=== reset_sequencer ===
File: src/rtl/reset_sequencer.sv
// Reset sequencer for the 42 MHz PLL domain: synchronizes PLL lock and the reset
// button, debounces the button, and releases sysReset only after lock is stable.
module reset_sequencer #(
  parameter int SYNC_STAGES        = 2,
  parameter int LOCK_STABLE_CYCLES = 1024,
  parameter int HOLD_CYCLES        = 64,
  parameter int DEBOUNCE_CYCLES    = 4200,
  parameter int CNT_WIDTH          = 16
) (
  input  logic       clk,
  input  logic       reset,
  input  logic       isLocked,
  input  logic       extReset,
  output logic       sysReset,
  output logic       ready,
  output logic [7:0] lockLostCount,
  output logic [1:0] state_dbg_o
);

  typedef enum logic [1:0] {
    WAIT_LOCK = 2'd0,
    STABLE    = 2'd1,
    HOLD      = 2'd2,
    RUN       = 2'd3
  } state_t;

  localparam logic [CNT_WIDTH-1:0] CNT_ONE   = CNT_WIDTH'(1);
  localparam logic [CNT_WIDTH-1:0] LOCK_LAST = CNT_WIDTH'(LOCK_STABLE_CYCLES - 1);
  localparam logic [CNT_WIDTH-1:0] HOLD_LAST = CNT_WIDTH'(HOLD_CYCLES - 1);
  localparam logic [CNT_WIDTH-1:0] DEB_LAST  = CNT_WIDTH'(DEBOUNCE_CYCLES - 1);

  logic [SYNC_STAGES-1:0] lock_sync_q;
  logic [SYNC_STAGES-1:0] btn_sync_q;
  logic                   lock_s;
  logic                   btn_s;

  logic [CNT_WIDTH-1:0]   deb_cnt_q, deb_cnt_d;
  logic                   btn_deb_q, btn_deb_d;

  state_t                 state_q, state_d;
  logic [CNT_WIDTH-1:0]   cnt_q, cnt_d;
  logic [7:0]             lost_q, lost_d;
  logic                   sys_reset_q, sys_reset_d;
  logic                   ready_q, ready_d;

  always_ff @(posedge clk or posedge reset) begin
    if (reset) begin
      lock_sync_q <= '0;
      btn_sync_q  <= '0;
    end else begin
      lock_sync_q <= {lock_sync_q[SYNC_STAGES-2:0], isLocked};
      btn_sync_q  <= {btn_sync_q[SYNC_STAGES-2:0], extReset};
    end
  end

  assign lock_s = lock_sync_q[SYNC_STAGES-1];
  assign btn_s  = btn_sync_q[SYNC_STAGES-1];

  // The debounced level only moves after DEBOUNCE_CYCLES consecutive disagreeing samples.
  always_comb begin
    deb_cnt_d = '0;
    btn_deb_d = btn_deb_q;
    if (btn_s != btn_deb_q) begin
      if (deb_cnt_q == DEB_LAST) begin
        btn_deb_d = ~btn_deb_q;
      end else begin
        deb_cnt_d = deb_cnt_q + CNT_ONE;
      end
    end
  end

  always_comb begin
    state_d = state_q;
    cnt_d   = cnt_q;
    lost_d  = lost_q;
    unique case (state_q)
      WAIT_LOCK: begin
        cnt_d = '0;
        if (lock_s) begin
          state_d = STABLE;
          cnt_d   = CNT_ONE;
        end
      end
      STABLE: begin
        if (!lock_s) begin
          state_d = WAIT_LOCK;
          cnt_d   = '0;
        end else if (cnt_q == LOCK_LAST) begin
          state_d = HOLD;
          cnt_d   = '0;
        end else begin
          cnt_d = cnt_q + CNT_ONE;
        end
      end
      HOLD: begin
        if (!lock_s) begin
          state_d = WAIT_LOCK;
          cnt_d   = '0;
        end else if (btn_deb_q) begin
          cnt_d = '0;
        end else if (cnt_q == HOLD_LAST) begin
          state_d = RUN;
          cnt_d   = '0;
        end else begin
          cnt_d = cnt_q + CNT_ONE;
        end
      end
      RUN: begin
        // Lock loss is checked first so it wins over a simultaneous button press.
        if (!lock_s) begin
          state_d = WAIT_LOCK;
          cnt_d   = '0;
          if (lost_q != 8'hFF) begin
            lost_d = lost_q + 8'd1;
          end
        end else if (btn_deb_q) begin
          state_d = HOLD;
          cnt_d   = '0;
        end
      end
      default: begin
        state_d = WAIT_LOCK;
        cnt_d   = '0;
      end
    endcase
    sys_reset_d = (state_d != RUN);
    ready_d     = (state_d == RUN);
  end

  always_ff @(posedge clk or posedge reset) begin
    if (reset) begin
      deb_cnt_q   <= '0;
      btn_deb_q   <= 1'b0;
      state_q     <= WAIT_LOCK;
      cnt_q       <= '0;
      lost_q      <= '0;
      sys_reset_q <= 1'b1;
      ready_q     <= 1'b0;
    end else begin
      deb_cnt_q   <= deb_cnt_d;
      btn_deb_q   <= btn_deb_d;
      state_q     <= state_d;
      cnt_q       <= cnt_d;
      lost_q      <= lost_d;
      sys_reset_q <= sys_reset_d;
      ready_q     <= ready_d;
    end
  end

  assign sysReset      = sys_reset_q;
  assign ready         = ready_q;
  assign lockLostCount = lost_q;
  assign state_dbg_o   = state_q;

endmodule

File: config.mk
export PLATFORM = sky130hd
export DESIGN_NAME = reset_sequencer
export DESIGN_NICKNAME = d
export VERILOG_FILES = /design/src/rtl/reset_sequencer.sv
export SDC_FILE = /design/constraint.sdc
export NUM_CORES = 1
export LEC_CHECK = 0
export ABC_AREA = 1
export CAP_MARGIN = 15
export CORE_ASPECT_RATIO = 0.6
export CORE_UTILIZATION = 45
export CTS_CLUSTER_DIAMETER = 100
export DETAILED_ROUTE_END_ITERATION = 10
export DONT_BUFFER_PORTS = 1
export PLACE_DENSITY_LB_ADDON = 0.25
export SKIP_LAST_GASP = 1
export SYNTH_ARGS = -nofsm -noshare
export SYNTH_HDL_FRONTEND = slang
export SYNTH_SLANG_ARGS = --single-unit
File: constraint.sdc
create_clock -name clk -period 1.45 [get_ports clk]
set_clock_uncertainty 0.15 [all_clocks]
set_input_delay 0.29 -clock clk [delete_from_list [all_inputs] [get_ports clk]]
set_output_delay 0.29 -clock clk [all_outputs]
set_load 0.1 [all_outputs]
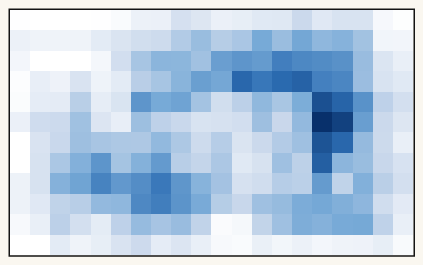
Figure 1: reset_sequencer, wire density map.
(4 px per um) The die is cut into 20 by 12 equal tiles; white is low, dark blue is high, scaled to the fullest tile. Values are wire area over tile area, all layers added.
18% of the tiles are over half the peak. 5.8% of the tiles are nearly empty. The emptiest ninth of the die: top left. The fullest tile reaches 0.79. The mean over all tiles is 0.24. The densest ninth of the die: right middle.
WL per Instance: 16.6 um
Vias: 2774
GRT Total Usage: 26.3%
DRT Wirelength: 8740 um

==> results.sh <==
# flow metrics
export IMPL_r2r_start="lockLostCount[1]"
export IMPL_syn_area_mm2=0.00264
export IMPL_yosys_stat_seqShare_pct=46.5
export IMPL_finalSetupViolCount=50
export IMPL_rsz0062_at_grt="true"
export IMPL_drt_iter0_drc=193
export IMPL_top_logic_kind="simple AND/OR/NAND/NOR gates"
export IMPL_status="finished with violations"
export IMPL_yosysUniqueCellTypes=28
export IMPL_hold_buffers=3
export IMPL_ant_nets=0
export IMPL_clkSinkCount=49
export IMPL_grt_pass1_wl_um=12000
export IMPL_synth_warnings=0
export IMPL_crit_type="flip-flop to flip-flop"
export IMPL_most_common_cell="nand2_1"
export IMPL_leakage_nw=2.07
export IMPL_period_needed_ns=1.72
export IMPL_crit_path_frequent_cell="nand2_4"
export IMPL_netlist_instances=341
export IMPL_timing_final_ws_setup_ns=-0.272
export IMPL_rows=21
export IMPL_clockBufferDepth=2
export IMPL_holdPathStages=0
export IMPL_critPathMaxStageDelay_ns=0.45
export IMPL_p_clk_mw=1.02
export IMPL_die_area_mm2=0.00618
export IMPL_highest_layer="met4"
export IMPL_design_area_mm2=0.00435
export IMPL_violations="setup timing"
export IMPL_ys_sh_mux_pct=0
export IMPL_endpoint="lockLostCount[1]"
export IMPL_sequentialPower_mw=1.43
export IMPL_core_area_mm2=0.00562
export IMPL_p_seq_share_pct=51.4
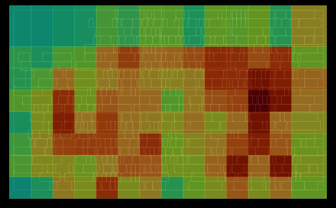
Figure 2: reset_sequencer, routing congestion.
Final Util: 77.3%
GR Layer Usage met2: 43.5%
met3 Use GR: 6.36%
busiest grt layer: met2

stage by stage:
| step | hold WS (ns) | worst slack [ns] |
|---|---|---|
| floorplan | 0.171 | -0.255 |
| global placement | 0.00293 | -0.134 |
| detailed placement | 0.00333 | -0.222 |
| CTS | 0.217 | -0.163 |
| global route | 0.225 | -0.333 |
| finish | 0.220 | -0.272 |
logic make-up (layout without fill, tap and decap cells):
family | after synthesis | in the layout
AND/OR/NAND/NOR | 203 | 204
buffers and inverters | 54 | 160
flip-flops | 49 | 49
AND-OR/OR-AND | 18 | 18
XOR/XNOR | 14 | 14
adder cells (fa/ha/maj) | 3 | 3

=== mem_stage_lsu ===
`src/rtl/mem_stage_lsu_pkg.sv`:
```
// Shared encodings and the sub-word store latch record for the MEM-stage load/store unit.
package mem_stage_lsu_pkg;

  localparam logic [1:0] SZ_BYTE = 2'b00;
  localparam logic [1:0] SZ_HALF = 2'b01;
  localparam logic [1:0] SZ_WORD = 2'b10;

  localparam logic [0:0] ST_IDLE      = 1'b0;
  localparam logic [0:0] ST_RMW_WRITE = 1'b1;

  localparam int IDX_LSB_DEF = 2;
  localparam int IDX_MSB_DEF = 11;

  // State captured in the first RMW cycle and replayed in the write cycle
  typedef struct packed {
    logic [1:0]  size;
    logic [1:0]  off;
    logic [31:0] old;
    logic [31:0] data;
  } rmw_t;

endpackage

```
`src/rtl/mem_stage_lsu_lane_unit.sv`:
```
// Combinational lane logic: misalign detection, load lane select/extend, sub-word store merge.
module lsu_lane_unit
  import mem_stage_lsu_pkg::*;
(
  input  logic [1:0]  req_size_i,
  input  logic [1:0]  req_off_i,
  input  logic        req_signed_i,
  input  logic [31:0] rdata_i,
  output logic        misalign_o,
  output logic [31:0] ld_data_o,
  input  logic [1:0]  st_size_i,
  input  logic [1:0]  st_off_i,
  input  logic [31:0] st_old_i,
  input  logic [31:0] st_data_i,
  output logic [31:0] merged_o
);

  logic [7:0]  byte_sel;
  logic [15:0] half_sel;

  always_comb begin
    unique case (req_size_i)
      SZ_BYTE: misalign_o = 1'b0;
      SZ_HALF: misalign_o = req_off_i[0];
      SZ_WORD: misalign_o = |req_off_i;
      default: misalign_o = 1'b1;
    endcase
  end

  always_comb begin
    byte_sel  = rdata_i[{req_off_i, 3'b000} +: 8];
    half_sel  = req_off_i[1] ? rdata_i[31:16] : rdata_i[15:0];
    ld_data_o = '0;
    if (!misalign_o) begin
      unique case (req_size_i)
        SZ_BYTE: ld_data_o = {{24{req_signed_i & byte_sel[7]}}, byte_sel};
        SZ_HALF: ld_data_o = {{16{req_signed_i & half_sel[15]}}, half_sel};
        default: ld_data_o = rdata_i;
      endcase
    end
  end

  always_comb begin
    merged_o = st_old_i;
    if (st_size_i == SZ_BYTE)
      merged_o[{st_off_i, 3'b000} +: 8] = st_data_i[7:0];
    else if (st_off_i[1])
      merged_o[31:16] = st_data_i[15:0];
    else
      merged_o[15:0] = st_data_i[15:0];
  end

endmodule

```
`src/rtl/mem_stage_lsu.sv`:
```
// MEM-stage load/store unit: word loads/stores direct, sub-word stores via a 2-cycle RMW.
// Optional perf counters (load/store/stall) enabled by LSU_PERF_CNT_EN.
module mem_stage_lsu
  import mem_stage_lsu_pkg::*;
#(
  parameter int ADDR_W  = 32,
  parameter int DATA_W  = 32,
  parameter int IDX_LSB = IDX_LSB_DEF,
  parameter int IDX_MSB = IDX_MSB_DEF,
  parameter int RD_W    = 5
) (
  input  logic              clk_i,
  input  logic              rst_i,
  input  logic              req_valid_i,
  output logic              req_ready_o,
  input  logic              req_we_i,
  input  logic [1:0]        req_size_i,
  input  logic              req_signed_i,
  input  logic [ADDR_W-1:0] req_addr_i,
  input  logic [DATA_W-1:0] req_wdata_i,
  input  logic [RD_W-1:0]   req_rd_i,
  input  logic              flush_i,
  output logic              dm_we_o,
  output logic [ADDR_W-1:0] dm_addr_o,
  output logic [DATA_W-1:0] dm_wdata_o,
  input  logic [DATA_W-1:0] dm_rdata_i,
  output logic              wb_valid_o,
  output logic [DATA_W-1:0] wb_rdata_o,
  output logic [RD_W-1:0]   wb_rd_o,
  output logic              wb_load_o,
`ifdef LSU_PERF_CNT_EN
  output logic [31:0]       cnt_load_o,
  output logic [31:0]       cnt_store_o,
  output logic [31:0]       cnt_stall_o,
`endif
  output logic              wb_misalign_o
);

  logic [0:0]                  state_q, state_d;
  rmw_t                        rmw_q, rmw_d;
  logic [ADDR_W-1:IDX_MSB+1]   rmw_hi_q, rmw_hi_d;
  logic [IDX_MSB:IDX_LSB]      rmw_idx_q, rmw_idx_d;
  logic                        wb_valid_q, wb_valid_d, wb_load_q, wb_load_d;
  logic                        wb_mis_q, wb_mis_d;
  logic [DATA_W-1:0]           wb_rdata_q, wb_rdata_d;
  logic [RD_W-1:0]             wb_rd_q, wb_rd_d;

  logic        misalign, go, sub_st, st_done;
  logic [31:0] ld_data, merged;

  lsu_lane_unit u_lane (
    .req_size_i   (req_size_i),
    .req_off_i    (req_addr_i[1:0]),
    .req_signed_i (req_signed_i),
    .rdata_i      (dm_rdata_i),
    .misalign_o   (misalign),
    .ld_data_o    (ld_data),
    .st_size_i    (rmw_q.size),
    .st_off_i     (rmw_q.off),
    .st_old_i     (rmw_q.old),
    .st_data_i    (rmw_q.data),
    .merged_o     (merged)
  );

  assign go     = req_valid_i & ~flush_i;
  assign sub_st = req_we_i & ((req_size_i == SZ_BYTE) | (req_size_i == SZ_HALF)) & ~misalign;

  always_comb begin
    state_d    = state_q;
    rmw_d      = rmw_q;
    rmw_hi_d   = rmw_hi_q;
    rmw_idx_d  = rmw_idx_q;
    req_ready_o = 1'b1;
    dm_we_o    = 1'b0;
    dm_addr_o  = {req_addr_i[ADDR_W-1:IDX_LSB], {IDX_LSB{1'b0}}};
    dm_wdata_o = req_wdata_i;
    wb_valid_d = 1'b0;
    wb_load_d  = 1'b0;
    wb_mis_d   = 1'b0;
    wb_rdata_d = '0;
    wb_rd_d    = '0;
    st_done    = 1'b0;
    if (state_q == ST_IDLE) begin
      req_ready_o = ~(go & sub_st);
      if (go) begin
        if (misalign) begin
          wb_valid_d = 1'b1;
          wb_mis_d   = 1'b1;
          wb_load_d  = ~req_we_i;
          wb_rd_d    = req_we_i ? '0 : req_rd_i;
        end else if (!req_we_i) begin
          wb_valid_d = 1'b1;
          wb_load_d  = 1'b1;
          wb_rdata_d = ld_data;
          wb_rd_d    = req_rd_i;
        end else if (!sub_st) begin
          dm_we_o    = 1'b1;
          wb_valid_d = 1'b1;
          st_done    = 1'b1;
        end else begin
          rmw_d     = '{size: req_size_i, off: req_addr_i[1:0], old: dm_rdata_i, data: req_wdata_i};
          rmw_hi_d  = req_addr_i[ADDR_W-1:IDX_MSB+1];
          rmw_idx_d = req_addr_i[IDX_MSB:IDX_LSB];
          state_d   = ST_RMW_WRITE;
        end
      end
    end else begin
      // Live request port is ignored here; upstream data was captured on entry
      req_ready_o = 1'b0;
      dm_addr_o   = {rmw_hi_q, rmw_idx_q, {IDX_LSB{1'b0}}};
      dm_wdata_o  = merged;
      dm_we_o     = ~flush_i;
      wb_valid_d  = ~flush_i;
      st_done     = ~flush_i;
      state_d     = ST_IDLE;
    end
  end

  always_ff @(posedge clk_i or posedge rst_i) begin
    if (rst_i) begin
      state_q    <= ST_IDLE;
      rmw_q      <= '0;
      rmw_hi_q   <= '0;
      rmw_idx_q  <= '0;
      wb_valid_q <= 1'b0;
      wb_load_q  <= 1'b0;
      wb_mis_q   <= 1'b0;
      wb_rdata_q <= '0;
      wb_rd_q    <= '0;
    end else begin
      state_q    <= state_d;
      rmw_q      <= rmw_d;
      rmw_hi_q   <= rmw_hi_d;
      rmw_idx_q  <= rmw_idx_d;
      wb_valid_q <= wb_valid_d;
      wb_load_q  <= wb_load_d;
      wb_mis_q   <= wb_mis_d;
      wb_rdata_q <= wb_rdata_d;
      wb_rd_q    <= wb_rd_d;
    end
  end

  assign wb_valid_o    = wb_valid_q;
  assign wb_rdata_o    = wb_rdata_q;
  assign wb_rd_o       = wb_rd_q;
  assign wb_load_o     = wb_load_q;
  assign wb_misalign_o = wb_mis_q;

`ifdef LSU_PERF_CNT_EN
  logic [31:0] cnt_load_q, cnt_store_q, cnt_stall_q;

  always_ff @(posedge clk_i or posedge rst_i) begin
    if (rst_i) begin
      cnt_load_q  <= '0;
      cnt_store_q <= '0;
      cnt_stall_q <= '0;
    end else begin
      if ((state_q == ST_IDLE) & go & ~req_we_i) cnt_load_q <= cnt_load_q + 32'd1;
      if (st_done)                                cnt_store_q <= cnt_store_q + 32'd1;
      if (req_valid_i & ~req_ready_o)             cnt_stall_q <= cnt_stall_q + 32'd1;
    end
  end

  assign cnt_load_o  = cnt_load_q;
  assign cnt_store_o = cnt_store_q;
  assign cnt_stall_o = cnt_stall_q;
`endif

endmodule

```
`config.mk`:
```
export PLATFORM = sky130hd
export DESIGN_NAME = mem_stage_lsu
export DESIGN_NICKNAME = d
export VERILOG_FILES = /design/src/rtl/mem_stage_lsu_pkg.sv /design/src/rtl/mem_stage_lsu_lane_unit.sv /design/src/rtl/mem_stage_lsu.sv
export SDC_FILE = /design/constraint.sdc
export NUM_CORES = 1
export LEC_CHECK = 0
export CAP_MARGIN = 30
export CORE_MARGIN = 2
export CORE_UTILIZATION = 42
export CTS_CLUSTER_SIZE = 10
export DETAILED_ROUTE_END_ITERATION = 10
export PLACE_DENSITY = 0.73
export SYNTH_ARGS = -nofsm -noshare
export SYNTH_HDL_FRONTEND = slang
export SYNTH_SLANG_ARGS = --single-unit
```
`constraint.sdc`:
```
create_clock -name clk_i -period 4.4 [get_ports clk_i]
set_input_delay 1.1 -clock clk_i [delete_from_list [all_inputs] [get_ports clk_i]]
set_output_delay 1.1 -clock clk_i [all_outputs]
set_load 0.01 [all_outputs]
```
==> results.sh <==
# flow metrics
export IMPL_grt_max_degree=84
export IMPL_worstPathCellList="inv_1, ha_1, nand2_1, or4_1, a21oi_4, a221o_1, clkdlybuf4s50_1"
export IMPL_synth_warnings=0
export IMPL_drive_above_1_share_pct=25.6
export IMPL_aoi_share_pct=13.8
export IMPL_endpoint="dm_wdata_o[18]"
export IMPL_cts_tree="built"
export IMPL_yosys_stat_area_mm2=0.00658
export IMPL_clk_pin_slew_worst_paths_ns=0.06
export IMPL_grt_ovfl_total=0
export IMPL_drt_iter0_drc=301
export IMPL_fa_ha_area_share_pct=0.950
export IMPL_status="complete, no violations"
export IMPL_arrival_ns=3.08
export IMPL_worst_hold_slack_ns=0.494
export IMPL_tns_ns=0
export IMPL_slowest_stage="clkdlybuf4s50_1"
export IMPL_rrSetupSlack_ns=1.76
export IMPL_grt_pass1_wl_um=30500
export IMPL_yosysUniqueCellTypes=47
export IMPL_nNetsFinal=846
## layer usage
| metal | part of all wire [%] | up-vias |
|---|---|---|
| met5 | 0 | - |
| met1 | 43 | 2587 |
| met2 | 49 | 217 |
| met3 | 6.4 | 33 |
| met4 | 2.4 | 0 |
| li1 | - | 2347 |
## final cells by class
cell class              instances  area [um2]  area share, %
inverters                      32         123           1.29
multi-input cells             334        3180           33.4
clock inverters                 9         159           1.67
well taps                     211         264           2.77
clock buffers                  23         478           5.02
flip-flops and latches        123        3080           32.4
repair buffers                224        2240           23.5
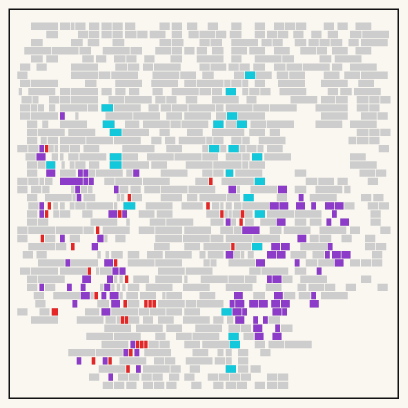
Figure 3: mem_stage_lsu, gate-type map.
(3 px per um)
Key: cyan = AND-OR and OR-AND gates [cells 24, most used a221o_1]; purple = inverting AOI/OAI gates [cells 95, most used a21oi_1]; red = inverters [cells 32, most used inv_1]
Comb area share: 33.4%
Layout Cells excl Fill: 956

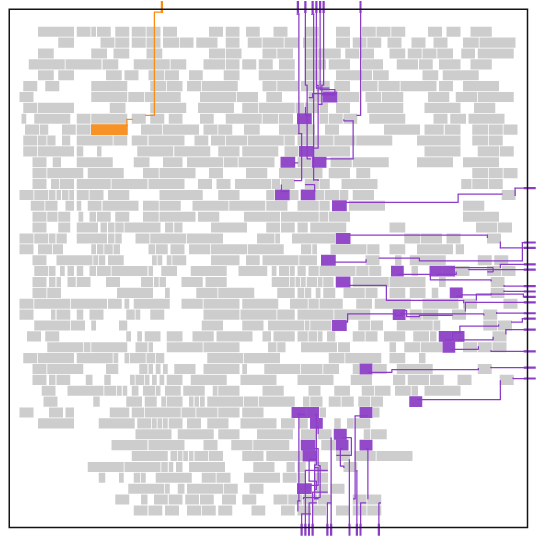
Figure 4: mem_stage_lsu, port wiring.
(4 px per um)
Key: purple = dm_wdata_o [direction output, edge 15 right, 10 bottom, 7 top, end cells 32, wire 1010 um]; orange = wb_valid_o [direction output, edge top, end cells 1, wire 33.2 um]
port buffer count: 212
IO Pins: 215

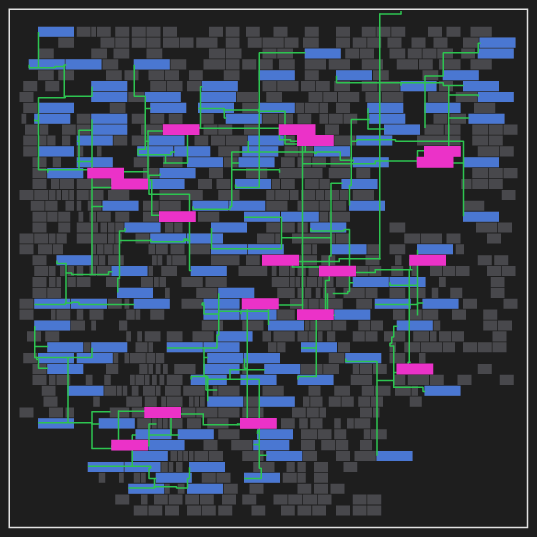
Figure 5: mem_stage_lsu, routed clock nets over the placement.
(4 px per um)
Key: blue = flip-flops [count 123]; green = clock wires [length 1700 um]; magenta = clock drivers [count 17]
Position of the flops: widely spread. There are 18 routed clock nets.
Insertion Delay late pin: 0.42 ns
clock group total power: 1.52 mW
Clock power frac: 39.1%


=== phys_reg_free_list ===
Figure 6. Routed clock nets over the placement (phys_reg_free_list).
(2 px per um)
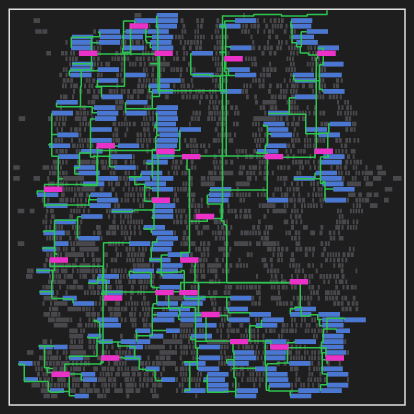
[src/rtl/rv32i_types.sv]
`default_nettype none
// ============================================================================
//  Package   : rv32i_types
//  Purpose   : Shared rename-stage types. The physical register index type is
//              used by the RAT, ROB and phys_reg_file request types.
//  Revision  : 1.0 - initial release
// ============================================================================
package rv32i_types;

    // Physical register file depth; the index width follows from it.
    localparam int TABLE_ENTRIES = 64;
    localparam int PREG_W        = $clog2(TABLE_ENTRIES);

    typedef logic [PREG_W-1:0] phys_reg_idx_t;

endpackage : rv32i_types
`default_nettype wire

[src/rtl/lane_prefix_count.sv]
`default_nettype none
// ============================================================================
//  Module    : lane_prefix_count
//  Purpose   : Turns a per-lane valid vector into exclusive prefix counts
//              (number of valid lanes strictly below each lane) plus the total.
//              Used to compact sparse lane requests onto consecutive slots.
//  Revision  : 1.0 - initial release
// ============================================================================
module lane_prefix_count #(
    parameter int SS = 2,
    parameter int CW = $clog2(SS + 1)
) (
    input  logic [SS-1:0]         valid_i,
    output logic [SS-1:0][CW-1:0] prefix_o,
    output logic [CW-1:0]         total_o
);

    logic [CW-1:0] run_count;

    // Running sum across lanes: each lane sees the count before adding itself.
    always_comb begin
        run_count = '0;
        prefix_o  = '0;
        for (int i = 0; i < SS; i++) begin
            prefix_o[i] = run_count;
            run_count   = run_count + CW'(valid_i[i]);
        end
        total_o = run_count;
    end

endmodule : lane_prefix_count
`default_nettype wire

[src/rtl/phys_reg_free_list.sv]
`default_nettype none
// ============================================================================
//  Module    : phys_reg_free_list
//  Purpose   : Circular FIFO of free physical register indices. Rename pops
//              up to SS entries per cycle (all-or-nothing), commit pushes up to
//              SS stale registers back. A committed-head pointer allows a
//              single-cycle rollback of speculative allocations on flush.
//  Revision  : 1.0 - initial release
// ============================================================================
module phys_reg_free_list
    import rv32i_types::*;
#(
    parameter int SS            = 2,
    parameter int TABLE_ENTRIES = 64,
    parameter int ARCH_REGS     = 32
) (
    input  logic                         clk,
    input  logic                         rst,
    input  logic                         flush,
    input  logic [SS-1:0]                alloc_req,
    output logic                         alloc_ready,
    output phys_reg_idx_t [SS-1:0]       alloc_preg,
    input  logic [SS-1:0]                free_valid,
    input  phys_reg_idx_t [SS-1:0]       free_preg,
    output logic [$clog2(TABLE_ENTRIES-ARCH_REGS+1)-1:0] free_count
);

    localparam int FE      = TABLE_ENTRIES - ARCH_REGS;  // must be a power of two
    localparam int PTR_W   = $clog2(FE);
    localparam int CNT_W   = $clog2(FE + 1);
    localparam int CNT_W1  = CNT_W + 1;                  // headroom for overflow check
    localparam int LANE_CW = $clog2(SS + 1);

    // Storage and pointers. Entries between retire_head and head are handed
    // out but not yet committed; flush returns them by rewinding head.
    phys_reg_idx_t     fifo_q [FE];
    logic [PTR_W-1:0]  head_q, head_d;
    logic [PTR_W-1:0]  tail_q, tail_d;
    logic [PTR_W-1:0]  retire_head_q, retire_head_d;
    logic [CNT_W-1:0]  count_q, count_d;

    logic [SS-1:0][LANE_CW-1:0] alloc_prefix;
    logic [SS-1:0][LANE_CW-1:0] free_prefix;
    logic [LANE_CW-1:0]         n_req;
    logic [LANE_CW-1:0]         n_free;
    logic [CNT_W1-1:0]          count_sum;

    lane_prefix_count #(.SS(SS), .CW(LANE_CW)) u_alloc_prefix (
        .valid_i  (alloc_req),
        .prefix_o (alloc_prefix),
        .total_o  (n_req)
    );

    lane_prefix_count #(.SS(SS), .CW(LANE_CW)) u_free_prefix (
        .valid_i  (free_valid),
        .prefix_o (free_prefix),
        .total_o  (n_free)
    );

    // Grant decision, compacted read addressing and next-state pointers.
    always_comb begin
        alloc_ready = !flush && (CNT_W'(n_req) <= count_q);

        for (int i = 0; i < SS; i++) begin
            alloc_preg[i] = fifo_q[head_q + PTR_W'(alloc_prefix[i])];
        end

        // Wide sum so an illegal over-free is visible instead of wrapping.
        count_sum = CNT_W1'(count_q) + CNT_W1'(n_free)
                  - (alloc_ready ? CNT_W1'(n_req) : CNT_W1'(0));

        tail_d        = tail_q + PTR_W'(n_free);
        retire_head_d = retire_head_q + PTR_W'(n_free);
        head_d        = head_q;
        count_d       = count_sum[CNT_W-1:0];

        if (flush) begin
            // Nothing in flight after recovery: every allocation is matched.
            head_d  = retire_head_q + PTR_W'(n_free);
            count_d = CNT_W'(FE);
        end else if (alloc_ready) begin
            head_d  = head_q + PTR_W'(n_req);
        end
    end

    assign free_count = count_q;

    // FIFO writes for released registers plus pointer/count update.
    always_ff @(posedge clk) begin
        if (rst) begin
            for (int i = 0; i < FE; i++) begin
                fifo_q[i] <= phys_reg_idx_t'(ARCH_REGS + i);
            end
            head_q        <= '0;
            tail_q        <= '0;
            retire_head_q <= '0;
            count_q       <= CNT_W'(FE);
        end else begin
            for (int i = 0; i < SS; i++) begin
                if (free_valid[i]) begin
                    fifo_q[tail_q + PTR_W'(free_prefix[i])] <= free_preg[i];
                end
            end
            head_q        <= head_d;
            tail_q        <= tail_d;
            retire_head_q <= retire_head_d;
            count_q       <= count_d;
        end
    end

    // Commit can never return more registers than the list can hold.
    a_no_overfree : assert property (@(posedge clk) disable iff (rst)
        !flush |-> (count_sum <= CNT_W1'(FE)));

endmodule : phys_reg_free_list
`default_nettype wire

[config.mk]
export PLATFORM = sky130hd
export DESIGN_NAME = phys_reg_free_list
export DESIGN_NICKNAME = d
export VERILOG_FILES = /design/src/rtl/rv32i_types.sv /design/src/rtl/lane_prefix_count.sv /design/src/rtl/phys_reg_free_list.sv
export SDC_FILE = /design/constraint.sdc
export NUM_CORES = 1
export LEC_CHECK = 0
export ABC_AREA = 1
export CORE_UTILIZATION = 40
export DETAILED_ROUTE_END_ITERATION = 10
export PLACE_DENSITY = 0.67
export SETUP_SLACK_MARGIN = 0.1
export SLEW_MARGIN = 20
export SYNTH_ARGS = -nofsm -noshare
export SYNTH_HDL_FRONTEND = slang
export SYNTH_SLANG_ARGS = --single-unit
[constraint.sdc]
create_clock -name clk -period 3.5 [get_ports clk]
set_clock_uncertainty 0.05 [all_clocks]
set_input_delay 0.7 -clock clk [delete_from_list [all_inputs] [get_ports clk]]
set_output_delay 0.7 -clock clk [all_outputs]
set_load 0.02 [all_outputs]
==> results.sh <==
# flow metrics
export IMPL_status="complete, no violations"
export IMPL_finalWirelength_um=59200
export IMPL_simple_gate_area_share_pct=40.1
export IMPL_holdPathStages=2
export IMPL_numSynthFlops=218
export IMPL_tightestPinTransition_ns=0.932
export IMPL_seq_area_mm2=0.00629
export IMPL_rsz0062_at_grt="false"
export IMPL_fa_ha_area_share_pct=2.33
export IMPL_ff_type="edfxtp_1"
export IMPL_slowest_stage="dfxtp_2"
export IMPL_path_depth=13
export IMPL_common_cells="859 x nand2_1, 285 x nor2_1, 260 x nand3_1, 192 x edfxtp_1, 170 x o21ai_0"
export IMPL_power_leader="registers"
export IMPL_worstPathCellList="ha_4, ha_4, inv_2, buf_12, buf_4, nor2_1, o21ai_0, nand3_1, nand3_1, nand2_2, nand2_1, nand2_2, buf_6"
export IMPL_lay_top_count="nand2_1"
export IMPL_log_warning_count=29
export IMPL_aoi_share_pct=8.02
export IMPL_htree_levels=1
export IMPL_r2r_end="fifo_q[30][5]"
export IMPL_numCtsBuffers=25
export IMPL_lay_top_cells="853 x nand2_1, 284 x nor2_1, 259 x nand3_1"
export IMPL_hp_class="flip-flop to flip-flop"
export IMPL_clk_pin_slew_worst_paths_ns=0.06
export IMPL_post_cts_buffers=1
export IMPL_grt_ovfl_total=0
export IMPL_slew_violations=0
export IMPL_busiest_layer="met2"
export IMPL_top_area_share_pct=37.9
export IMPL_ys_sh_mux_pct=0
export IMPL_drive_above_1_share_pct=10.5
export IMPL_clockBufferDepth=3
export IMPL_root_buffer="clkbuf_16"
export IMPL_grt_met3_usage_pct=4.76
export IMPL_holdCritStartpoint="head_q[0]"
export IMPL_grt_pass1_wl_um=89000
export IMPL_top_register="fifo_q"
export IMPL_edf_count=192
export IMPL_gp_congestion=1.00
export IMPL_period_needed_ns=3.30
export IMPL_pg_comb_mw=2.64
export IMPL_intPower_mw=5.38
export IMPL_dieWidth_um=197
export IMPL_fmax_mhz=303
export IMPL_ys_cells=2251
export IMPL_tns_ns=0
export IMPL_topCellsByArea="edfxtp_1 38%, nand2_1 21%, nand3_1 8.5%, nor2_1 7.0%, o21ai_0 5.6%"
export IMPL_use_met2_pct=46.6
export IMPL_grt_use_met1_pct=43.6
export IMPL_post_drt_wl_per_cell_um=20.8
Notes on Figure 6 above:
Key: green = clock wires [length 3060 um]; magenta = clock drivers [count 25]; blue = flip-flops [count 218]
There are 26 routed clock nets. Position of the flops: widely spread.
Insertion Delay late pin: 0.53 ns
Clock power frac: 31.9%
clock group total power: 2.66 mW

layer usage:
layer / vias to the layer above / share of wire (%)
met4: 0 / 4.3
met2: 982 / 42
li1: 7472 / -
met5: - / 0
met1: 7272 / 42
met3: 163 / 12
worst min-delay path: stages, from the launching register on:
cell and delay (ns):
dfxtp_2 0.35, nand2_1 0.07, a21oi_1 0.06
cell type report:
type / instances / share of cell area [%]
multi-input combinational: 1749 / 44.2
sequential: 218 / 35.1
timing repair buffer: 174 / 9.50
tap: 511 / 3.56
clock buffer: 27 / 3.53
inverter: 153 / 3.21
clock inverter: 17 / 0.969

=== ntt_layer_ctrl ===
$ cat src/rtl/ntt_pkg.sv
// Shared constants, FSM state type and write-back delay-line entry for the
// 256-point NTT layer controller.
package ntt_pkg;

  localparam int N          = 256;
  localparam int HALF_N     = N / 2;
  localparam int ADDR_W     = 8;

  localparam int MEM_RD_LAT = 1;
  localparam int BFU_LAT    = 4;
  localparam int PIPE_LAT   = MEM_RD_LAT + BFU_LAT;
  localparam int DRAIN_CNT_W = $clog2(PIPE_LAT);

  localparam int NL_KYBER     = 7;
  localparam int NL_DILITHIUM = 8;

  // Modulus and Montgomery inverse (q^-1 mod 2^16 / 2^32), index 0 = Kyber, 1 = Dilithium.
  localparam logic [31:0] Q_TBL    [2] = '{32'd3329,  32'd8380417};
  localparam logic [31:0] QINV_TBL [2] = '{32'd62209, 32'd58728449};

  typedef enum logic [1:0] {
    ST_IDLE  = 2'd0,
    ST_RUN   = 2'd1,
    ST_DRAIN = 2'd2,
    ST_DONE  = 2'd3
  } state_e;

  typedef struct packed {
    logic              valid;
    logic [ADDR_W-1:0] addr_a;
    logic [ADDR_W-1:0] addr_b;
  } wb_entry_t;

  function automatic logic [2:0] last_layer(input logic algo);
    return algo ? 3'(NL_DILITHIUM - 1) : 3'(NL_KYBER - 1);
  endfunction

endpackage

$ cat src/rtl/ntt_addr_gen.sv
// Combinational butterfly address generator: maps (layer, butterfly index,
// direction) to the coefficient pair and twiddle ROM address.
module ntt_addr_gen
  import ntt_pkg::*;
(
  input  logic [2:0]        i_layer,
  input  logic [6:0]        i_j,
  input  logic              i_intt,
  output logic [ADDR_W-1:0] o_addr_a,
  output logic [ADDR_W-1:0] o_addr_b,
  output logic [ADDR_W-1:0] o_tw_addr
);

  logic [2:0]        w_shift;
  logic [ADDR_W-1:0] w_j;
  logic [ADDR_W-1:0] w_len;
  logic [ADDR_W-1:0] w_grp;
  logic [ADDR_W-1:0] w_off;
  logic [ADDR_W-1:0] w_tw_fwd;
  logic [ADDR_W-1:0] w_tw_inv;

  // len = 128 >> L is a power of two, so divide/modulo reduce to shift/mask.
  assign w_shift = 3'd7 - i_layer;
  assign w_j     = {1'b0, i_j};
  assign w_len   = 8'd1 << w_shift;
  assign w_grp   = w_j >> w_shift;
  assign w_off   = w_j & (w_len - 8'd1);

  assign o_addr_a = ((w_grp << 1) << w_shift) + w_off;
  assign o_addr_b = o_addr_a + w_len;

  // At L=7 the 8-bit (2<<L) wraps to 0, giving 255-g as intended.
  assign w_tw_fwd  = (8'd1 << i_layer) + w_grp;
  assign w_tw_inv  = (8'd2 << i_layer) - 8'd1 - w_grp;
  assign o_tw_addr = i_intt ? w_tw_inv : w_tw_fwd;

endmodule

$ cat src/rtl/ntt_layer_ctrl.sv
// In-place forward/inverse NTT scheduler: issues one butterfly per cycle,
// drains the BFU pipeline between layers and writes results back in place.
module ntt_layer_ctrl
  import ntt_pkg::*;
(
  input  logic              i_clk,
  input  logic              i_rst_n,
  input  logic              i_start,
  input  logic              i_intt,
  input  logic              i_algo,
  output logic              o_busy,
  output logic              o_done,
  output logic              o_rd_en,
  output logic [ADDR_W-1:0] o_rd_addr_a,
  output logic [ADDR_W-1:0] o_rd_addr_b,
  output logic [ADDR_W-1:0] o_tw_addr,
  output logic              o_bfu_intt,
  output logic              o_bfu_algo,
  output logic              o_bfu_skip,
  output logic              o_wr_en,
  output logic [ADDR_W-1:0] o_wr_addr_a,
  output logic [ADDR_W-1:0] o_wr_addr_b
);

  state_e                 r_state;
  logic                   r_intt;
  logic                   r_algo;
  logic [2:0]             r_layer;
  logic [6:0]             r_j;
  logic [DRAIN_CNT_W-1:0] r_drain_cnt;
  wb_entry_t              r_dly [PIPE_LAT];

  logic [2:0]        w_gen_layer;
  logic [6:0]        w_gen_j;
  logic              w_gen_intt;
  logic [ADDR_W-1:0] w_addr_a;
  logic [ADDR_W-1:0] w_addr_b;
  logic [ADDR_W-1:0] w_tw;
  logic              w_last_layer;
  wb_entry_t         w_issue;

  // The generator looks one butterfly ahead so the read outputs can be registered.
  always_comb begin
    // NOTE: every always_comb output gets a default first; a path that skips an
    // assignment would otherwise infer a latch.
    w_gen_layer = r_layer;
    w_gen_j     = r_j + 7'd1;
    w_gen_intt  = r_intt;
    unique case (r_state)
      ST_IDLE: begin
        w_gen_layer = i_intt ? last_layer(i_algo) : 3'd0;
        w_gen_j     = '0;
        w_gen_intt  = i_intt;
      end
      ST_DRAIN: begin
        w_gen_layer = r_intt ? (r_layer - 3'd1) : (r_layer + 3'd1);
        w_gen_j     = '0;
      end
      default: ;
    endcase
  end

  assign w_last_layer = r_intt ? (r_layer == 3'd0) : (r_layer == last_layer(r_algo));

  ntt_addr_gen u_addr_gen (
    .i_layer   (w_gen_layer),
    .i_j       (w_gen_j),
    .i_intt    (w_gen_intt),
    .o_addr_a  (w_addr_a),
    .o_addr_b  (w_addr_b),
    .o_tw_addr (w_tw)
  );

  always_ff @(posedge i_clk or negedge i_rst_n) begin
    if (!i_rst_n) begin
      r_state     <= ST_IDLE;
      r_intt      <= 1'b0;
      r_algo      <= 1'b0;
      r_layer     <= '0;
      r_j         <= '0;
      r_drain_cnt <= '0;
      o_busy      <= 1'b0;
      o_done      <= 1'b0;
      o_rd_en     <= 1'b0;
      o_rd_addr_a <= '0;
      o_rd_addr_b <= '0;
      o_tw_addr   <= '0;
    end else begin
      // NOTE: clocked state uses non-blocking assignments only, so every register
      // here sees the pre-edge value of every other register.
      unique case (r_state)
        ST_IDLE: begin
          if (i_start) begin
            r_state     <= ST_RUN;
            r_intt      <= i_intt;
            r_algo      <= i_algo;
            r_layer     <= w_gen_layer;
            r_j         <= '0;
            o_busy      <= 1'b1;
            o_rd_en     <= 1'b1;
            o_rd_addr_a <= w_addr_a;
            o_rd_addr_b <= w_addr_b;
            o_tw_addr   <= w_tw;
          end
        end
        ST_RUN: begin
          if (r_j == 7'(HALF_N - 1)) begin
            r_state     <= ST_DRAIN;
            r_drain_cnt <= '0;
            o_rd_en     <= 1'b0;
          end else begin
            r_j         <= w_gen_j;
            o_rd_addr_a <= w_addr_a;
            o_rd_addr_b <= w_addr_b;
            o_tw_addr   <= w_tw;
          end
        end
        ST_DRAIN: begin
          // The last write of this layer lands in the final drain cycle.
          if (r_drain_cnt == DRAIN_CNT_W'(PIPE_LAT - 1)) begin
            if (w_last_layer) begin
              r_state <= ST_DONE;
              o_done  <= 1'b1;
            end else begin
              r_state     <= ST_RUN;
              r_layer     <= w_gen_layer;
              r_j         <= '0;
              o_rd_en     <= 1'b1;
              o_rd_addr_a <= w_addr_a;
              o_rd_addr_b <= w_addr_b;
              o_tw_addr   <= w_tw;
            end
          end else begin
            r_drain_cnt <= r_drain_cnt + DRAIN_CNT_W'(1);
          end
        end
        ST_DONE: begin
          r_state <= ST_IDLE;
          o_done  <= 1'b0;
          o_busy  <= 1'b0;
        end
        default: r_state <= ST_IDLE;
      endcase
    end
  end

  assign w_issue = '{valid: o_rd_en, addr_a: o_rd_addr_a, addr_b: o_rd_addr_b};

  always_ff @(posedge i_clk or negedge i_rst_n) begin
    if (!i_rst_n) begin
      // NOTE: this delay line is plain flops, not a RAM, and is cleared so an
      // aborted transform can never emit a stray write after reset.
      for (int i = 0; i < PIPE_LAT; i++) r_dly[i] <= '0;
    end else begin
      r_dly[0] <= w_issue;
      for (int i = 1; i < PIPE_LAT; i++) r_dly[i] <= r_dly[i-1];
    end
  end

  assign o_wr_en     = r_dly[PIPE_LAT-1].valid;
  assign o_wr_addr_a = r_dly[PIPE_LAT-1].addr_a;
  assign o_wr_addr_b = r_dly[PIPE_LAT-1].addr_b;

  assign o_bfu_intt = r_intt;
  assign o_bfu_algo = r_algo;
  assign o_bfu_skip = 1'b0;

endmodule

$ cat config.mk
export PLATFORM = sky130hd
export DESIGN_NAME = ntt_layer_ctrl
export DESIGN_NICKNAME = d
export VERILOG_FILES = /design/src/rtl/ntt_pkg.sv /design/src/rtl/ntt_addr_gen.sv /design/src/rtl/ntt_layer_ctrl.sv
export SDC_FILE = /design/constraint.sdc
export NUM_CORES = 1
export LEC_CHECK = 0
export CORE_MARGIN = 1
export CORE_UTILIZATION = 40
export DETAILED_ROUTE_END_ITERATION = 12
export HOLD_SLACK_MARGIN = 0.05
export SLEW_MARGIN = 20
export SYNTH_ARGS = -nofsm -noshare
export SYNTH_HDL_FRONTEND = slang
export SYNTH_SLANG_ARGS = --single-unit
export TNS_END_PERCENT = 50
$ cat constraint.sdc
create_clock -name i_clk -period 4.7 [get_ports i_clk]
set_clock_uncertainty 0.15 [all_clocks]
set_input_delay 0.47 -clock i_clk [delete_from_list [all_inputs] [get_ports i_clk]]
set_output_delay 0.47 -clock i_clk [all_outputs]
set_load 0.03 [all_outputs]
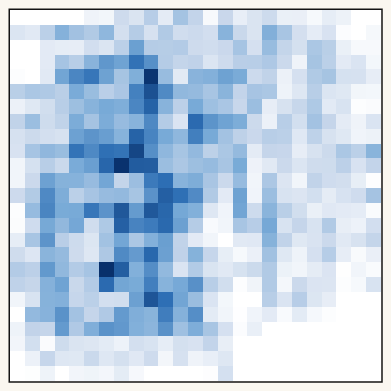
Figure 7: ntt_layer_ctrl, wire density map.
(3 px per um) The die is cut into 25 by 25 equal tiles; white is low, dark blue is high, scaled to the fullest tile. Values are wire area over tile area, all layers added.
The mean over all tiles is 0.12. The emptiest ninth of the die: bottom right. The fullest tile reaches 0.44. 16% of the tiles are over half the peak. 13% of the tiles are nearly empty.
WL per Instance: 15.2 um
DRT Wirelength: 12100 um
Vias: 3962

==> results.sh <==
# flow metrics
export IMPL_status="complete, no violations"
export IMPL_holdPathStages=0
export IMPL_clockNetworkAreaShare_pct=7.54
export IMPL_numSynthFlops=129
export IMPL_slew_violations=0
export IMPL_start_kind="flip-flop"
export IMPL_yosys_stat_seqShare_pct=54.5
export IMPL_hp_class="flip-flop to flip-flop"
export IMPL_top_register="r_dly"
export IMPL_intPower_mw=2.99
export IMPL_grt_pass1_vias=3967
export IMPL_ioPinCount=52
export IMPL_clkSinkCount=129
export IMPL_top_area_cell="dfrtp_1"
export IMPL_grt_ovfl_total=0
export IMPL_path_depth=18
export IMPL_grt_pass1_wl_um=19900
export IMPL_clk_pin_slew_worst_paths_ns=0.06
export IMPL_rows=44
export IMPL_period_needed_ns=4.54
export IMPL_antenna_found_initial=0
export IMPL_numCtsBuffers=17
export IMPL_nNetsFinal=637
export IMPL_ys_sh_mux_pct=4.69
export IMPL_common_cells="129 x dfrtp_1, 59 x nand2_1, 28 x nor2_1, 26 x ha_1, 26 x o21ai_0"
export IMPL_clk_latency_ns=0.42
export IMPL_met2_length_um=6150
export IMPL_inv_count=20
export IMPL_syn2layout_area_growth_pct=27.2
export IMPL_finalSetupViolCount=0
export IMPL_drive_above_1_share_pct=23.3
export IMPL_top_area_share_pct=54.5
export IMPL_synth_xor_area_share_pct=4.14
export IMPL_power_frac_comb_pct=35.8
export IMPL_layout_nonclk_buf_share_pct=12.0
export IMPL_synth_warnings=0
export IMPL_die_y_um=124
export IMPL_critPathMaxStageDelay_ns=0.58
export IMPL_met1_length_um=5500
export IMPL_p_clk_share_pct=26.8
export IMPL_simple_gate_area_share_pct=10.4
export IMPL_clockBufferDepth=2
export IMPL_gp_congestion=0.814
export IMPL_swShare_pct=35.2
export IMPL_fa_ha_area_share_pct=7.18
export IMPL_p_seq_share_pct=37.3
export IMPL_post_cts_buffers=0
export IMPL_avgViaCountPerCell=4.96
export IMPL_ys_cells=517
export IMPL_post_route_period_util_pct=96.7
export IMPL_p_clk_mw=1.24
export IMPL_comb_share_pct=33.5
export IMPL_end_kind="flip-flop"
export IMPL_tns_ns=0
export IMPL_crit_type="flip-flop to flip-flop"
export IMPL_seq_area_mm2=0.00323
export IMPL_htree_levels=4
export IMPL_ir_drop_uv=301
export IMPL_tightestPinTransition_ns=0.850
export IMPL_endpoint="o_rd_addr_b[7]"
export IMPL_logic_area_mm2=0.00253
export IMPL_leakage_nw=3.52
export IMPL_nWellTaps=184
export IMPL_crit_start="o_bfu_intt"
export IMPL_diodes=0
export IMPL_cap_violations=0
through the flow:
stage	setup WS (ns)	hold slack (ns)	cell area [um2]	utilization (%)	cells
CTS	0.000425	0.194	7340	50.7	791
detailed placement	-0.0528	0.185	6760	46.7	758
global placement	0.0643	0.182	6760	46.7	758
finish	0.155	0.192	7540	52.1	798
floorplan	0.0579	0.0244	5930	-	518
global route	-0.0372	0.200	7540	52.1	798
per-layer routing:
| layer | vias up | track usage (%) |
|---|---|---|
| li1 | 1940 | - |
| met1 | 1953 | 21.8 |
| met2 | 59 | 28.7 |
| met3 | 10 | 4.58 |
| met4 | 0 | 7.53 |
| met5 | - | 0 |

=== regfile_wb_arbiter ===
Figure 8. Routing congestion (regfile_wb_arbiter).
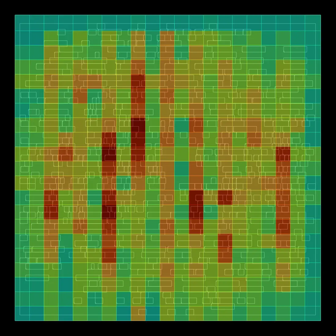
`config.mk`:
```
export PLATFORM = sky130hd
export DESIGN_NAME = regfile_wb_arbiter
export DESIGN_NICKNAME = d
export VERILOG_FILES = /design/src/rtl/wb_pkg.sv /design/src/rtl/wb_fifo.sv /design/src/rtl/regfile_wb_arbiter.sv
export SDC_FILE = /design/constraint.sdc
export NUM_CORES = 1
export LEC_CHECK = 0
export CAP_MARGIN = 5
export CORE_MARGIN = 2
export CORE_UTILIZATION = 40
export DETAILED_ROUTE_END_ITERATION = 10
export PLACE_DENSITY_LB_ADDON = 0.2
export SLEW_MARGIN = 20
export SYNTH_ARGS = -nofsm -noshare
export SYNTH_HDL_FRONTEND = slang
export SYNTH_HIERARCHICAL = 1
export SYNTH_SLANG_ARGS = --single-unit
```
`constraint.sdc`:
```
create_clock -name clk -period 3.23 [get_ports clk]
set_input_delay 0.323 -clock clk [delete_from_list [all_inputs] [get_ports clk]]
set_output_delay 0.323 -clock clk [all_outputs]
set_load 0.1 [all_outputs]
```
`src/rtl/wb_pkg.sv`:
```
// Shared types for the register-file writeback arbiter: source tags, the queued
// write entry, and the x0 address that is never written.
package wb_pkg;

   localparam int WB_ADDR_WIDTH = 5;
   localparam int WB_DATA_WIDTH = 32;

   localparam logic [WB_ADDR_WIDTH-1:0] REG_ZERO = '0;

   typedef enum logic {
      WB_SRC_ALU = 1'b0,
      WB_SRC_LSU = 1'b1
   } wb_src_e;

   typedef struct packed {
      logic [WB_ADDR_WIDTH-1:0] addr;
      logic [WB_DATA_WIDTH-1:0] data;
   } wb_entry_t;

   function automatic wb_src_e wb_other_src(input wb_src_e src);
      return (src == WB_SRC_ALU) ? WB_SRC_LSU : WB_SRC_ALU;
   endfunction

endpackage

```
`src/rtl/wb_fifo.sv`:
```
// Small synchronous FIFO of writeback entries. A push into a full FIFO or a pop
// from an empty one is ignored.
module wb_fifo
   import wb_pkg::*;
#(
   parameter int DEPTH = 2
) (
   input  logic      clk,
   input  logic      rst,
   input  logic      push,
   input  wb_entry_t push_data,
   input  logic      pop,
   output logic      full,
   output logic      empty,
   output wb_entry_t head
);

   localparam int PTR_W = (DEPTH > 1) ? $clog2(DEPTH) : 1;

   logic [PTR_W-1:0] r_wr_ptr;
   logic [PTR_W-1:0] r_rd_ptr;
   logic [PTR_W:0]   r_count;
   wb_entry_t        r_mem [DEPTH];

   logic w_push;
   logic w_pop;

   assign full   = (r_count == (PTR_W+1)'(DEPTH));
   assign empty  = (r_count == '0);
   assign w_push = push && !full;
   assign w_pop  = pop && !empty;
   assign head   = r_mem[r_rd_ptr];

   // Pointers wrap naturally because DEPTH is a power of two.
   always_ff @(posedge clk) begin
      if (rst) begin
         r_wr_ptr <= '0;
         r_rd_ptr <= '0;
         r_count  <= '0;
      end else begin
         if (w_push) r_wr_ptr <= r_wr_ptr + PTR_W'(1);
         if (w_pop)  r_rd_ptr <= r_rd_ptr + PTR_W'(1);
         r_count <= r_count + (PTR_W+1)'(w_push) - (PTR_W+1)'(w_pop);
      end
   end

   always_ff @(posedge clk) begin
      if (w_push) r_mem[r_wr_ptr] <= push_data;
   end

endmodule

```
`src/rtl/regfile_wb_arbiter.sv`:
```
// Writeback arbiter: queues ALU and LSU results in per-source FIFOs and issues
// one registered register-file write per cycle, round-robin between sources.
module regfile_wb_arbiter
   import wb_pkg::*;
#(
   parameter int ADDR_WIDTH = 5,
   parameter int DATA_WIDTH = 32,
   parameter int FIFO_DEPTH = 2
) (
   input  logic                  clk,
   input  logic                  rst,
   input  logic                  alu_valid_in,
   output logic                  alu_ready_out,
   input  logic [ADDR_WIDTH-1:0] alu_rd_addr_in,
   input  logic [DATA_WIDTH-1:0] alu_data_in,
   input  logic                  lsu_valid_in,
   output logic                  lsu_ready_out,
   input  logic [ADDR_WIDTH-1:0] lsu_rd_addr_in,
   input  logic [DATA_WIDTH-1:0] lsu_data_in,
   output logic [ADDR_WIDTH-1:0] wr_addr_out,
   output logic [DATA_WIDTH-1:0] wr_data_out,
   output logic                  wr_data_valid_out,
   input  logic                  wr_data_ready_in,
   output logic                  busy_out
);

   logic                  r_wr_valid;
   logic [ADDR_WIDTH-1:0] r_wr_addr;
   logic [DATA_WIDTH-1:0] r_wr_data;
   wb_src_e               r_last_grant;

   wb_entry_t w_alu_entry;
   wb_entry_t w_lsu_entry;
   wb_entry_t w_alu_head;
   wb_entry_t w_lsu_head;
   wb_entry_t w_grant_entry;
   wb_src_e   w_grant_src;
   logic      w_alu_full;
   logic      w_alu_empty;
   logic      w_lsu_full;
   logic      w_lsu_empty;
   logic      w_alu_push;
   logic      w_lsu_push;
   logic      w_alu_pop;
   logic      w_lsu_pop;
   logic      w_out_free;
   logic      w_grant_vld;

   // Ready never looks at valid, so upstream can't form a combinational loop.
   assign alu_ready_out = !rst && !w_alu_full;
   assign lsu_ready_out = !rst && !w_lsu_full;

   // Writes to x0 complete the handshake but are never queued.
   assign w_alu_push = alu_valid_in && alu_ready_out && (alu_rd_addr_in != REG_ZERO);
   assign w_lsu_push = lsu_valid_in && lsu_ready_out && (lsu_rd_addr_in != REG_ZERO);

   assign w_alu_entry = '{addr: alu_rd_addr_in, data: alu_data_in};
   assign w_lsu_entry = '{addr: lsu_rd_addr_in, data: lsu_data_in};

   wb_fifo #(.DEPTH(FIFO_DEPTH)) u_alu_fifo (
      .clk       (clk),
      .rst       (rst),
      .push      (w_alu_push),
      .push_data (w_alu_entry),
      .pop       (w_alu_pop),
      .full      (w_alu_full),
      .empty     (w_alu_empty),
      .head      (w_alu_head)
   );

   wb_fifo #(.DEPTH(FIFO_DEPTH)) u_lsu_fifo (
      .clk       (clk),
      .rst       (rst),
      .push      (w_lsu_push),
      .push_data (w_lsu_entry),
      .pop       (w_lsu_pop),
      .full      (w_lsu_full),
      .empty     (w_lsu_empty),
      .head      (w_lsu_head)
   );

   // On a tie the source that did not win last time is granted.
   always_comb begin
      w_grant_src = WB_SRC_ALU;
      if (!w_alu_empty && !w_lsu_empty) begin
         w_grant_src = wb_other_src(r_last_grant);
      end else if (w_alu_empty) begin
         w_grant_src = WB_SRC_LSU;
      end
   end

   assign w_out_free    = !r_wr_valid || wr_data_ready_in;
   assign w_grant_vld   = w_out_free && !(w_alu_empty && w_lsu_empty);
   assign w_alu_pop     = w_grant_vld && (w_grant_src == WB_SRC_ALU);
   assign w_lsu_pop     = w_grant_vld && (w_grant_src == WB_SRC_LSU);
   assign w_grant_entry = (w_grant_src == WB_SRC_ALU) ? w_alu_head : w_lsu_head;

   always_ff @(posedge clk) begin
      if (rst) begin
         r_wr_valid   <= 1'b0;
         r_wr_addr    <= '0;
         r_wr_data    <= '0;
         r_last_grant <= WB_SRC_LSU;
      end else if (w_out_free) begin
         if (w_grant_vld) begin
            r_wr_valid   <= 1'b1;
            r_wr_addr    <= w_grant_entry.addr;
            r_wr_data    <= w_grant_entry.data;
            r_last_grant <= w_grant_src;
         end else begin
            r_wr_valid <= 1'b0;
         end
      end
   end

   assign wr_addr_out       = r_wr_addr;
   assign wr_data_out       = r_wr_data;
   assign wr_data_valid_out = r_wr_valid;
   assign busy_out          = !w_alu_empty || !w_lsu_empty || r_wr_valid;

endmodule

```
==> results.sh <==
# flow metrics
export IMPL_status="complete, no violations"
export IMPL_buffers=133
export IMPL_clockBufferDepth=2
export IMPL_cts_tree="built"
export IMPL_start_kind="flip-flop"
export IMPL_worst_hold_slack_ns=0.303
export IMPL_antenna_found_initial=0
export IMPL_relSlewSlack_pct=30.2
export IMPL_nWellTaps=265
export IMPL_holdPathStages=2
export IMPL_leakage_nw=3.22
export IMPL_crit_type="flip-flop to output port"
export IMPL_yosys_stat_seqShare_pct=67.7
export IMPL_comb_share_pct=22.8
export IMPL_rsz0062_at_grt="false"
export IMPL_place_area_mm2=0.00937
export IMPL_rows=51
export IMPL_pre_cts_ws_ns=0.609
export IMPL_cp_top_family="simple AND/OR/NAND/NOR gates"
export IMPL_fa_ha_area_share_pct=0.625
export IMPL_ant_nets=0
export IMPL_tns_ns=0
export IMPL_syn2layout_area_growth_pct=24.2
export IMPL_fp_utilization_pct=41.0
export IMPL_drive_above_1_share_pct=20.5
export IMPL_vias=4881
Notes on Figure 8 above:
met3 Use GR: 3.89%
GR Layer Usage met2: 29.7%
Final Util: 51.0%
GRT Total Usage: 16.5%
WL per Instance: 19.4 um

## where the power goes
| group | internal [mW] | switching [mW] | leakage (nW) |
|---|---|---|---|
| Sequential | 3.08 | 0.151 | 1.76 |
| Clock | 1.15 | 0.920 | 0.280 |
| Combinational | 1.10 | 2.11 | 1.18 |
## kinds of logic after synthesis
| family | count (synthesis) |
|---|---|
| mux | 74 |
| xor+xnor | 4 |
| buf+inv | 54 |
| fa+ha+maj | 4 |
| simple gates | 112 |
| flops | 197 |
| compound gates | 85 |

=== pam5_symbol_mapper ===
File: src/rtl/pam5_symbol_mapper.sv
// Byte-stream to 4-lane scrambled PAM5 symbol mapper with SSD/ESD framing and idle fill, feeding the FFE.
// Optional scrambler test-pattern mode is built when PAM5_MAPPER_PRBS_EN is defined (adds port io_prbs).
module pam5_symbol_mapper #(
   parameter int unsigned LEVEL = 32,
   parameter logic [32:0] SEED  = 33'h1
) (
   input  logic       clock,
   input  logic       reset,
   input  logic       io_en,
`ifdef PAM5_MAPPER_PRBS_EN
   input  logic       io_prbs,
`endif
   input  logic       io_in_valid,
   output logic       io_in_ready,
   input  logic [7:0] io_in_bits,
   input  logic       io_in_last,
   output logic       io_out_valid,
   output logic [7:0] io_out_bits_0,
   output logic [7:0] io_out_bits_1,
   output logic [7:0] io_out_bits_2,
   output logic [7:0] io_out_bits_3,
   output logic       io_underrun
);

   localparam int unsigned SYM_W = 8;
   localparam int unsigned LANES = 4;
   localparam int unsigned SCR_W = 33;

   // Level constants are formed at 9 bits signed, then truncated to the 8-bit lane width.
   localparam logic [SYM_W-1:0] SYM_P2 = SYM_W'(9'(2 * LEVEL));
   localparam logic [SYM_W-1:0] SYM_P1 = SYM_W'(9'(LEVEL));
   localparam logic [SYM_W-1:0] SYM_M1 = SYM_W'(9'(0) - 9'(LEVEL));
   localparam logic [SYM_W-1:0] SYM_M2 = SYM_W'(9'(0) - 9'(2 * LEVEL));

   typedef enum logic [2:0] {
      ST_IDLE = 3'd0,
      ST_SSD1 = 3'd1,
      ST_SSD2 = 3'd2,
      ST_DATA = 3'd3,
      ST_ESD1 = 3'd4,
      ST_ESD2 = 3'd5
   } state_t;

   state_t                         state_q, state_d;
   logic [SCR_W-1:0]               scr_q, scr_d;
   logic                           valid_q, valid_d;
   logic                           under_q, under_d;
   logic [LANES-1:0][SYM_W-1:0]    lane_q, lane_d;
   logic [LANES-1:0][SYM_W-1:0]    idle_lanes, data_lanes;
   logic [7:0]                     dbyte;
   logic                           prbs_act;

   function automatic logic [SYM_W-1:0] gray_sym(input logic [1:0] b);
      case (b)
         2'b00:   return SYM_M2;
         2'b01:   return SYM_M1;
         2'b11:   return SYM_P1;
         default: return SYM_P2;
      endcase
   endfunction

`ifdef PAM5_MAPPER_PRBS_EN
   assign prbs_act = io_prbs;
`else
   assign prbs_act = 1'b0;
`endif

   assign io_in_ready = (state_q == ST_DATA) && io_en && !prbs_act;

   // Candidate lane values from the current (pre-advance) scrambler byte.
   always_comb begin
      dbyte = io_in_bits ^ scr_q[7:0];
      for (int k = 0; k < LANES; k++) begin
         idle_lanes[k] = scr_q[2*k] ? SYM_P2 : SYM_M2;
         data_lanes[k] = gray_sym(dbyte[2*k +: 2]);
      end
   end

   always_comb begin
      state_d = state_q;
      scr_d   = scr_q;
      valid_d = io_en;
      under_d = under_q;
      lane_d  = '0;
      if (!io_en) begin
         state_d = ST_IDLE;
      end else begin
         scr_d = {scr_q[SCR_W-2:0], scr_q[SCR_W-1] ^ scr_q[12]};
         if (prbs_act) begin
            state_d = ST_IDLE;
            lane_d  = idle_lanes;
         end else begin
            case (state_q)
               ST_IDLE: begin
                  lane_d = idle_lanes;
                  if (io_in_valid) state_d = ST_SSD1;
               end
               ST_SSD1: begin
                  lane_d  = {LANES{SYM_P2}};
                  state_d = ST_SSD2;
               end
               ST_SSD2: begin
                  lane_d  = {LANES{SYM_P2}};
                  state_d = ST_DATA;
               end
               ST_DATA: begin
                  // A missing byte inside a packet sends zero symbols and is flagged permanently.
                  if (io_in_valid) begin
                     lane_d = data_lanes;
                     if (io_in_last) state_d = ST_ESD1;
                  end else begin
                     under_d = 1'b1;
                  end
               end
               ST_ESD1: begin
                  lane_d  = {LANES{SYM_M2}};
                  state_d = ST_ESD2;
               end
               ST_ESD2: begin
                  lane_d  = {LANES{SYM_M2}};
                  state_d = ST_IDLE;
               end
               default: state_d = ST_IDLE;
            endcase
         end
      end
   end

   always_ff @(posedge clock or posedge reset) begin
      if (reset) begin
         state_q <= ST_IDLE;
         scr_q   <= SEED;
         valid_q <= 1'b0;
         under_q <= 1'b0;
         lane_q  <= '0;
      end else begin
         state_q <= state_d;
         scr_q   <= scr_d;
         valid_q <= valid_d;
         under_q <= under_d;
         lane_q  <= lane_d;
      end
   end

   assign io_out_valid  = valid_q;
   assign io_underrun   = under_q;
   assign io_out_bits_0 = lane_q[0];
   assign io_out_bits_1 = lane_q[1];
   assign io_out_bits_2 = lane_q[2];
   assign io_out_bits_3 = lane_q[3];

endmodule

File: config.mk
export PLATFORM = sky130hd
export DESIGN_NAME = pam5_symbol_mapper
export DESIGN_NICKNAME = d
export VERILOG_FILES = /design/src/rtl/pam5_symbol_mapper.sv
export SDC_FILE = /design/constraint.sdc
export NUM_CORES = 1
export LEC_CHECK = 0
export ABC_AREA = 1
export CORE_UTILIZATION = 50
export CTS_BUF_LIST = sky130_fd_sc_hd__clkbuf_8
export CTS_CLUSTER_SIZE = 14
export DETAILED_ROUTE_END_ITERATION = 8
export PLACE_DENSITY = 0.87
export SETUP_SLACK_MARGIN = 0.05
export SLEW_MARGIN = 5
export SYNTH_ARGS = -nofsm -noshare
export SYNTH_HDL_FRONTEND = slang
export SYNTH_SLANG_ARGS = --single-unit
File: constraint.sdc
create_clock -name clock -period 2.8 [get_ports clock]
set_clock_uncertainty 0.2 [all_clocks]
set_input_delay 0.28 -clock clock [delete_from_list [all_inputs] [get_ports clock]]
set_output_delay 0.28 -clock clock [all_outputs]
set_load 0.02 [all_outputs]
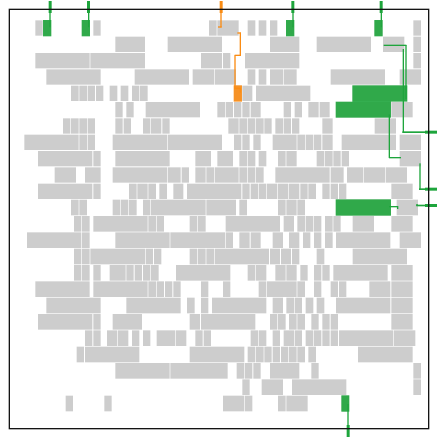
Figure 9: pam5_symbol_mapper, port wiring.
(6 px per um)
Key: orange = io_in_last [direction input, edge top, end cells 1, wire 15.2 um]; green = io_out_bits_3 [direction output, edge 4 top, 3 right, 1 bottom, end cells 8, wire 62.0 um]
port buffer count: 27
IO Pins: 48

==> results.sh <==
# flow metrics
export IMPL_fmax_mhz=430
export IMPL_arrival_ns=1.84
export IMPL_avgSynthCellArea_um2=8.03
export IMPL_cts_tree="built"
export IMPL_status="complete, no violations"
export IMPL_rsz0062_at_grt="false"
export IMPL_switching_power_mw=0.611
export IMPL_grt_use_met1_pct=22.3
export IMPL_dieWidth_um=69.7
export IMPL_hp_class="input port to asynchronous set/reset pin"
export IMPL_r2r_end="state_q[1]"
export IMPL_drt_iter0_drc=97
export IMPL_topCellsByArea="dfrtp_1 54%, nand2_1 21%, buf_4 6.9%, inv_1 4.3%, o21ai_0 3.1%"
export IMPL_clkSinkCount=50
export IMPL_ys_cells=285
export IMPL_clk_pin_slew_worst_paths_ns=0.08
export IMPL_post_route_period_util_pct=83.0
export IMPL_layout_cells_non_filler=366
export IMPL_gp_congestion=0.829
export IMPL_tns_ns=0
export IMPL_post_drt_wl_per_cell_um=10.7
export IMPL_highest_layer="met4"
export IMPL_finalWirelength_um=3920
export IMPL_period_needed_ns=2.32
export IMPL_worstPathCellList="nand2_2, nor2_4, inv_2, nor2_4, clkdlybuf4s50_1"
export IMPL_path_depth=5
export IMPL_htree_levels=2
export IMPL_simple_gate_area_share_pct=25.5
export IMPL_grt_pass1_wl_um=6850
export IMPL_most_common_cell="nand2_1"
export IMPL_drive_above_1_share_pct=6.37
export IMPL_ff_type="dfrtp_1"
export IMPL_ir_drop_uv=337
export IMPL_netlist_instances=285
export IMPL_placedCellCount=358
export IMPL_diodes=0
export IMPL_place_area_mm2=0.00253
export IMPL_yosys_stat_seqShare_pct=54.7
export IMPL_use_met2_pct=29.6
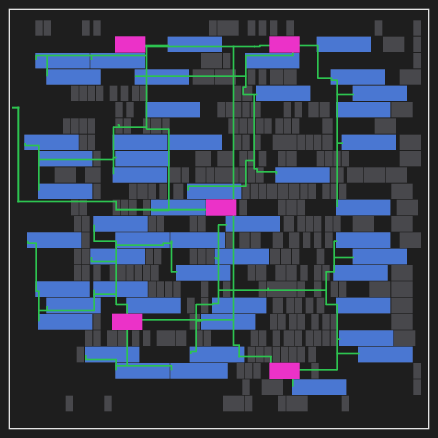
Figure 10: pam5_symbol_mapper, routed clock nets over the placement.
(6 px per um)
Key: green = clock wires [length 553 um]; blue = flip-flops [count 50]; magenta = clock drivers [count 5]
Position of the flops: widely spread. There are 6 routed clock nets.
Clock power frac: 22.6%
Insertion Delay late pin: 0.30 ns
clock group total power: 0.421 mW

## final cells by class
class | instances | area (um2)
clock buffer | 6 | 82.6
inverter | 29 | 111
timing repair buffer | 31 | 300
multi-input combinational | 196 | 806
sequential | 50 | 1250
clock inverter | 2 | 8.76
fill | 398 | 1760
tap | 52 | 65.1
## state kept, by name, summed over array words and instances (netlist names)
| name | count |
|---|---|
| io_out_bits_1 | 3 |
| state_q | 3 |
| io_out_bits_2 | 3 |
| io_out_bits_3 | 3 |
| scr_q | 33 |
| io_underrun | 1 |
| io_out_bits_0 | 3 |
| io_out_valid | 1 |

=== odd_seq_sched ===
File: src/rtl/odd_seq_pkg.sv
// Shared types and constants for the odd-value sequence scheduler.
package odd_seq_pkg;

  typedef logic [1:0] state_t;

  localparam state_t IDLE = 2'd0;
  localparam state_t BUSY = 2'd1;

  localparam int unsigned NUM_REQ   = 2;
  localparam int unsigned VAL_W     = 4;
  localparam int unsigned GCNT_W    = 8;
  localparam logic [3:0]  SEQ_FIRST = 4'd1;
  localparam logic [3:0]  SEQ_STEP  = 4'd2;

endpackage

File: src/rtl/odd_seq_gen.sv
// Wrapping odd-value generator: 1,3,5,...,MAX_VAL,1,... advancing on step.
module odd_seq_gen
  import odd_seq_pkg::*;
#(
  parameter int unsigned MAX_VAL = 9
) (
  input  logic             clk,
  input  logic             reset_n,
  input  logic             step,
  output logic [VAL_W-1:0] value
);

  always_ff @(posedge clk) begin
    if (!reset_n) begin
      value <= SEQ_FIRST;
    end else if (step) begin
      value <= (value == VAL_W'(MAX_VAL)) ? SEQ_FIRST : value + SEQ_STEP;
    end
  end

endmodule

File: src/rtl/odd_seq_sched.sv
// Two-requester burst scheduler handing out the odd sequence, alternating priority.
// Defining ODD_SEQ_SCHED_STATS_EN adds saturating per-requester grant counters gcnt0/gcnt1.
module odd_seq_sched
  import odd_seq_pkg::*;
#(
  parameter int unsigned BURST_LEN = 2,
  parameter int unsigned MAX_VAL   = 9
) (
  input  logic               clk,
  input  logic               reset_n,
  input  logic [NUM_REQ-1:0] req,
  input  logic [NUM_REQ-1:0] ack,
  output logic [NUM_REQ-1:0] gnt,
  output logic [VAL_W-1:0]   val_o,
  output logic               val_valid
`ifdef ODD_SEQ_SCHED_STATS_EN
  ,
  output logic [GCNT_W-1:0]  gcnt0,
  output logic [GCNT_W-1:0]  gcnt1
`endif
);

  localparam int unsigned BEAT_W = 2;

  state_t             state;
  state_t             state_nx;
  logic [NUM_REQ-1:0] gnt_nx;
  logic [BEAT_W-1:0]  beat;
  logic [BEAT_W-1:0]  beat_nx;
  logic               ptr;
  logic               ptr_nx;
  logic               owner_c;
  logic               win_c;
  logic               xfer_c;
  logic               end_c;

  // Arbitration, burst tracking and grant termination
  always_comb begin
    state_nx = IDLE;
    gnt_nx   = '0;
    beat_nx  = '0;
    ptr_nx   = ptr;
    owner_c  = gnt[1];
    win_c    = ptr;
    xfer_c   = 1'b0;
    end_c    = 1'b0;
    case (state)
      IDLE: begin
        if (req != '0) begin
          win_c    = (req == 2'b11) ? ptr : req[1];
          state_nx = BUSY;
          gnt_nx   = win_c ? 2'b10 : 2'b01;
        end
      end
      BUSY: begin
        xfer_c = ack[owner_c];
        end_c  = !req[owner_c] || (xfer_c && (beat == BEAT_W'(BURST_LEN - 1)));
        if (end_c) begin
          ptr_nx = !owner_c;
        end else begin
          state_nx = BUSY;
          gnt_nx   = gnt;
          beat_nx  = xfer_c ? beat + BEAT_W'(1) : beat;
        end
      end
      default: ;
    endcase
  end

  always_ff @(posedge clk) begin
    if (!reset_n) begin
      state     <= IDLE;
      gnt       <= '0;
      beat      <= '0;
      ptr       <= 1'b0;
      val_valid <= 1'b0;
    end else begin
      state     <= state_nx;
      gnt       <= gnt_nx;
      beat      <= beat_nx;
      ptr       <= ptr_nx;
      val_valid <= (state_nx == BUSY);
    end
  end

  odd_seq_gen #(
    .MAX_VAL (MAX_VAL)
  ) u_gen (
    .clk     (clk),
    .reset_n (reset_n),
    .step    (xfer_c),
    .value   (val_o)
  );

`ifdef ODD_SEQ_SCHED_STATS_EN
  // Completed grants per requester, sticky at all-ones
  always_ff @(posedge clk) begin
    if (!reset_n) begin
      gcnt0 <= '0;
      gcnt1 <= '0;
    end else if (end_c) begin
      if (owner_c) begin
        if (gcnt1 != '1) gcnt1 <= gcnt1 + GCNT_W'(1);
      end else begin
        if (gcnt0 != '1) gcnt0 <= gcnt0 + GCNT_W'(1);
      end
    end
  end
`endif

endmodule

File: config.mk
export PLATFORM = sky130hd
export DESIGN_NAME = odd_seq_sched
export DESIGN_NICKNAME = d
export VERILOG_FILES = /design/src/rtl/odd_seq_pkg.sv /design/src/rtl/odd_seq_gen.sv /design/src/rtl/odd_seq_sched.sv
export SDC_FILE = /design/constraint.sdc
export NUM_CORES = 1
export LEC_CHECK = 0
export ABC_AREA = 1
export CAP_MARGIN = 20
export CORE_AREA = 3 3 40 42
export DETAILED_ROUTE_END_ITERATION = 6
export DIE_AREA = 0 0 43 45
export DONT_BUFFER_PORTS = 1
export PLACE_DENSITY_LB_ADDON = 0.1
export SLEW_MARGIN = 20
export SYNTH_ARGS = -nofsm -noshare
export SYNTH_HDL_FRONTEND = slang
export SYNTH_SLANG_ARGS = --single-unit
File: constraint.sdc
create_clock -name clk -period 1.08 [get_ports clk]
set_input_delay 0.216 -clock clk [delete_from_list [all_inputs] [get_ports clk]]
set_output_delay 0.216 -clock clk [all_outputs]
set_load 0.05 [all_outputs]
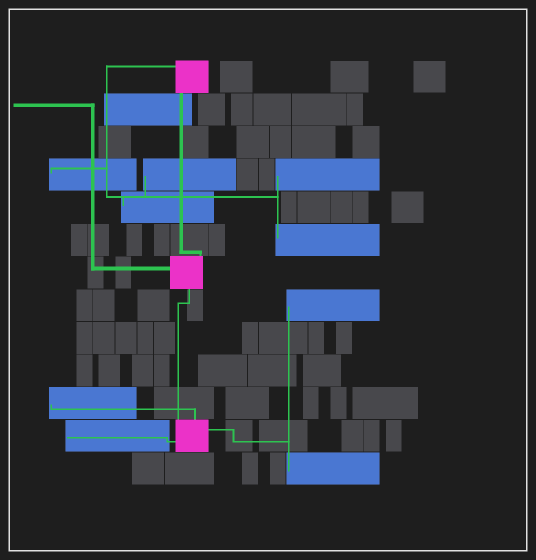
Figure 11: odd_seq_sched, routed clock nets over the placement.
(12 px per um)
Key: magenta = clock drivers [count 3]; green = clock wires [length 153 um]; blue = flip-flops [count 10]
There are 4 routed clock nets.
clock group total power: 0.339 mW
Max Clock Skew: 0.000446 ns
Insertion Delay late pin: 0.26 ns

==> results.sh <==
# flow metrics
export IMPL_sequentialPower_mw=0.404
export IMPL_arrival_ns=0.86
export IMPL_slowest_stage="dfxtp_4"
export IMPL_post_cts_buffers=0
export IMPL_crit_start="gnt[1]"
export IMPL_use_met2_pct=15.0
export IMPL_netlist_instances=65
export IMPL_cap_violations=0
export IMPL_swShare_pct=30.3
export IMPL_worst_path_buf_inv=1
export IMPL_fillers=139
export IMPL_end_kind="output port"
export IMPL_ff2ff_path_depth=5
export IMPL_drc_errors=0
export IMPL_yosys_stat_seqShare_pct=41.9
export IMPL_ant_nets=0
export IMPL_synth_xor_area_share_pct=3.66
export IMPL_numSynthFlops=10
export IMPL_fa_ha_area_share_pct=5.24
export IMPL_clockBufferDepth=2
export IMPL_inv_count=10
export IMPL_grt_met3_usage_pct=3.19
export IMPL_start_kind="flip-flop"
export IMPL_endpoint="gnt[1]"
export IMPL_clockNetworkAreaShare_pct=5.59
export IMPL_nNetsFinal=85
export IMPL_met2_length_um=424
export IMPL_dpl_hpwl_um=686
export IMPL_min_to="ptr"
export IMPL_p_clk_share_pct=35.9
export IMPL_logic_area_um2=288
export IMPL_nWellTaps=15
export IMPL_placedCellCount=87
export IMPL_hp_class="input port to flip-flop"
export IMPL_cp_top_family="flip-flops"
export IMPL_grt_pass1_vias=397
export IMPL_clkSinkCount=10
export IMPL_drive_above_1_share_pct=44.7
export IMPL_diodes=0
export IMPL_grt_ovfl_total=0
export IMPL_power_frac_comb_pct=21.2
export IMPL_dieWidth_um=43
export IMPL_place_area_um2=563
export IMPL_htree_levels=1
export IMPL_cts_tree="built"
export IMPL_power_leader="registers"
export IMPL_log_warning_count=27
export IMPL_critPathMaxStageDelay_ns=0.39
export IMPL_fp_utilization_pct=37.2
export IMPL_root_buffer="clkbuf_4"
export IMPL_final_hold_violation_count=0
export IMPL_numPortBuffers=0
export IMPL_grt_use_met1_pct=14.6
export IMPL_largestClassByArea="logic gates"
export IMPL_status="complete, no violations"
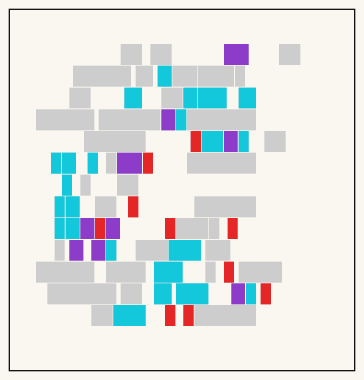
Figure 12: odd_seq_sched, gate-type map.
(8 px per um)
Key: purple = inverting AOI/OAI gates [cells 9]; cyan = NAND gates [cells 23, most used nand2_1]; red = inverters [cells 10, most used inv_1]
most numerous logic cell after layout: nand2_1
Layout Cells excl Fill: 91

## synth_stat cells
library cell | n | area, um2
nor2_2 | 1 | 6.26
nand3_1 | 7 | 35.0
a21oi_1 | 4 | 20.0
ha_1 | 2 | 25.0
xnor2_1 | 1 | 8.76
o21ai_0 | 5 | 25.0
xor2_1 | 1 | 8.76
dfxtp_1 | 10 | 200
nand2_2 | 3 | 18.8
nand2_1 | 12 | 45.0
nand3b_1 | 1 | 7.51
or2_2 | 1 | 6.26
nor2_4 | 1 | 11.3
inv_1 | 10 | 37.5
nor2_1 | 6 | 22.5

=== sauria_cfg_mem_arbiter ===
Figure 13. Gate-type map (sauria_cfg_mem_arbiter).
(2 px per um)
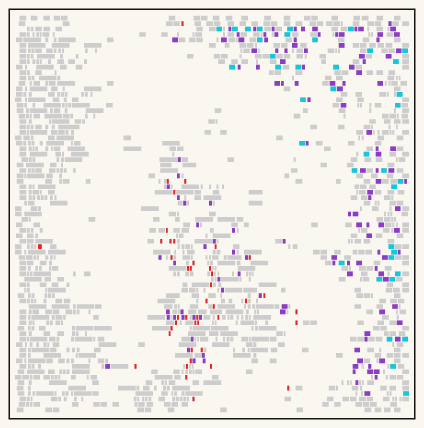
`src/rtl/sauria_cfg_mem_arbiter.sv`:
```
// -----------------------------------------------------------------------------
// sauria_cfg_mem_arbiter
//
// Shares SAURIA's internal address space between the host configuration port
// (requester 0) and the DMA (requester 1). Round-robin arbitration with one
// transaction in flight. The winning address is decoded into a one-hot target
// strobe and a single-cycle response is returned to the issuing requester.
//
// Optional feature macro: SAURIA_XHEEP_PERIPH_EN
//   defined   -> NTGT = 9, region 0x7_0000 decodes to target 8 (XHEEP)
//   undefined -> NTGT = 8, region 0x7_0000 is unmapped (err response)
//
// Ports:
//   i_clk, i_rst          clock, asynchronous active-high reset
//   i_req/i_addr/i_we/    per-requester request bundle, requester r in
//   i_wdata/i_be          slice r; request is held until granted
//   o_gnt                 one-hot grant pulse (combinational in IDLE)
//   o_rvalid/o_rdata/     one-hot response pulse, read data, error flag
//   o_err
//   o_tgt_sel             one-hot target strobe, one cycle per access
//                         (0 REGS,1 CON,2 ACT,3 WEI,4 OUT,5 SRAMA,6 SRAMB,
//                          7 SRAMC,8 XHEEP)
//   o_tgt_addr/we/wdata/be  latched request fields
//   i_tgt_rdata           per-target read data, target t in slice t
// -----------------------------------------------------------------------------
module sauria_cfg_mem_arbiter #(
  parameter int unsigned ADDR_W     = 32,
  parameter int unsigned DATA_W     = 32,
  parameter int unsigned RD_LATENCY = 1,
`ifdef SAURIA_XHEEP_PERIPH_EN
  localparam int unsigned NTGT      = 9,
`else
  localparam int unsigned NTGT      = 8,
`endif
  localparam int unsigned BE_W      = DATA_W / 8
) (
  input  logic                   i_clk,
  input  logic                   i_rst,
  input  logic [1:0]             i_req,
  input  logic [2*ADDR_W-1:0]    i_addr,
  input  logic [1:0]             i_we,
  input  logic [2*DATA_W-1:0]    i_wdata,
  input  logic [2*BE_W-1:0]      i_be,
  output logic [1:0]             o_gnt,
  output logic [1:0]             o_rvalid,
  output logic [DATA_W-1:0]      o_rdata,
  output logic                   o_err,
  output logic [NTGT-1:0]        o_tgt_sel,
  output logic [ADDR_W-1:0]      o_tgt_addr,
  output logic                   o_tgt_we,
  output logic [DATA_W-1:0]      o_tgt_wdata,
  output logic [BE_W-1:0]        o_tgt_be,
  input  logic [NTGT*DATA_W-1:0] i_tgt_rdata
);

  typedef enum logic [1:0] {StIdle, StIssue, StWait, StResp} state_e;

  state_e            state_q;
  logic              rr_q;      // requester that has priority next
  logic              id_q;      // requester owning the current transaction
  logic              err_q;
  logic [1:0]        rvalid_q;
  logic [2:0]        cnt_q;
  logic [NTGT-1:0]   tgt_sel_q; // one-cycle strobe
  logic [NTGT-1:0]   hit_q;     // held copy of the decoded target for rdata
  logic [ADDR_W-1:0] addr_q;
  logic              we_q;
  logic [DATA_W-1:0] wdata_q;
  logic [BE_W-1:0]   be_q;

  // ---------------------------------------------------------------------------
  // Winner selection
  // ---------------------------------------------------------------------------
  logic              any_req;
  logic              win_id;
  logic [ADDR_W-1:0] win_addr;
  logic              win_we;
  logic [DATA_W-1:0] win_wdata;
  logic [BE_W-1:0]   win_be;

  always_comb begin
    any_req   = |i_req;
    win_id    = i_req[rr_q] ? rr_q : ~rr_q;
    win_addr  = win_id ? i_addr[2*ADDR_W-1:ADDR_W]   : i_addr[ADDR_W-1:0];
    win_we    = win_id ? i_we[1]                     : i_we[0];
    win_wdata = win_id ? i_wdata[2*DATA_W-1:DATA_W]  : i_wdata[DATA_W-1:0];
    win_be    = win_id ? i_be[2*BE_W-1:BE_W]         : i_be[BE_W-1:0];
  end

  // Grant is only offered in IDLE; reset masks it so every output is 0 while
  // reset is held.
  always_comb begin
    o_gnt = 2'b00;
    if (!i_rst && state_q == StIdle && any_req) begin
      o_gnt[win_id] = 1'b1;
    end
  end

  // ---------------------------------------------------------------------------
  // Address decode. Only bits [19:9] take part; higher bits alias.
  // ---------------------------------------------------------------------------
  logic [NTGT-1:0] dec_sel;
  logic            dec_err;

  always_comb begin
    dec_sel = '0;
    dec_err = 1'b0;
    case (win_addr[19:16])
      4'h0: begin
        case (win_addr[15:9])
          7'd0:    dec_sel[0] = 1'b1; // REGS 0x0000
          7'd1:    dec_sel[1] = 1'b1; // CON  0x0200
          7'd2:    dec_sel[2] = 1'b1; // ACT  0x0400
          7'd3:    dec_sel[3] = 1'b1; // WEI  0x0600
          7'd4:    dec_sel[4] = 1'b1; // OUT  0x0800
          default: dec_err    = 1'b1;
        endcase
      end
      4'h1:    dec_sel[5] = 1'b1;     // SRAMA
      4'h2:    dec_sel[6] = 1'b1;     // SRAMB
      4'h3:    dec_sel[7] = 1'b1;     // SRAMC
`ifdef SAURIA_XHEEP_PERIPH_EN
      4'h7:    dec_sel[8] = 1'b1;     // XHEEP peripheral window
`endif
      default: dec_err    = 1'b1;
    endcase
  end

  // ---------------------------------------------------------------------------
  // Transaction FSM
  // ---------------------------------------------------------------------------
  always_ff @(posedge i_clk or posedge i_rst) begin
    if (i_rst) begin
      state_q   <= StIdle;
      rr_q      <= 1'b0;
      id_q      <= 1'b0;
      err_q     <= 1'b0;
      rvalid_q  <= 2'b00;
      cnt_q     <= 3'd0;
      tgt_sel_q <= '0;
      hit_q     <= '0;
      addr_q    <= '0;
      we_q      <= 1'b0;
      wdata_q   <= '0;
      be_q      <= '0;
    end else begin
      case (state_q)
        StIdle: begin
          if (any_req) begin
            id_q    <= win_id;
            rr_q    <= ~win_id;
            addr_q  <= win_addr;
            we_q    <= win_we;
            wdata_q <= win_wdata;
            be_q    <= win_be;
            hit_q   <= dec_sel;
            if (dec_err) begin
              // Unmapped: skip the target entirely and respond next cycle.
              err_q            <= 1'b1;
              rvalid_q[win_id] <= 1'b1;
              state_q          <= StResp;
            end else begin
              err_q     <= 1'b0;
              tgt_sel_q <= dec_sel;
              state_q   <= StIssue;
            end
          end
        end

        StIssue: begin
          tgt_sel_q <= '0;
          cnt_q     <= 3'(RD_LATENCY - 1);
          if (RD_LATENCY == 1) begin
            rvalid_q[id_q] <= 1'b1;
            state_q        <= StResp;
          end else begin
            state_q <= StWait;
          end
        end

        StWait: begin
          cnt_q <= cnt_q - 3'd1;
          if (cnt_q == 3'd1) begin
            rvalid_q[id_q] <= 1'b1;
            state_q        <= StResp;
          end
        end

        StResp: begin
          rvalid_q <= 2'b00;
          err_q    <= 1'b0;
          state_q  <= StIdle;
        end

        default: state_q <= StIdle;
      endcase
    end
  end

  // ---------------------------------------------------------------------------
  // Response data: AND-OR mux over the held one-hot target. Target rdata is
  // valid in the RESP cycle, so it is passed through rather than registered.
  // ---------------------------------------------------------------------------
  logic [DATA_W-1:0] sel_rdata;

  always_comb begin
    sel_rdata = '0;
    for (int t = 0; t < NTGT; t++) begin
      if (hit_q[t]) begin
        sel_rdata = sel_rdata | i_tgt_rdata[t*DATA_W +: DATA_W];
      end
    end
  end

  always_comb begin
    o_rdata = '0;
    if (state_q == StResp && !we_q && !err_q) begin
      o_rdata = sel_rdata;
    end
  end

  assign o_rvalid    = rvalid_q;
  assign o_err       = err_q;
  assign o_tgt_sel   = tgt_sel_q;
  assign o_tgt_addr  = addr_q;
  assign o_tgt_we    = we_q;
  assign o_tgt_wdata = wdata_q;
  assign o_tgt_be    = be_q;

endmodule
```
`config.mk`:
```
export PLATFORM = sky130hd
export DESIGN_NAME = sauria_cfg_mem_arbiter
export DESIGN_NICKNAME = d
export VERILOG_FILES = /design/src/rtl/sauria_cfg_mem_arbiter.sv
export SDC_FILE = /design/constraint.sdc
export NUM_CORES = 1
export LEC_CHECK = 0
export ABC_AREA = 1
export CAP_MARGIN = 15
export CORE_AREA = 2 2 200 202
export DETAILED_ROUTE_END_ITERATION = 6
export DIE_AREA = 0 0 202 204
export SYNTH_ARGS = -nofsm -noshare
export SYNTH_HDL_FRONTEND = slang
export SYNTH_SLANG_ARGS = --single-unit
```
`constraint.sdc`:
```
create_clock -name i_clk -period 3.9 [get_ports i_clk]
set_input_delay 0.78 -clock i_clk [delete_from_list [all_inputs] [get_ports i_clk]]
set_output_delay 0.78 -clock i_clk [all_outputs]
set_load 0.01 [all_outputs]
```
==> results.sh <==
# flow metrics
export IMPL_cts_tree="built"
export IMPL_top_area_share_pct=38.1
export IMPL_ys_async_sr_fraction_pct=100
export IMPL_p_seq_share_pct=26.6
export IMPL_fin_skew_ns=0.0150
export IMPL_met2_length_um=22400
export IMPL_lay_top_cells="511 x clkdlybuf4s50_1, 226 x nand2_1, 201 x nand3_1"
export IMPL_r2r_end="o_tgt_wdata[13]"
export IMPL_most_common_cell="nand2_1"
export IMPL_rsz0062_at_grt="false"
export IMPL_ff2ff_path_depth=9
export IMPL_power_leader="combinational logic"
export IMPL_sh_seq_area_pct=19.3
export IMPL_end_kind="output port"
export IMPL_ys_cells=847
export IMPL_min_to="o_tgt_addr[13]"
export IMPL_edf_count=0
export IMPL_numCtsBuffers=9
export IMPL_dr_wl_met3_um=3360
export IMPL_numPortBuffers=511
export IMPL_pre_cts_ws_ns=0.372
export IMPL_top_area_cell="dfrtp_1"
export IMPL_holdCritStartpoint="o_tgt_addr[13]"
export IMPL_final_hold_violation_count=0
export IMPL_dpl_hpwl_um=34500
export IMPL_nNetsFinal=1730
export IMPL_status="complete, no violations"
export IMPL_ff_type="dfrtp_1"
Notes on Figure 13 above:
Key: cyan = AND-OR and OR-AND gates [cells 38, most used a22o_1]; purple = inverting AOI/OAI gates [cells 131, most used a221oi_1]; red = inverters [cells 42, most used inv_1]
Layout Cells excl Fill: 1863
Comb area share: 27.8%
most numerous logic cell after layout: clkdlybuf4s50_1

## state kept, by name, indices dropped and copies added (netlist names)
signal,count
o_tgt_sel,8
o_tgt_addr,32
cnt_q,3
hit_q,8
id_q,1
o_tgt_wdata,32
o_err,1
rr_q,1
o_rvalid,2
o_tgt_we,1
o_tgt_be,4
state_q,2
## through the flow
stage / instances / utilization [%]
finish: 1863 / 31.5
global route: 1860 / 31.5
CTS: 1854 / 31.4
detailed placement: 1838 / 30.6
global placement: 1838 / 30.6
floorplan: 847 / -

=== load_store_unit ===
### config.mk
export PLATFORM = sky130hd
export DESIGN_NAME = load_store_unit
export DESIGN_NICKNAME = d
export VERILOG_FILES = /design/src/rtl/lsu_pkg.sv /design/src/rtl/lsu_align.sv /design/src/rtl/load_store_unit.sv
export SDC_FILE = /design/constraint.sdc
export NUM_CORES = 1
export LEC_CHECK = 0
export ABC_AREA = 1
export CORE_UTILIZATION = 54
export DETAILED_ROUTE_END_ITERATION = 10
export PLACE_DENSITY = 0.86
export SKIP_CTS_REPAIR_TIMING = 1
export SLEW_MARGIN = 20
export SYNTH_ARGS = -nofsm -noshare
export SYNTH_HDL_FRONTEND = slang
export SYNTH_SLANG_ARGS = --single-unit
### constraint.sdc
create_clock -name clk -period 5.3 [get_ports clk]
set_input_delay 1.06 -clock clk [delete_from_list [all_inputs] [get_ports clk]]
set_output_delay 1.06 -clock clk [all_outputs]
set_load 0.02 [all_outputs]
### src/rtl/lsu_pkg.sv
// Shared encodings and helpers for the load/store unit.
package lsu_pkg;

  localparam logic [1:0] SZ_BYTE = 2'b00;
  localparam logic [1:0] SZ_HALF = 2'b01;
  localparam logic [1:0] SZ_WORD = 2'b10;
  localparam logic [1:0] SZ_RSVD = 2'b11;

  typedef logic [1:0] lsu_state_t;
  localparam lsu_state_t IDLE = 2'd0;
  localparam lsu_state_t RD   = 2'd1;
  localparam lsu_state_t WR   = 2'd2;
  localparam lsu_state_t RESP = 2'd3;

  function automatic logic is_misaligned(input logic [1:0] size, input logic [1:0] lo);
    case (size)
      SZ_HALF: is_misaligned = lo[0];
      SZ_WORD: is_misaligned = (lo != 2'b00);
      default: is_misaligned = 1'b0;
    endcase
  endfunction

endpackage

### src/rtl/lsu_align.sv
// Lane steering: merges sub-word store data into an old word and
// extracts/extends load data. Purely combinational.
module lsu_align
  import lsu_pkg::*;
#(
  parameter int WL = 32
) (
  input  logic [WL-1:0] old_word,
  input  logic [WL-1:0] st_data,
  input  logic [1:0]    lane,
  input  logic [1:0]    size,
  input  logic          is_unsigned,
  output logic [WL-1:0] st_word,
  output logic [WL-1:0] ld_data
);

  logic [4:0]  byte_off;
  logic [4:0]  half_off;
  logic [7:0]  ld_byte;
  logic [15:0] ld_half;

  assign byte_off = {lane, 3'b000};
  assign half_off = {lane[1], 4'b0000};
  assign ld_byte  = old_word[byte_off +: 8];
  assign ld_half  = old_word[half_off +: 16];

  always_comb begin
    st_word = old_word;
    ld_data = '0;
    case (size)
      SZ_BYTE: begin
        st_word[byte_off +: 8] = st_data[7:0];
        ld_data = {{(WL-8){~is_unsigned & ld_byte[7]}}, ld_byte};
      end
      SZ_HALF: begin
        st_word[half_off +: 16] = st_data[15:0];
        ld_data = {{(WL-16){~is_unsigned & ld_half[15]}}, ld_half};
      end
      SZ_WORD: begin
        st_word = st_data;
        ld_data = old_word;
      end
      default: ;
    endcase
  end

endmodule

### src/rtl/load_store_unit.sv
// Byte-addressed load/store front end for a word-addressed data memory,
// with read-modify-write for sub-word stores.
//
// state | meaning
// IDLE  | ready for a request
// RD    | memory word addressed; load result or merged store word captured
// WR    | single-cycle write strobe
// RESP  | response held until consumer accepts
module load_store_unit
  import lsu_pkg::*;
#(
  parameter int WL    = 32,
  parameter int DEPTH = 1024
) (
  input  logic          clk,
  input  logic          rst_n,
  input  logic          req_valid,
  output logic          req_ready,
  input  logic          req_we,
  input  logic [1:0]    req_size,
  input  logic          req_unsigned,
  input  logic [WL-1:0] req_addr,
  input  logic [WL-1:0] req_wdata,
  output logic          resp_valid,
  input  logic          resp_ready,
  output logic [WL-1:0] resp_rdata,
  output logic          resp_err,
  output logic [WL-1:0] mem_addr,
  output logic [WL-1:0] mem_wdata,
  output logic          mem_we,
  input  logic [WL-1:0] mem_rdata
);

  lsu_state_t    state_q, state_d;
  logic [1:0]    lane_q, lane_d;
  logic [1:0]    size_q, size_d;
  logic          uns_q, uns_d;
  logic          we_q, we_d;
  logic [WL-1:0] wdata_q, wdata_d;
  logic [WL-1:0] mem_addr_q, mem_addr_d;
  logic [WL-1:0] mem_wdata_q, mem_wdata_d;
  logic [WL-1:0] resp_rdata_q, resp_rdata_d;
  logic          resp_err_q, resp_err_d;

  logic          accept;
  logic          req_err;
  logic [WL-1:0] req_index;
  logic [WL-1:0] merged_word;
  logic [WL-1:0] load_result;

  assign req_ready = rst_n & (state_q == IDLE);
  assign accept    = req_valid & req_ready;
  assign req_index = {2'b00, req_addr[WL-1:2]};
  assign req_err   = (req_size == SZ_RSVD) | is_misaligned(req_size, req_addr[1:0])
                   | (req_index >= WL'(DEPTH));

  // Fed straight from memory so RD can capture both the merge and the load result.
  lsu_align #(.WL(WL)) u_align (
    .old_word    (mem_rdata),
    .st_data     (wdata_q),
    .lane        (lane_q),
    .size        (size_q),
    .is_unsigned (uns_q),
    .st_word     (merged_word),
    .ld_data     (load_result)
  );

  always_comb begin
    state_d      = state_q;
    lane_d       = lane_q;
    size_d       = size_q;
    uns_d        = uns_q;
    we_d         = we_q;
    wdata_d      = wdata_q;
    mem_addr_d   = mem_addr_q;
    mem_wdata_d  = mem_wdata_q;
    resp_rdata_d = resp_rdata_q;
    resp_err_d   = resp_err_q;
    case (state_q)
      IDLE: begin
        if (accept) begin
          lane_d       = req_addr[1:0];
          size_d       = req_size;
          uns_d        = req_unsigned;
          we_d         = req_we;
          wdata_d      = req_wdata;
          resp_rdata_d = '0;
          resp_err_d   = req_err;
          if (req_err) begin
            state_d = RESP;
          end else begin
            mem_addr_d = req_index;
            if (req_we && req_size == SZ_WORD) begin
              mem_wdata_d = req_wdata;
              state_d     = WR;
            end else begin
              state_d = RD;
            end
          end
        end
      end
      RD: begin
        if (we_q) begin
          mem_wdata_d = merged_word;
          state_d     = WR;
        end else begin
          resp_rdata_d = load_result;
          state_d      = RESP;
        end
      end
      WR:      state_d = RESP;
      RESP:    if (resp_ready) state_d = IDLE;
      default: state_d = IDLE;
    endcase
  end

  always_ff @(posedge clk or negedge rst_n) begin
    if (!rst_n) begin
      state_q      <= IDLE;
      lane_q       <= '0;
      size_q       <= '0;
      uns_q        <= 1'b0;
      we_q         <= 1'b0;
      wdata_q      <= '0;
      mem_addr_q   <= '0;
      mem_wdata_q  <= '0;
      resp_rdata_q <= '0;
      resp_err_q   <= 1'b0;
    end else begin
      state_q      <= state_d;
      lane_q       <= lane_d;
      size_q       <= size_d;
      uns_q        <= uns_d;
      we_q         <= we_d;
      wdata_q      <= wdata_d;
      mem_addr_q   <= mem_addr_d;
      mem_wdata_q  <= mem_wdata_d;
      resp_rdata_q <= resp_rdata_d;
      resp_err_q   <= resp_err_d;
    end
  end

  assign mem_we     = (state_q == WR);
  assign resp_valid = (state_q == RESP);
  assign mem_addr   = mem_addr_q;
  assign mem_wdata  = mem_wdata_q;
  assign resp_rdata = resp_rdata_q;
  assign resp_err   = resp_err_q;

endmodule

==> results.sh <==
# flow metrics
export IMPL_status="complete, no violations"
export IMPL_pre_cts_ws_ns=1.59
export IMPL_cap_violations=0
export IMPL_topCellsByArea="dfrtp_1 43%, nand2_1 26%, nor2_1 4.7%, o21ai_0 4.0%, inv_1 3.9%"
export IMPL_rrSetupSlack_ns=1.90
export IMPL_crit_path_frequent_cell="nand2_2"
export IMPL_syn2layout_area_growth_pct=31.9
export IMPL_fillers=1098
export IMPL_nNetsFinal=1430
export IMPL_ys_sh_mux_pct=0
export IMPL_tns_ns=0
export IMPL_switching_power_mw=2.88
export IMPL_cp_top_family="simple AND/OR/NAND/NOR gates"
export IMPL_met2_length_um=11300
export IMPL_swShare_pct=46.9
export IMPL_period_needed_ns=3.40
export IMPL_busiest_layer="met2"
export IMPL_sh_seq_area_pct=32.6
export IMPL_clk_pin_slew_worst_paths_ns=0.06
export IMPL_yosys_stat_seqShare_pct=43.0
export IMPL_netlist_instances=1145
export IMPL_ys_cells=1145
export IMPL_required_ns=5.67
export IMPL_placedCellCount=1475
export IMPL_drt_iter0_drc=994
export IMPL_largestClassByArea="logic gates"
export IMPL_gp_congestion=0.952
export IMPL_vias=8195
export IMPL_post_drt_wl_per_cell_um=16.3
export IMPL_grt_use_met1_pct=44.3
export IMPL_grt_met3_usage_pct=7.39
export IMPL_grt_pass1_wl_um=38900
export IMPL_worst_path_max_fanout=33
export IMPL_ioPinCount=204
export IMPL_numSynthFlops=135
export IMPL_cts_tree="built"
synth_stat cells, drive strengths merged:
library cell / number
nand2: 547
dfrtp: 135
nor2: 103
inv: 87
o21ai: 82
a21oi: 44
buf: 42
nand3: 29
clkbuf: 15
ha: 12
a22oi: 10
o22ai: 10
clkinv: 7
nor3: 7
o221ai: 4
o211ai: 3
a21boi: 2
nand4: 2
o21a: 2
conb: 1
or2: 1
sequential cells by signal, summed over array words and instances, names as in the netlist:
name and cells:
mem_wdata 32, resp_rdata 32, wdata_q 32, mem_addr 30, lane_q 2, size_q 2
state_q 2, resp_err 1, uns_q 1, we_q 1
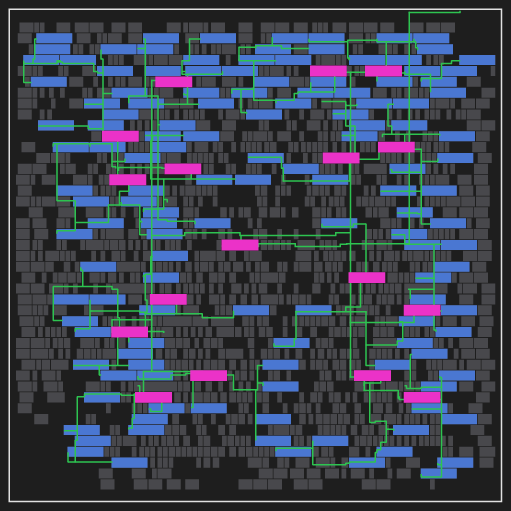
Figure 14: load_store_unit, routed clock nets over the placement.
(4 px per um)
Key: blue = flip-flops [count 135]; green = clock wires [length 1740 um]; magenta = clock drivers [count 17]
There are 18 routed clock nets. Position of the flops: widely spread.
Insertion Delay late pin: 0.43 ns
clock group total power: 1.20 mW


=== uart_tx_arbiter ===
Figure 15. Port wiring (uart_tx_arbiter).
(6 px per um)
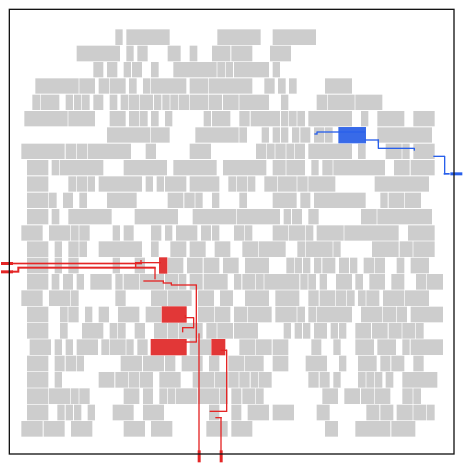
Figure 16. Wire density map (uart_tx_arbiter).
(4 px per um) The die is cut into 15 by 15 equal tiles; white is low, dark blue is high, scaled to the fullest tile. Values are wire area over tile area, all layers added.
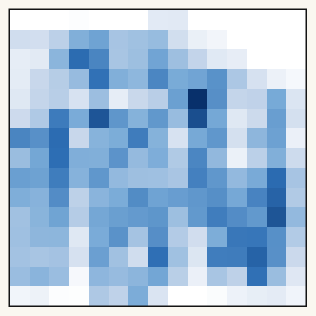
`src/rtl/uart_pkg.sv`:
```
// Shared definitions for the UART transmit arbiter: arbiter state
// encoding, the default frame width and the index-width helper.
package uart_pkg;

  localparam int DBIT_DEF = 8;

  localparam logic [1:0] ST_IDLE   = 2'd0;
  localparam logic [1:0] ST_ISSUE  = 2'd1;
  localparam logic [1:0] ST_WAIT   = 2'd2;
  localparam logic [1:0] ST_LOCKED = 2'd3;

  typedef enum logic [1:0] {
    IDLE   = ST_IDLE,
    ISSUE  = ST_ISSUE,
    WAIT   = ST_WAIT,
    LOCKED = ST_LOCKED
  } arb_state_e;

  // Width of an index into n requesters, never narrower than one bit.
  function automatic int idx_w(input int n);
    return (n <= 2) ? 1 : $clog2(n);
  endfunction

endpackage

```
`src/rtl/uart_tx_arbiter_rr_pick.sv`:
```
// Round-robin picker: finds the first valid requester at or after the
// pointer, wrapping modulo NREQ. Purely combinational.
module rr_pick
  import uart_pkg::*;
#(
  parameter int NREQ = 4,
  parameter int IW   = idx_w(NREQ)
) (
  input  logic [NREQ-1:0] valid,
  input  logic [IW-1:0]   ptr,
  output logic            found,
  output logic [IW-1:0]   idx
);

  logic [IW:0] cand;
  logic        hit;

  // Scan from the farthest offset down so the nearest valid candidate wins.
  always_comb begin
    found = 1'b0;
    idx   = '0;
    cand  = '0;
    hit   = 1'b0;
    for (int k = NREQ - 1; k >= 0; k--) begin
      cand = {1'b0, ptr} + (IW + 1)'(k);
      if (cand >= (IW + 1)'(NREQ)) begin
        cand = cand - (IW + 1)'(NREQ);
      end
      hit = 1'b0;
      for (int i = 0; i < NREQ; i++) begin
        if (cand == (IW + 1)'(i)) begin
          hit = valid[i];
        end
      end
      if (hit) begin
        found = 1'b1;
        idx   = cand[IW-1:0];
      end
    end
  end

endmodule

```
`src/rtl/uart_tx_arbiter.sv`:
```
// Arbitrates byte requesters onto a single UART transmitter. Packets hold
// the grant until their last byte; an owner that goes quiet for LOCK_TO
// cycles mid-packet loses the grant.
module uart_tx_arbiter
  import uart_pkg::*;
#(
  parameter int NREQ    = 4,
  parameter int DBIT    = DBIT_DEF,
  parameter int LOCK_TO = 1024
) (
  input  logic                     clk,
  input  logic                     reset_n,
  input  logic [NREQ-1:0]          req_valid,
  input  logic [NREQ*DBIT-1:0]     req_data,
  input  logic [NREQ-1:0]          req_last,
  output logic [NREQ-1:0]          req_ready,
  output logic                     tx_start,
  output logic [DBIT-1:0]          tx_din,
  input  logic                     tx_done_tick,
  output logic [idx_w(NREQ)-1:0]   grant_id,
  output logic                     busy
);

  localparam int IW = idx_w(NREQ);
  localparam int CW = $clog2(LOCK_TO) + 1;

  arb_state_e      state_q, state_d;
  logic [IW-1:0]   rr_ptr_q, rr_ptr_d;
  logic [IW-1:0]   owner_q, owner_d;
  logic [DBIT-1:0] data_q, data_d;
  logic            last_q, last_d;
  logic [CW-1:0]   cnt_q, cnt_d;

  logic            pick_found;
  logic [IW-1:0]   pick_idx;
  logic            owner_valid;
  logic            accept;
  logic [IW-1:0]   accept_idx;
  logic [DBIT-1:0] acc_data;
  logic            acc_last;
  logic [IW-1:0]   owner_next;

  rr_pick #(
    .NREQ (NREQ),
    .IW   (IW)
  ) u_rr_pick (
    .valid (req_valid),
    .ptr   (rr_ptr_q),
    .found (pick_found),
    .idx   (pick_idx)
  );

  assign owner_next = (owner_q == IW'(NREQ - 1)) ? '0 : owner_q + IW'(1);
  assign grant_id   = owner_q;
  assign tx_din     = data_q;

  // State and datapath registers with synchronous active-low reset.
  always_ff @(posedge clk) begin
    if (!reset_n) begin
      state_q  <= IDLE;
      rr_ptr_q <= '0;
      owner_q  <= '0;
      data_q   <= '0;
      last_q   <= 1'b0;
      cnt_q    <= '0;
    end else begin
      state_q  <= state_d;
      rr_ptr_q <= rr_ptr_d;
      owner_q  <= owner_d;
      data_q   <= data_d;
      last_q   <= last_d;
      cnt_q    <= cnt_d;
    end
  end

  // Outputs: the accept handshake, the selected byte and the status strobes.
  always_comb begin
    owner_valid = 1'b0;
    for (int i = 0; i < NREQ; i++) begin
      if (owner_q == IW'(i)) begin
        owner_valid = req_valid[i];
      end
    end

    accept     = 1'b0;
    accept_idx = owner_q;
    case (state_q)
      IDLE: begin
        if (pick_found) begin
          accept     = 1'b1;
          accept_idx = pick_idx;
        end
      end
      LOCKED: begin
        if (owner_valid) begin
          accept = 1'b1;
        end
      end
      default: ;
    endcase

    req_ready = '0;
    acc_data  = '0;
    acc_last  = 1'b0;
    for (int i = 0; i < NREQ; i++) begin
      req_ready[i] = accept && (accept_idx == IW'(i));
      if (accept_idx == IW'(i)) begin
        acc_data = req_data[i*DBIT +: DBIT];
        acc_last = req_last[i];
      end
    end

    tx_start = (state_q == ISSUE);
    busy     = (state_q != IDLE);
  end

  // Next state: grant, issue, wait for the transmitter, hold or release.
  always_comb begin
    state_d  = state_q;
    rr_ptr_d = rr_ptr_q;
    owner_d  = owner_q;
    data_d   = data_q;
    last_d   = last_q;
    cnt_d    = cnt_q;

    case (state_q)
      IDLE, LOCKED: begin
        if (accept) begin
          owner_d = accept_idx;
          data_d  = acc_data;
          last_d  = acc_last;
          state_d = ISSUE;
        end else if (state_q == LOCKED) begin
          if (cnt_q == CW'(LOCK_TO - 1)) begin
            rr_ptr_d = owner_next;
            cnt_d    = '0;
            state_d  = IDLE;
          end else begin
            cnt_d = cnt_q + CW'(1);
          end
        end
      end
      ISSUE: begin
        state_d = WAIT;
      end
      WAIT: begin
        if (tx_done_tick) begin
          if (last_q) begin
            rr_ptr_d = owner_next;
            state_d  = IDLE;
          end else begin
            cnt_d   = '0;
            state_d = LOCKED;
          end
        end
      end
      default: begin
        state_d = IDLE;
      end
    endcase
  end

endmodule

```
`config.mk`:
```
export PLATFORM = sky130hd
export DESIGN_NAME = uart_tx_arbiter
export DESIGN_NICKNAME = d
export VERILOG_FILES = /design/src/rtl/uart_pkg.sv /design/src/rtl/uart_tx_arbiter_rr_pick.sv /design/src/rtl/uart_tx_arbiter.sv
export SDC_FILE = /design/constraint.sdc
export NUM_CORES = 1
export LEC_CHECK = 0
export ABC_AREA = 1
export CORE_MARGIN = 1.5
export CORE_UTILIZATION = 40
export DETAILED_ROUTE_END_ITERATION = 7
export GPL_ROUTABILITY_DRIVEN = 0
export PLACE_DENSITY = 0.69
export SKIP_LAST_GASP = 1
export SLEW_MARGIN = 20
export SYNTH_ARGS = -nofsm -noshare
export SYNTH_HDL_FRONTEND = slang
export SYNTH_SLANG_ARGS = --single-unit
```
`constraint.sdc`:
```
create_clock -name clk -period 3.2 [get_ports clk]
set_input_delay 0.96 -clock clk [delete_from_list [all_inputs] [get_ports clk]]
set_output_delay 0.96 -clock clk [all_outputs]
set_load 0.01 [all_outputs]
```
==> results.sh <==
# flow metrics
export IMPL_start_kind="input port"
export IMPL_log_warning_count=40
export IMPL_nWellTaps=67
export IMPL_comb_share_pct=46.1
export IMPL_post_cts_buffers=8
export IMPL_status="finished with violations"
export IMPL_drive_above_1_share_pct=29.4
export IMPL_drtPass1Iterations=4
export IMPL_r2r_start="rr_ptr_q[0]"
export IMPL_worst_path_buf_inv=3
export IMPL_grt_pass1_wl_um=9400
export IMPL_fillers=437
export IMPL_htree_levels=1
export IMPL_slew_violations=0
export IMPL_hold_buffers=0
export IMPL_common_cells="67 x nand2_1, 42 x nor2_1, 35 x inv_1, 29 x nand3_1, 26 x dfxtp_1"
export IMPL_use_met2_pct=41.5
export IMPL_top_area_share_pct=25.9
export IMPL_rrSetupSlack_ns=0.55
export IMPL_seq_cell_count=26
export IMPL_synthesis_nets=368
export IMPL_pre_cts_ws_ns=-0.930
export IMPL_path_depth=11
export IMPL_buffers=103
export IMPL_yosysUniqueCellTypes=31
export IMPL_most_common_cell="nand2_1"
export IMPL_worst_hold_slack_ns=0.458
export IMPL_aoi_share_pct=15.4
export IMPL_yosys_stat_seqShare_pct=25.9
export IMPL_clkSinkCount=26
export IMPL_syn2layout_area_growth_pct=61.3
export IMPL_cts_tree="built"
export IMPL_netlist_instances=309
export IMPL_period_needed_ns=3.22
export IMPL_violations="setup timing"
export IMPL_final_hold_violation_count=0
export IMPL_ys_sh_mux_pct=0
export IMPL_crit_type="input port to output port"
export IMPL_synth_xor_area_share_pct=2.62
export IMPL_design_area_mm2=0.00324
export IMPL_finalSetupViolCount=4
export IMPL_syn_area_mm2=0.00201
export IMPL_timing_final_ws_setup_ns=-0.0246
export IMPL_simple_gate_area_share_pct=37.0
export IMPL_nClkBuffers=4
export IMPL_leakage_nw=1.42
Notes on Figure 15 above:
Key: blue = tx_start [direction output, edge right, end cells 1, wire 24.0 um]; red = req_ready [direction output, edge 2 left, 2 bottom, end cells 4, wire 120 um]
IO Pins: 59
port buffer count: 58

Notes on Figure 16 above:
The emptiest ninth of the die: top right. 11% of the tiles are nearly empty. The mean over all tiles is 0.16.
Vias: 2266
DRT Wirelength: 5570 um
WL per Instance: 11.7 um
GRT Total Usage: 21.8%

==> registers in the layout, summed over array words and instances (netlist names) <==
register,flops
cnt_q,11
tx_din,8
grant_id,2
rr_ptr_q,2
state_q,2
last_q,1
==> per-layer routing <==
metal | wire (um) | vias up
li1 | - | 1204
met1 | 2370 | 1011
met2 | 2870 | 47
met3 | 306 | 4
met4 | 29 | 0
met5 | 0 | -
==> power by group <==
part | switching (mW) | internal [mW] | total, mW
registers | 0.0414 | 0.390 | 0.432
logic | 0.899 | 0.814 | 1.71
clock network | 0.0973 | 0.110 | 0.207
total | 1.04 | 1.31 | 2.35

=== sram_port_arbiter_flat ===
Figure 17. Wire density map (sram_port_arbiter_flat).
(1 px per um) The die is cut into 34 by 35 equal tiles; white is low, dark blue is high, scaled to the fullest tile. Values are wire area over tile area, all layers added.
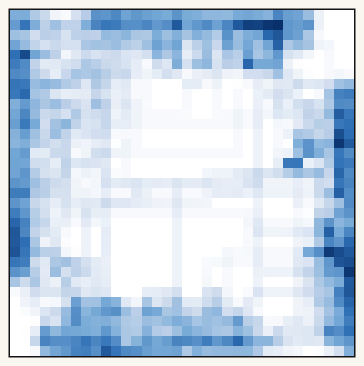
Figure 18. Port wiring (sram_port_arbiter_flat).
(1.5 px per um)
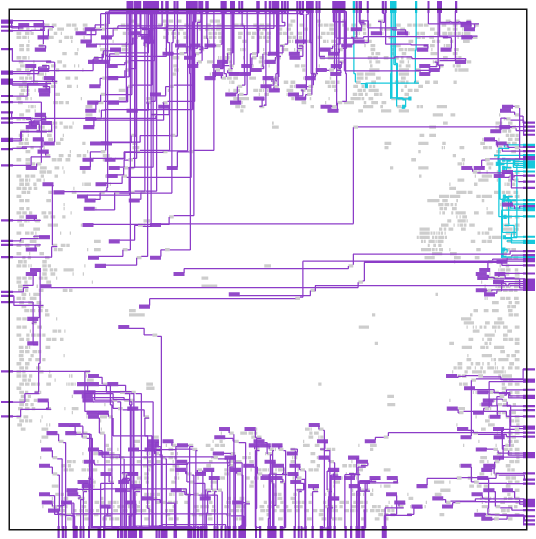
`config.mk`:
```
export PLATFORM = sky130hd
export DESIGN_NAME = sram_port_arbiter_flat
export DESIGN_NICKNAME = d
export VERILOG_FILES = /design/src/rtl/sram_port_arbiter_if.sv /design/src/rtl/sram_port_arbiter.sv /design/src/flat_wrapper.sv
export SDC_FILE = /design/constraint.sdc
export NUM_CORES = 1
export LEC_CHECK = 0
export CORE_AREA = 4 4 340 342
export CTS_BUF_LIST = sky130_fd_sc_hd__clkbuf_8
export DETAILED_ROUTE_END_ITERATION = 16
export DIE_AREA = 0 0 344 346
export PLACE_DENSITY = 0.34
export SYNTH_ARGS = -nofsm -noshare
export SYNTH_HDL_FRONTEND = slang
export SYNTH_SLANG_ARGS = --single-unit
```
`constraint.sdc`:
```
create_clock -name clk -period 5 [get_ports clk]
set_input_delay 1.25 -clock clk [delete_from_list [all_inputs] [get_ports clk]]
set_output_delay 1.25 -clock clk [all_outputs]
set_load 0.02 [all_outputs]
```
`src/rtl/sram_port_arbiter_if.sv`:
```
// sram_port_arbiter_if
// Bundles the client-side request/data lanes and the registered SRAM-side
// pins of the SRAM port arbiter.
//   master : client side (drives in_*, observes op_*)
//   slave  : arbiter side (observes in_*, drives op_*)
// Flattened vectors carry client i at [i*ADDR_W +: ADDR_W] / [i*DATA_W +: DATA_W].
interface sram_port_arbiter_if #(
  parameter int NUM_CLIENTS = 2,
  parameter int ADDR_W      = 11,
  parameter int DATA_W      = 256
);
  logic [NUM_CLIENTS-1:0]        in_req;
  logic [NUM_CLIENTS-1:0]        in_lock;
  logic [NUM_CLIENTS*ADDR_W-1:0] in_readAddr1;
  logic [NUM_CLIENTS*ADDR_W-1:0] in_readAddr2;
  logic [NUM_CLIENTS-1:0]        in_we;
  logic [NUM_CLIENTS*ADDR_W-1:0] in_writeAddr;
  logic [NUM_CLIENTS*DATA_W-1:0] in_writeData;

  logic [NUM_CLIENTS-1:0]        op_grant;
  logic                          op_busy;
  logic [ADDR_W-1:0]             op_yReadAddress1;
  logic [ADDR_W-1:0]             op_yReadAddress2;
  logic                          op_yWriteEnable;
  logic [ADDR_W-1:0]             op_yWriteAddress;
  logic [DATA_W-1:0]             op_writeData;

  modport master (
    output in_req, in_lock, in_readAddr1, in_readAddr2, in_we, in_writeAddr, in_writeData,
    input  op_grant, op_busy, op_yReadAddress1, op_yReadAddress2, op_yWriteEnable,
           op_yWriteAddress, op_writeData
  );

  modport slave (
    input  in_req, in_lock, in_readAddr1, in_readAddr2, in_we, in_writeAddr, in_writeData,
    output op_grant, op_busy, op_yReadAddress1, op_yReadAddress2, op_yWriteEnable,
           op_yWriteAddress, op_writeData
  );
endinterface

```
`src/rtl/sram_port_arbiter.sv`:
```
// sram_port_arbiter
// Round-robin arbiter placing NUM_CLIENTS requesters onto one dual-read /
// single-write SRAM port. Grant and all SRAM pins are registered.
// Ports:
//   clk   - rising-edge clock
//   reset - synchronous, active-high
//   bus   - sram_port_arbiter_if.slave (client lanes in, SRAM pins out)
//
// state | meaning
// IDLE  | no grant held, SRAM pins at idle values
// OWN   | grantQ[k] held by one client, hold counter running
module sram_port_arbiter #(
  parameter int                NUM_CLIENTS = 2,
  parameter int                ADDR_W      = 11,
  parameter int                DATA_W      = 256,
  parameter logic [ADDR_W-1:0] IDLE_ADDR   = {ADDR_W{1'b1}},
  parameter int                MAX_HOLD    = 16
) (
  input logic                clk,
  input logic                reset,
  sram_port_arbiter_if.slave bus
);

  localparam int CW = (NUM_CLIENTS > 1) ? $clog2(NUM_CLIENTS) : 1;
  localparam int HW = $clog2(MAX_HOLD + 1);
  localparam logic [HW-1:0] HOLD_TOP = HW'(MAX_HOLD - 1);

  typedef enum logic {IDLE, OWN} state_t;

  state_t                 stateQ, stateD;
  logic [NUM_CLIENTS-1:0] grantQ, grantD;
  logic                   busyQ;
  logic [CW-1:0]          lastQ, lastD;
  logic [HW-1:0]          holdQ, holdD;

  logic [ADDR_W-1:0]      rd1Q, rd1D, rd2Q, rd2D, waQ, waD;
  logic                   weQ, weD;
  logic [DATA_W-1:0]      dataQ, dataD;

  logic [CW-1:0]          ownerIdx, searchBase, candIdx, pos;
  logic                   candValid, othersPending, take;

  // State register
  always_ff @(posedge clk) begin
    if (reset) begin
      stateQ <= IDLE;
      grantQ <= '0;
      busyQ  <= 1'b0;
      lastQ  <= CW'(NUM_CLIENTS - 1);
      holdQ  <= '0;
      rd1Q   <= IDLE_ADDR;
      rd2Q   <= IDLE_ADDR;
      waQ    <= IDLE_ADDR;
      weQ    <= 1'b0;
      dataQ  <= '0;
    end else begin
      stateQ <= stateD;
      grantQ <= grantD;
      busyQ  <= |grantD;
      lastQ  <= lastD;
      holdQ  <= holdD;
      rd1Q   <= rd1D;
      rd2Q   <= rd2D;
      waQ    <= waD;
      weQ    <= weD;
      dataQ  <= dataD;
    end
  end

  // Next-state logic
  always_comb begin
    ownerIdx = '0;
    for (int i = 0; i < NUM_CLIENTS; i++)
      if (grantQ[i]) ownerIdx = CW'(i);

    // Round-robin search starts just past the owner (or the last owner when idle).
    // Walk from farthest to nearest so the nearest requester wins.
    searchBase = (stateQ == OWN) ? ownerIdx : lastQ;
    candValid  = 1'b0;
    candIdx    = '0;
    pos        = '0;
    for (int off = NUM_CLIENTS; off >= 1; off--) begin
      pos = CW'((int'(searchBase) + off) % NUM_CLIENTS);
      if (bus.in_req[pos]) begin
        candValid = 1'b1;
        candIdx   = pos;
      end
    end

    othersPending = |(bus.in_req & ~grantQ);

    stateD = stateQ;
    grantD = grantQ;
    lastD  = lastQ;
    holdD  = holdQ;
    take   = 1'b0;

    case (stateQ)
      IDLE: begin
        if (candValid) take = 1'b1;
      end
      OWN: begin
        if (!bus.in_req[ownerIdx]) begin
          // Owner released: hand off in the same edge, or fall idle.
          if (candValid) begin
            take = 1'b1;
          end else begin
            stateD = IDLE;
            grantD = '0;
            holdD  = '0;
          end
        end else if (!bus.in_lock[ownerIdx] && holdQ == HOLD_TOP && othersPending) begin
          take = 1'b1;
        end else if (holdQ != HOLD_TOP) begin
          holdD = holdQ + HW'(1);
        end
      end
      default: begin
        stateD = IDLE;
        grantD = '0;
        holdD  = '0;
      end
    endcase

    if (take) begin
      stateD = OWN;
      grantD = NUM_CLIENTS'(1) << candIdx;
      lastD  = candIdx;
      holdD  = '0;
    end
  end

  // SRAM pin selection from the client granted in the current cycle
  always_comb begin
    rd1D  = IDLE_ADDR;
    rd2D  = IDLE_ADDR;
    waD   = IDLE_ADDR;
    weD   = 1'b0;
    dataD = '0;
    for (int i = 0; i < NUM_CLIENTS; i++) begin
      if (grantQ[i]) begin
        weD   = bus.in_we[i];
        waD   = bus.in_writeAddr[i*ADDR_W +: ADDR_W];
        // Read port 1 shares the array with the write; park it during writes.
        rd1D  = bus.in_we[i] ? IDLE_ADDR : bus.in_readAddr1[i*ADDR_W +: ADDR_W];
        rd2D  = bus.in_readAddr2[i*ADDR_W +: ADDR_W];
        dataD = bus.in_writeData[i*DATA_W +: DATA_W];
      end
    end
  end

  // Outputs
  always_comb begin
    bus.op_grant         = grantQ;
    bus.op_busy          = busyQ;
    bus.op_yReadAddress1 = rd1Q;
    bus.op_yReadAddress2 = rd2Q;
    bus.op_yWriteEnable  = weQ;
    bus.op_yWriteAddress = waQ;
    bus.op_writeData     = dataQ;
  end

endmodule
```
`src/flat_wrapper.sv`:
```
// flat-port wrapper written by rule: the top's interface ports become plain ports
module sram_port_arbiter_flat 
#(
  parameter int                NUM_CLIENTS = 2,
  parameter int                ADDR_W      = 11,
  parameter int                DATA_W      = 256,
  parameter logic [ADDR_W-1:0] IDLE_ADDR   = {ADDR_W{1'b1}},
  parameter int                MAX_HOLD    = 16
)
  (clk, reset, bus_in_req, bus_in_lock, bus_in_readAddr1, bus_in_readAddr2, bus_in_we, bus_in_writeAddr, bus_in_writeData, bus_op_grant, bus_op_busy, bus_op_yReadAddress1, bus_op_yReadAddress2, bus_op_yWriteEnable, bus_op_yWriteAddress, bus_op_writeData);
  sram_port_arbiter_if #(.NUM_CLIENTS(NUM_CLIENTS), .ADDR_W(ADDR_W), .DATA_W(DATA_W)) bus_i ();
  input logic clk;
  input logic reset;
  input wire logic [$bits(bus_i.in_req)-1:0] bus_in_req;
  input wire logic [$bits(bus_i.in_lock)-1:0] bus_in_lock;
  input wire logic [$bits(bus_i.in_readAddr1)-1:0] bus_in_readAddr1;
  input wire logic [$bits(bus_i.in_readAddr2)-1:0] bus_in_readAddr2;
  input wire logic [$bits(bus_i.in_we)-1:0] bus_in_we;
  input wire logic [$bits(bus_i.in_writeAddr)-1:0] bus_in_writeAddr;
  input wire logic [$bits(bus_i.in_writeData)-1:0] bus_in_writeData;
  output wire logic [$bits(bus_i.op_grant)-1:0] bus_op_grant;
  output wire logic [$bits(bus_i.op_busy)-1:0] bus_op_busy;
  output wire logic [$bits(bus_i.op_yReadAddress1)-1:0] bus_op_yReadAddress1;
  output wire logic [$bits(bus_i.op_yReadAddress2)-1:0] bus_op_yReadAddress2;
  output wire logic [$bits(bus_i.op_yWriteEnable)-1:0] bus_op_yWriteEnable;
  output wire logic [$bits(bus_i.op_yWriteAddress)-1:0] bus_op_yWriteAddress;
  output wire logic [$bits(bus_i.op_writeData)-1:0] bus_op_writeData;
  assign bus_i.in_req = bus_in_req;
  assign bus_i.in_lock = bus_in_lock;
  assign bus_i.in_readAddr1 = bus_in_readAddr1;
  assign bus_i.in_readAddr2 = bus_in_readAddr2;
  assign bus_i.in_we = bus_in_we;
  assign bus_i.in_writeAddr = bus_in_writeAddr;
  assign bus_i.in_writeData = bus_in_writeData;
  assign bus_op_grant = bus_i.op_grant;
  assign bus_op_busy = bus_i.op_busy;
  assign bus_op_yReadAddress1 = bus_i.op_yReadAddress1;
  assign bus_op_yReadAddress2 = bus_i.op_yReadAddress2;
  assign bus_op_yWriteEnable = bus_i.op_yWriteEnable;
  assign bus_op_yWriteAddress = bus_i.op_yWriteAddress;
  assign bus_op_writeData = bus_i.op_writeData;
  sram_port_arbiter #(.NUM_CLIENTS(NUM_CLIENTS), .ADDR_W(ADDR_W), .DATA_W(DATA_W), .IDLE_ADDR(IDLE_ADDR), .MAX_HOLD(MAX_HOLD)) u_core (.clk(clk), .reset(reset), .bus(bus_i));
endmodule
```
==> results.sh <==
# flow metrics
export IMPL_status="complete, no violations"
export IMPL_slew_violations=0
export IMPL_edf_count=0
export IMPL_simple_gate_area_share_pct=12.8
export IMPL_met1_length_um=24300
export IMPL_layout_cells_non_filler=3451
export IMPL_worst_path_buf_inv=1
export IMPL_syn2layout_area_growth_pct=118
export IMPL_synth_warnings=0
export IMPL_yosys_stat_seqShare_pct=59.7
export IMPL_final_hold_violation_count=0
export IMPL_top_area_share_pct=59.7
export IMPL_diodes=5
export IMPL_drive_above_1_share_pct=6.01
export IMPL_fillers=12500
export IMPL_placedCellCount=3329
export IMPL_holdPathStages=2
export IMPL_grt_met3_usage_pct=3.96
export IMPL_hold_buffers=0
export IMPL_seq_area_mm2=0.00601
export IMPL_grt_max_degree=110
export IMPL_required_ns=3.75
export IMPL_power_frac_comb_pct=21.3
export IMPL_tns_ns=0
export IMPL_nNetsFinal=2489
export IMPL_drc_errors=0
export IMPL_syn_area_mm2=0.0101
export IMPL_yosys_stat_area_mm2=0.0101
export IMPL_cap_violations=0
export IMPL_avgSynthCellArea_um2=9.71
export IMPL_highest_layer="met4"
export IMPL_slowest_stage="clkdlybuf4s50_1"
export IMPL_fp_utilization_pct=8.95
export IMPL_ys_sh_mux_pct=0.635
export IMPL_hp_class="flip-flop to flip-flop"
export IMPL_common_cells="300 x dfxtp_1, 261 x nor2_1, 256 x a22oi_1, 88 x clkbuf_1, 33 x o22ai_1"
export IMPL_timing_final_ws_setup_ns=1.67
export IMPL_synth_xor_area_share_pct=0.0871
export IMPL_intPower_mw=4.97
export IMPL_fa_ha_area_share_pct=0.249
export IMPL_top_logic_kind="AND-OR/OR-AND gates"
export IMPL_critPathMaxStageDelay_ns=0.71
export IMPL_path_depth=1
export IMPL_pg_comb_mw=1.48
export IMPL_sh_seq_area_pct=27.4
export IMPL_dpl_hpwl_um=55300
export IMPL_worst_hold_slack_ns=0.538
export IMPL_busiest_layer="met2"
export IMPL_p_clk_share_pct=41.4
Notes on Figure 17 above:
The mean over all tiles is 0.094. 17% of the tiles are over half the peak. The fullest tile reaches 0.39. The emptiest ninth of the die: middle. The densest ninth of the die: top left. 18% of the tiles are nearly empty.
WL per Instance: 19.9 um
DRT Wirelength: 68800 um
GRT Total Usage: 10.9%
Vias: 11500

Notes on Figure 18 above:
Key: cyan = bus_in_writeAddr [direction input, edge 16 right, 6 top, end cells 11, wire 963 um]; purple = bus_op_writeData [direction output, edge 89 top, 87 bottom, 51 right, 29 left, end cells 256, wire 16900 um]
port buffer count: 878
IO Pins: 879

layout by cell type (no fill, tap or decap), drive strengths merged, types with 3 or more instances in the layout:
| cell | instances |
|---|---|
| clkinv | 4 |
| clkbuf | 83 |
| o21ai | 3 |
| nand2 | 14 |
| mux2i | 3 |
| nor3 | 6 |
| buf | 16 |
| mux2 | 3 |
| inv | 30 |
| bufinv | 3 |
| a22oi | 256 |
| nand2b | 26 |
| a211oi | 3 |
| o22ai | 33 |
| clkdlybuf4s50 | 877 |
| nor2 | 261 |
| dfxtp | 300 |
| a21oi | 6 |
| diode | 5 |

=== go_turn_ctrl_flat ===
Figure 19. Routing congestion (go_turn_ctrl_flat).
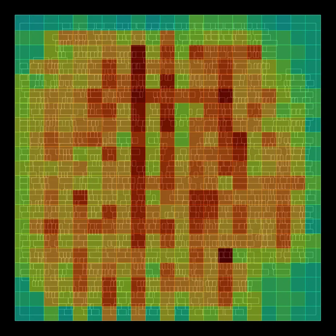
Figure 20. Wire density map (go_turn_ctrl_flat).
(2 px per um) The die is cut into 29 by 29 equal tiles; white is low, dark blue is high, scaled to the fullest tile. Values are wire area over tile area, all layers added.
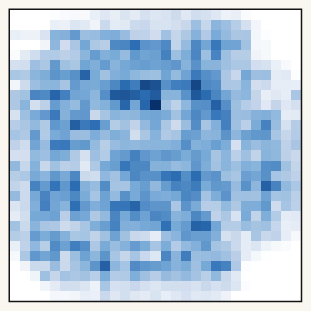
--- src/rtl/go_pkg.sv ---
// Shared types and constants for the 9x9 Go turn controller datapath.
// Also hosts the colour-toggle helper used wherever the turn advances.
package go_pkg;

    typedef enum logic [1:0] {
        EMPTY = 2'b00,
        BLACK = 2'b01,
        WHITE = 2'b10
    } cell_t;

    typedef cell_t [8:0][8:0] board_t;

    localparam int         BOARD_N   = 32'd9;
    localparam logic [7:0] PASS_MOVE = 8'hFF;

    typedef enum logic [2:0] {
        IDLE  = 3'd0,
        CHECK = 3'd1,
        WRITE = 3'd2,
        PASS  = 3'd3,
        TX    = 3'd4,
        OVER  = 3'd5
    } ctrl_state_t;

    function automatic cell_t other_color(input cell_t c);
        return (c == BLACK) ? WHITE : BLACK;
    endfunction

endpackage

--- src/rtl/go_turn_ctrl_if.sv ---
// Move request / transmit handshake bundle between the players and the turn controller.
// The master side is the environment; the slave side is the controller.
interface go_turn_ctrl_if;
    logic       local_valid;
    logic [7:0] local_move;
    logic       local_ack;
    logic       local_nack;
    logic       rx_ready;
    logic [7:0] rx_move;
    logic       tx_valid;
    logic [7:0] tx_move;
    logic       tx_ready;

    modport master (
        output local_valid, local_move, rx_ready, rx_move, tx_ready,
        input  local_ack, local_nack, tx_valid, tx_move
    );

    modport slave (
        input  local_valid, local_move, rx_ready, rx_move, tx_ready,
        output local_ack, local_nack, tx_valid, tx_move
    );
endinterface

--- src/rtl/go_move_decode.sv ---
// Combinational move decoder: splits row/col and flags pass and on-board moves.
module go_move_decode
    import go_pkg::*;
#(
    parameter int BOARD_N = go_pkg::BOARD_N
) (
    input  logic [7:0] move,
    output logic [3:0] row,
    output logic [3:0] col,
    output logic       is_pass,
    output logic       in_range
);
    localparam logic [3:0] MAX_IDX = 4'(BOARD_N - 1);

    assign row      = move[7:4];
    assign col      = move[3:0];
    assign is_pass  = (move == PASS_MOVE);
    assign in_range = (row <= MAX_IDX) && (col <= MAX_IDX);
endmodule

--- src/rtl/go_turn_ctrl.sv ---
// Turn sequencer and board owner: admits on-turn moves, validates them against the
// stored board, writes legal stones, forwards local moves to the link and tracks passes.
module go_turn_ctrl
    import go_pkg::*;
#(
    parameter cell_t LOCAL_COLOR = BLACK,
    parameter int    BOARD_N     = go_pkg::BOARD_N
) (
    input  logic                 clk_in,
    input  logic                 reset,
    go_turn_ctrl_if.slave        bus,
    output board_t               board,
    output cell_t                turn,
    output logic                 game_over,
    output logic                 illegal
);
    ctrl_state_t state_r, state_nxt_s;
    board_t      board_r;
    cell_t       turn_r, turn_nxt_s;
    logic [1:0]  pass_cnt_r, pass_cnt_nxt_s, pass_inc_s;
    logic [7:0]  move_r, latch_move_s, tx_move_r, tx_move_nxt_s;
    logic        src_local_r, latch_src_s, latch_s, board_we_s;
    logic        local_ack_r, local_ack_nxt_s, local_nack_r, local_nack_nxt_s;
    logic        illegal_r, illegal_nxt_s, tx_valid_r, tx_valid_nxt_s;
    logic        game_over_r;
    logic [3:0]  row_s, col_s, row_idx_s, col_idx_s;
    logic        is_pass_s, in_range_s, occupied_s, reject_s, my_turn_s, local_req_s;

    go_move_decode #(.BOARD_N(BOARD_N)) u_decode (
        .move     (move_r),
        .row      (row_s),
        .col      (col_s),
        .is_pass  (is_pass_s),
        .in_range (in_range_s)
    );

    // Off-board indices are parked at 0 so the board lookup never leaves the array.
    assign row_idx_s  = in_range_s ? row_s : 4'd0;
    assign col_idx_s  = in_range_s ? col_s : 4'd0;
    assign occupied_s = (board_r[row_idx_s][col_idx_s] != EMPTY);
    assign reject_s   = !in_range_s || occupied_s;
    assign my_turn_s  = (turn_r == LOCAL_COLOR);
    // A request just nacked is still held high for a cycle; do not answer it twice.
    assign local_req_s = bus.local_valid && !local_nack_r;
    assign pass_inc_s  = (pass_cnt_r == 2'd2) ? 2'd2 : (pass_cnt_r + 2'd1);

    // State register.
    always_ff @(posedge clk_in) begin
        if (reset) begin
            state_r <= IDLE;
        end else begin
            state_r <= state_nxt_s;
        end
    end

    // Next-state logic.
    always_comb begin
        state_nxt_s = state_r;
        case (state_r)
            IDLE: begin
                if (my_turn_s) begin
                    state_nxt_s = local_req_s ? CHECK : IDLE;
                end else begin
                    state_nxt_s = bus.rx_ready ? CHECK : IDLE;
                end
            end
            CHECK: begin
                if (is_pass_s) begin
                    state_nxt_s = PASS;
                end else if (reject_s) begin
                    state_nxt_s = IDLE;
                end else begin
                    state_nxt_s = WRITE;
                end
            end
            WRITE:   state_nxt_s = src_local_r ? TX : IDLE;
            PASS: begin
                if (src_local_r) begin
                    state_nxt_s = TX;
                end else begin
                    state_nxt_s = (pass_inc_s == 2'd2) ? OVER : IDLE;
                end
            end
            TX: begin
                if (bus.tx_ready && tx_valid_r) begin
                    state_nxt_s = (pass_cnt_r == 2'd2) ? OVER : IDLE;
                end else begin
                    state_nxt_s = TX;
                end
            end
            OVER:    state_nxt_s = OVER;
            default: state_nxt_s = IDLE;
        endcase
    end

    // Output and datapath next values; all of these are registered below.
    always_comb begin
        local_ack_nxt_s  = 1'b0;
        local_nack_nxt_s = 1'b0;
        illegal_nxt_s    = 1'b0;
        tx_valid_nxt_s   = tx_valid_r;
        tx_move_nxt_s    = tx_move_r;
        pass_cnt_nxt_s   = pass_cnt_r;
        turn_nxt_s       = turn_r;
        board_we_s       = 1'b0;
        latch_s          = 1'b0;
        latch_move_s     = move_r;
        latch_src_s      = src_local_r;
        case (state_r)
            IDLE: begin
                if (my_turn_s) begin
                    latch_s       = local_req_s;
                    latch_move_s  = bus.local_move;
                    latch_src_s   = 1'b1;
                    illegal_nxt_s = bus.rx_ready;
                end else begin
                    latch_s          = bus.rx_ready;
                    latch_move_s     = bus.rx_move;
                    latch_src_s      = 1'b0;
                    local_nack_nxt_s = local_req_s;
                    illegal_nxt_s    = local_req_s;
                end
            end
            CHECK: begin
                if (!is_pass_s && reject_s) begin
                    local_nack_nxt_s = src_local_r;
                    illegal_nxt_s    = 1'b1;
                end else begin
                    local_ack_nxt_s = src_local_r;
                    illegal_nxt_s   = bus.rx_ready;
                end
            end
            WRITE, PASS: begin
                illegal_nxt_s  = bus.rx_ready;
                board_we_s     = (state_r == WRITE);
                pass_cnt_nxt_s = (state_r == WRITE) ? 2'd0 : pass_inc_s;
                if (src_local_r) begin
                    tx_valid_nxt_s = 1'b1;
                    tx_move_nxt_s  = move_r;
                end else begin
                    turn_nxt_s = other_color(turn_r);
                end
            end
            TX: begin
                illegal_nxt_s = bus.rx_ready;
                if (bus.tx_ready && tx_valid_r) begin
                    tx_valid_nxt_s = 1'b0;
                    turn_nxt_s     = other_color(turn_r);
                end else begin
                    tx_valid_nxt_s = tx_valid_r;
                end
            end
            OVER: begin
                illegal_nxt_s = 1'b0;
            end
            default: begin
                illegal_nxt_s = 1'b0;
            end
        endcase
    end

    // Datapath and output registers.
    always_ff @(posedge clk_in) begin
        if (reset) begin
            board_r      <= board_t'('0);
            turn_r       <= BLACK;
            pass_cnt_r   <= 2'd0;
            move_r       <= 8'h00;
            src_local_r  <= 1'b0;
            local_ack_r  <= 1'b0;
            local_nack_r <= 1'b0;
            illegal_r    <= 1'b0;
            tx_valid_r   <= 1'b0;
            tx_move_r    <= 8'h00;
            game_over_r  <= 1'b0;
        end else begin
            if (latch_s) begin
                move_r      <= latch_move_s;
                src_local_r <= latch_src_s;
            end
            if (board_we_s) begin
                board_r[row_idx_s][col_idx_s] <= turn_r;
            end
            turn_r       <= turn_nxt_s;
            pass_cnt_r   <= pass_cnt_nxt_s;
            local_ack_r  <= local_ack_nxt_s;
            local_nack_r <= local_nack_nxt_s;
            illegal_r    <= illegal_nxt_s;
            tx_valid_r   <= tx_valid_nxt_s;
            tx_move_r    <= tx_move_nxt_s;
            game_over_r  <= (state_nxt_s == OVER);
        end
    end

    assign bus.local_ack  = local_ack_r;
    assign bus.local_nack = local_nack_r;
    assign bus.tx_valid   = tx_valid_r;
    assign bus.tx_move    = tx_move_r;
    assign board          = board_r;
    assign turn           = turn_r;
    assign game_over      = game_over_r;
    assign illegal        = illegal_r;
endmodule

--- src/flat_wrapper.sv ---
// flat-port wrapper written by rule: the top's interface ports become plain ports
module go_turn_ctrl_flat import go_pkg::*;
#(
    parameter cell_t LOCAL_COLOR = BLACK,
    parameter int    BOARD_N     = go_pkg::BOARD_N
)
  (clk_in, reset, board, turn, game_over, illegal, bus_local_valid, bus_local_move, bus_rx_ready, bus_rx_move, bus_tx_ready, bus_local_ack, bus_local_nack, bus_tx_valid, bus_tx_move);
  go_turn_ctrl_if bus_i ();
  input  logic clk_in;
  input  logic reset;
  output board_t board;
  output cell_t turn;
  output logic game_over;
  output logic illegal;
  input wire logic [$bits(bus_i.local_valid)-1:0] bus_local_valid;
  input wire logic [$bits(bus_i.local_move)-1:0] bus_local_move;
  input wire logic [$bits(bus_i.rx_ready)-1:0] bus_rx_ready;
  input wire logic [$bits(bus_i.rx_move)-1:0] bus_rx_move;
  input wire logic [$bits(bus_i.tx_ready)-1:0] bus_tx_ready;
  output wire logic [$bits(bus_i.local_ack)-1:0] bus_local_ack;
  output wire logic [$bits(bus_i.local_nack)-1:0] bus_local_nack;
  output wire logic [$bits(bus_i.tx_valid)-1:0] bus_tx_valid;
  output wire logic [$bits(bus_i.tx_move)-1:0] bus_tx_move;
  assign bus_i.local_valid = bus_local_valid;
  assign bus_i.local_move = bus_local_move;
  assign bus_i.rx_ready = bus_rx_ready;
  assign bus_i.rx_move = bus_rx_move;
  assign bus_i.tx_ready = bus_tx_ready;
  assign bus_local_ack = bus_i.local_ack;
  assign bus_local_nack = bus_i.local_nack;
  assign bus_tx_valid = bus_i.tx_valid;
  assign bus_tx_move = bus_i.tx_move;
  go_turn_ctrl #(.LOCAL_COLOR(LOCAL_COLOR), .BOARD_N(BOARD_N)) u_core (.clk_in(clk_in), .reset(reset), .bus(bus_i), .board(board), .turn(turn), .game_over(game_over), .illegal(illegal));
endmodule
--- config.mk ---
export PLATFORM = sky130hd
export DESIGN_NAME = go_turn_ctrl_flat
export DESIGN_NICKNAME = d
export VERILOG_FILES = /design/src/rtl/go_pkg.sv /design/src/rtl/go_turn_ctrl_if.sv /design/src/rtl/go_move_decode.sv /design/src/rtl/go_turn_ctrl.sv /design/src/flat_wrapper.sv
export SDC_FILE = /design/constraint.sdc
export NUM_CORES = 1
export LEC_CHECK = 0
export CORE_MARGIN = 2
export CORE_UTILIZATION = 46
export CTS_BUF_LIST = sky130_fd_sc_hd__clkbuf_4 sky130_fd_sc_hd__clkbuf_8 sky130_fd_sc_hd__clkbuf_16
export DETAILED_ROUTE_END_ITERATION = 8
export PLACE_DENSITY = 0.75
export SETUP_SLACK_MARGIN = 0.1
export SLEW_MARGIN = 20
export SYNTH_ARGS = -nofsm -noshare
export SYNTH_HDL_FRONTEND = slang
export SYNTH_SLANG_ARGS = --single-unit
--- constraint.sdc ---
create_clock -name clk_in -period 2.7 [get_ports clk_in]
set_clock_uncertainty 0.15 [all_clocks]
set_input_delay 0.405 -clock clk_in [delete_from_list [all_inputs] [get_ports clk_in]]
set_output_delay 0.405 -clock clk_in [all_outputs]
set_load 0.02 [all_outputs]
==> results.sh <==
# flow metrics
export IMPL_largest_reg_flops=162
export IMPL_synth_warnings=0
export IMPL_p_seq_share_pct=32.5
export IMPL_edf_count=0
export IMPL_status="complete, no violations"
export IMPL_ff2ff_path_depth=9
export IMPL_worst_hold_slack_ns=0.192
export IMPL_final_util_pct=66.0
export IMPL_largestClassByArea="logic gates"
export IMPL_worst_path_max_fanout=11
export IMPL_syn2layout_area_growth_pct=40.3
export IMPL_intPower_mw=5.78
export IMPL_end_kind="flip-flop"
export IMPL_pre_cts_ws_ns=-0.248
export IMPL_arrival_ns=2.83
export IMPL_cap_violations=0
export IMPL_clkSinkCount=191
export IMPL_sequentialPower_mw=3.03
export IMPL_ff_type="dfxtp_1"
export IMPL_endpoint="u_core.illegal"
export IMPL_numCtsBuffers=17
export IMPL_slew_violations=0
export IMPL_core_area_mm2=0.0195
export IMPL_synthesis_nets=1229
export IMPL_crit_type="flip-flop to flip-flop"
export IMPL_layout_cells_non_filler=1714
export IMPL_topCellsByArea="dfxtp_1 42%, a21oi_1 9.5%, nand2_1 9.4%, nand3_1 5.6%, o21ai_0 4.3%"
export IMPL_ir_drop_uv=560
export IMPL_drt_iter0_drc=1140
export IMPL_power_density_mw_per_mm2=723
export IMPL_gp_congestion=0.914
export IMPL_period_needed_ns=2.67
export IMPL_top_logic_kind="simple AND/OR/NAND/NOR gates"
export IMPL_simple_gate_area_share_pct=24.6
export IMPL_cts_tree="built"
export IMPL_r2r_end="u_core.illegal"
export IMPL_nClkBuffers=18
export IMPL_buffers=318
export IMPL_top_area_cell="dfxtp_1"
export IMPL_start_kind="flip-flop"
export IMPL_p_total_mw=9.32
export IMPL_power_frac_comb_pct=38.7
export IMPL_leakage_nw=4.41
export IMPL_post_cts_buffers=5
export IMPL_yosys_stat_seqShare_pct=41.6
export IMPL_min_to="u_core.turn[1]"
export IMPL_sh_seq_area_pct=29.8
export IMPL_holdCritStartpoint="reset"
export IMPL_worstPathCellList="o31a_1, buf_4, nor3_4, nor2_1, o21ai_0, a21oi_1, nor4_4, o21a_1, o22ai_1"
export IMPL_diodes=0
export IMPL_inv_count=4
export IMPL_common_cells="231 x nand2_1, 191 x dfxtp_1, 174 x a21oi_1, 104 x nor2_1, 103 x nand3_1"
export IMPL_lay_top_count="nand2_1"
## Picture notes: Figure 19
met3 Use GR: 5.50%
GRT Total Usage: 31.3%
busiest grt layer: met2

## Picture notes: Figure 20
8.7% of the tiles are nearly empty. The mean over all tiles is 0.27. The fullest tile reaches 0.72.
DRT Wirelength: 34200 um
Vias: 10200

[metal layers]
layer  GRT usage, %  routed length [um]
met1           43.8               14500
met2           49.4               16000
met3           5.50                3100
met4           10.1                 615
met5              0                   0
[cell families (layout without fill, tap and decap cells)]
logic type,count (synthesis),count (layout)
buffers and inverters,111,354
AND/OR/NAND/NOR,514,514
flip-flops,191,191
AND-OR/OR-AND,332,332
multiplexers,56,56
adder cells (fa/ha/maj),2,2

=== dmem_bridge ===
<file path="config.mk">
export PLATFORM = sky130hd
export DESIGN_NAME = dmem_bridge
export DESIGN_NICKNAME = d
export VERILOG_FILES = /design/src/rtl/dmem_bridge.sv
export SDC_FILE = /design/constraint.sdc
export NUM_CORES = 1
export LEC_CHECK = 0
export ABC_AREA = 1
export CAP_MARGIN = 20
export CORE_ASPECT_RATIO = 0.75
export CORE_MARGIN = 4
export CORE_UTILIZATION = 40
export CTS_BUF_LIST = sky130_fd_sc_hd__clkbuf_8 sky130_fd_sc_hd__clkbuf_16
export DETAILED_ROUTE_END_ITERATION = 12
export GPL_TIMING_DRIVEN = 0
export PLACE_DENSITY = 0.75
export SETUP_SLACK_MARGIN = 0.3
export SYNTH_ARGS = -nofsm -noshare
export SYNTH_HDL_FRONTEND = slang
export SYNTH_SLANG_ARGS = --single-unit
</file>
<file path="constraint.sdc">
create_clock -name clk -period 1.4 [get_ports clk]
set_input_delay 0.28 -clock clk [delete_from_list [all_inputs] [get_ports clk]]
set_output_delay 0.28 -clock clk [all_outputs]
set_load 0.02 [all_outputs]
</file>
<file path="src/rtl/dmem_bridge.sv">
// Data-memory bridge: load/store stage to a single-outstanding req/ack bus with lane steering.
// Optional misalignment trap is enabled by defining MISALIGN_CHECK_EN.
module dmem_bridge #(
  parameter int TIMEOUT = 255
) (
  input  logic        clk,
  input  logic        rst,
  input  logic [6:0]  i_op,
  input  logic [2:0]  i_funct3,
  input  logic [31:0] i_addr,
  input  logic [31:0] i_wdata,
  output logic [31:0] o_rdata,
  output logic        o_stall,
  output logic        o_err,
  output logic        o_req,
  output logic        o_we,
  output logic [31:0] o_addr,
  output logic [3:0]  o_be,
  output logic [31:0] o_bwdata,
  input  logic        i_ack,
  input  logic [31:0] i_brdata
);

  localparam logic [6:0] OP_LOAD  = 7'b0000011;
  localparam logic [6:0] OP_STORE = 7'b0100011;
  localparam int CW = (TIMEOUT > 1) ? $clog2(TIMEOUT) : 1;
  localparam logic [CW-1:0] TO_LAST = CW'(TIMEOUT - 1);

  typedef enum logic [1:0] {IDLE, REQ, DONE} state_t;

  state_t        state, state_next;
  logic          is_load, is_store, is_mem, f3_ok, misalign, go_bus, timeout_hit;
  logic [CW-1:0] cnt;
  logic [2:0]    f3_q;
  logic [1:0]    off_q;
  logic [3:0]    be_new;
  logic [31:0]   bwdata_new, rdata_new;

  // Decode the incoming access; unsupported size codes never reach the bus.
  always_comb begin
    is_load  = (i_op == OP_LOAD);
    is_store = (i_op == OP_STORE);
    is_mem   = is_load | is_store;
    case (i_funct3)
      3'b000, 3'b001, 3'b010: f3_ok = 1'b1;
      3'b100, 3'b101:         f3_ok = is_load;
      default:                f3_ok = 1'b0;
    endcase
`ifdef MISALIGN_CHECK_EN
    misalign = f3_ok && (((i_funct3[1:0] == 2'b01) && i_addr[0]) ||
                         ((i_funct3 == 3'b010) && (i_addr[1:0] != 2'b00)));
`else
    misalign = 1'b0;
`endif
    go_bus = f3_ok && !misalign;
  end

  always_comb begin
    be_new     = 4'b1111;
    bwdata_new = '0;
    if (is_store) begin
      bwdata_new = i_wdata;
      case (i_funct3[1:0])
        2'b00: begin
          be_new     = 4'b0001 << i_addr[1:0];
          bwdata_new = {4{i_wdata[7:0]}};
        end
        2'b01: begin
          be_new     = 4'b0011 << {i_addr[1], 1'b0};
          bwdata_new = {2{i_wdata[15:0]}};
        end
        default: ;
      endcase
    end
  end

  // Right-justify the addressed byte/half; vacated upper bits fill with zero.
  always_comb begin
    case (f3_q)
      3'b000, 3'b100: rdata_new = i_brdata >> {off_q, 3'b000};
      3'b001, 3'b101: rdata_new = i_brdata >> {off_q[1], 4'b0000};
      default:        rdata_new = i_brdata;
    endcase
  end

  assign timeout_hit = (TIMEOUT != 0) && (cnt == TO_LAST);

  always_comb begin
    state_next = state;
    o_stall    = 1'b0;
    o_req      = 1'b0;
    case (state)
      IDLE: begin
        if (is_mem) begin
          o_stall    = 1'b1;
          state_next = go_bus ? REQ : DONE;
        end
      end
      REQ: begin
        o_req   = 1'b1;
        o_stall = 1'b1;
        if (i_ack || timeout_hit) state_next = DONE;
      end
      DONE:    state_next = IDLE;
      default: state_next = IDLE;
    endcase
  end

  always_ff @(posedge clk) begin
    if (rst) begin
      state    <= IDLE;
      o_we     <= 1'b0;
      o_addr   <= '0;
      o_be     <= '0;
      o_bwdata <= '0;
      o_rdata  <= '0;
      o_err    <= 1'b0;
      cnt      <= '0;
      f3_q     <= '0;
      off_q    <= '0;
    end else begin
      state <= state_next;
      o_err <= 1'b0;
      case (state)
        IDLE: begin
          if (is_mem) begin
            f3_q    <= i_funct3;
            off_q   <= i_addr[1:0];
            cnt     <= '0;
            o_rdata <= '0;
            if (go_bus) begin
              o_we     <= is_store;
              o_addr   <= {i_addr[31:2], 2'b00};
              o_be     <= be_new;
              o_bwdata <= bwdata_new;
            end else begin
              o_we  <= 1'b0;
              o_err <= misalign;
            end
          end
        end
        REQ: begin
          // An ack in the final counted cycle takes priority over the timeout.
          if (i_ack) begin
            if (!o_we) o_rdata <= rdata_new;
          end else if (timeout_hit) begin
            o_err   <= 1'b1;
            o_rdata <= '0;
          end else begin
            cnt <= cnt + 1'b1;
          end
        end
        default: ;
      endcase
    end
  end

endmodule

</file>
==> results.sh <==
# flow metrics
export IMPL_status="finished with violations"
export IMPL_violations="setup timing"
export IMPL_lay_top_cells="133 x buf_6, 107 x nand2_1, 97 x clkdlybuf4s50_1"
export IMPL_clk_latency_ns=0.42
export IMPL_min_to="f3_q[0]"
export IMPL_cp_top_family="AND-OR/OR-AND gates"
export IMPL_slowest_stage="dfxtp_4"
export IMPL_finalSetupViolCount=100
export IMPL_timing_final_ws_setup_ns=-0.232
export IMPL_grt_pass1_wl_um=31900
export IMPL_post_route_period_util_pct=117
export IMPL_yosys_stat_area_mm2=0.00538
export IMPL_dr_wl_met3_um=2280
export IMPL_ff2ff_path_depth=8
export IMPL_nWellTaps=171
export IMPL_period_needed_ns=1.63
export IMPL_grt_met3_usage_pct=8.53
export IMPL_seq_area_mm2=0.00245
export IMPL_power_density_mw_per_mm2=802
export IMPL_final_hold_violation_count=0
==> where the power goes <==
part           leakage [nW]  switching (mW)  total [mW]  internal [mW]
combinational          3.16           0.480       0.944          0.463
clock                 0.276            1.69        4.27           2.58
sequential            0.977          0.0114        3.25           3.23
==> logic make-up (layout without fill, tap and decap cells) <==
kind of cell,count (synthesis),after routing,synth area share [%]
adder cells (fa/ha/maj),2,2,0.465
AND-OR/OR-AND,213,214,21.7
XOR/XNOR,1,1,0.163
other,1,2,0.0697
AND/OR/NAND/NOR,298,299,24.8
flip-flops,114,114,42.4
buffers and inverters,136,460,10.4
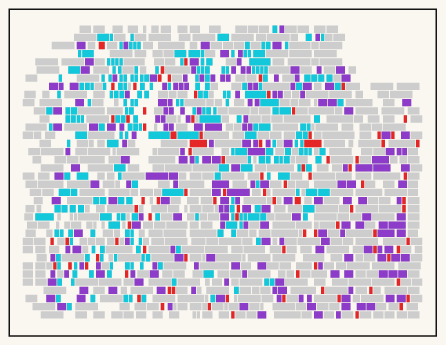
Figure 21: dmem_bridge, gate-type map.
(3 px per um)
Key: purple = inverting AOI/OAI gates [cells 214, most used a21oi_2, where widely spread]; red = inverters [cells 91, most used inv_1, where widely spread]; cyan = NAND gates [cells 249, most used nand2_1]
Comb area share: 32.3%
Layout Cells excl Fill: 1263
most numerous logic cell after layout: buf_6

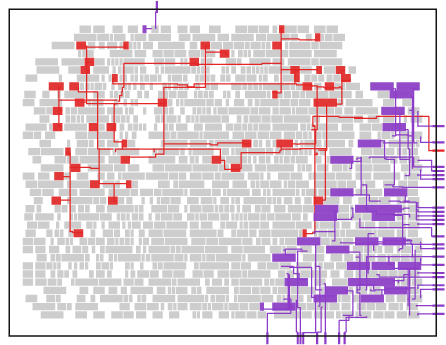
Figure 22: dmem_bridge, port wiring.
(3 px per um)
Key: red = rst [direction input, edge right, end cells 48, wire 809 um]; purple = o_addr [direction output, edge 23 right, 8 bottom, 1 top, end cells 32, wire 975 um]
IO Pins: 213
port buffer count: 209


=== serial_adder ===
### src/rtl/serial_adder_pkg.sv
// serial_adder_pkg
//   Shared types and helpers for the bit-serial adder.
//   - state_t   : control FSM states (IDLE, RUN, DONE)
//   - cnt_width : bit counter width, max(1, clog2(width))
package serial_adder_pkg;

    typedef enum logic [1:0] {
        IDLE = 2'd0,
        RUN  = 2'd1,
        DONE = 2'd2
    } state_t;

    // A one-bit counter is still needed when width is 1 or 2.
    function automatic int cnt_width(input int width);
        return (width <= 2) ? 1 : $clog2(width);
    endfunction

endpackage

### src/rtl/serial_adder_fa_bit.sv
// fa_bit
//   Purely combinational one-bit full adder.
//   Ports:
//     a, b, ci : addend bits and carry-in
//     s        : sum bit, a ^ b ^ ci
//     co       : carry-out, majority(a, b, ci)
module fa_bit (
    input  logic a,
    input  logic b,
    input  logic ci,
    output logic s,
    output logic co
);

    assign s  = a ^ b ^ ci;
    assign co = (a & b) | (a & ci) | (b & ci);

endmodule

### src/rtl/serial_adder.sv
// serial_adder
//   Bit-serial, LSB-first adder: S = A + B + Cin computed over WIDTH cycles
//   using a single full-add cell and a carry flip-flop.
//   Ports:
//     clk, reset          : clock, synchronous active-high reset
//     in_valid / in_ready : operand handshake (in_ready high only in IDLE)
//     A, B, Cin           : operands, captured on the accept edge
//     out_valid/out_ready : result handshake (out_valid high only in DONE)
//     S, Cout             : sum (mod 2^WIDTH) and carry-out; held until the
//                           next result completes
module serial_adder
    import serial_adder_pkg::*;
#(
    parameter int WIDTH = 8
) (
    input  logic             clk,
    input  logic             reset,
    input  logic             in_valid,
    output logic             in_ready,
    input  logic [WIDTH-1:0] A,
    input  logic [WIDTH-1:0] B,
    input  logic             Cin,
    output logic             out_valid,
    input  logic             out_ready,
    output logic [WIDTH-1:0] S,
    output logic             Cout
);

    localparam int            CW   = cnt_width(WIDTH);
    localparam logic [CW-1:0] LAST = CW'(WIDTH - 1);

    state_t           state;
    state_t           state_next;
    logic [CW-1:0]    cnt;
    logic             carry;
    logic [WIDTH-1:0] sh_a;
    logic [WIDTH-1:0] sh_b;
    logic [WIDTH-1:0] sh_s;
    logic [WIDTH-1:0] sh_s_next;
    logic             fa_s;
    logic             fa_co;
    logic             last_bit;

    fa_bit u_fa (
        .a  (sh_a[0]),
        .b  (sh_b[0]),
        .ci (carry),
        .s  (fa_s),
        .co (fa_co)
    );

    // New sum bit enters at the MSB; after WIDTH shifts the LSB-first
    // stream is aligned. Written as a widened shift so WIDTH=1 needs no
    // special case.
    assign sh_s_next = WIDTH'({fa_s, sh_s} >> 1);
    assign last_bit  = (cnt == LAST);

    always_ff @(posedge clk) begin
        if (reset) begin
            state <= IDLE;
        end else begin
            state <= state_next;
        end
    end

    always_comb begin
        state_next = state;
        in_ready   = 1'b0;
        out_valid  = 1'b0;
        unique case (state)
            IDLE: begin
                in_ready = 1'b1;
                if (in_valid) state_next = RUN;
            end
            RUN: begin
                if (last_bit) state_next = DONE;
            end
            DONE: begin
                out_valid = 1'b1;
                if (out_ready) state_next = IDLE;
            end
            default: state_next = IDLE;
        endcase
    end

    // S/Cout are separate from the shift register so they stay stable
    // after the handshake while the next operation is shifting.
    always_ff @(posedge clk) begin
        if (reset) begin
            cnt   <= '0;
            carry <= 1'b0;
            sh_a  <= '0;
            sh_b  <= '0;
            sh_s  <= '0;
            S     <= '0;
            Cout  <= 1'b0;
        end else begin
            unique case (state)
                IDLE: begin
                    if (in_valid) begin
                        sh_a  <= A;
                        sh_b  <= B;
                        carry <= Cin;
                        cnt   <= '0;
                    end
                end
                RUN: begin
                    sh_s  <= sh_s_next;
                    sh_a  <= sh_a >> 1;
                    sh_b  <= sh_b >> 1;
                    carry <= fa_co;
                    cnt   <= cnt + 1'b1;
                    if (last_bit) begin
                        S    <= sh_s_next;
                        Cout <= fa_co;
                    end
                end
                default: ;
            endcase
        end
    end

endmodule
### config.mk
export PLATFORM = sky130hd
export DESIGN_NAME = serial_adder
export DESIGN_NICKNAME = d
export VERILOG_FILES = /design/src/rtl/serial_adder_pkg.sv /design/src/rtl/serial_adder_fa_bit.sv /design/src/rtl/serial_adder.sv
export SDC_FILE = /design/constraint.sdc
export NUM_CORES = 1
export LEC_CHECK = 0
export CORE_ASPECT_RATIO = 0.5
export CORE_MARGIN = 4
export CORE_UTILIZATION = 47
export CTS_BUF_LIST = sky130_fd_sc_hd__clkbuf_8
export DETAILED_ROUTE_END_ITERATION = 16
export PLACE_DENSITY = 0.88
export SKIP_CTS_REPAIR_TIMING = 1
export SYNTH_ARGS = -nofsm -noshare
export SYNTH_HDL_FRONTEND = slang
export SYNTH_SLANG_ARGS = --single-unit
### constraint.sdc
create_clock -name clk -period 1.3 [get_ports clk]
set_input_delay 0.13 -clock clk [delete_from_list [all_inputs] [get_ports clk]]
set_output_delay 0.13 -clock clk [all_outputs]
set_load 0.02 [all_outputs]
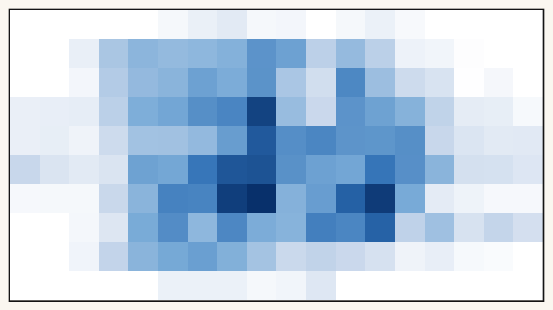
Figure 23: serial_adder, wire density map.
(6 px per um) The die is cut into 18 by 10 equal tiles; white is low, dark blue is high, scaled to the fullest tile. Values are wire area over tile area, all layers added.
The densest ninth of the die: middle. 24% of the tiles are over half the peak. The mean over all tiles is 0.17.
Vias: 1519
WL per Instance: 15.9 um
DRT Wirelength: 4360 um

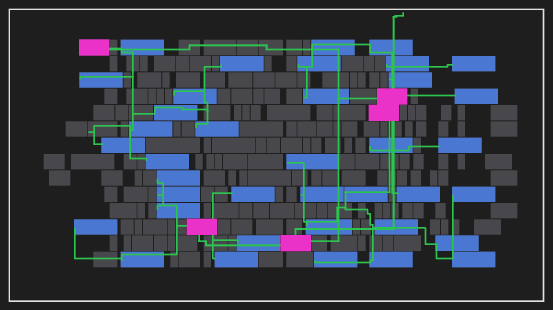
Figure 24: serial_adder, routed clock nets over the placement.
(6 px per um)
Key: green = clock wires [length 510 um]; blue = flip-flops [count 38]; magenta = clock drivers [count 5]
There are 6 routed clock nets.
Insertion Delay late pin: 0.30 ns
clock group total power: 0.846 mW
Clock power frac: 33.9%
Max Clock Skew: 0.00803 ns

==> results.sh <==
# flow metrics
export IMPL_top_area_share_pct=49.6
export IMPL_pg_comb_mw=0.387
export IMPL_timing_final_ws_setup_ns=-0.0539
export IMPL_edf_count=0
export IMPL_grt_use_met1_pct=19.8
export IMPL_p_total_mw=2.49
export IMPL_grt_pass1_vias=1293
export IMPL_syn_area_mm2=0.00153
export IMPL_cts_tree="built"
export IMPL_avgViaCountPerCell=5.54
export IMPL_final_hold_violation_count=0
export IMPL_reg_top3="S (8), sh_a (8), sh_b (8)"
export IMPL_root_buffer="clkbuf_8"
export IMPL_nClkBuffers=6
export IMPL_hp_class="input port to flip-flop"
export IMPL_dieWidth_um=88.8
export IMPL_fillers=176
export IMPL_nNetsFinal=257
export IMPL_htree_levels=2
export IMPL_yosys_stat_area_mm2=0.00153
export IMPL_most_common_cell="nor2_1"
export IMPL_met2_length_um=2100
export IMPL_relSlewSlack_pct=82.0
export IMPL_placedCellCount=259
export IMPL_grt_max_degree=39
export IMPL_ys_cells=190
export IMPL_gp_congestion=0.761
export IMPL_syn2layout_area_growth_pct=48.4
export IMPL_avgSynthCellArea_um2=8.07
export IMPL_design_area_mm2=0.00228
export IMPL_r2r_start="state[1]"
export IMPL_violations="setup timing"
export IMPL_finalSetupViolCount=12
export IMPL_die_area_mm2=0.00430
export IMPL_switching_power_mw=0.655
export IMPL_nWellTaps=40
export IMPL_power_frac_comb_pct=15.5
export IMPL_sh_seq_area_pct=33.7
export IMPL_status="finished with violations"
export IMPL_numCtsBuffers=5
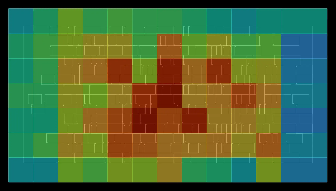
Figure 25: serial_adder, routing congestion.
Final Util: 74.2%
busiest grt layer: met2

## cell families (layout without fill, tap and decap cells)
family	after synthesis	after routing	share of synthesized area, %
fa+ha+maj	3	3	2.94
buf+inv	15	58	5.55
mux	2	2	1.31
simple gates	107	108	31.6
flops	38	38	49.6
compound gates	25	25	8.97
## worst max-delay path, stage by stage, from the launching register on
cell and delay [ns]:
dfxtp_2 0.35, buf_6 0.13, or3b_4 0.42, buf_8 0.17, nor2_2 0.11, nor4_1 0.07

=== game_controller ===
Figure 26. Wire density map (game_controller).
(4 px per um) The die is cut into 18 by 18 equal tiles; white is low, dark blue is high, scaled to the fullest tile. Values are wire area over tile area, all layers added.
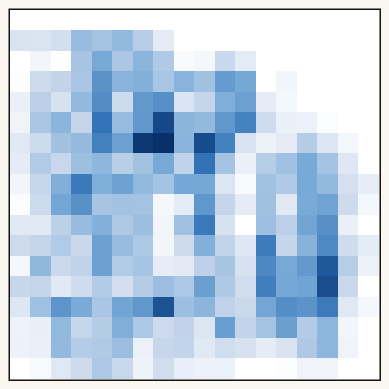
Figure 27. Port wiring (game_controller).
(4 px per um)
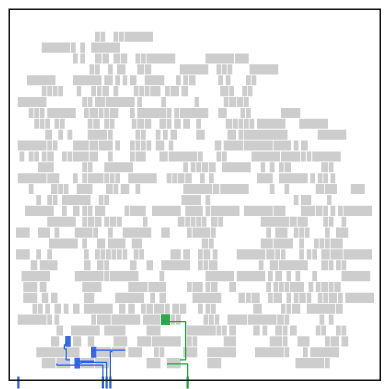
===== src/rtl/game_controller.sv =====
// game_controller
//   Input conditioning and game sequencing for the runner game. Debounces the
//   jump button, registers the speed/difficulty switch encodings, runs the
//   IDLE/RUN/DEAD state machine and produces the game_tick enable that paces
//   the physics, map, score, audio and display engines. Everything runs in
//   the CLK100MHZ domain.
//
// Ports
//   CLK100MHZ      in   system clock
//   reset_btn      in   synchronous active-high reset
//   jump_btn       in   raw asynchronous jump/start button
//   speed_in[3:0]  in   speed switches, highest set bit wins
//   difficulty_in  in   difficulty switches, highest set bit wins
//   isdead         in   collision flag from the physics engine
//   jump           out  one-cycle pulse on a debounced press, gated by state
//   jump_level     out  debounced button level
//   start          out  high while the game is running
//   game_tick      out  one-cycle engine enable (RUN and DEAD only)
//   speed[2:0]     out  registered speed code, 2..6
//   difficulty     out  registered difficulty code, 0..3
//   state[1:0]     out  00 IDLE, 01 RUN, 10 DEAD
module game_controller #(
    parameter int unsigned DEBOUNCE_CYCLES = 1000000,
    parameter int unsigned ACC_W           = 27,
    parameter int unsigned DEAD_HOLD_TICKS = 8
) (
    input  logic       CLK100MHZ,
    input  logic       reset_btn,
    input  logic       jump_btn,
    input  logic [3:0] speed_in,
    input  logic [3:0] difficulty_in,
    input  logic       isdead,
    output logic       jump,
    output logic       jump_level,
    output logic       start,
    output logic       game_tick,
    output logic [2:0] speed,
    output logic [1:0] difficulty,
    output logic [1:0] state
);

    localparam int unsigned CNT_W  = (DEBOUNCE_CYCLES > 1) ? $clog2(DEBOUNCE_CYCLES) : 1;
    localparam int unsigned HOLD_W = (DEAD_HOLD_TICKS > 0) ? $clog2(DEAD_HOLD_TICKS + 1) : 1;

    localparam logic [CNT_W-1:0]  DB_LAST  = CNT_W'(DEBOUNCE_CYCLES - 1);
    localparam logic [HOLD_W-1:0] HOLD_MAX = HOLD_W'(DEAD_HOLD_TICKS);

    typedef enum logic [1:0] {
        ST_IDLE = 2'b00,
        ST_RUN  = 2'b01,
        ST_DEAD = 2'b10,
        ST_BAD  = 2'b11
    } state_t;

    // Button conditioning
    logic             r_sync1;
    logic             r_sync2;
    logic [CNT_W-1:0] r_db_cnt;
    logic             r_level;
    logic             r_level_d;
    logic             w_rise;

    // Switch encodings
    logic [2:0] r_speed;
    logic [1:0] r_diff;
    logic [2:0] w_speed_enc;
    logic [1:0] w_diff_enc;

    // Sequencing
    logic [1:0]        r_state;
    state_t            w_state;
    state_t            w_state_nxt;
    logic [ACC_W-1:0]  r_acc;
    logic [ACC_W:0]    w_sum;
    logic              r_tick;
    logic [HOLD_W-1:0] r_hold;
    logic              w_hold_full;
    logic              w_jump;
    logic              w_start;
    logic              w_acc_clr;
    logic              w_acc_run;
    logic              w_hold_clr;

    // ------------------------------------------------------------------
    // Two-flop synchronizer and debounce. The level only follows the
    // synchronized button after it has disagreed for DEBOUNCE_CYCLES
    // consecutive edges; any agreement restarts the count.
    // ------------------------------------------------------------------
    always_ff @(posedge CLK100MHZ) begin
        if (reset_btn) begin
            r_sync1   <= 1'b0;
            r_sync2   <= 1'b0;
            r_db_cnt  <= '0;
            r_level   <= 1'b0;
            r_level_d <= 1'b0;
        end else begin
            r_sync1   <= jump_btn;
            r_sync2   <= r_sync1;
            r_level_d <= r_level;
            if (r_sync2 != r_level) begin
                if (r_db_cnt == DB_LAST) begin
                    r_level  <= r_sync2;
                    r_db_cnt <= '0;
                end else begin
                    r_db_cnt <= r_db_cnt + 1'b1;
                end
            end else begin
                r_db_cnt <= '0;
            end
        end
    end

    assign w_rise = r_level & ~r_level_d;

    // ------------------------------------------------------------------
    // Priority encoders
    // ------------------------------------------------------------------
    always_comb begin
        w_speed_enc = 3'd2;
        if (speed_in[3])      w_speed_enc = 3'd6;
        else if (speed_in[2]) w_speed_enc = 3'd5;
        else if (speed_in[1]) w_speed_enc = 3'd4;
        else if (speed_in[0]) w_speed_enc = 3'd3;
    end

    always_comb begin
        w_diff_enc = 2'd0;
        if (difficulty_in[3])      w_diff_enc = 2'd3;
        else if (difficulty_in[2]) w_diff_enc = 2'd2;
        else if (difficulty_in[1]) w_diff_enc = 2'd1;
    end

    // ------------------------------------------------------------------
    // State machine: next state and control decode
    // ------------------------------------------------------------------
    assign w_state     = state_t'(r_state);
    assign w_hold_full = (r_hold == HOLD_MAX);

    always_comb begin
        w_state_nxt = w_state;
        w_jump      = 1'b0;
        w_start     = 1'b0;
        w_acc_clr   = 1'b0;
        w_acc_run   = 1'b0;
        w_hold_clr  = 1'b0;
        case (w_state)
            ST_IDLE: begin
                w_jump     = w_rise;
                w_acc_clr  = 1'b1;
                w_hold_clr = 1'b1;
                if (w_rise) w_state_nxt = ST_RUN;
            end
            ST_RUN: begin
                w_start    = 1'b1;
                w_acc_run  = 1'b1;
                w_hold_clr = 1'b1;
                // A collision in the same cycle as a press takes priority
                // and swallows the press.
                if (isdead) w_state_nxt = ST_DEAD;
                else        w_jump      = w_rise;
            end
            ST_DEAD: begin
                w_acc_run = 1'b1;
                if (w_rise && w_hold_full) begin
                    w_state_nxt = ST_RUN;
                    w_acc_clr   = 1'b1;
                    w_hold_clr  = 1'b1;
                end
            end
            default: begin
                w_state_nxt = ST_IDLE;
                w_acc_clr   = 1'b1;
                w_hold_clr  = 1'b1;
            end
        endcase
    end

    // Speed is zero-extended; the extra top bit of the sum is the carry.
    assign w_sum = {1'b0, r_acc} + (ACC_W + 1)'(r_speed);

    // ------------------------------------------------------------------
    // State register and sequencing datapath
    // ------------------------------------------------------------------
    always_ff @(posedge CLK100MHZ) begin
        if (reset_btn) begin
            r_state <= ST_IDLE;
            r_acc   <= '0;
            r_tick  <= 1'b0;
            r_hold  <= '0;
            r_speed <= 3'd2;
            r_diff  <= 2'd0;
        end else begin
            r_state <= w_state_nxt;

            if (w_acc_clr) begin
                r_acc  <= '0;
                r_tick <= 1'b0;
            end else if (w_acc_run) begin
                r_acc  <= w_sum[ACC_W-1:0];
                r_tick <= w_sum[ACC_W];
            end else begin
                r_tick <= 1'b0;
            end

            // Counts ticks seen while dead; saturates so a long wait still
            // allows a restart.
            if (w_hold_clr) begin
                r_hold <= '0;
            end else if (r_tick && !w_hold_full) begin
                r_hold <= r_hold + 1'b1;
            end

            // Frozen during play; the entry edge itself still captures.
            if (w_state != ST_RUN) begin
                r_speed <= w_speed_enc;
                r_diff  <= w_diff_enc;
            end
        end
    end

    assign jump       = w_jump;
    assign jump_level = r_level;
    assign start      = w_start;
    assign game_tick  = r_tick;
    assign speed      = r_speed;
    assign difficulty = r_diff;
    assign state      = r_state;

endmodule


===== config.mk =====
export PLATFORM = sky130hd
export DESIGN_NAME = game_controller
export DESIGN_NICKNAME = d
export VERILOG_FILES = /design/src/rtl/game_controller.sv
export SDC_FILE = /design/constraint.sdc
export NUM_CORES = 1
export LEC_CHECK = 0
export ABC_AREA = 1
export CAP_MARGIN = 40
export CORE_UTILIZATION = 40
export CTS_CLUSTER_SIZE = 14
export DETAILED_ROUTE_END_ITERATION = 10
export GPL_TIMING_DRIVEN = 0
export MAX_ROUTING_LAYER = met4
export SLEW_MARGIN = 20
export SYNTH_ARGS = -nofsm -noshare
export SYNTH_HDL_FRONTEND = slang
export SYNTH_SLANG_ARGS = --single-unit

===== constraint.sdc =====
create_clock -name CLK100MHZ -period 2.3 [get_ports CLK100MHZ]
set_input_delay 0.23 -clock CLK100MHZ [delete_from_list [all_inputs] [get_ports CLK100MHZ]]
set_output_delay 0.23 -clock CLK100MHZ [all_outputs]
set_load 0.01 [all_outputs]

==> results.sh <==
# flow metrics
export IMPL_worstPathCellList="inv_1, ha_2, inv_2, nor2_2, nor2_1, nor2_1, clkdlybuf4s50_1"
export IMPL_simple_gate_area_share_pct=38.3
export IMPL_ys_sh_mux_pct=0
export IMPL_switching_power_mw=0.677
export IMPL_sequentialPower_mw=1.15
export IMPL_met1_length_um=3240
export IMPL_pre_cts_ws_ns=0.364
export IMPL_placedCellCount=599
export IMPL_lay_top_cells="111 x nand2_1, 94 x nor2_1, 63 x dfxtp_1"
export IMPL_synth_xor_area_share_pct=2.95
export IMPL_log_warning_count=30
export IMPL_clockNetworkAreaShare_pct=5.00
export IMPL_fillers=811
export IMPL_most_common_cell="nand2_1"
export IMPL_timing_final_ws_setup_ns=0.159
export IMPL_place_area_mm2=0.00360
export IMPL_nWellTaps=102
export IMPL_synth_warnings=0
export IMPL_fin_skew_ns=0.0107
export IMPL_sh_seq_area_pct=33.2
export IMPL_dr_wl_met3_um=191
export IMPL_power_frac_comb_pct=15.5
export IMPL_ir_drop_uv=323
export IMPL_ys_async_sr_fraction_pct=0
export IMPL_grt_pass1_vias=2725
export IMPL_r2r_end="r_acc[18]"
export IMPL_rrSetupSlack_ns=0.34
export IMPL_core_area_mm2=0.00781
export IMPL_p_seq_share_pct=46.2
export IMPL_ff2ff_path_depth=12
export IMPL_drc_errors=0
export IMPL_swShare_pct=27.2
export IMPL_comb_cells=350
export IMPL_ff_type="dfxtp_1"
export IMPL_worst_hold_slack_ns=0.401
export IMPL_inv_count=59
export IMPL_slew_violations=0
export IMPL_post_cts_buffers=0
export IMPL_tightestPinTransition_ns=0.341
export IMPL_nNetsFinal=530
export IMPL_clockBufferDepth=2
export IMPL_top_area_share_pct=38.6
export IMPL_synthesis_nets=498
export IMPL_grt_ovfl_total=0
export IMPL_status="complete, no violations"
export IMPL_hold_buffers=0
export IMPL_dpl_hpwl_um=5000
export IMPL_buffers=25
export IMPL_rsz0062_at_grt="false"
export IMPL_relSlewSlack_pct=77.1
export IMPL_fa_ha_area_share_pct=4.06
export IMPL_gp_congestion=0.806
export IMPL_drive_above_1_share_pct=9.94
export IMPL_ctsResizeCount=0
export IMPL_p_clk_share_pct=38.4
export IMPL_crit_path_frequent_cell="nor2_1"
export IMPL_final_hold_violation_count=0
export IMPL_top_area_cell="dfxtp_1"
export IMPL_cp_top_family="buffers and inverters"
## Picture notes: Figure 26
The emptiest ninth of the die: top right. 19% of the tiles are nearly empty. The fullest tile reaches 0.45.
DRT Wirelength: 6650 um
GRT Total Usage: 17.9%
Vias: 2915

## Picture notes: Figure 27
Key: green = isdead [direction input, edge bottom, end cells 1, wire 25.4 um]; blue = difficulty_in [direction input, edge bottom, end cells 3, wire 52.4 um]
IO Pins: 23
port buffer count: 21

## sequential cells by signal, summed over array words and instances, names as in the netlist
register    count
r_acc          27
r_db_cnt       20
r_hold          4
speed           3
difficulty      2
state           2
game_tick       1
jump_level      1
r_level_d       1
r_sync1         1
r_sync2         1
## worst max-delay path by stage
stage                        start  cells after the start        end  slack, ns
final                     state[1]                      7       jump       0.16
after global routing      state[1]                      7       jump      0.002
after CTS                 state[1]                      7       jump       0.03
after detailed placement  speed[0]                     11  r_acc[18]       0.36
after global placement    state[1]                      7       jump       0.42
after floorplan           speed[0]                     11  r_acc[18]       0.56

=== mem_port_arbiter ===
### config.mk
export PLATFORM = sky130hd
export DESIGN_NAME = mem_port_arbiter
export DESIGN_NICKNAME = d
export VERILOG_FILES = /design/src/rtl/mem_port_arbiter.sv
export SDC_FILE = /design/constraint.sdc
export NUM_CORES = 1
export LEC_CHECK = 0
export CORE_MARGIN = 2
export CORE_UTILIZATION = 32
export CTS_CLUSTER_DIAMETER = 120
export CTS_CLUSTER_SIZE = 16
export DETAILED_ROUTE_END_ITERATION = 10
export GPL_TIMING_DRIVEN = 0
export PLACE_DENSITY = 0.83
export SETUP_SLACK_MARGIN = 0.02
export SLEW_MARGIN = 20
export SYNTH_ARGS = -nofsm -noshare
export SYNTH_HDL_FRONTEND = slang
export SYNTH_SLANG_ARGS = --single-unit
### constraint.sdc
create_clock -name clk -period 1.8 [get_ports clk]
set_input_delay 0.36 -clock clk [delete_from_list [all_inputs] [get_ports clk]]
set_output_delay 0.36 -clock clk [all_outputs]
set_load 0.01 [all_outputs]
### src/rtl/mem_port_arbiter.sv
// mem_port_arbiter: shares one single-port memory between the fetch (F) and
// data (M) requesters. One transaction outstanding at a time, data has
// priority, in-flight fetches can be cancelled by a redirect, and a
// grant-to-response timeout raises a sticky bus error.
module mem_port_arbiter #(
  parameter int ADDR_W  = 32,
  parameter int DATA_W  = 32,
  parameter int TIMEOUT = 64
) (
  input  logic                clk,
  input  logic                rst,
  // fetch requester
  input  logic                fetch_req,
  input  logic [ADDR_W-1:0]   fetch_addr,
  input  logic                fetch_flush,
  output logic [DATA_W-1:0]   fetch_rdata,
  output logic                fetch_valid,
  // data requester
  input  logic                data_req,
  input  logic                data_we,
  input  logic [ADDR_W-1:0]   data_addr,
  input  logic [DATA_W-1:0]   data_wdata,
  input  logic [DATA_W/8-1:0] data_be,
  output logic [DATA_W-1:0]   data_rdata,
  output logic                data_done,
  // memory port
  output logic                mem_req,
  output logic                mem_we,
  output logic [ADDR_W-1:0]   mem_addr,
  output logic [DATA_W-1:0]   mem_wdata,
  output logic [DATA_W/8-1:0] mem_be,
  input  logic                mem_gnt,
  input  logic                mem_rvalid,
  input  logic [DATA_W-1:0]   mem_rdata,
  // pipeline control
  output logic                stall_f,
  output logic                stall_m,
  output logic                bus_err
);

  localparam int CNT_W = (TIMEOUT > 2) ? $clog2(TIMEOUT) : 1;

  typedef enum logic [1:0] {
    IDLE       = 2'd0,
    DATA_WAIT  = 2'd1,
    FETCH_WAIT = 2'd2
  } state_t;

  state_t             r_state;
  state_t             w_state_nxt;
  logic               r_drop;
  logic [CNT_W-1:0]   r_cnt;
  logic               r_fetch_valid;
  logic               r_data_done;
  logic               r_bus_err;
  logic [DATA_W-1:0]  r_fetch_rdata;
  logic [DATA_W-1:0]  r_data_rdata;

  logic               w_data_act;
  logic               w_fetch_act;
  logic               w_timeout;
  logic               w_fetch_keep;

  // A requester is masked for the cycle its own completion pulse is visible,
  // since it has not yet had the chance to drop or change its request.
  assign w_data_act   = data_req & ~r_data_done;
  assign w_fetch_act  = fetch_req & ~fetch_flush & ~r_fetch_valid;
  // Last allowed wait cycle passed with no response.
  assign w_timeout    = (r_cnt == CNT_W'(TIMEOUT - 1)) & ~mem_rvalid;
  // A fetch response is delivered only if no redirect cancelled it.
  assign w_fetch_keep = ~r_drop & ~fetch_flush;

  // State register.
  always_ff @(posedge clk) begin
    if (rst) r_state <= IDLE;
    else     r_state <= w_state_nxt;
  end

  // Next-state and combinational memory request from the winning requester.
  always_comb begin
    w_state_nxt = r_state;
    mem_req     = 1'b0;
    mem_we      = 1'b0;
    mem_addr    = '0;
    mem_wdata   = '0;
    mem_be      = '0;
    case (r_state)
      IDLE: begin
        if (w_data_act) begin
          mem_req   = 1'b1;
          mem_we    = data_we;
          mem_addr  = data_addr;
          mem_wdata = data_wdata;
          mem_be    = data_be;
          if (mem_gnt) w_state_nxt = DATA_WAIT;
        end else if (w_fetch_act) begin
          mem_req   = 1'b1;
          mem_addr  = fetch_addr;
          mem_be    = '1;
          if (mem_gnt) w_state_nxt = FETCH_WAIT;
        end
      end
      DATA_WAIT, FETCH_WAIT: begin
        if (mem_rvalid || w_timeout) w_state_nxt = IDLE;
      end
      default: w_state_nxt = IDLE;
    endcase
  end

  // Response capture, completion pulses, drop flag, timeout counter, bus error.
  always_ff @(posedge clk) begin
    if (rst) begin
      r_drop        <= 1'b0;
      r_cnt         <= '0;
      r_fetch_valid <= 1'b0;
      r_data_done   <= 1'b0;
      r_bus_err     <= 1'b0;
      r_fetch_rdata <= '0;
      r_data_rdata  <= '0;
    end else begin
      r_fetch_valid <= 1'b0;
      r_data_done   <= 1'b0;
      case (r_state)
        IDLE: begin
          if (mem_req && mem_gnt) r_cnt <= '0;
        end
        DATA_WAIT: begin
          if (mem_rvalid) begin
            r_data_rdata <= mem_rdata;
            r_data_done  <= 1'b1;
          end else if (w_timeout) begin
            r_data_rdata <= '0;
            r_data_done  <= 1'b1;
            r_bus_err    <= 1'b1;
          end else begin
            r_cnt <= r_cnt + CNT_W'(1);
          end
        end
        FETCH_WAIT: begin
          if (mem_rvalid) begin
            if (w_fetch_keep) begin
              r_fetch_rdata <= mem_rdata;
              r_fetch_valid <= 1'b1;
            end
            r_drop <= 1'b0;
          end else if (w_timeout) begin
            if (w_fetch_keep) begin
              r_fetch_rdata <= '0;
              r_fetch_valid <= 1'b1;
            end
            r_drop    <= 1'b0;
            r_bus_err <= 1'b1;
          end else begin
            r_cnt <= r_cnt + CNT_W'(1);
            if (fetch_flush) r_drop <= 1'b1;
          end
        end
        default: ;
      endcase
    end
  end

  assign fetch_rdata = r_fetch_rdata;
  assign fetch_valid = r_fetch_valid;
  assign data_rdata  = r_data_rdata;
  assign data_done   = r_data_done;
  assign bus_err     = r_bus_err;
  assign stall_m     = data_req & ~r_data_done;
  assign stall_f     = (fetch_req & ~r_fetch_valid & ~fetch_flush) | stall_m;

endmodule

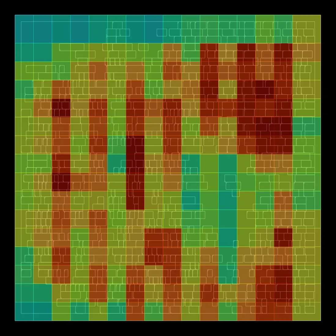
Figure 28: mem_port_arbiter, routing congestion.
met3 Use GR: 6.54%
GR Layer Usage met1: 31.9%
GRT Total Usage: 28.3%

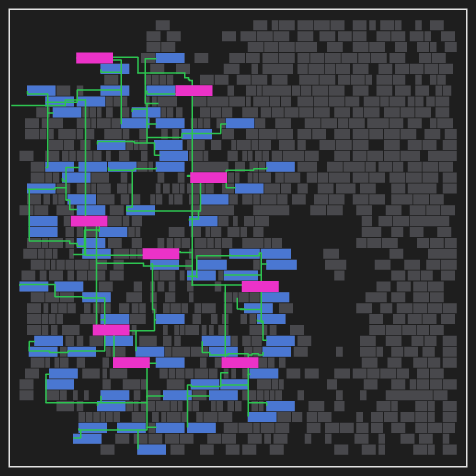
Figure 29: mem_port_arbiter, routed clock nets over the placement.
(4 px per um)
Key: blue = flip-flops [count 76]; green = clock wires [length 929 um]; magenta = clock drivers [count 9]
There are 10 routed clock nets.
Clock power frac: 29.7%
clock group total power: 1.76 mW
Max Clock Skew: 0.00488 ns

==> results.sh <==
# flow metrics
export IMPL_largestClassByArea="buffers"
export IMPL_layout_nonclk_buf_share_pct=46.1
export IMPL_comb_cells=325
export IMPL_worst_path_max_fanout=8
export IMPL_fa_ha_area_share_pct=1.29
export IMPL_root_buffer="clkbuf_16"
export IMPL_placedCellCount=885
export IMPL_synthesis_nets=605
export IMPL_design_area_mm2=0.00806
export IMPL_ys_cells=461
export IMPL_end_kind="output port"
export IMPL_use_met2_pct=51.0
export IMPL_numCtsBuffers=9
export IMPL_critPathMaxStageDelay_ns=0.36
export IMPL_timing_final_ws_setup_ns=-0.433
export IMPL_pg_comb_mw=2.39
export IMPL_required_ns=1.44
export IMPL_vias=5255
export IMPL_nClkBuffers=13
export IMPL_period_needed_ns=2.23
export IMPL_violations="setup timing"
export IMPL_status="finished with violations"
export IMPL_dr_wl_met3_um=1580
export IMPL_place_area_mm2=0.00683
export IMPL_drc_errors=0
export IMPL_ys_async_sr_fraction_pct=0
export IMPL_ff2ff_path_depth=9
export IMPL_grt_max_degree=12
export IMPL_top_area_cell="dfxtp_1"
export IMPL_p_total_mw=5.93
export IMPL_die_area_mm2=0.0130
export IMPL_log_warning_count=30
export IMPL_seq_cell_count=76
export IMPL_start_kind="flip-flop"
export IMPL_lay_top_cells="202 x clkdlybuf4s50_1, 73 x buf_6, 70 x dfxtp_1"
export IMPL_grt_ovfl_total=0
export IMPL_yosys_stat_area_mm2=0.00387
export IMPL_fp_utilization_pct=32.5
export IMPL_top_area_share_pct=39.3
export IMPL_common_cells="76 x dfxtp_1, 70 x a21oi_1, 38 x clkbuf_1, 37 x nand2_1, 35 x o21ai_0"
export IMPL_leakage_nw=3.10
export IMPL_cts_tree="built"
export IMPL_ir_drop_uv=604
export IMPL_hold_buffers=0
export IMPL_post_route_period_util_pct=124
export IMPL_drive_above_1_share_pct=30.7
export IMPL_ys_sh_mux_pct=0
export IMPL_buffers=389
export IMPL_clk_latency_ns=0.34
export IMPL_finalSetupViolCount=78
export IMPL_clk_pin_slew_worst_paths_ns=0.06
export IMPL_comb_share_pct=28.6
export IMPL_seq_area_mm2=0.00153
export IMPL_sequentialPower_mw=1.77
export IMPL_edf_count=0
export IMPL_top_logic_kind="AND-OR/OR-AND gates"
export IMPL_numSynthFlops=76
## worst max-delay path: cells and delay by family, from the launching register on
kind            cells  cell delay [ns]
compound gates      1             0.18
fa+ha+maj           1             0.16
buf+inv             5             0.73
flops               1             0.36
simple gates        2             0.11
## per-stage QoR
stage / TNS (ns) / utilization (%)
5_1_grt: -24.36 / 67.6
3_3_place_gp: -85.12 / 57.4
6_report: -20.46 / 67.6
3_5_place_dp: -86.21 / 57.4
4_1_cts: -19.32 / 65.5
2_1_floorplan: 0 / -

=== dmem_arbiter ===
Figure 30. Routing congestion (dmem_arbiter).
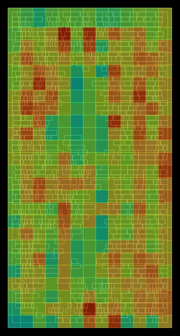
Figure 31. Wire density map (dmem_arbiter).
(3 px per um) The die is cut into 18 by 35 equal tiles; white is low, dark blue is high, scaled to the fullest tile. Values are wire area over tile area, all layers added.
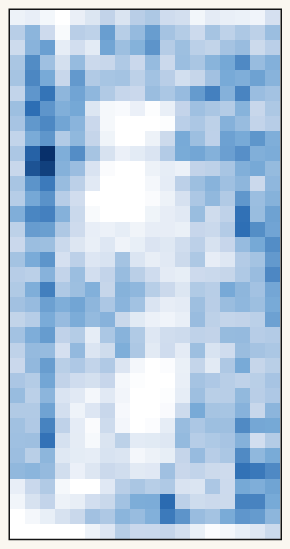
## config.mk

```make
export PLATFORM = sky130hd
export DESIGN_NAME = dmem_arbiter
export DESIGN_NICKNAME = d
export VERILOG_FILES = /design/src/rtl/dmem_arbiter.sv
export SDC_FILE = /design/constraint.sdc
export NUM_CORES = 1
export LEC_CHECK = 0
export CAP_MARGIN = 20
export CORE_ASPECT_RATIO = 2
export CORE_MARGIN = 2
export CORE_UTILIZATION = 42
export CTS_BUF_LIST = sky130_fd_sc_hd__clkbuf_8
export DETAILED_ROUTE_END_ITERATION = 10
export PLACE_DENSITY = 0.84
export SLEW_MARGIN = 30
export SYNTH_ARGS = -nofsm -noshare
export SYNTH_HDL_FRONTEND = slang
export SYNTH_SLANG_ARGS = --single-unit
export TNS_END_PERCENT = 50
```

## constraint.sdc

```tcl
create_clock -name clk_i -period 6.22 [get_ports clk_i]
set_clock_uncertainty 0.15 [all_clocks]
set_input_delay 1.244 -clock clk_i [delete_from_list [all_inputs] [get_ports clk_i]]
set_output_delay 1.244 -clock clk_i [all_outputs]
set_load 0.05 [all_outputs]
```

## src/rtl/dmem_arbiter.sv

```systemverilog
// dmem_arbiter: shares the single-ported data memory between the pipeline
// MEM stage (p_*) and a secondary master (d_*). Each access runs for
// MEM_LATENCY cycles. The pipeline is stalled until its own access completes.
//
//   state  | meaning
//   IDLE   | no access in flight; arbitrate and latch the winner's request
//   ACCESS | strobes asserted, latency counter running down to zero
//   RESP   | done pulse to the granted requester; always back to IDLE
module dmem_arbiter #(
  parameter int WIDTH        = 32,
  parameter int MEM_LATENCY  = 2,
  parameter int STARVE_LIMIT = 4
) (
  input  logic             clk_i,
  input  logic             rst_i,
  input  logic             p_req_i,
  input  logic             p_we_i,
  input  logic [WIDTH-1:0] p_addr_i,
  input  logic [WIDTH-1:0] p_wdata_i,
  output logic [WIDTH-1:0] p_rdata_o,
  output logic             p_done_o,
  output logic             stall_o,
  input  logic             d_req_i,
  input  logic             d_we_i,
  input  logic [WIDTH-1:0] d_addr_i,
  input  logic [WIDTH-1:0] d_wdata_i,
  output logic [WIDTH-1:0] d_rdata_o,
  output logic             d_done_o,
  output logic             mem_we_o,
  output logic             mem_re_o,
  output logic [WIDTH-1:0] mem_addr_o,
  output logic [WIDTH-1:0] mem_wdata_o,
  input  logic [WIDTH-1:0] mem_rdata_i
);

  typedef enum logic [1:0] {S_IDLE, S_ACCESS, S_RESP} state_t;

  localparam logic [2:0] LAT_INIT   = 3'(MEM_LATENCY - 1);
  localparam logic [3:0] STARVE_MAX = 4'(STARVE_LIMIT);

  state_t           state_q;
  logic [2:0]       lat_q;
  logic [3:0]       starve_q;
  logic             gnt_sec_q;
  logic             mem_we_q;
  logic             mem_re_q;
  logic [WIDTH-1:0] mem_addr_q;
  logic [WIDTH-1:0] mem_wdata_q;
  logic [WIDTH-1:0] p_rdata_q;
  logic [WIDTH-1:0] d_rdata_q;
  logic             p_done_q;
  logic             d_done_q;

  logic             sec_win_d;
  logic             win_we_d;
  logic [WIDTH-1:0] win_addr_d;
  logic [WIDTH-1:0] win_wdata_d;

  // Arbitration: the pipeline wins ties unless the secondary has lost STARVE_LIMIT times in a row.
  always_comb begin
    sec_win_d   = d_req_i & (~p_req_i | (starve_q == STARVE_MAX));
    win_we_d    = sec_win_d ? d_we_i    : p_we_i;
    win_addr_d  = sec_win_d ? d_addr_i  : p_addr_i;
    win_wdata_d = sec_win_d ? d_wdata_i : p_wdata_i;
  end

  // Access sequencer: latch grant, run the latency counter, capture read data, pulse done.
  always_ff @(posedge clk_i or posedge rst_i) begin
    if (rst_i) begin
      state_q     <= S_IDLE;
      lat_q       <= '0;
      starve_q    <= '0;
      gnt_sec_q   <= 1'b0;
      mem_we_q    <= 1'b0;
      mem_re_q    <= 1'b0;
      mem_addr_q  <= '0;
      mem_wdata_q <= '0;
      p_rdata_q   <= '0;
      d_rdata_q   <= '0;
      p_done_q    <= 1'b0;
      d_done_q    <= 1'b0;
    end else begin
      p_done_q <= 1'b0;
      d_done_q <= 1'b0;
      case (state_q)
        S_IDLE: begin
          if (p_req_i | d_req_i) begin
            gnt_sec_q   <= sec_win_d;
            mem_we_q    <= win_we_d;
            mem_re_q    <= ~win_we_d;
            mem_addr_q  <= win_addr_d;
            mem_wdata_q <= win_wdata_d;
            lat_q       <= LAT_INIT;
            state_q     <= S_ACCESS;
          end
          // Starvation only accumulates while the secondary is actually waiting.
          if (!d_req_i || sec_win_d) begin
            starve_q <= '0;
          end else if (p_req_i && (starve_q < STARVE_MAX)) begin
            starve_q <= starve_q + 4'd1;
          end
        end
        S_ACCESS: begin
          if (lat_q == 3'd0) begin
            mem_we_q <= 1'b0;
            mem_re_q <= 1'b0;
            if (mem_re_q) begin
              if (gnt_sec_q) d_rdata_q <= mem_rdata_i;
              else           p_rdata_q <= mem_rdata_i;
            end
            if (gnt_sec_q) d_done_q <= 1'b1;
            else           p_done_q <= 1'b1;
            state_q <= S_RESP;
          end else begin
            lat_q <= lat_q - 3'd1;
          end
        end
        S_RESP:  state_q <= S_IDLE;
        default: state_q <= S_IDLE;
      endcase
    end
  end

  assign stall_o     = p_req_i & ~p_done_q;
  assign p_done_o    = p_done_q;
  assign d_done_o    = d_done_q;
  assign p_rdata_o   = p_rdata_q;
  assign d_rdata_o   = d_rdata_q;
  assign mem_we_o    = mem_we_q;
  assign mem_re_o    = mem_re_q;
  assign mem_addr_o  = mem_addr_q;
  assign mem_wdata_o = mem_wdata_q;

endmodule

```

==> results.sh <==
# flow metrics
export IMPL_status="complete, no violations"
export IMPL_grt_pass1_vias=5638
export IMPL_r2r_end="mem_re_o"
export IMPL_synth_xor_area_share_pct=0
export IMPL_ys_async_sr_fraction_pct=100
export IMPL_root_buffer="clkbuf_8"
export IMPL_post_route_period_util_pct=71.2
export IMPL_comb_cells=370
export IMPL_inv_count=11
export IMPL_hp_class="flip-flop to flip-flop"
export IMPL_finalSetupViolCount=0
export IMPL_log_warning_count=28
export IMPL_cts_tree="built"
export IMPL_core_area_mm2=0.0147
export IMPL_avgViaCountPerCell=5.11
export IMPL_numPortBuffers=298
export IMPL_timing_final_ws_setup_ns=1.79
export IMPL_syn_area_mm2=0.00623
export IMPL_topCellsByArea="dfrtp_1 57%, mux2_4 14%, a21oi_1 11%, nand2_1 4.3%, nor2_1 4.2%"
export IMPL_rsz0062_at_grt="false"
export IMPL_leakage_nw=4.36
export IMPL_p_total_mw=6.04
export IMPL_ctsResizeCount=0
export IMPL_drtPass1Iterations=6
export IMPL_slowest_stage="clkdlybuf4s50_1"
export IMPL_rows=63
export IMPL_worstPathCellList="clkdlybuf4s50_1, inv_1, nor2_1, clkdlybuf4s50_1"
About Figure 30:
WL per Instance: 18.0 um
GRT Total Usage: 24.0%
met3 Use GR: 8.88%
Final Util: 66.3%
GR Layer Usage met1: 29.0%

About Figure 31:
The emptiest ninth of the die: middle. The mean over all tiles is 0.20. 14% of the tiles are over half the peak. 6.5% of the tiles are nearly empty. The fullest tile reaches 0.65.
DRT Wirelength: 18900 um
Vias: 5385

## stage by stage
stage | utilization (%) | instance area, um2
after floorplan | - | 6230
after global placement | 63.7 | 9330
after detailed placement | 63.8 | 9350
after CTS | 66.3 | 9720
after global routing | 66.3 | 9720
final | 66.3 | 9720
## power by group
group          internal (mW)  switching (mW)
Clock                  0.342           0.342
Combinational           1.35            2.33
Sequential              1.38           0.287
Total                   3.08            2.96
## routing by layer
metal,part of all wire (%),wire (um),global-route usage (%)
met5,0,0,0
met4,2.0,375,8.01
met3,9.9,1870,8.88
met2,48,9010,39.6
met1,40,7660,29.0

=== mul_seq4_flat ===
Figure 32. Port wiring (mul_seq4_flat).
(8 px per um)
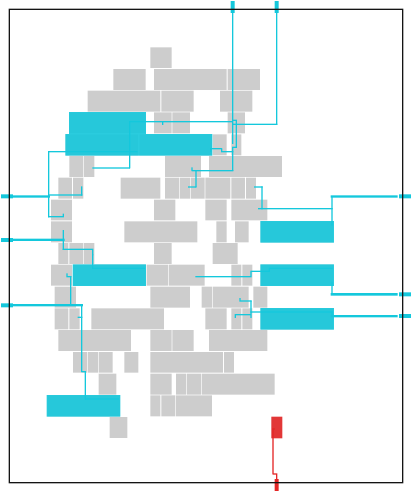
Figure 33. Wire density map (mul_seq4_flat).
(6 px per um) The die is cut into 10 by 12 equal tiles; white is low, dark blue is high, scaled to the fullest tile. Values are wire area over tile area, all layers added.
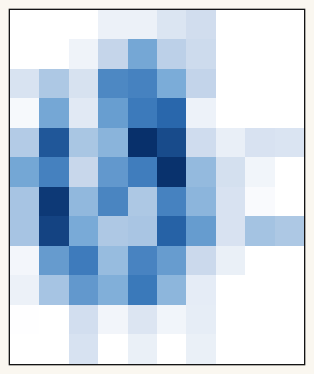
<file path="src/rtl/alu_pkg.sv">
// Shared ALU datapath types and constants for the sequential multiplier.
// Latency: n/a (declarations only).
// Backpressure: n/a (declarations only).
package alu_pkg;

    localparam int MUL_W    = 4;
    localparam int MUL_ITER = 4;

    // 2'd3 is never entered; the FSM treats it as IDLE.
    typedef enum logic [1:0] {
        IDLE = 2'd0,
        RUN  = 2'd1,
        DONE = 2'd2
    } mul_state_e;

endpackage

</file>
<file path="src/rtl/mul_seq4_if.sv">
// Operand and product handshake bundle between the ALU and the multiplier.
// Latency: n/a (wires only).
// Backpressure: in_ready throttles operands, out_ready holds the product.
interface mul_seq4_if;
    import alu_pkg::*;

    logic                   in_valid;
    logic                   in_ready;
    logic [MUL_W-1:0]       a;
    logic [MUL_W-1:0]       b;
    logic                   out_valid;
    logic                   out_ready;
    logic [2*MUL_W-1:0]     product;

    // Requester side: supplies operands, consumes the product.
    modport master (
        output in_valid, a, b, out_ready,
        input  in_ready, out_valid, product
    );

    // Multiplier side.
    modport slave (
        input  in_valid, a, b, out_ready,
        output in_ready, out_valid, product
    );
endinterface

</file>
<file path="src/rtl/adder.sv">
// 4-bit ripple adder used by the multiplier's add-and-shift step.
// Latency: combinational.
// Backpressure: none.
module adder (
    input  logic [3:0] a,
    input  logic [3:0] b,
    input  logic       cin,
    output logic [3:0] sum,
    output logic       cout
);
    // Carry-out is kept as the fifth result bit.
    assign {cout, sum} = {1'b0, a} + {1'b0, b} + {4'b0000, cin};
endmodule

</file>
<file path="src/rtl/mul_seq4.sv">
// Sequential 4x4 unsigned shift-add multiplier sharing one 4-bit adder.
// Latency: 4 cycles from accept to out_valid; initiation interval 6 cycles.
// Backpressure: holds DONE with a constant product until out_ready; in_ready only in IDLE.
module mul_seq4
    import alu_pkg::*;
(
    input  logic        clk,
    input  logic        rst,
    mul_seq4_if.slave   bus
);

    localparam logic [1:0] CNT_LAST = 2'(MUL_ITER - 1);

    mul_state_e        state_q, state_d;
    logic [MUL_W-1:0]  mcand_q, mcand_d;
    logic [MUL_W-1:0]  acc_q,   acc_d;
    logic [MUL_W-1:0]  q_q,     q_d;
    logic [1:0]        cnt_q,   cnt_d;

    logic [MUL_W-1:0]  addend;
    logic [MUL_W-1:0]  add_sum;
    logic              add_c;

    // Partial-product term: multiplicand gated by the current multiplier LSB.
    assign addend = q_q[0] ? mcand_q : '0;

    adder u_adder (
        .a    (acc_q),
        .b    (addend),
        .cin  (1'b0),
        .sum  (add_sum),
        .cout (add_c)
    );

    // Handshake flags decode from state alone so there is no input-to-output path.
    assign bus.in_ready  = (state_q == IDLE);
    assign bus.out_valid = (state_q == DONE);
    assign bus.product   = {acc_q, q_q};

    // Next-state and datapath: accept in IDLE, one add-and-shift per RUN cycle.
    always_comb begin
        state_d = state_q;
        mcand_d = mcand_q;
        acc_d   = acc_q;
        q_d     = q_q;
        cnt_d   = cnt_q;
        case (state_q)
            IDLE: begin
                if (bus.in_valid) begin
                    mcand_d = bus.a;
                    q_d     = bus.b;
                    acc_d   = '0;
                    cnt_d   = 2'd0;
                    state_d = RUN;
                end
            end
            RUN: begin
                // Carry shifts into acc MSB; sum LSB shifts into the low half.
                acc_d = {add_c, add_sum[MUL_W-1:1]};
                q_d   = {add_sum[0], q_q[MUL_W-1:1]};
                cnt_d = cnt_q + 2'd1;
                if (cnt_q == CNT_LAST) begin
                    state_d = DONE;
                end
            end
            DONE: begin
                if (bus.out_ready) begin
                    state_d = IDLE;
                end
            end
            default: begin
                state_d = IDLE;
            end
        endcase
    end

    // State and datapath registers; reset discards any in-flight result.
    always_ff @(posedge clk or posedge rst) begin
        if (rst) begin
            state_q <= IDLE;
            mcand_q <= '0;
            acc_q   <= '0;
            q_q     <= '0;
            cnt_q   <= 2'd0;
        end else begin
            state_q <= state_d;
            mcand_q <= mcand_d;
            acc_q   <= acc_d;
            q_q     <= q_d;
            cnt_q   <= cnt_d;
        end
    end

endmodule

</file>
<file path="src/flat_wrapper.sv">
// flat-port wrapper written by rule: the top's interface ports become plain ports
module mul_seq4_flat import alu_pkg::*;
  (clk, rst, bus_in_valid, bus_a, bus_b, bus_out_ready, bus_in_ready, bus_out_valid, bus_product);
  mul_seq4_if bus_i ();
  input  logic clk;
  input  logic rst;
  input wire logic [$bits(bus_i.in_valid)-1:0] bus_in_valid;
  input wire logic [$bits(bus_i.a)-1:0] bus_a;
  input wire logic [$bits(bus_i.b)-1:0] bus_b;
  input wire logic [$bits(bus_i.out_ready)-1:0] bus_out_ready;
  output wire logic [$bits(bus_i.in_ready)-1:0] bus_in_ready;
  output wire logic [$bits(bus_i.out_valid)-1:0] bus_out_valid;
  output wire logic [$bits(bus_i.product)-1:0] bus_product;
  assign bus_i.in_valid = bus_in_valid;
  assign bus_i.a = bus_a;
  assign bus_i.b = bus_b;
  assign bus_i.out_ready = bus_out_ready;
  assign bus_in_ready = bus_i.in_ready;
  assign bus_out_valid = bus_i.out_valid;
  assign bus_product = bus_i.product;
  mul_seq4 u_core (.clk(clk), .rst(rst), .bus(bus_i));
endmodule
</file>
<file path="config.mk">
export PLATFORM = sky130hd
export DESIGN_NAME = mul_seq4_flat
export DESIGN_NICKNAME = d
export VERILOG_FILES = /design/src/rtl/alu_pkg.sv /design/src/rtl/mul_seq4_if.sv /design/src/rtl/adder.sv /design/src/rtl/mul_seq4.sv /design/src/flat_wrapper.sv
export SDC_FILE = /design/constraint.sdc
export NUM_CORES = 1
export LEC_CHECK = 0
export CORE_AREA = 3 3 46 56
export DETAILED_ROUTE_END_ITERATION = 8
export DIE_AREA = 0 0 49 59
export DONT_BUFFER_PORTS = 1
export GPL_ROUTABILITY_DRIVEN = 0
export GPL_TIMING_DRIVEN = 0
export SYNTH_ARGS = -nofsm -noshare
export SYNTH_HDL_FRONTEND = slang
export SYNTH_SLANG_ARGS = --single-unit
</file>
<file path="constraint.sdc">
create_clock -name clk -period 1.9 [get_ports clk]
set_clock_uncertainty 0.05 [all_clocks]
set_input_delay 0.57 -clock clk [delete_from_list [all_inputs] [get_ports clk]]
set_output_delay 0.57 -clock clk [all_outputs]
set_load 0.01 [all_outputs]
</file>
==> results.sh <==
# flow metrics
export IMPL_ir_drop_uv=808
export IMPL_vias=564
export IMPL_top_area_cell="dfrtp_1"
export IMPL_p_clk_mw=0.182
export IMPL_grt_use_met1_pct=12.8
export IMPL_crit_start="u_core.state_q[0]"
export IMPL_tns_ns=0
export IMPL_most_common_cell="dfrtp_1"
export IMPL_fmax_mhz=571
export IMPL_netlist_instances=79
export IMPL_antenna_found_initial=0
export IMPL_grt_usage_pct=12.4
export IMPL_clockBufferDepth=2
export IMPL_seq_area_um2=402
export IMPL_rrSetupSlack_ns=0.15
export IMPL_dpl_hpwl_um=1220
export IMPL_drt_iter0_drc=9
export IMPL_syn_area_um2=825
export IMPL_root_buffer="clkbuf_4"
export IMPL_numCtsBuffers=3
export IMPL_arrival_ns=1.13
export IMPL_slew_violations=0
export IMPL_die_area_mm2=0.00289
export IMPL_period_needed_ns=1.75
export IMPL_buffers=3
export IMPL_grt_ovfl_total=0
export IMPL_rows=18
export IMPL_grt_pass1_vias=589
export IMPL_end_kind="output port"
export IMPL_finalSetupViolCount=0
export IMPL_status="complete, no violations"
export IMPL_final_hold_violation_count=0
export IMPL_fp_utilization_pct=39.4
export IMPL_power_frac_comb_pct=40.3
export IMPL_inv_count=6
export IMPL_ys_async_sr_fraction_pct=100
export IMPL_place_area_um2=862
export IMPL_htree_levels=1
export IMPL_ctsResizeCount=0
export IMPL_yosys_stat_area_um2=825
export IMPL_dr_wl_met3_um=89
export IMPL_common_cells="16 x dfrtp_1, 12 x nand2_1, 11 x o21ai_0, 6 x inv_1, 5 x ha_1"
export IMPL_comb_cells=54
export IMPL_clockNetworkAreaShare_pct=2.54
export IMPL_hp_class="input port to asynchronous set/reset pin"
export IMPL_cap_violations=0
export IMPL_placedCellCount=109
export IMPL_clkSinkCount=16
export IMPL_dieWidth_um=49
export IMPL_fillers=209
export IMPL_ys_cells=79
export IMPL_numSynthFlops=16
export IMPL_drc_errors=0
About Figure 32:
Key: red = rst [direction input, edge bottom, end cells 1, wire 6.90 um]; cyan = bus_product [direction output, edge 3 left, 3 right, 2 top, end cells 8, wire 237 um]
IO Pins: 22
port buffer count: 0

About Figure 33:
The emptiest ninth of the die: top right. The fullest tile reaches 0.32. 23% of the tiles are over half the peak. 30% of the tiles are nearly empty. The mean over all tiles is 0.086.
DRT Wirelength: 1540 um
WL per Instance: 13.8 um

## registers in the layout, indices dropped and copies added (netlist names)
signal          count
u_core.acc_q        4
u_core.mcand_q      4
u_core.cnt_q        2
u_core.state_q      2
u_core.q_q          4
## logic make-up after synthesis
group           synth area share [%]
compound gates                  14.9
xor+xnor                        2.12
fa+ha+maj                       10.0
buf+inv                         5.16
flops                           48.6
mux                             5.46
simple gates                    13.8

=== stream_demux ===
Figure 34. Routing congestion (stream_demux).
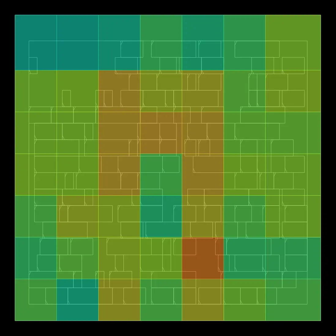
Figure 35. Wire density map (stream_demux).
(8 px per um) The die is cut into 10 by 10 equal tiles; white is low, dark blue is high, scaled to the fullest tile. Values are wire area over tile area, all layers added.
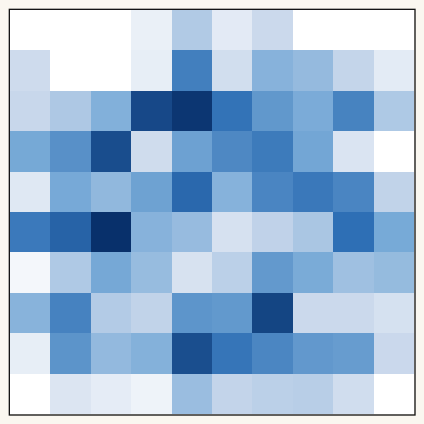
Figure 36. Gate-type map (stream_demux).
(8 px per um)
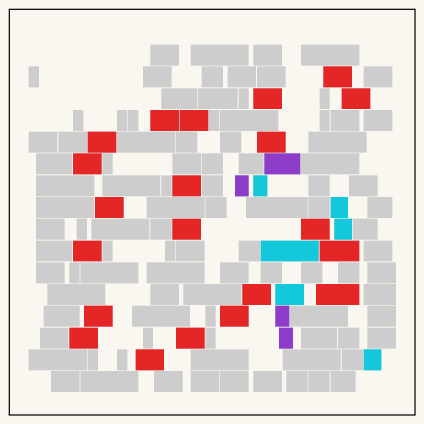
===== config.mk =====
export PLATFORM = sky130hd
export DESIGN_NAME = stream_demux
export DESIGN_NICKNAME = d
export VERILOG_FILES = /design/src/rtl/stream_demux.sv
export SDC_FILE = /design/constraint.sdc
export NUM_CORES = 1
export LEC_CHECK = 0
export CAP_MARGIN = 10
export CORE_MARGIN = 2
export CORE_UTILIZATION = 40
export CTS_CLUSTER_SIZE = 25
export DETAILED_ROUTE_END_ITERATION = 8
export PLACE_DENSITY_LB_ADDON = 0.1
export SYNTH_ARGS = -nofsm -noshare
export SYNTH_HDL_FRONTEND = slang
export SYNTH_SLANG_ARGS = --single-unit
export TNS_END_PERCENT = 100

===== constraint.sdc =====
create_clock -name clk -period 1.9 [get_ports clk]
set_clock_uncertainty 0.2 [all_clocks]
set_input_delay 0.38 -clock clk [delete_from_list [all_inputs] [get_ports clk]]
set_output_delay 0.38 -clock clk [all_outputs]
set_load 0.02 [all_outputs]

===== src/rtl/stream_demux.sv =====
// Packet-aware 1-to-NUM_OUT stream demultiplexer; channel locked from the first beat until in_last.
// Latency: 1 cycle, one registered buffer per output; in_ready follows space in the target buffer.
// Optional per-channel packet counters (pkt_cnt) are built when STREAM_DEMUX_PKT_CNT_EN is defined.
module stream_demux #(
    parameter int WIDTH   = 8,
    parameter int NUM_OUT = 2,
    parameter int SEL_W   = $clog2(NUM_OUT)
) (
    input  logic                     clk,
    input  logic                     rst,
    input  logic                     in_valid,
    output logic                     in_ready,
    input  logic [WIDTH-1:0]         in_data,
    input  logic [SEL_W-1:0]         in_sel,
    input  logic                     in_last,
    output logic [NUM_OUT-1:0]       out_valid,
    input  logic [NUM_OUT-1:0]       out_ready,
    output logic [NUM_OUT*WIDTH-1:0] out_data,
    output logic [NUM_OUT-1:0]       out_last,
    output logic                     busy,
    output logic                     err
`ifdef STREAM_DEMUX_PKT_CNT_EN
    ,
    output logic [NUM_OUT*16-1:0]    pkt_cnt
`endif
);

    typedef enum logic [1:0] {IDLE, ROUTE, DROP} state_t;

    state_t                   state_q, state_d;
    logic [SEL_W-1:0]         lock_ch_q, lock_ch_d;
    logic                     err_q, err_d;
    logic [NUM_OUT-1:0]       out_valid_q, out_valid_d;
    logic [NUM_OUT-1:0]       out_last_q, out_last_d;
    logic [NUM_OUT*WIDTH-1:0] out_data_q, out_data_d;

    logic [NUM_OUT-1:0] space;
    logic [NUM_OUT-1:0] load;
    logic               sel_ok;
    logic               space_sel;
    logic               space_lock;
    logic               route;
    logic               accept;
    logic [SEL_W-1:0]   tgt_ch;

    // Select decode walks every encodable value so out-of-range selects never index past the buffers.
    always_comb begin
        space      = ~out_valid_q | out_ready;
        sel_ok     = 1'b0;
        space_sel  = 1'b0;
        space_lock = 1'b0;
        for (int k = 0; k < (1 << SEL_W); k++) begin
            if (in_sel == SEL_W'(k)) begin
                sel_ok = (k < NUM_OUT);
            end
        end
        for (int k = 0; k < NUM_OUT; k++) begin
            if (in_sel == SEL_W'(k)) begin
                space_sel = space[k];
            end
            if (lock_ch_q == SEL_W'(k)) begin
                space_lock = space[k];
            end
        end
    end

    always_comb begin
        in_ready = 1'b0;
        route    = 1'b0;
        tgt_ch   = lock_ch_q;
        case (state_q)
            IDLE: begin
                tgt_ch   = in_sel;
                route    = sel_ok;
                in_ready = sel_ok ? space_sel : 1'b1;
            end
            ROUTE: begin
                route    = 1'b1;
                in_ready = space_lock;
            end
            DROP: begin
                in_ready = 1'b1;
            end
            default: begin
                in_ready = 1'b0;
            end
        endcase
    end

    assign accept = in_valid & in_ready;

    always_comb begin
        state_d   = state_q;
        lock_ch_d = lock_ch_q;
        err_d     = err_q;
        if (accept) begin
            case (state_q)
                IDLE: begin
                    if (sel_ok) begin
                        if (!in_last) begin
                            lock_ch_d = in_sel;
                            state_d   = ROUTE;
                        end
                    end else begin
                        err_d = 1'b1;
                        if (!in_last) begin
                            state_d = DROP;
                        end
                    end
                end
                ROUTE, DROP: begin
                    if (in_last) begin
                        state_d = IDLE;
                    end
                end
                default: begin
                    state_d = IDLE;
                end
            endcase
        end
    end

    // A load wins over a drain so a full buffer can stream one beat per cycle.
    always_comb begin
        load        = '0;
        out_valid_d = out_valid_q;
        out_last_d  = out_last_q;
        out_data_d  = out_data_q;
        for (int k = 0; k < NUM_OUT; k++) begin
            load[k] = accept & route & (tgt_ch == SEL_W'(k));
            if (load[k]) begin
                out_valid_d[k]              = 1'b1;
                out_last_d[k]               = in_last;
                out_data_d[k*WIDTH +: WIDTH] = in_data;
            end else if (out_ready[k]) begin
                out_valid_d[k] = 1'b0;
            end
        end
    end

    always_ff @(posedge clk) begin
        if (rst) begin
            state_q     <= IDLE;
            lock_ch_q   <= '0;
            err_q       <= 1'b0;
            out_valid_q <= '0;
            out_last_q  <= '0;
            out_data_q  <= '0;
        end else begin
            state_q     <= state_d;
            lock_ch_q   <= lock_ch_d;
            err_q       <= err_d;
            out_valid_q <= out_valid_d;
            out_last_q  <= out_last_d;
            out_data_q  <= out_data_d;
        end
    end

`ifdef STREAM_DEMUX_PKT_CNT_EN
    logic [NUM_OUT*16-1:0] pkt_cnt_q, pkt_cnt_d;

    // A packet counts once its last beat leaves the buffer, not when it enters.
    always_comb begin
        pkt_cnt_d = pkt_cnt_q;
        for (int k = 0; k < NUM_OUT; k++) begin
            pkt_cnt_d[k*16 +: 16] = pkt_cnt_q[k*16 +: 16]
                                  + 16'(out_valid_q[k] & out_ready[k] & out_last_q[k]);
        end
    end

    always_ff @(posedge clk) begin
        if (rst) begin
            pkt_cnt_q <= '0;
        end else begin
            pkt_cnt_q <= pkt_cnt_d;
        end
    end

    assign pkt_cnt = pkt_cnt_q;
`endif

    assign out_valid = out_valid_q;
    assign out_last  = out_last_q;
    assign out_data  = out_data_q;
    assign busy      = (state_q != IDLE);
    assign err       = err_q;

endmodule


==> results.sh <==
# flow metrics
export IMPL_violations="setup timing"
export IMPL_slowest_stage="dfxtp_2"
export IMPL_nNetsFinal=143
export IMPL_yosys_stat_area_um2=866
export IMPL_clk_latency_ns=0.30
export IMPL_timing_final_ws_setup_ns=-0.0293
export IMPL_worst_path_max_fanout=2
export IMPL_comb_cells=52
export IMPL_most_common_cell="dfxtp_1"
export IMPL_largestClassByArea="buffers"
export IMPL_status="finished with violations"
export IMPL_power_frac_comb_pct=23.6
export IMPL_finalSetupViolCount=1
export IMPL_clockBufferDepth=2
export IMPL_numSynthFlops=22
export IMPL_p_clk_share_pct=25.5
Notes on Figure 34 above:
busiest grt layer: met2
GRT Total Usage: 16.1%

Notes on Figure 35 above:
36% of the tiles are over half the peak. The emptiest ninth of the die: top left. The fullest tile reaches 0.28. The mean over all tiles is 0.11. 11% of the tiles are nearly empty.
DRT Wirelength: 1790 um
Vias: 723
WL per Instance: 11.6 um

Notes on Figure 36 above:
Key: red = multiplexers [cells 21, most used mux2i_1]; purple = inverting AOI/OAI gates [cells 4, most used a21oi_1]; cyan = NAND gates [cells 6, most used nand2b_1, where right middle]
Comb area share: 28.4%
Layout Cells excl Fill: 154
most numerous logic cell after layout: clkdlybuf4s50_1

## layer usage
layer,track usage (%),share of wire (%),up-vias
met2,26.5,48,21
met5,0,0,-
met4,5.41,0,0
met3,3.87,4.9,0
met1,20.6,47,344
li1,-,-,358
## registers in the layout, indices dropped and copies added (netlist names)
| signal | flops |
|---|---|
| out_data | 16 |
| out_last | 2 |
| out_valid | 2 |
| lock_ch_q | 1 |
| state_q | 1 |
## final timing paths
kind,cells after the start,endpoint
setup reg to reg,7,out_data[12]
setup / recovery,3,in_ready
hold reg to reg,2,lock_ch_q
hold / removal,3,lock_ch_q


==> gallery <==
Gate-type map.
shot_01.png
(6 px per um)
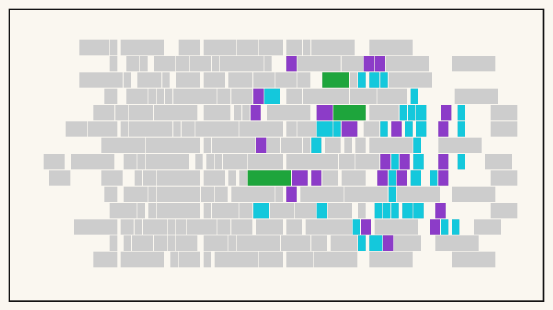
shot_02.png
(3 px per um)
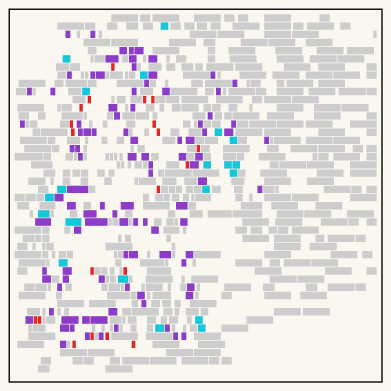
shot_03.png
(2 px per um)
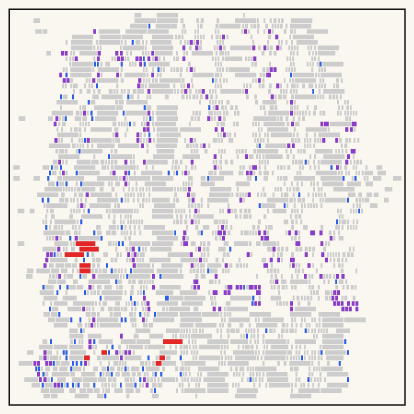
shot_04.png
(4 px per um)
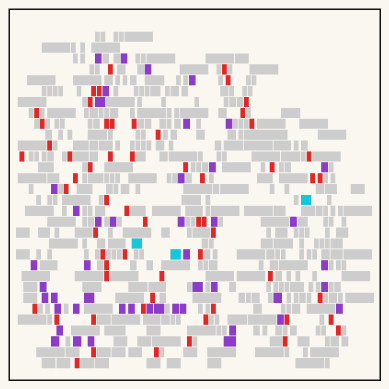
shot_05.png
(2 px per um)
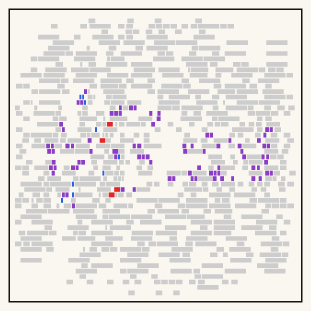
shot_06.png
(3 px per um)
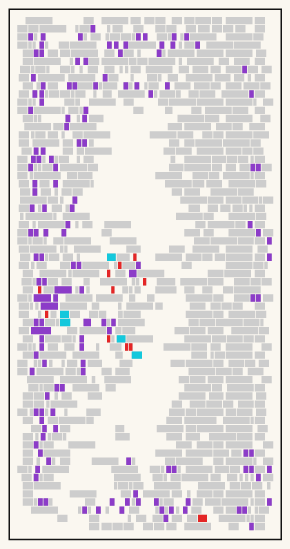
For regfile_wb_arbiter, see shot_05.png.
For phys_reg_free_list, see shot_03.png.
For serial_adder, see shot_01.png.
For game_controller, see shot_04.png.
For dmem_arbiter, see shot_06.png.
For ntt_layer_ctrl, see shot_02.png.
The one with the most cells is shot_03.png.

Key to shot_04.png:
Key: cyan = AND-OR and OR-AND gates [cells 3, most used o21a_1]; red = inverters [cells 59, most used inv_1]; purple = inverting AOI/OAI gates [cells 46, most used a21oi_1, where widely spread]


==> layout pictures side by side <==
Gate-type map.
picture 1
(4 px per um)
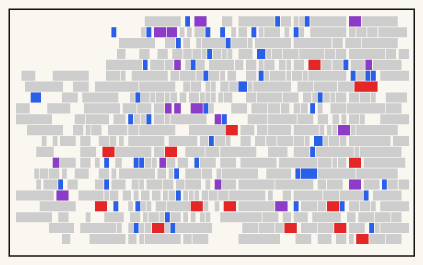
picture 2
(2 px per um)
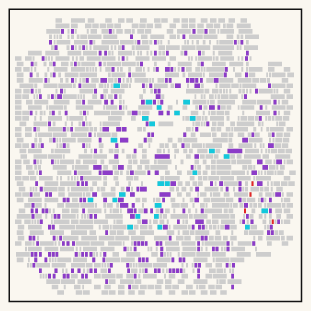
picture 3
(3 px per um)
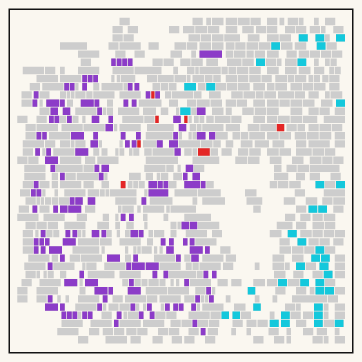
picture 4
(3 px per um)
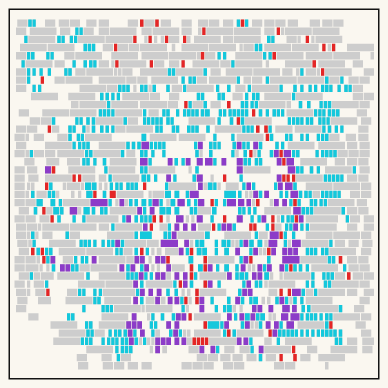
picture 5
(4 px per um)
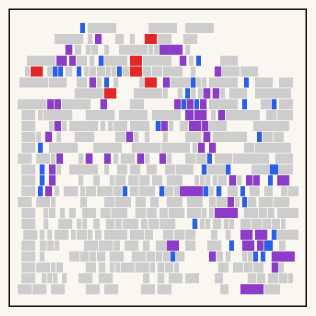
picture 6
(6 px per um)
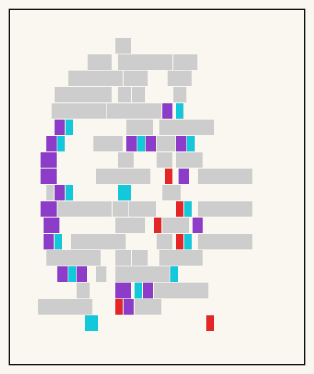
picture 4: load_store_unit
picture 1: reset_sequencer
picture 6: mul_seq4_flat
picture 3: mem_port_arbiter
picture 5: uart_tx_arbiter
picture 2: go_turn_ctrl_flat
Of these, largest die: picture 2
Of these, fewest cells: picture 6

Key to picture 1:
Key: red = XOR/XNOR gates [cells 14, most used xor2_1]; blue = inverters [cells 53, most used inv_1]; purple = inverting AOI/OAI gates [cells 17, most used a21oi_1]

No activity file was given, so power comes from the tool's default toggle rates.
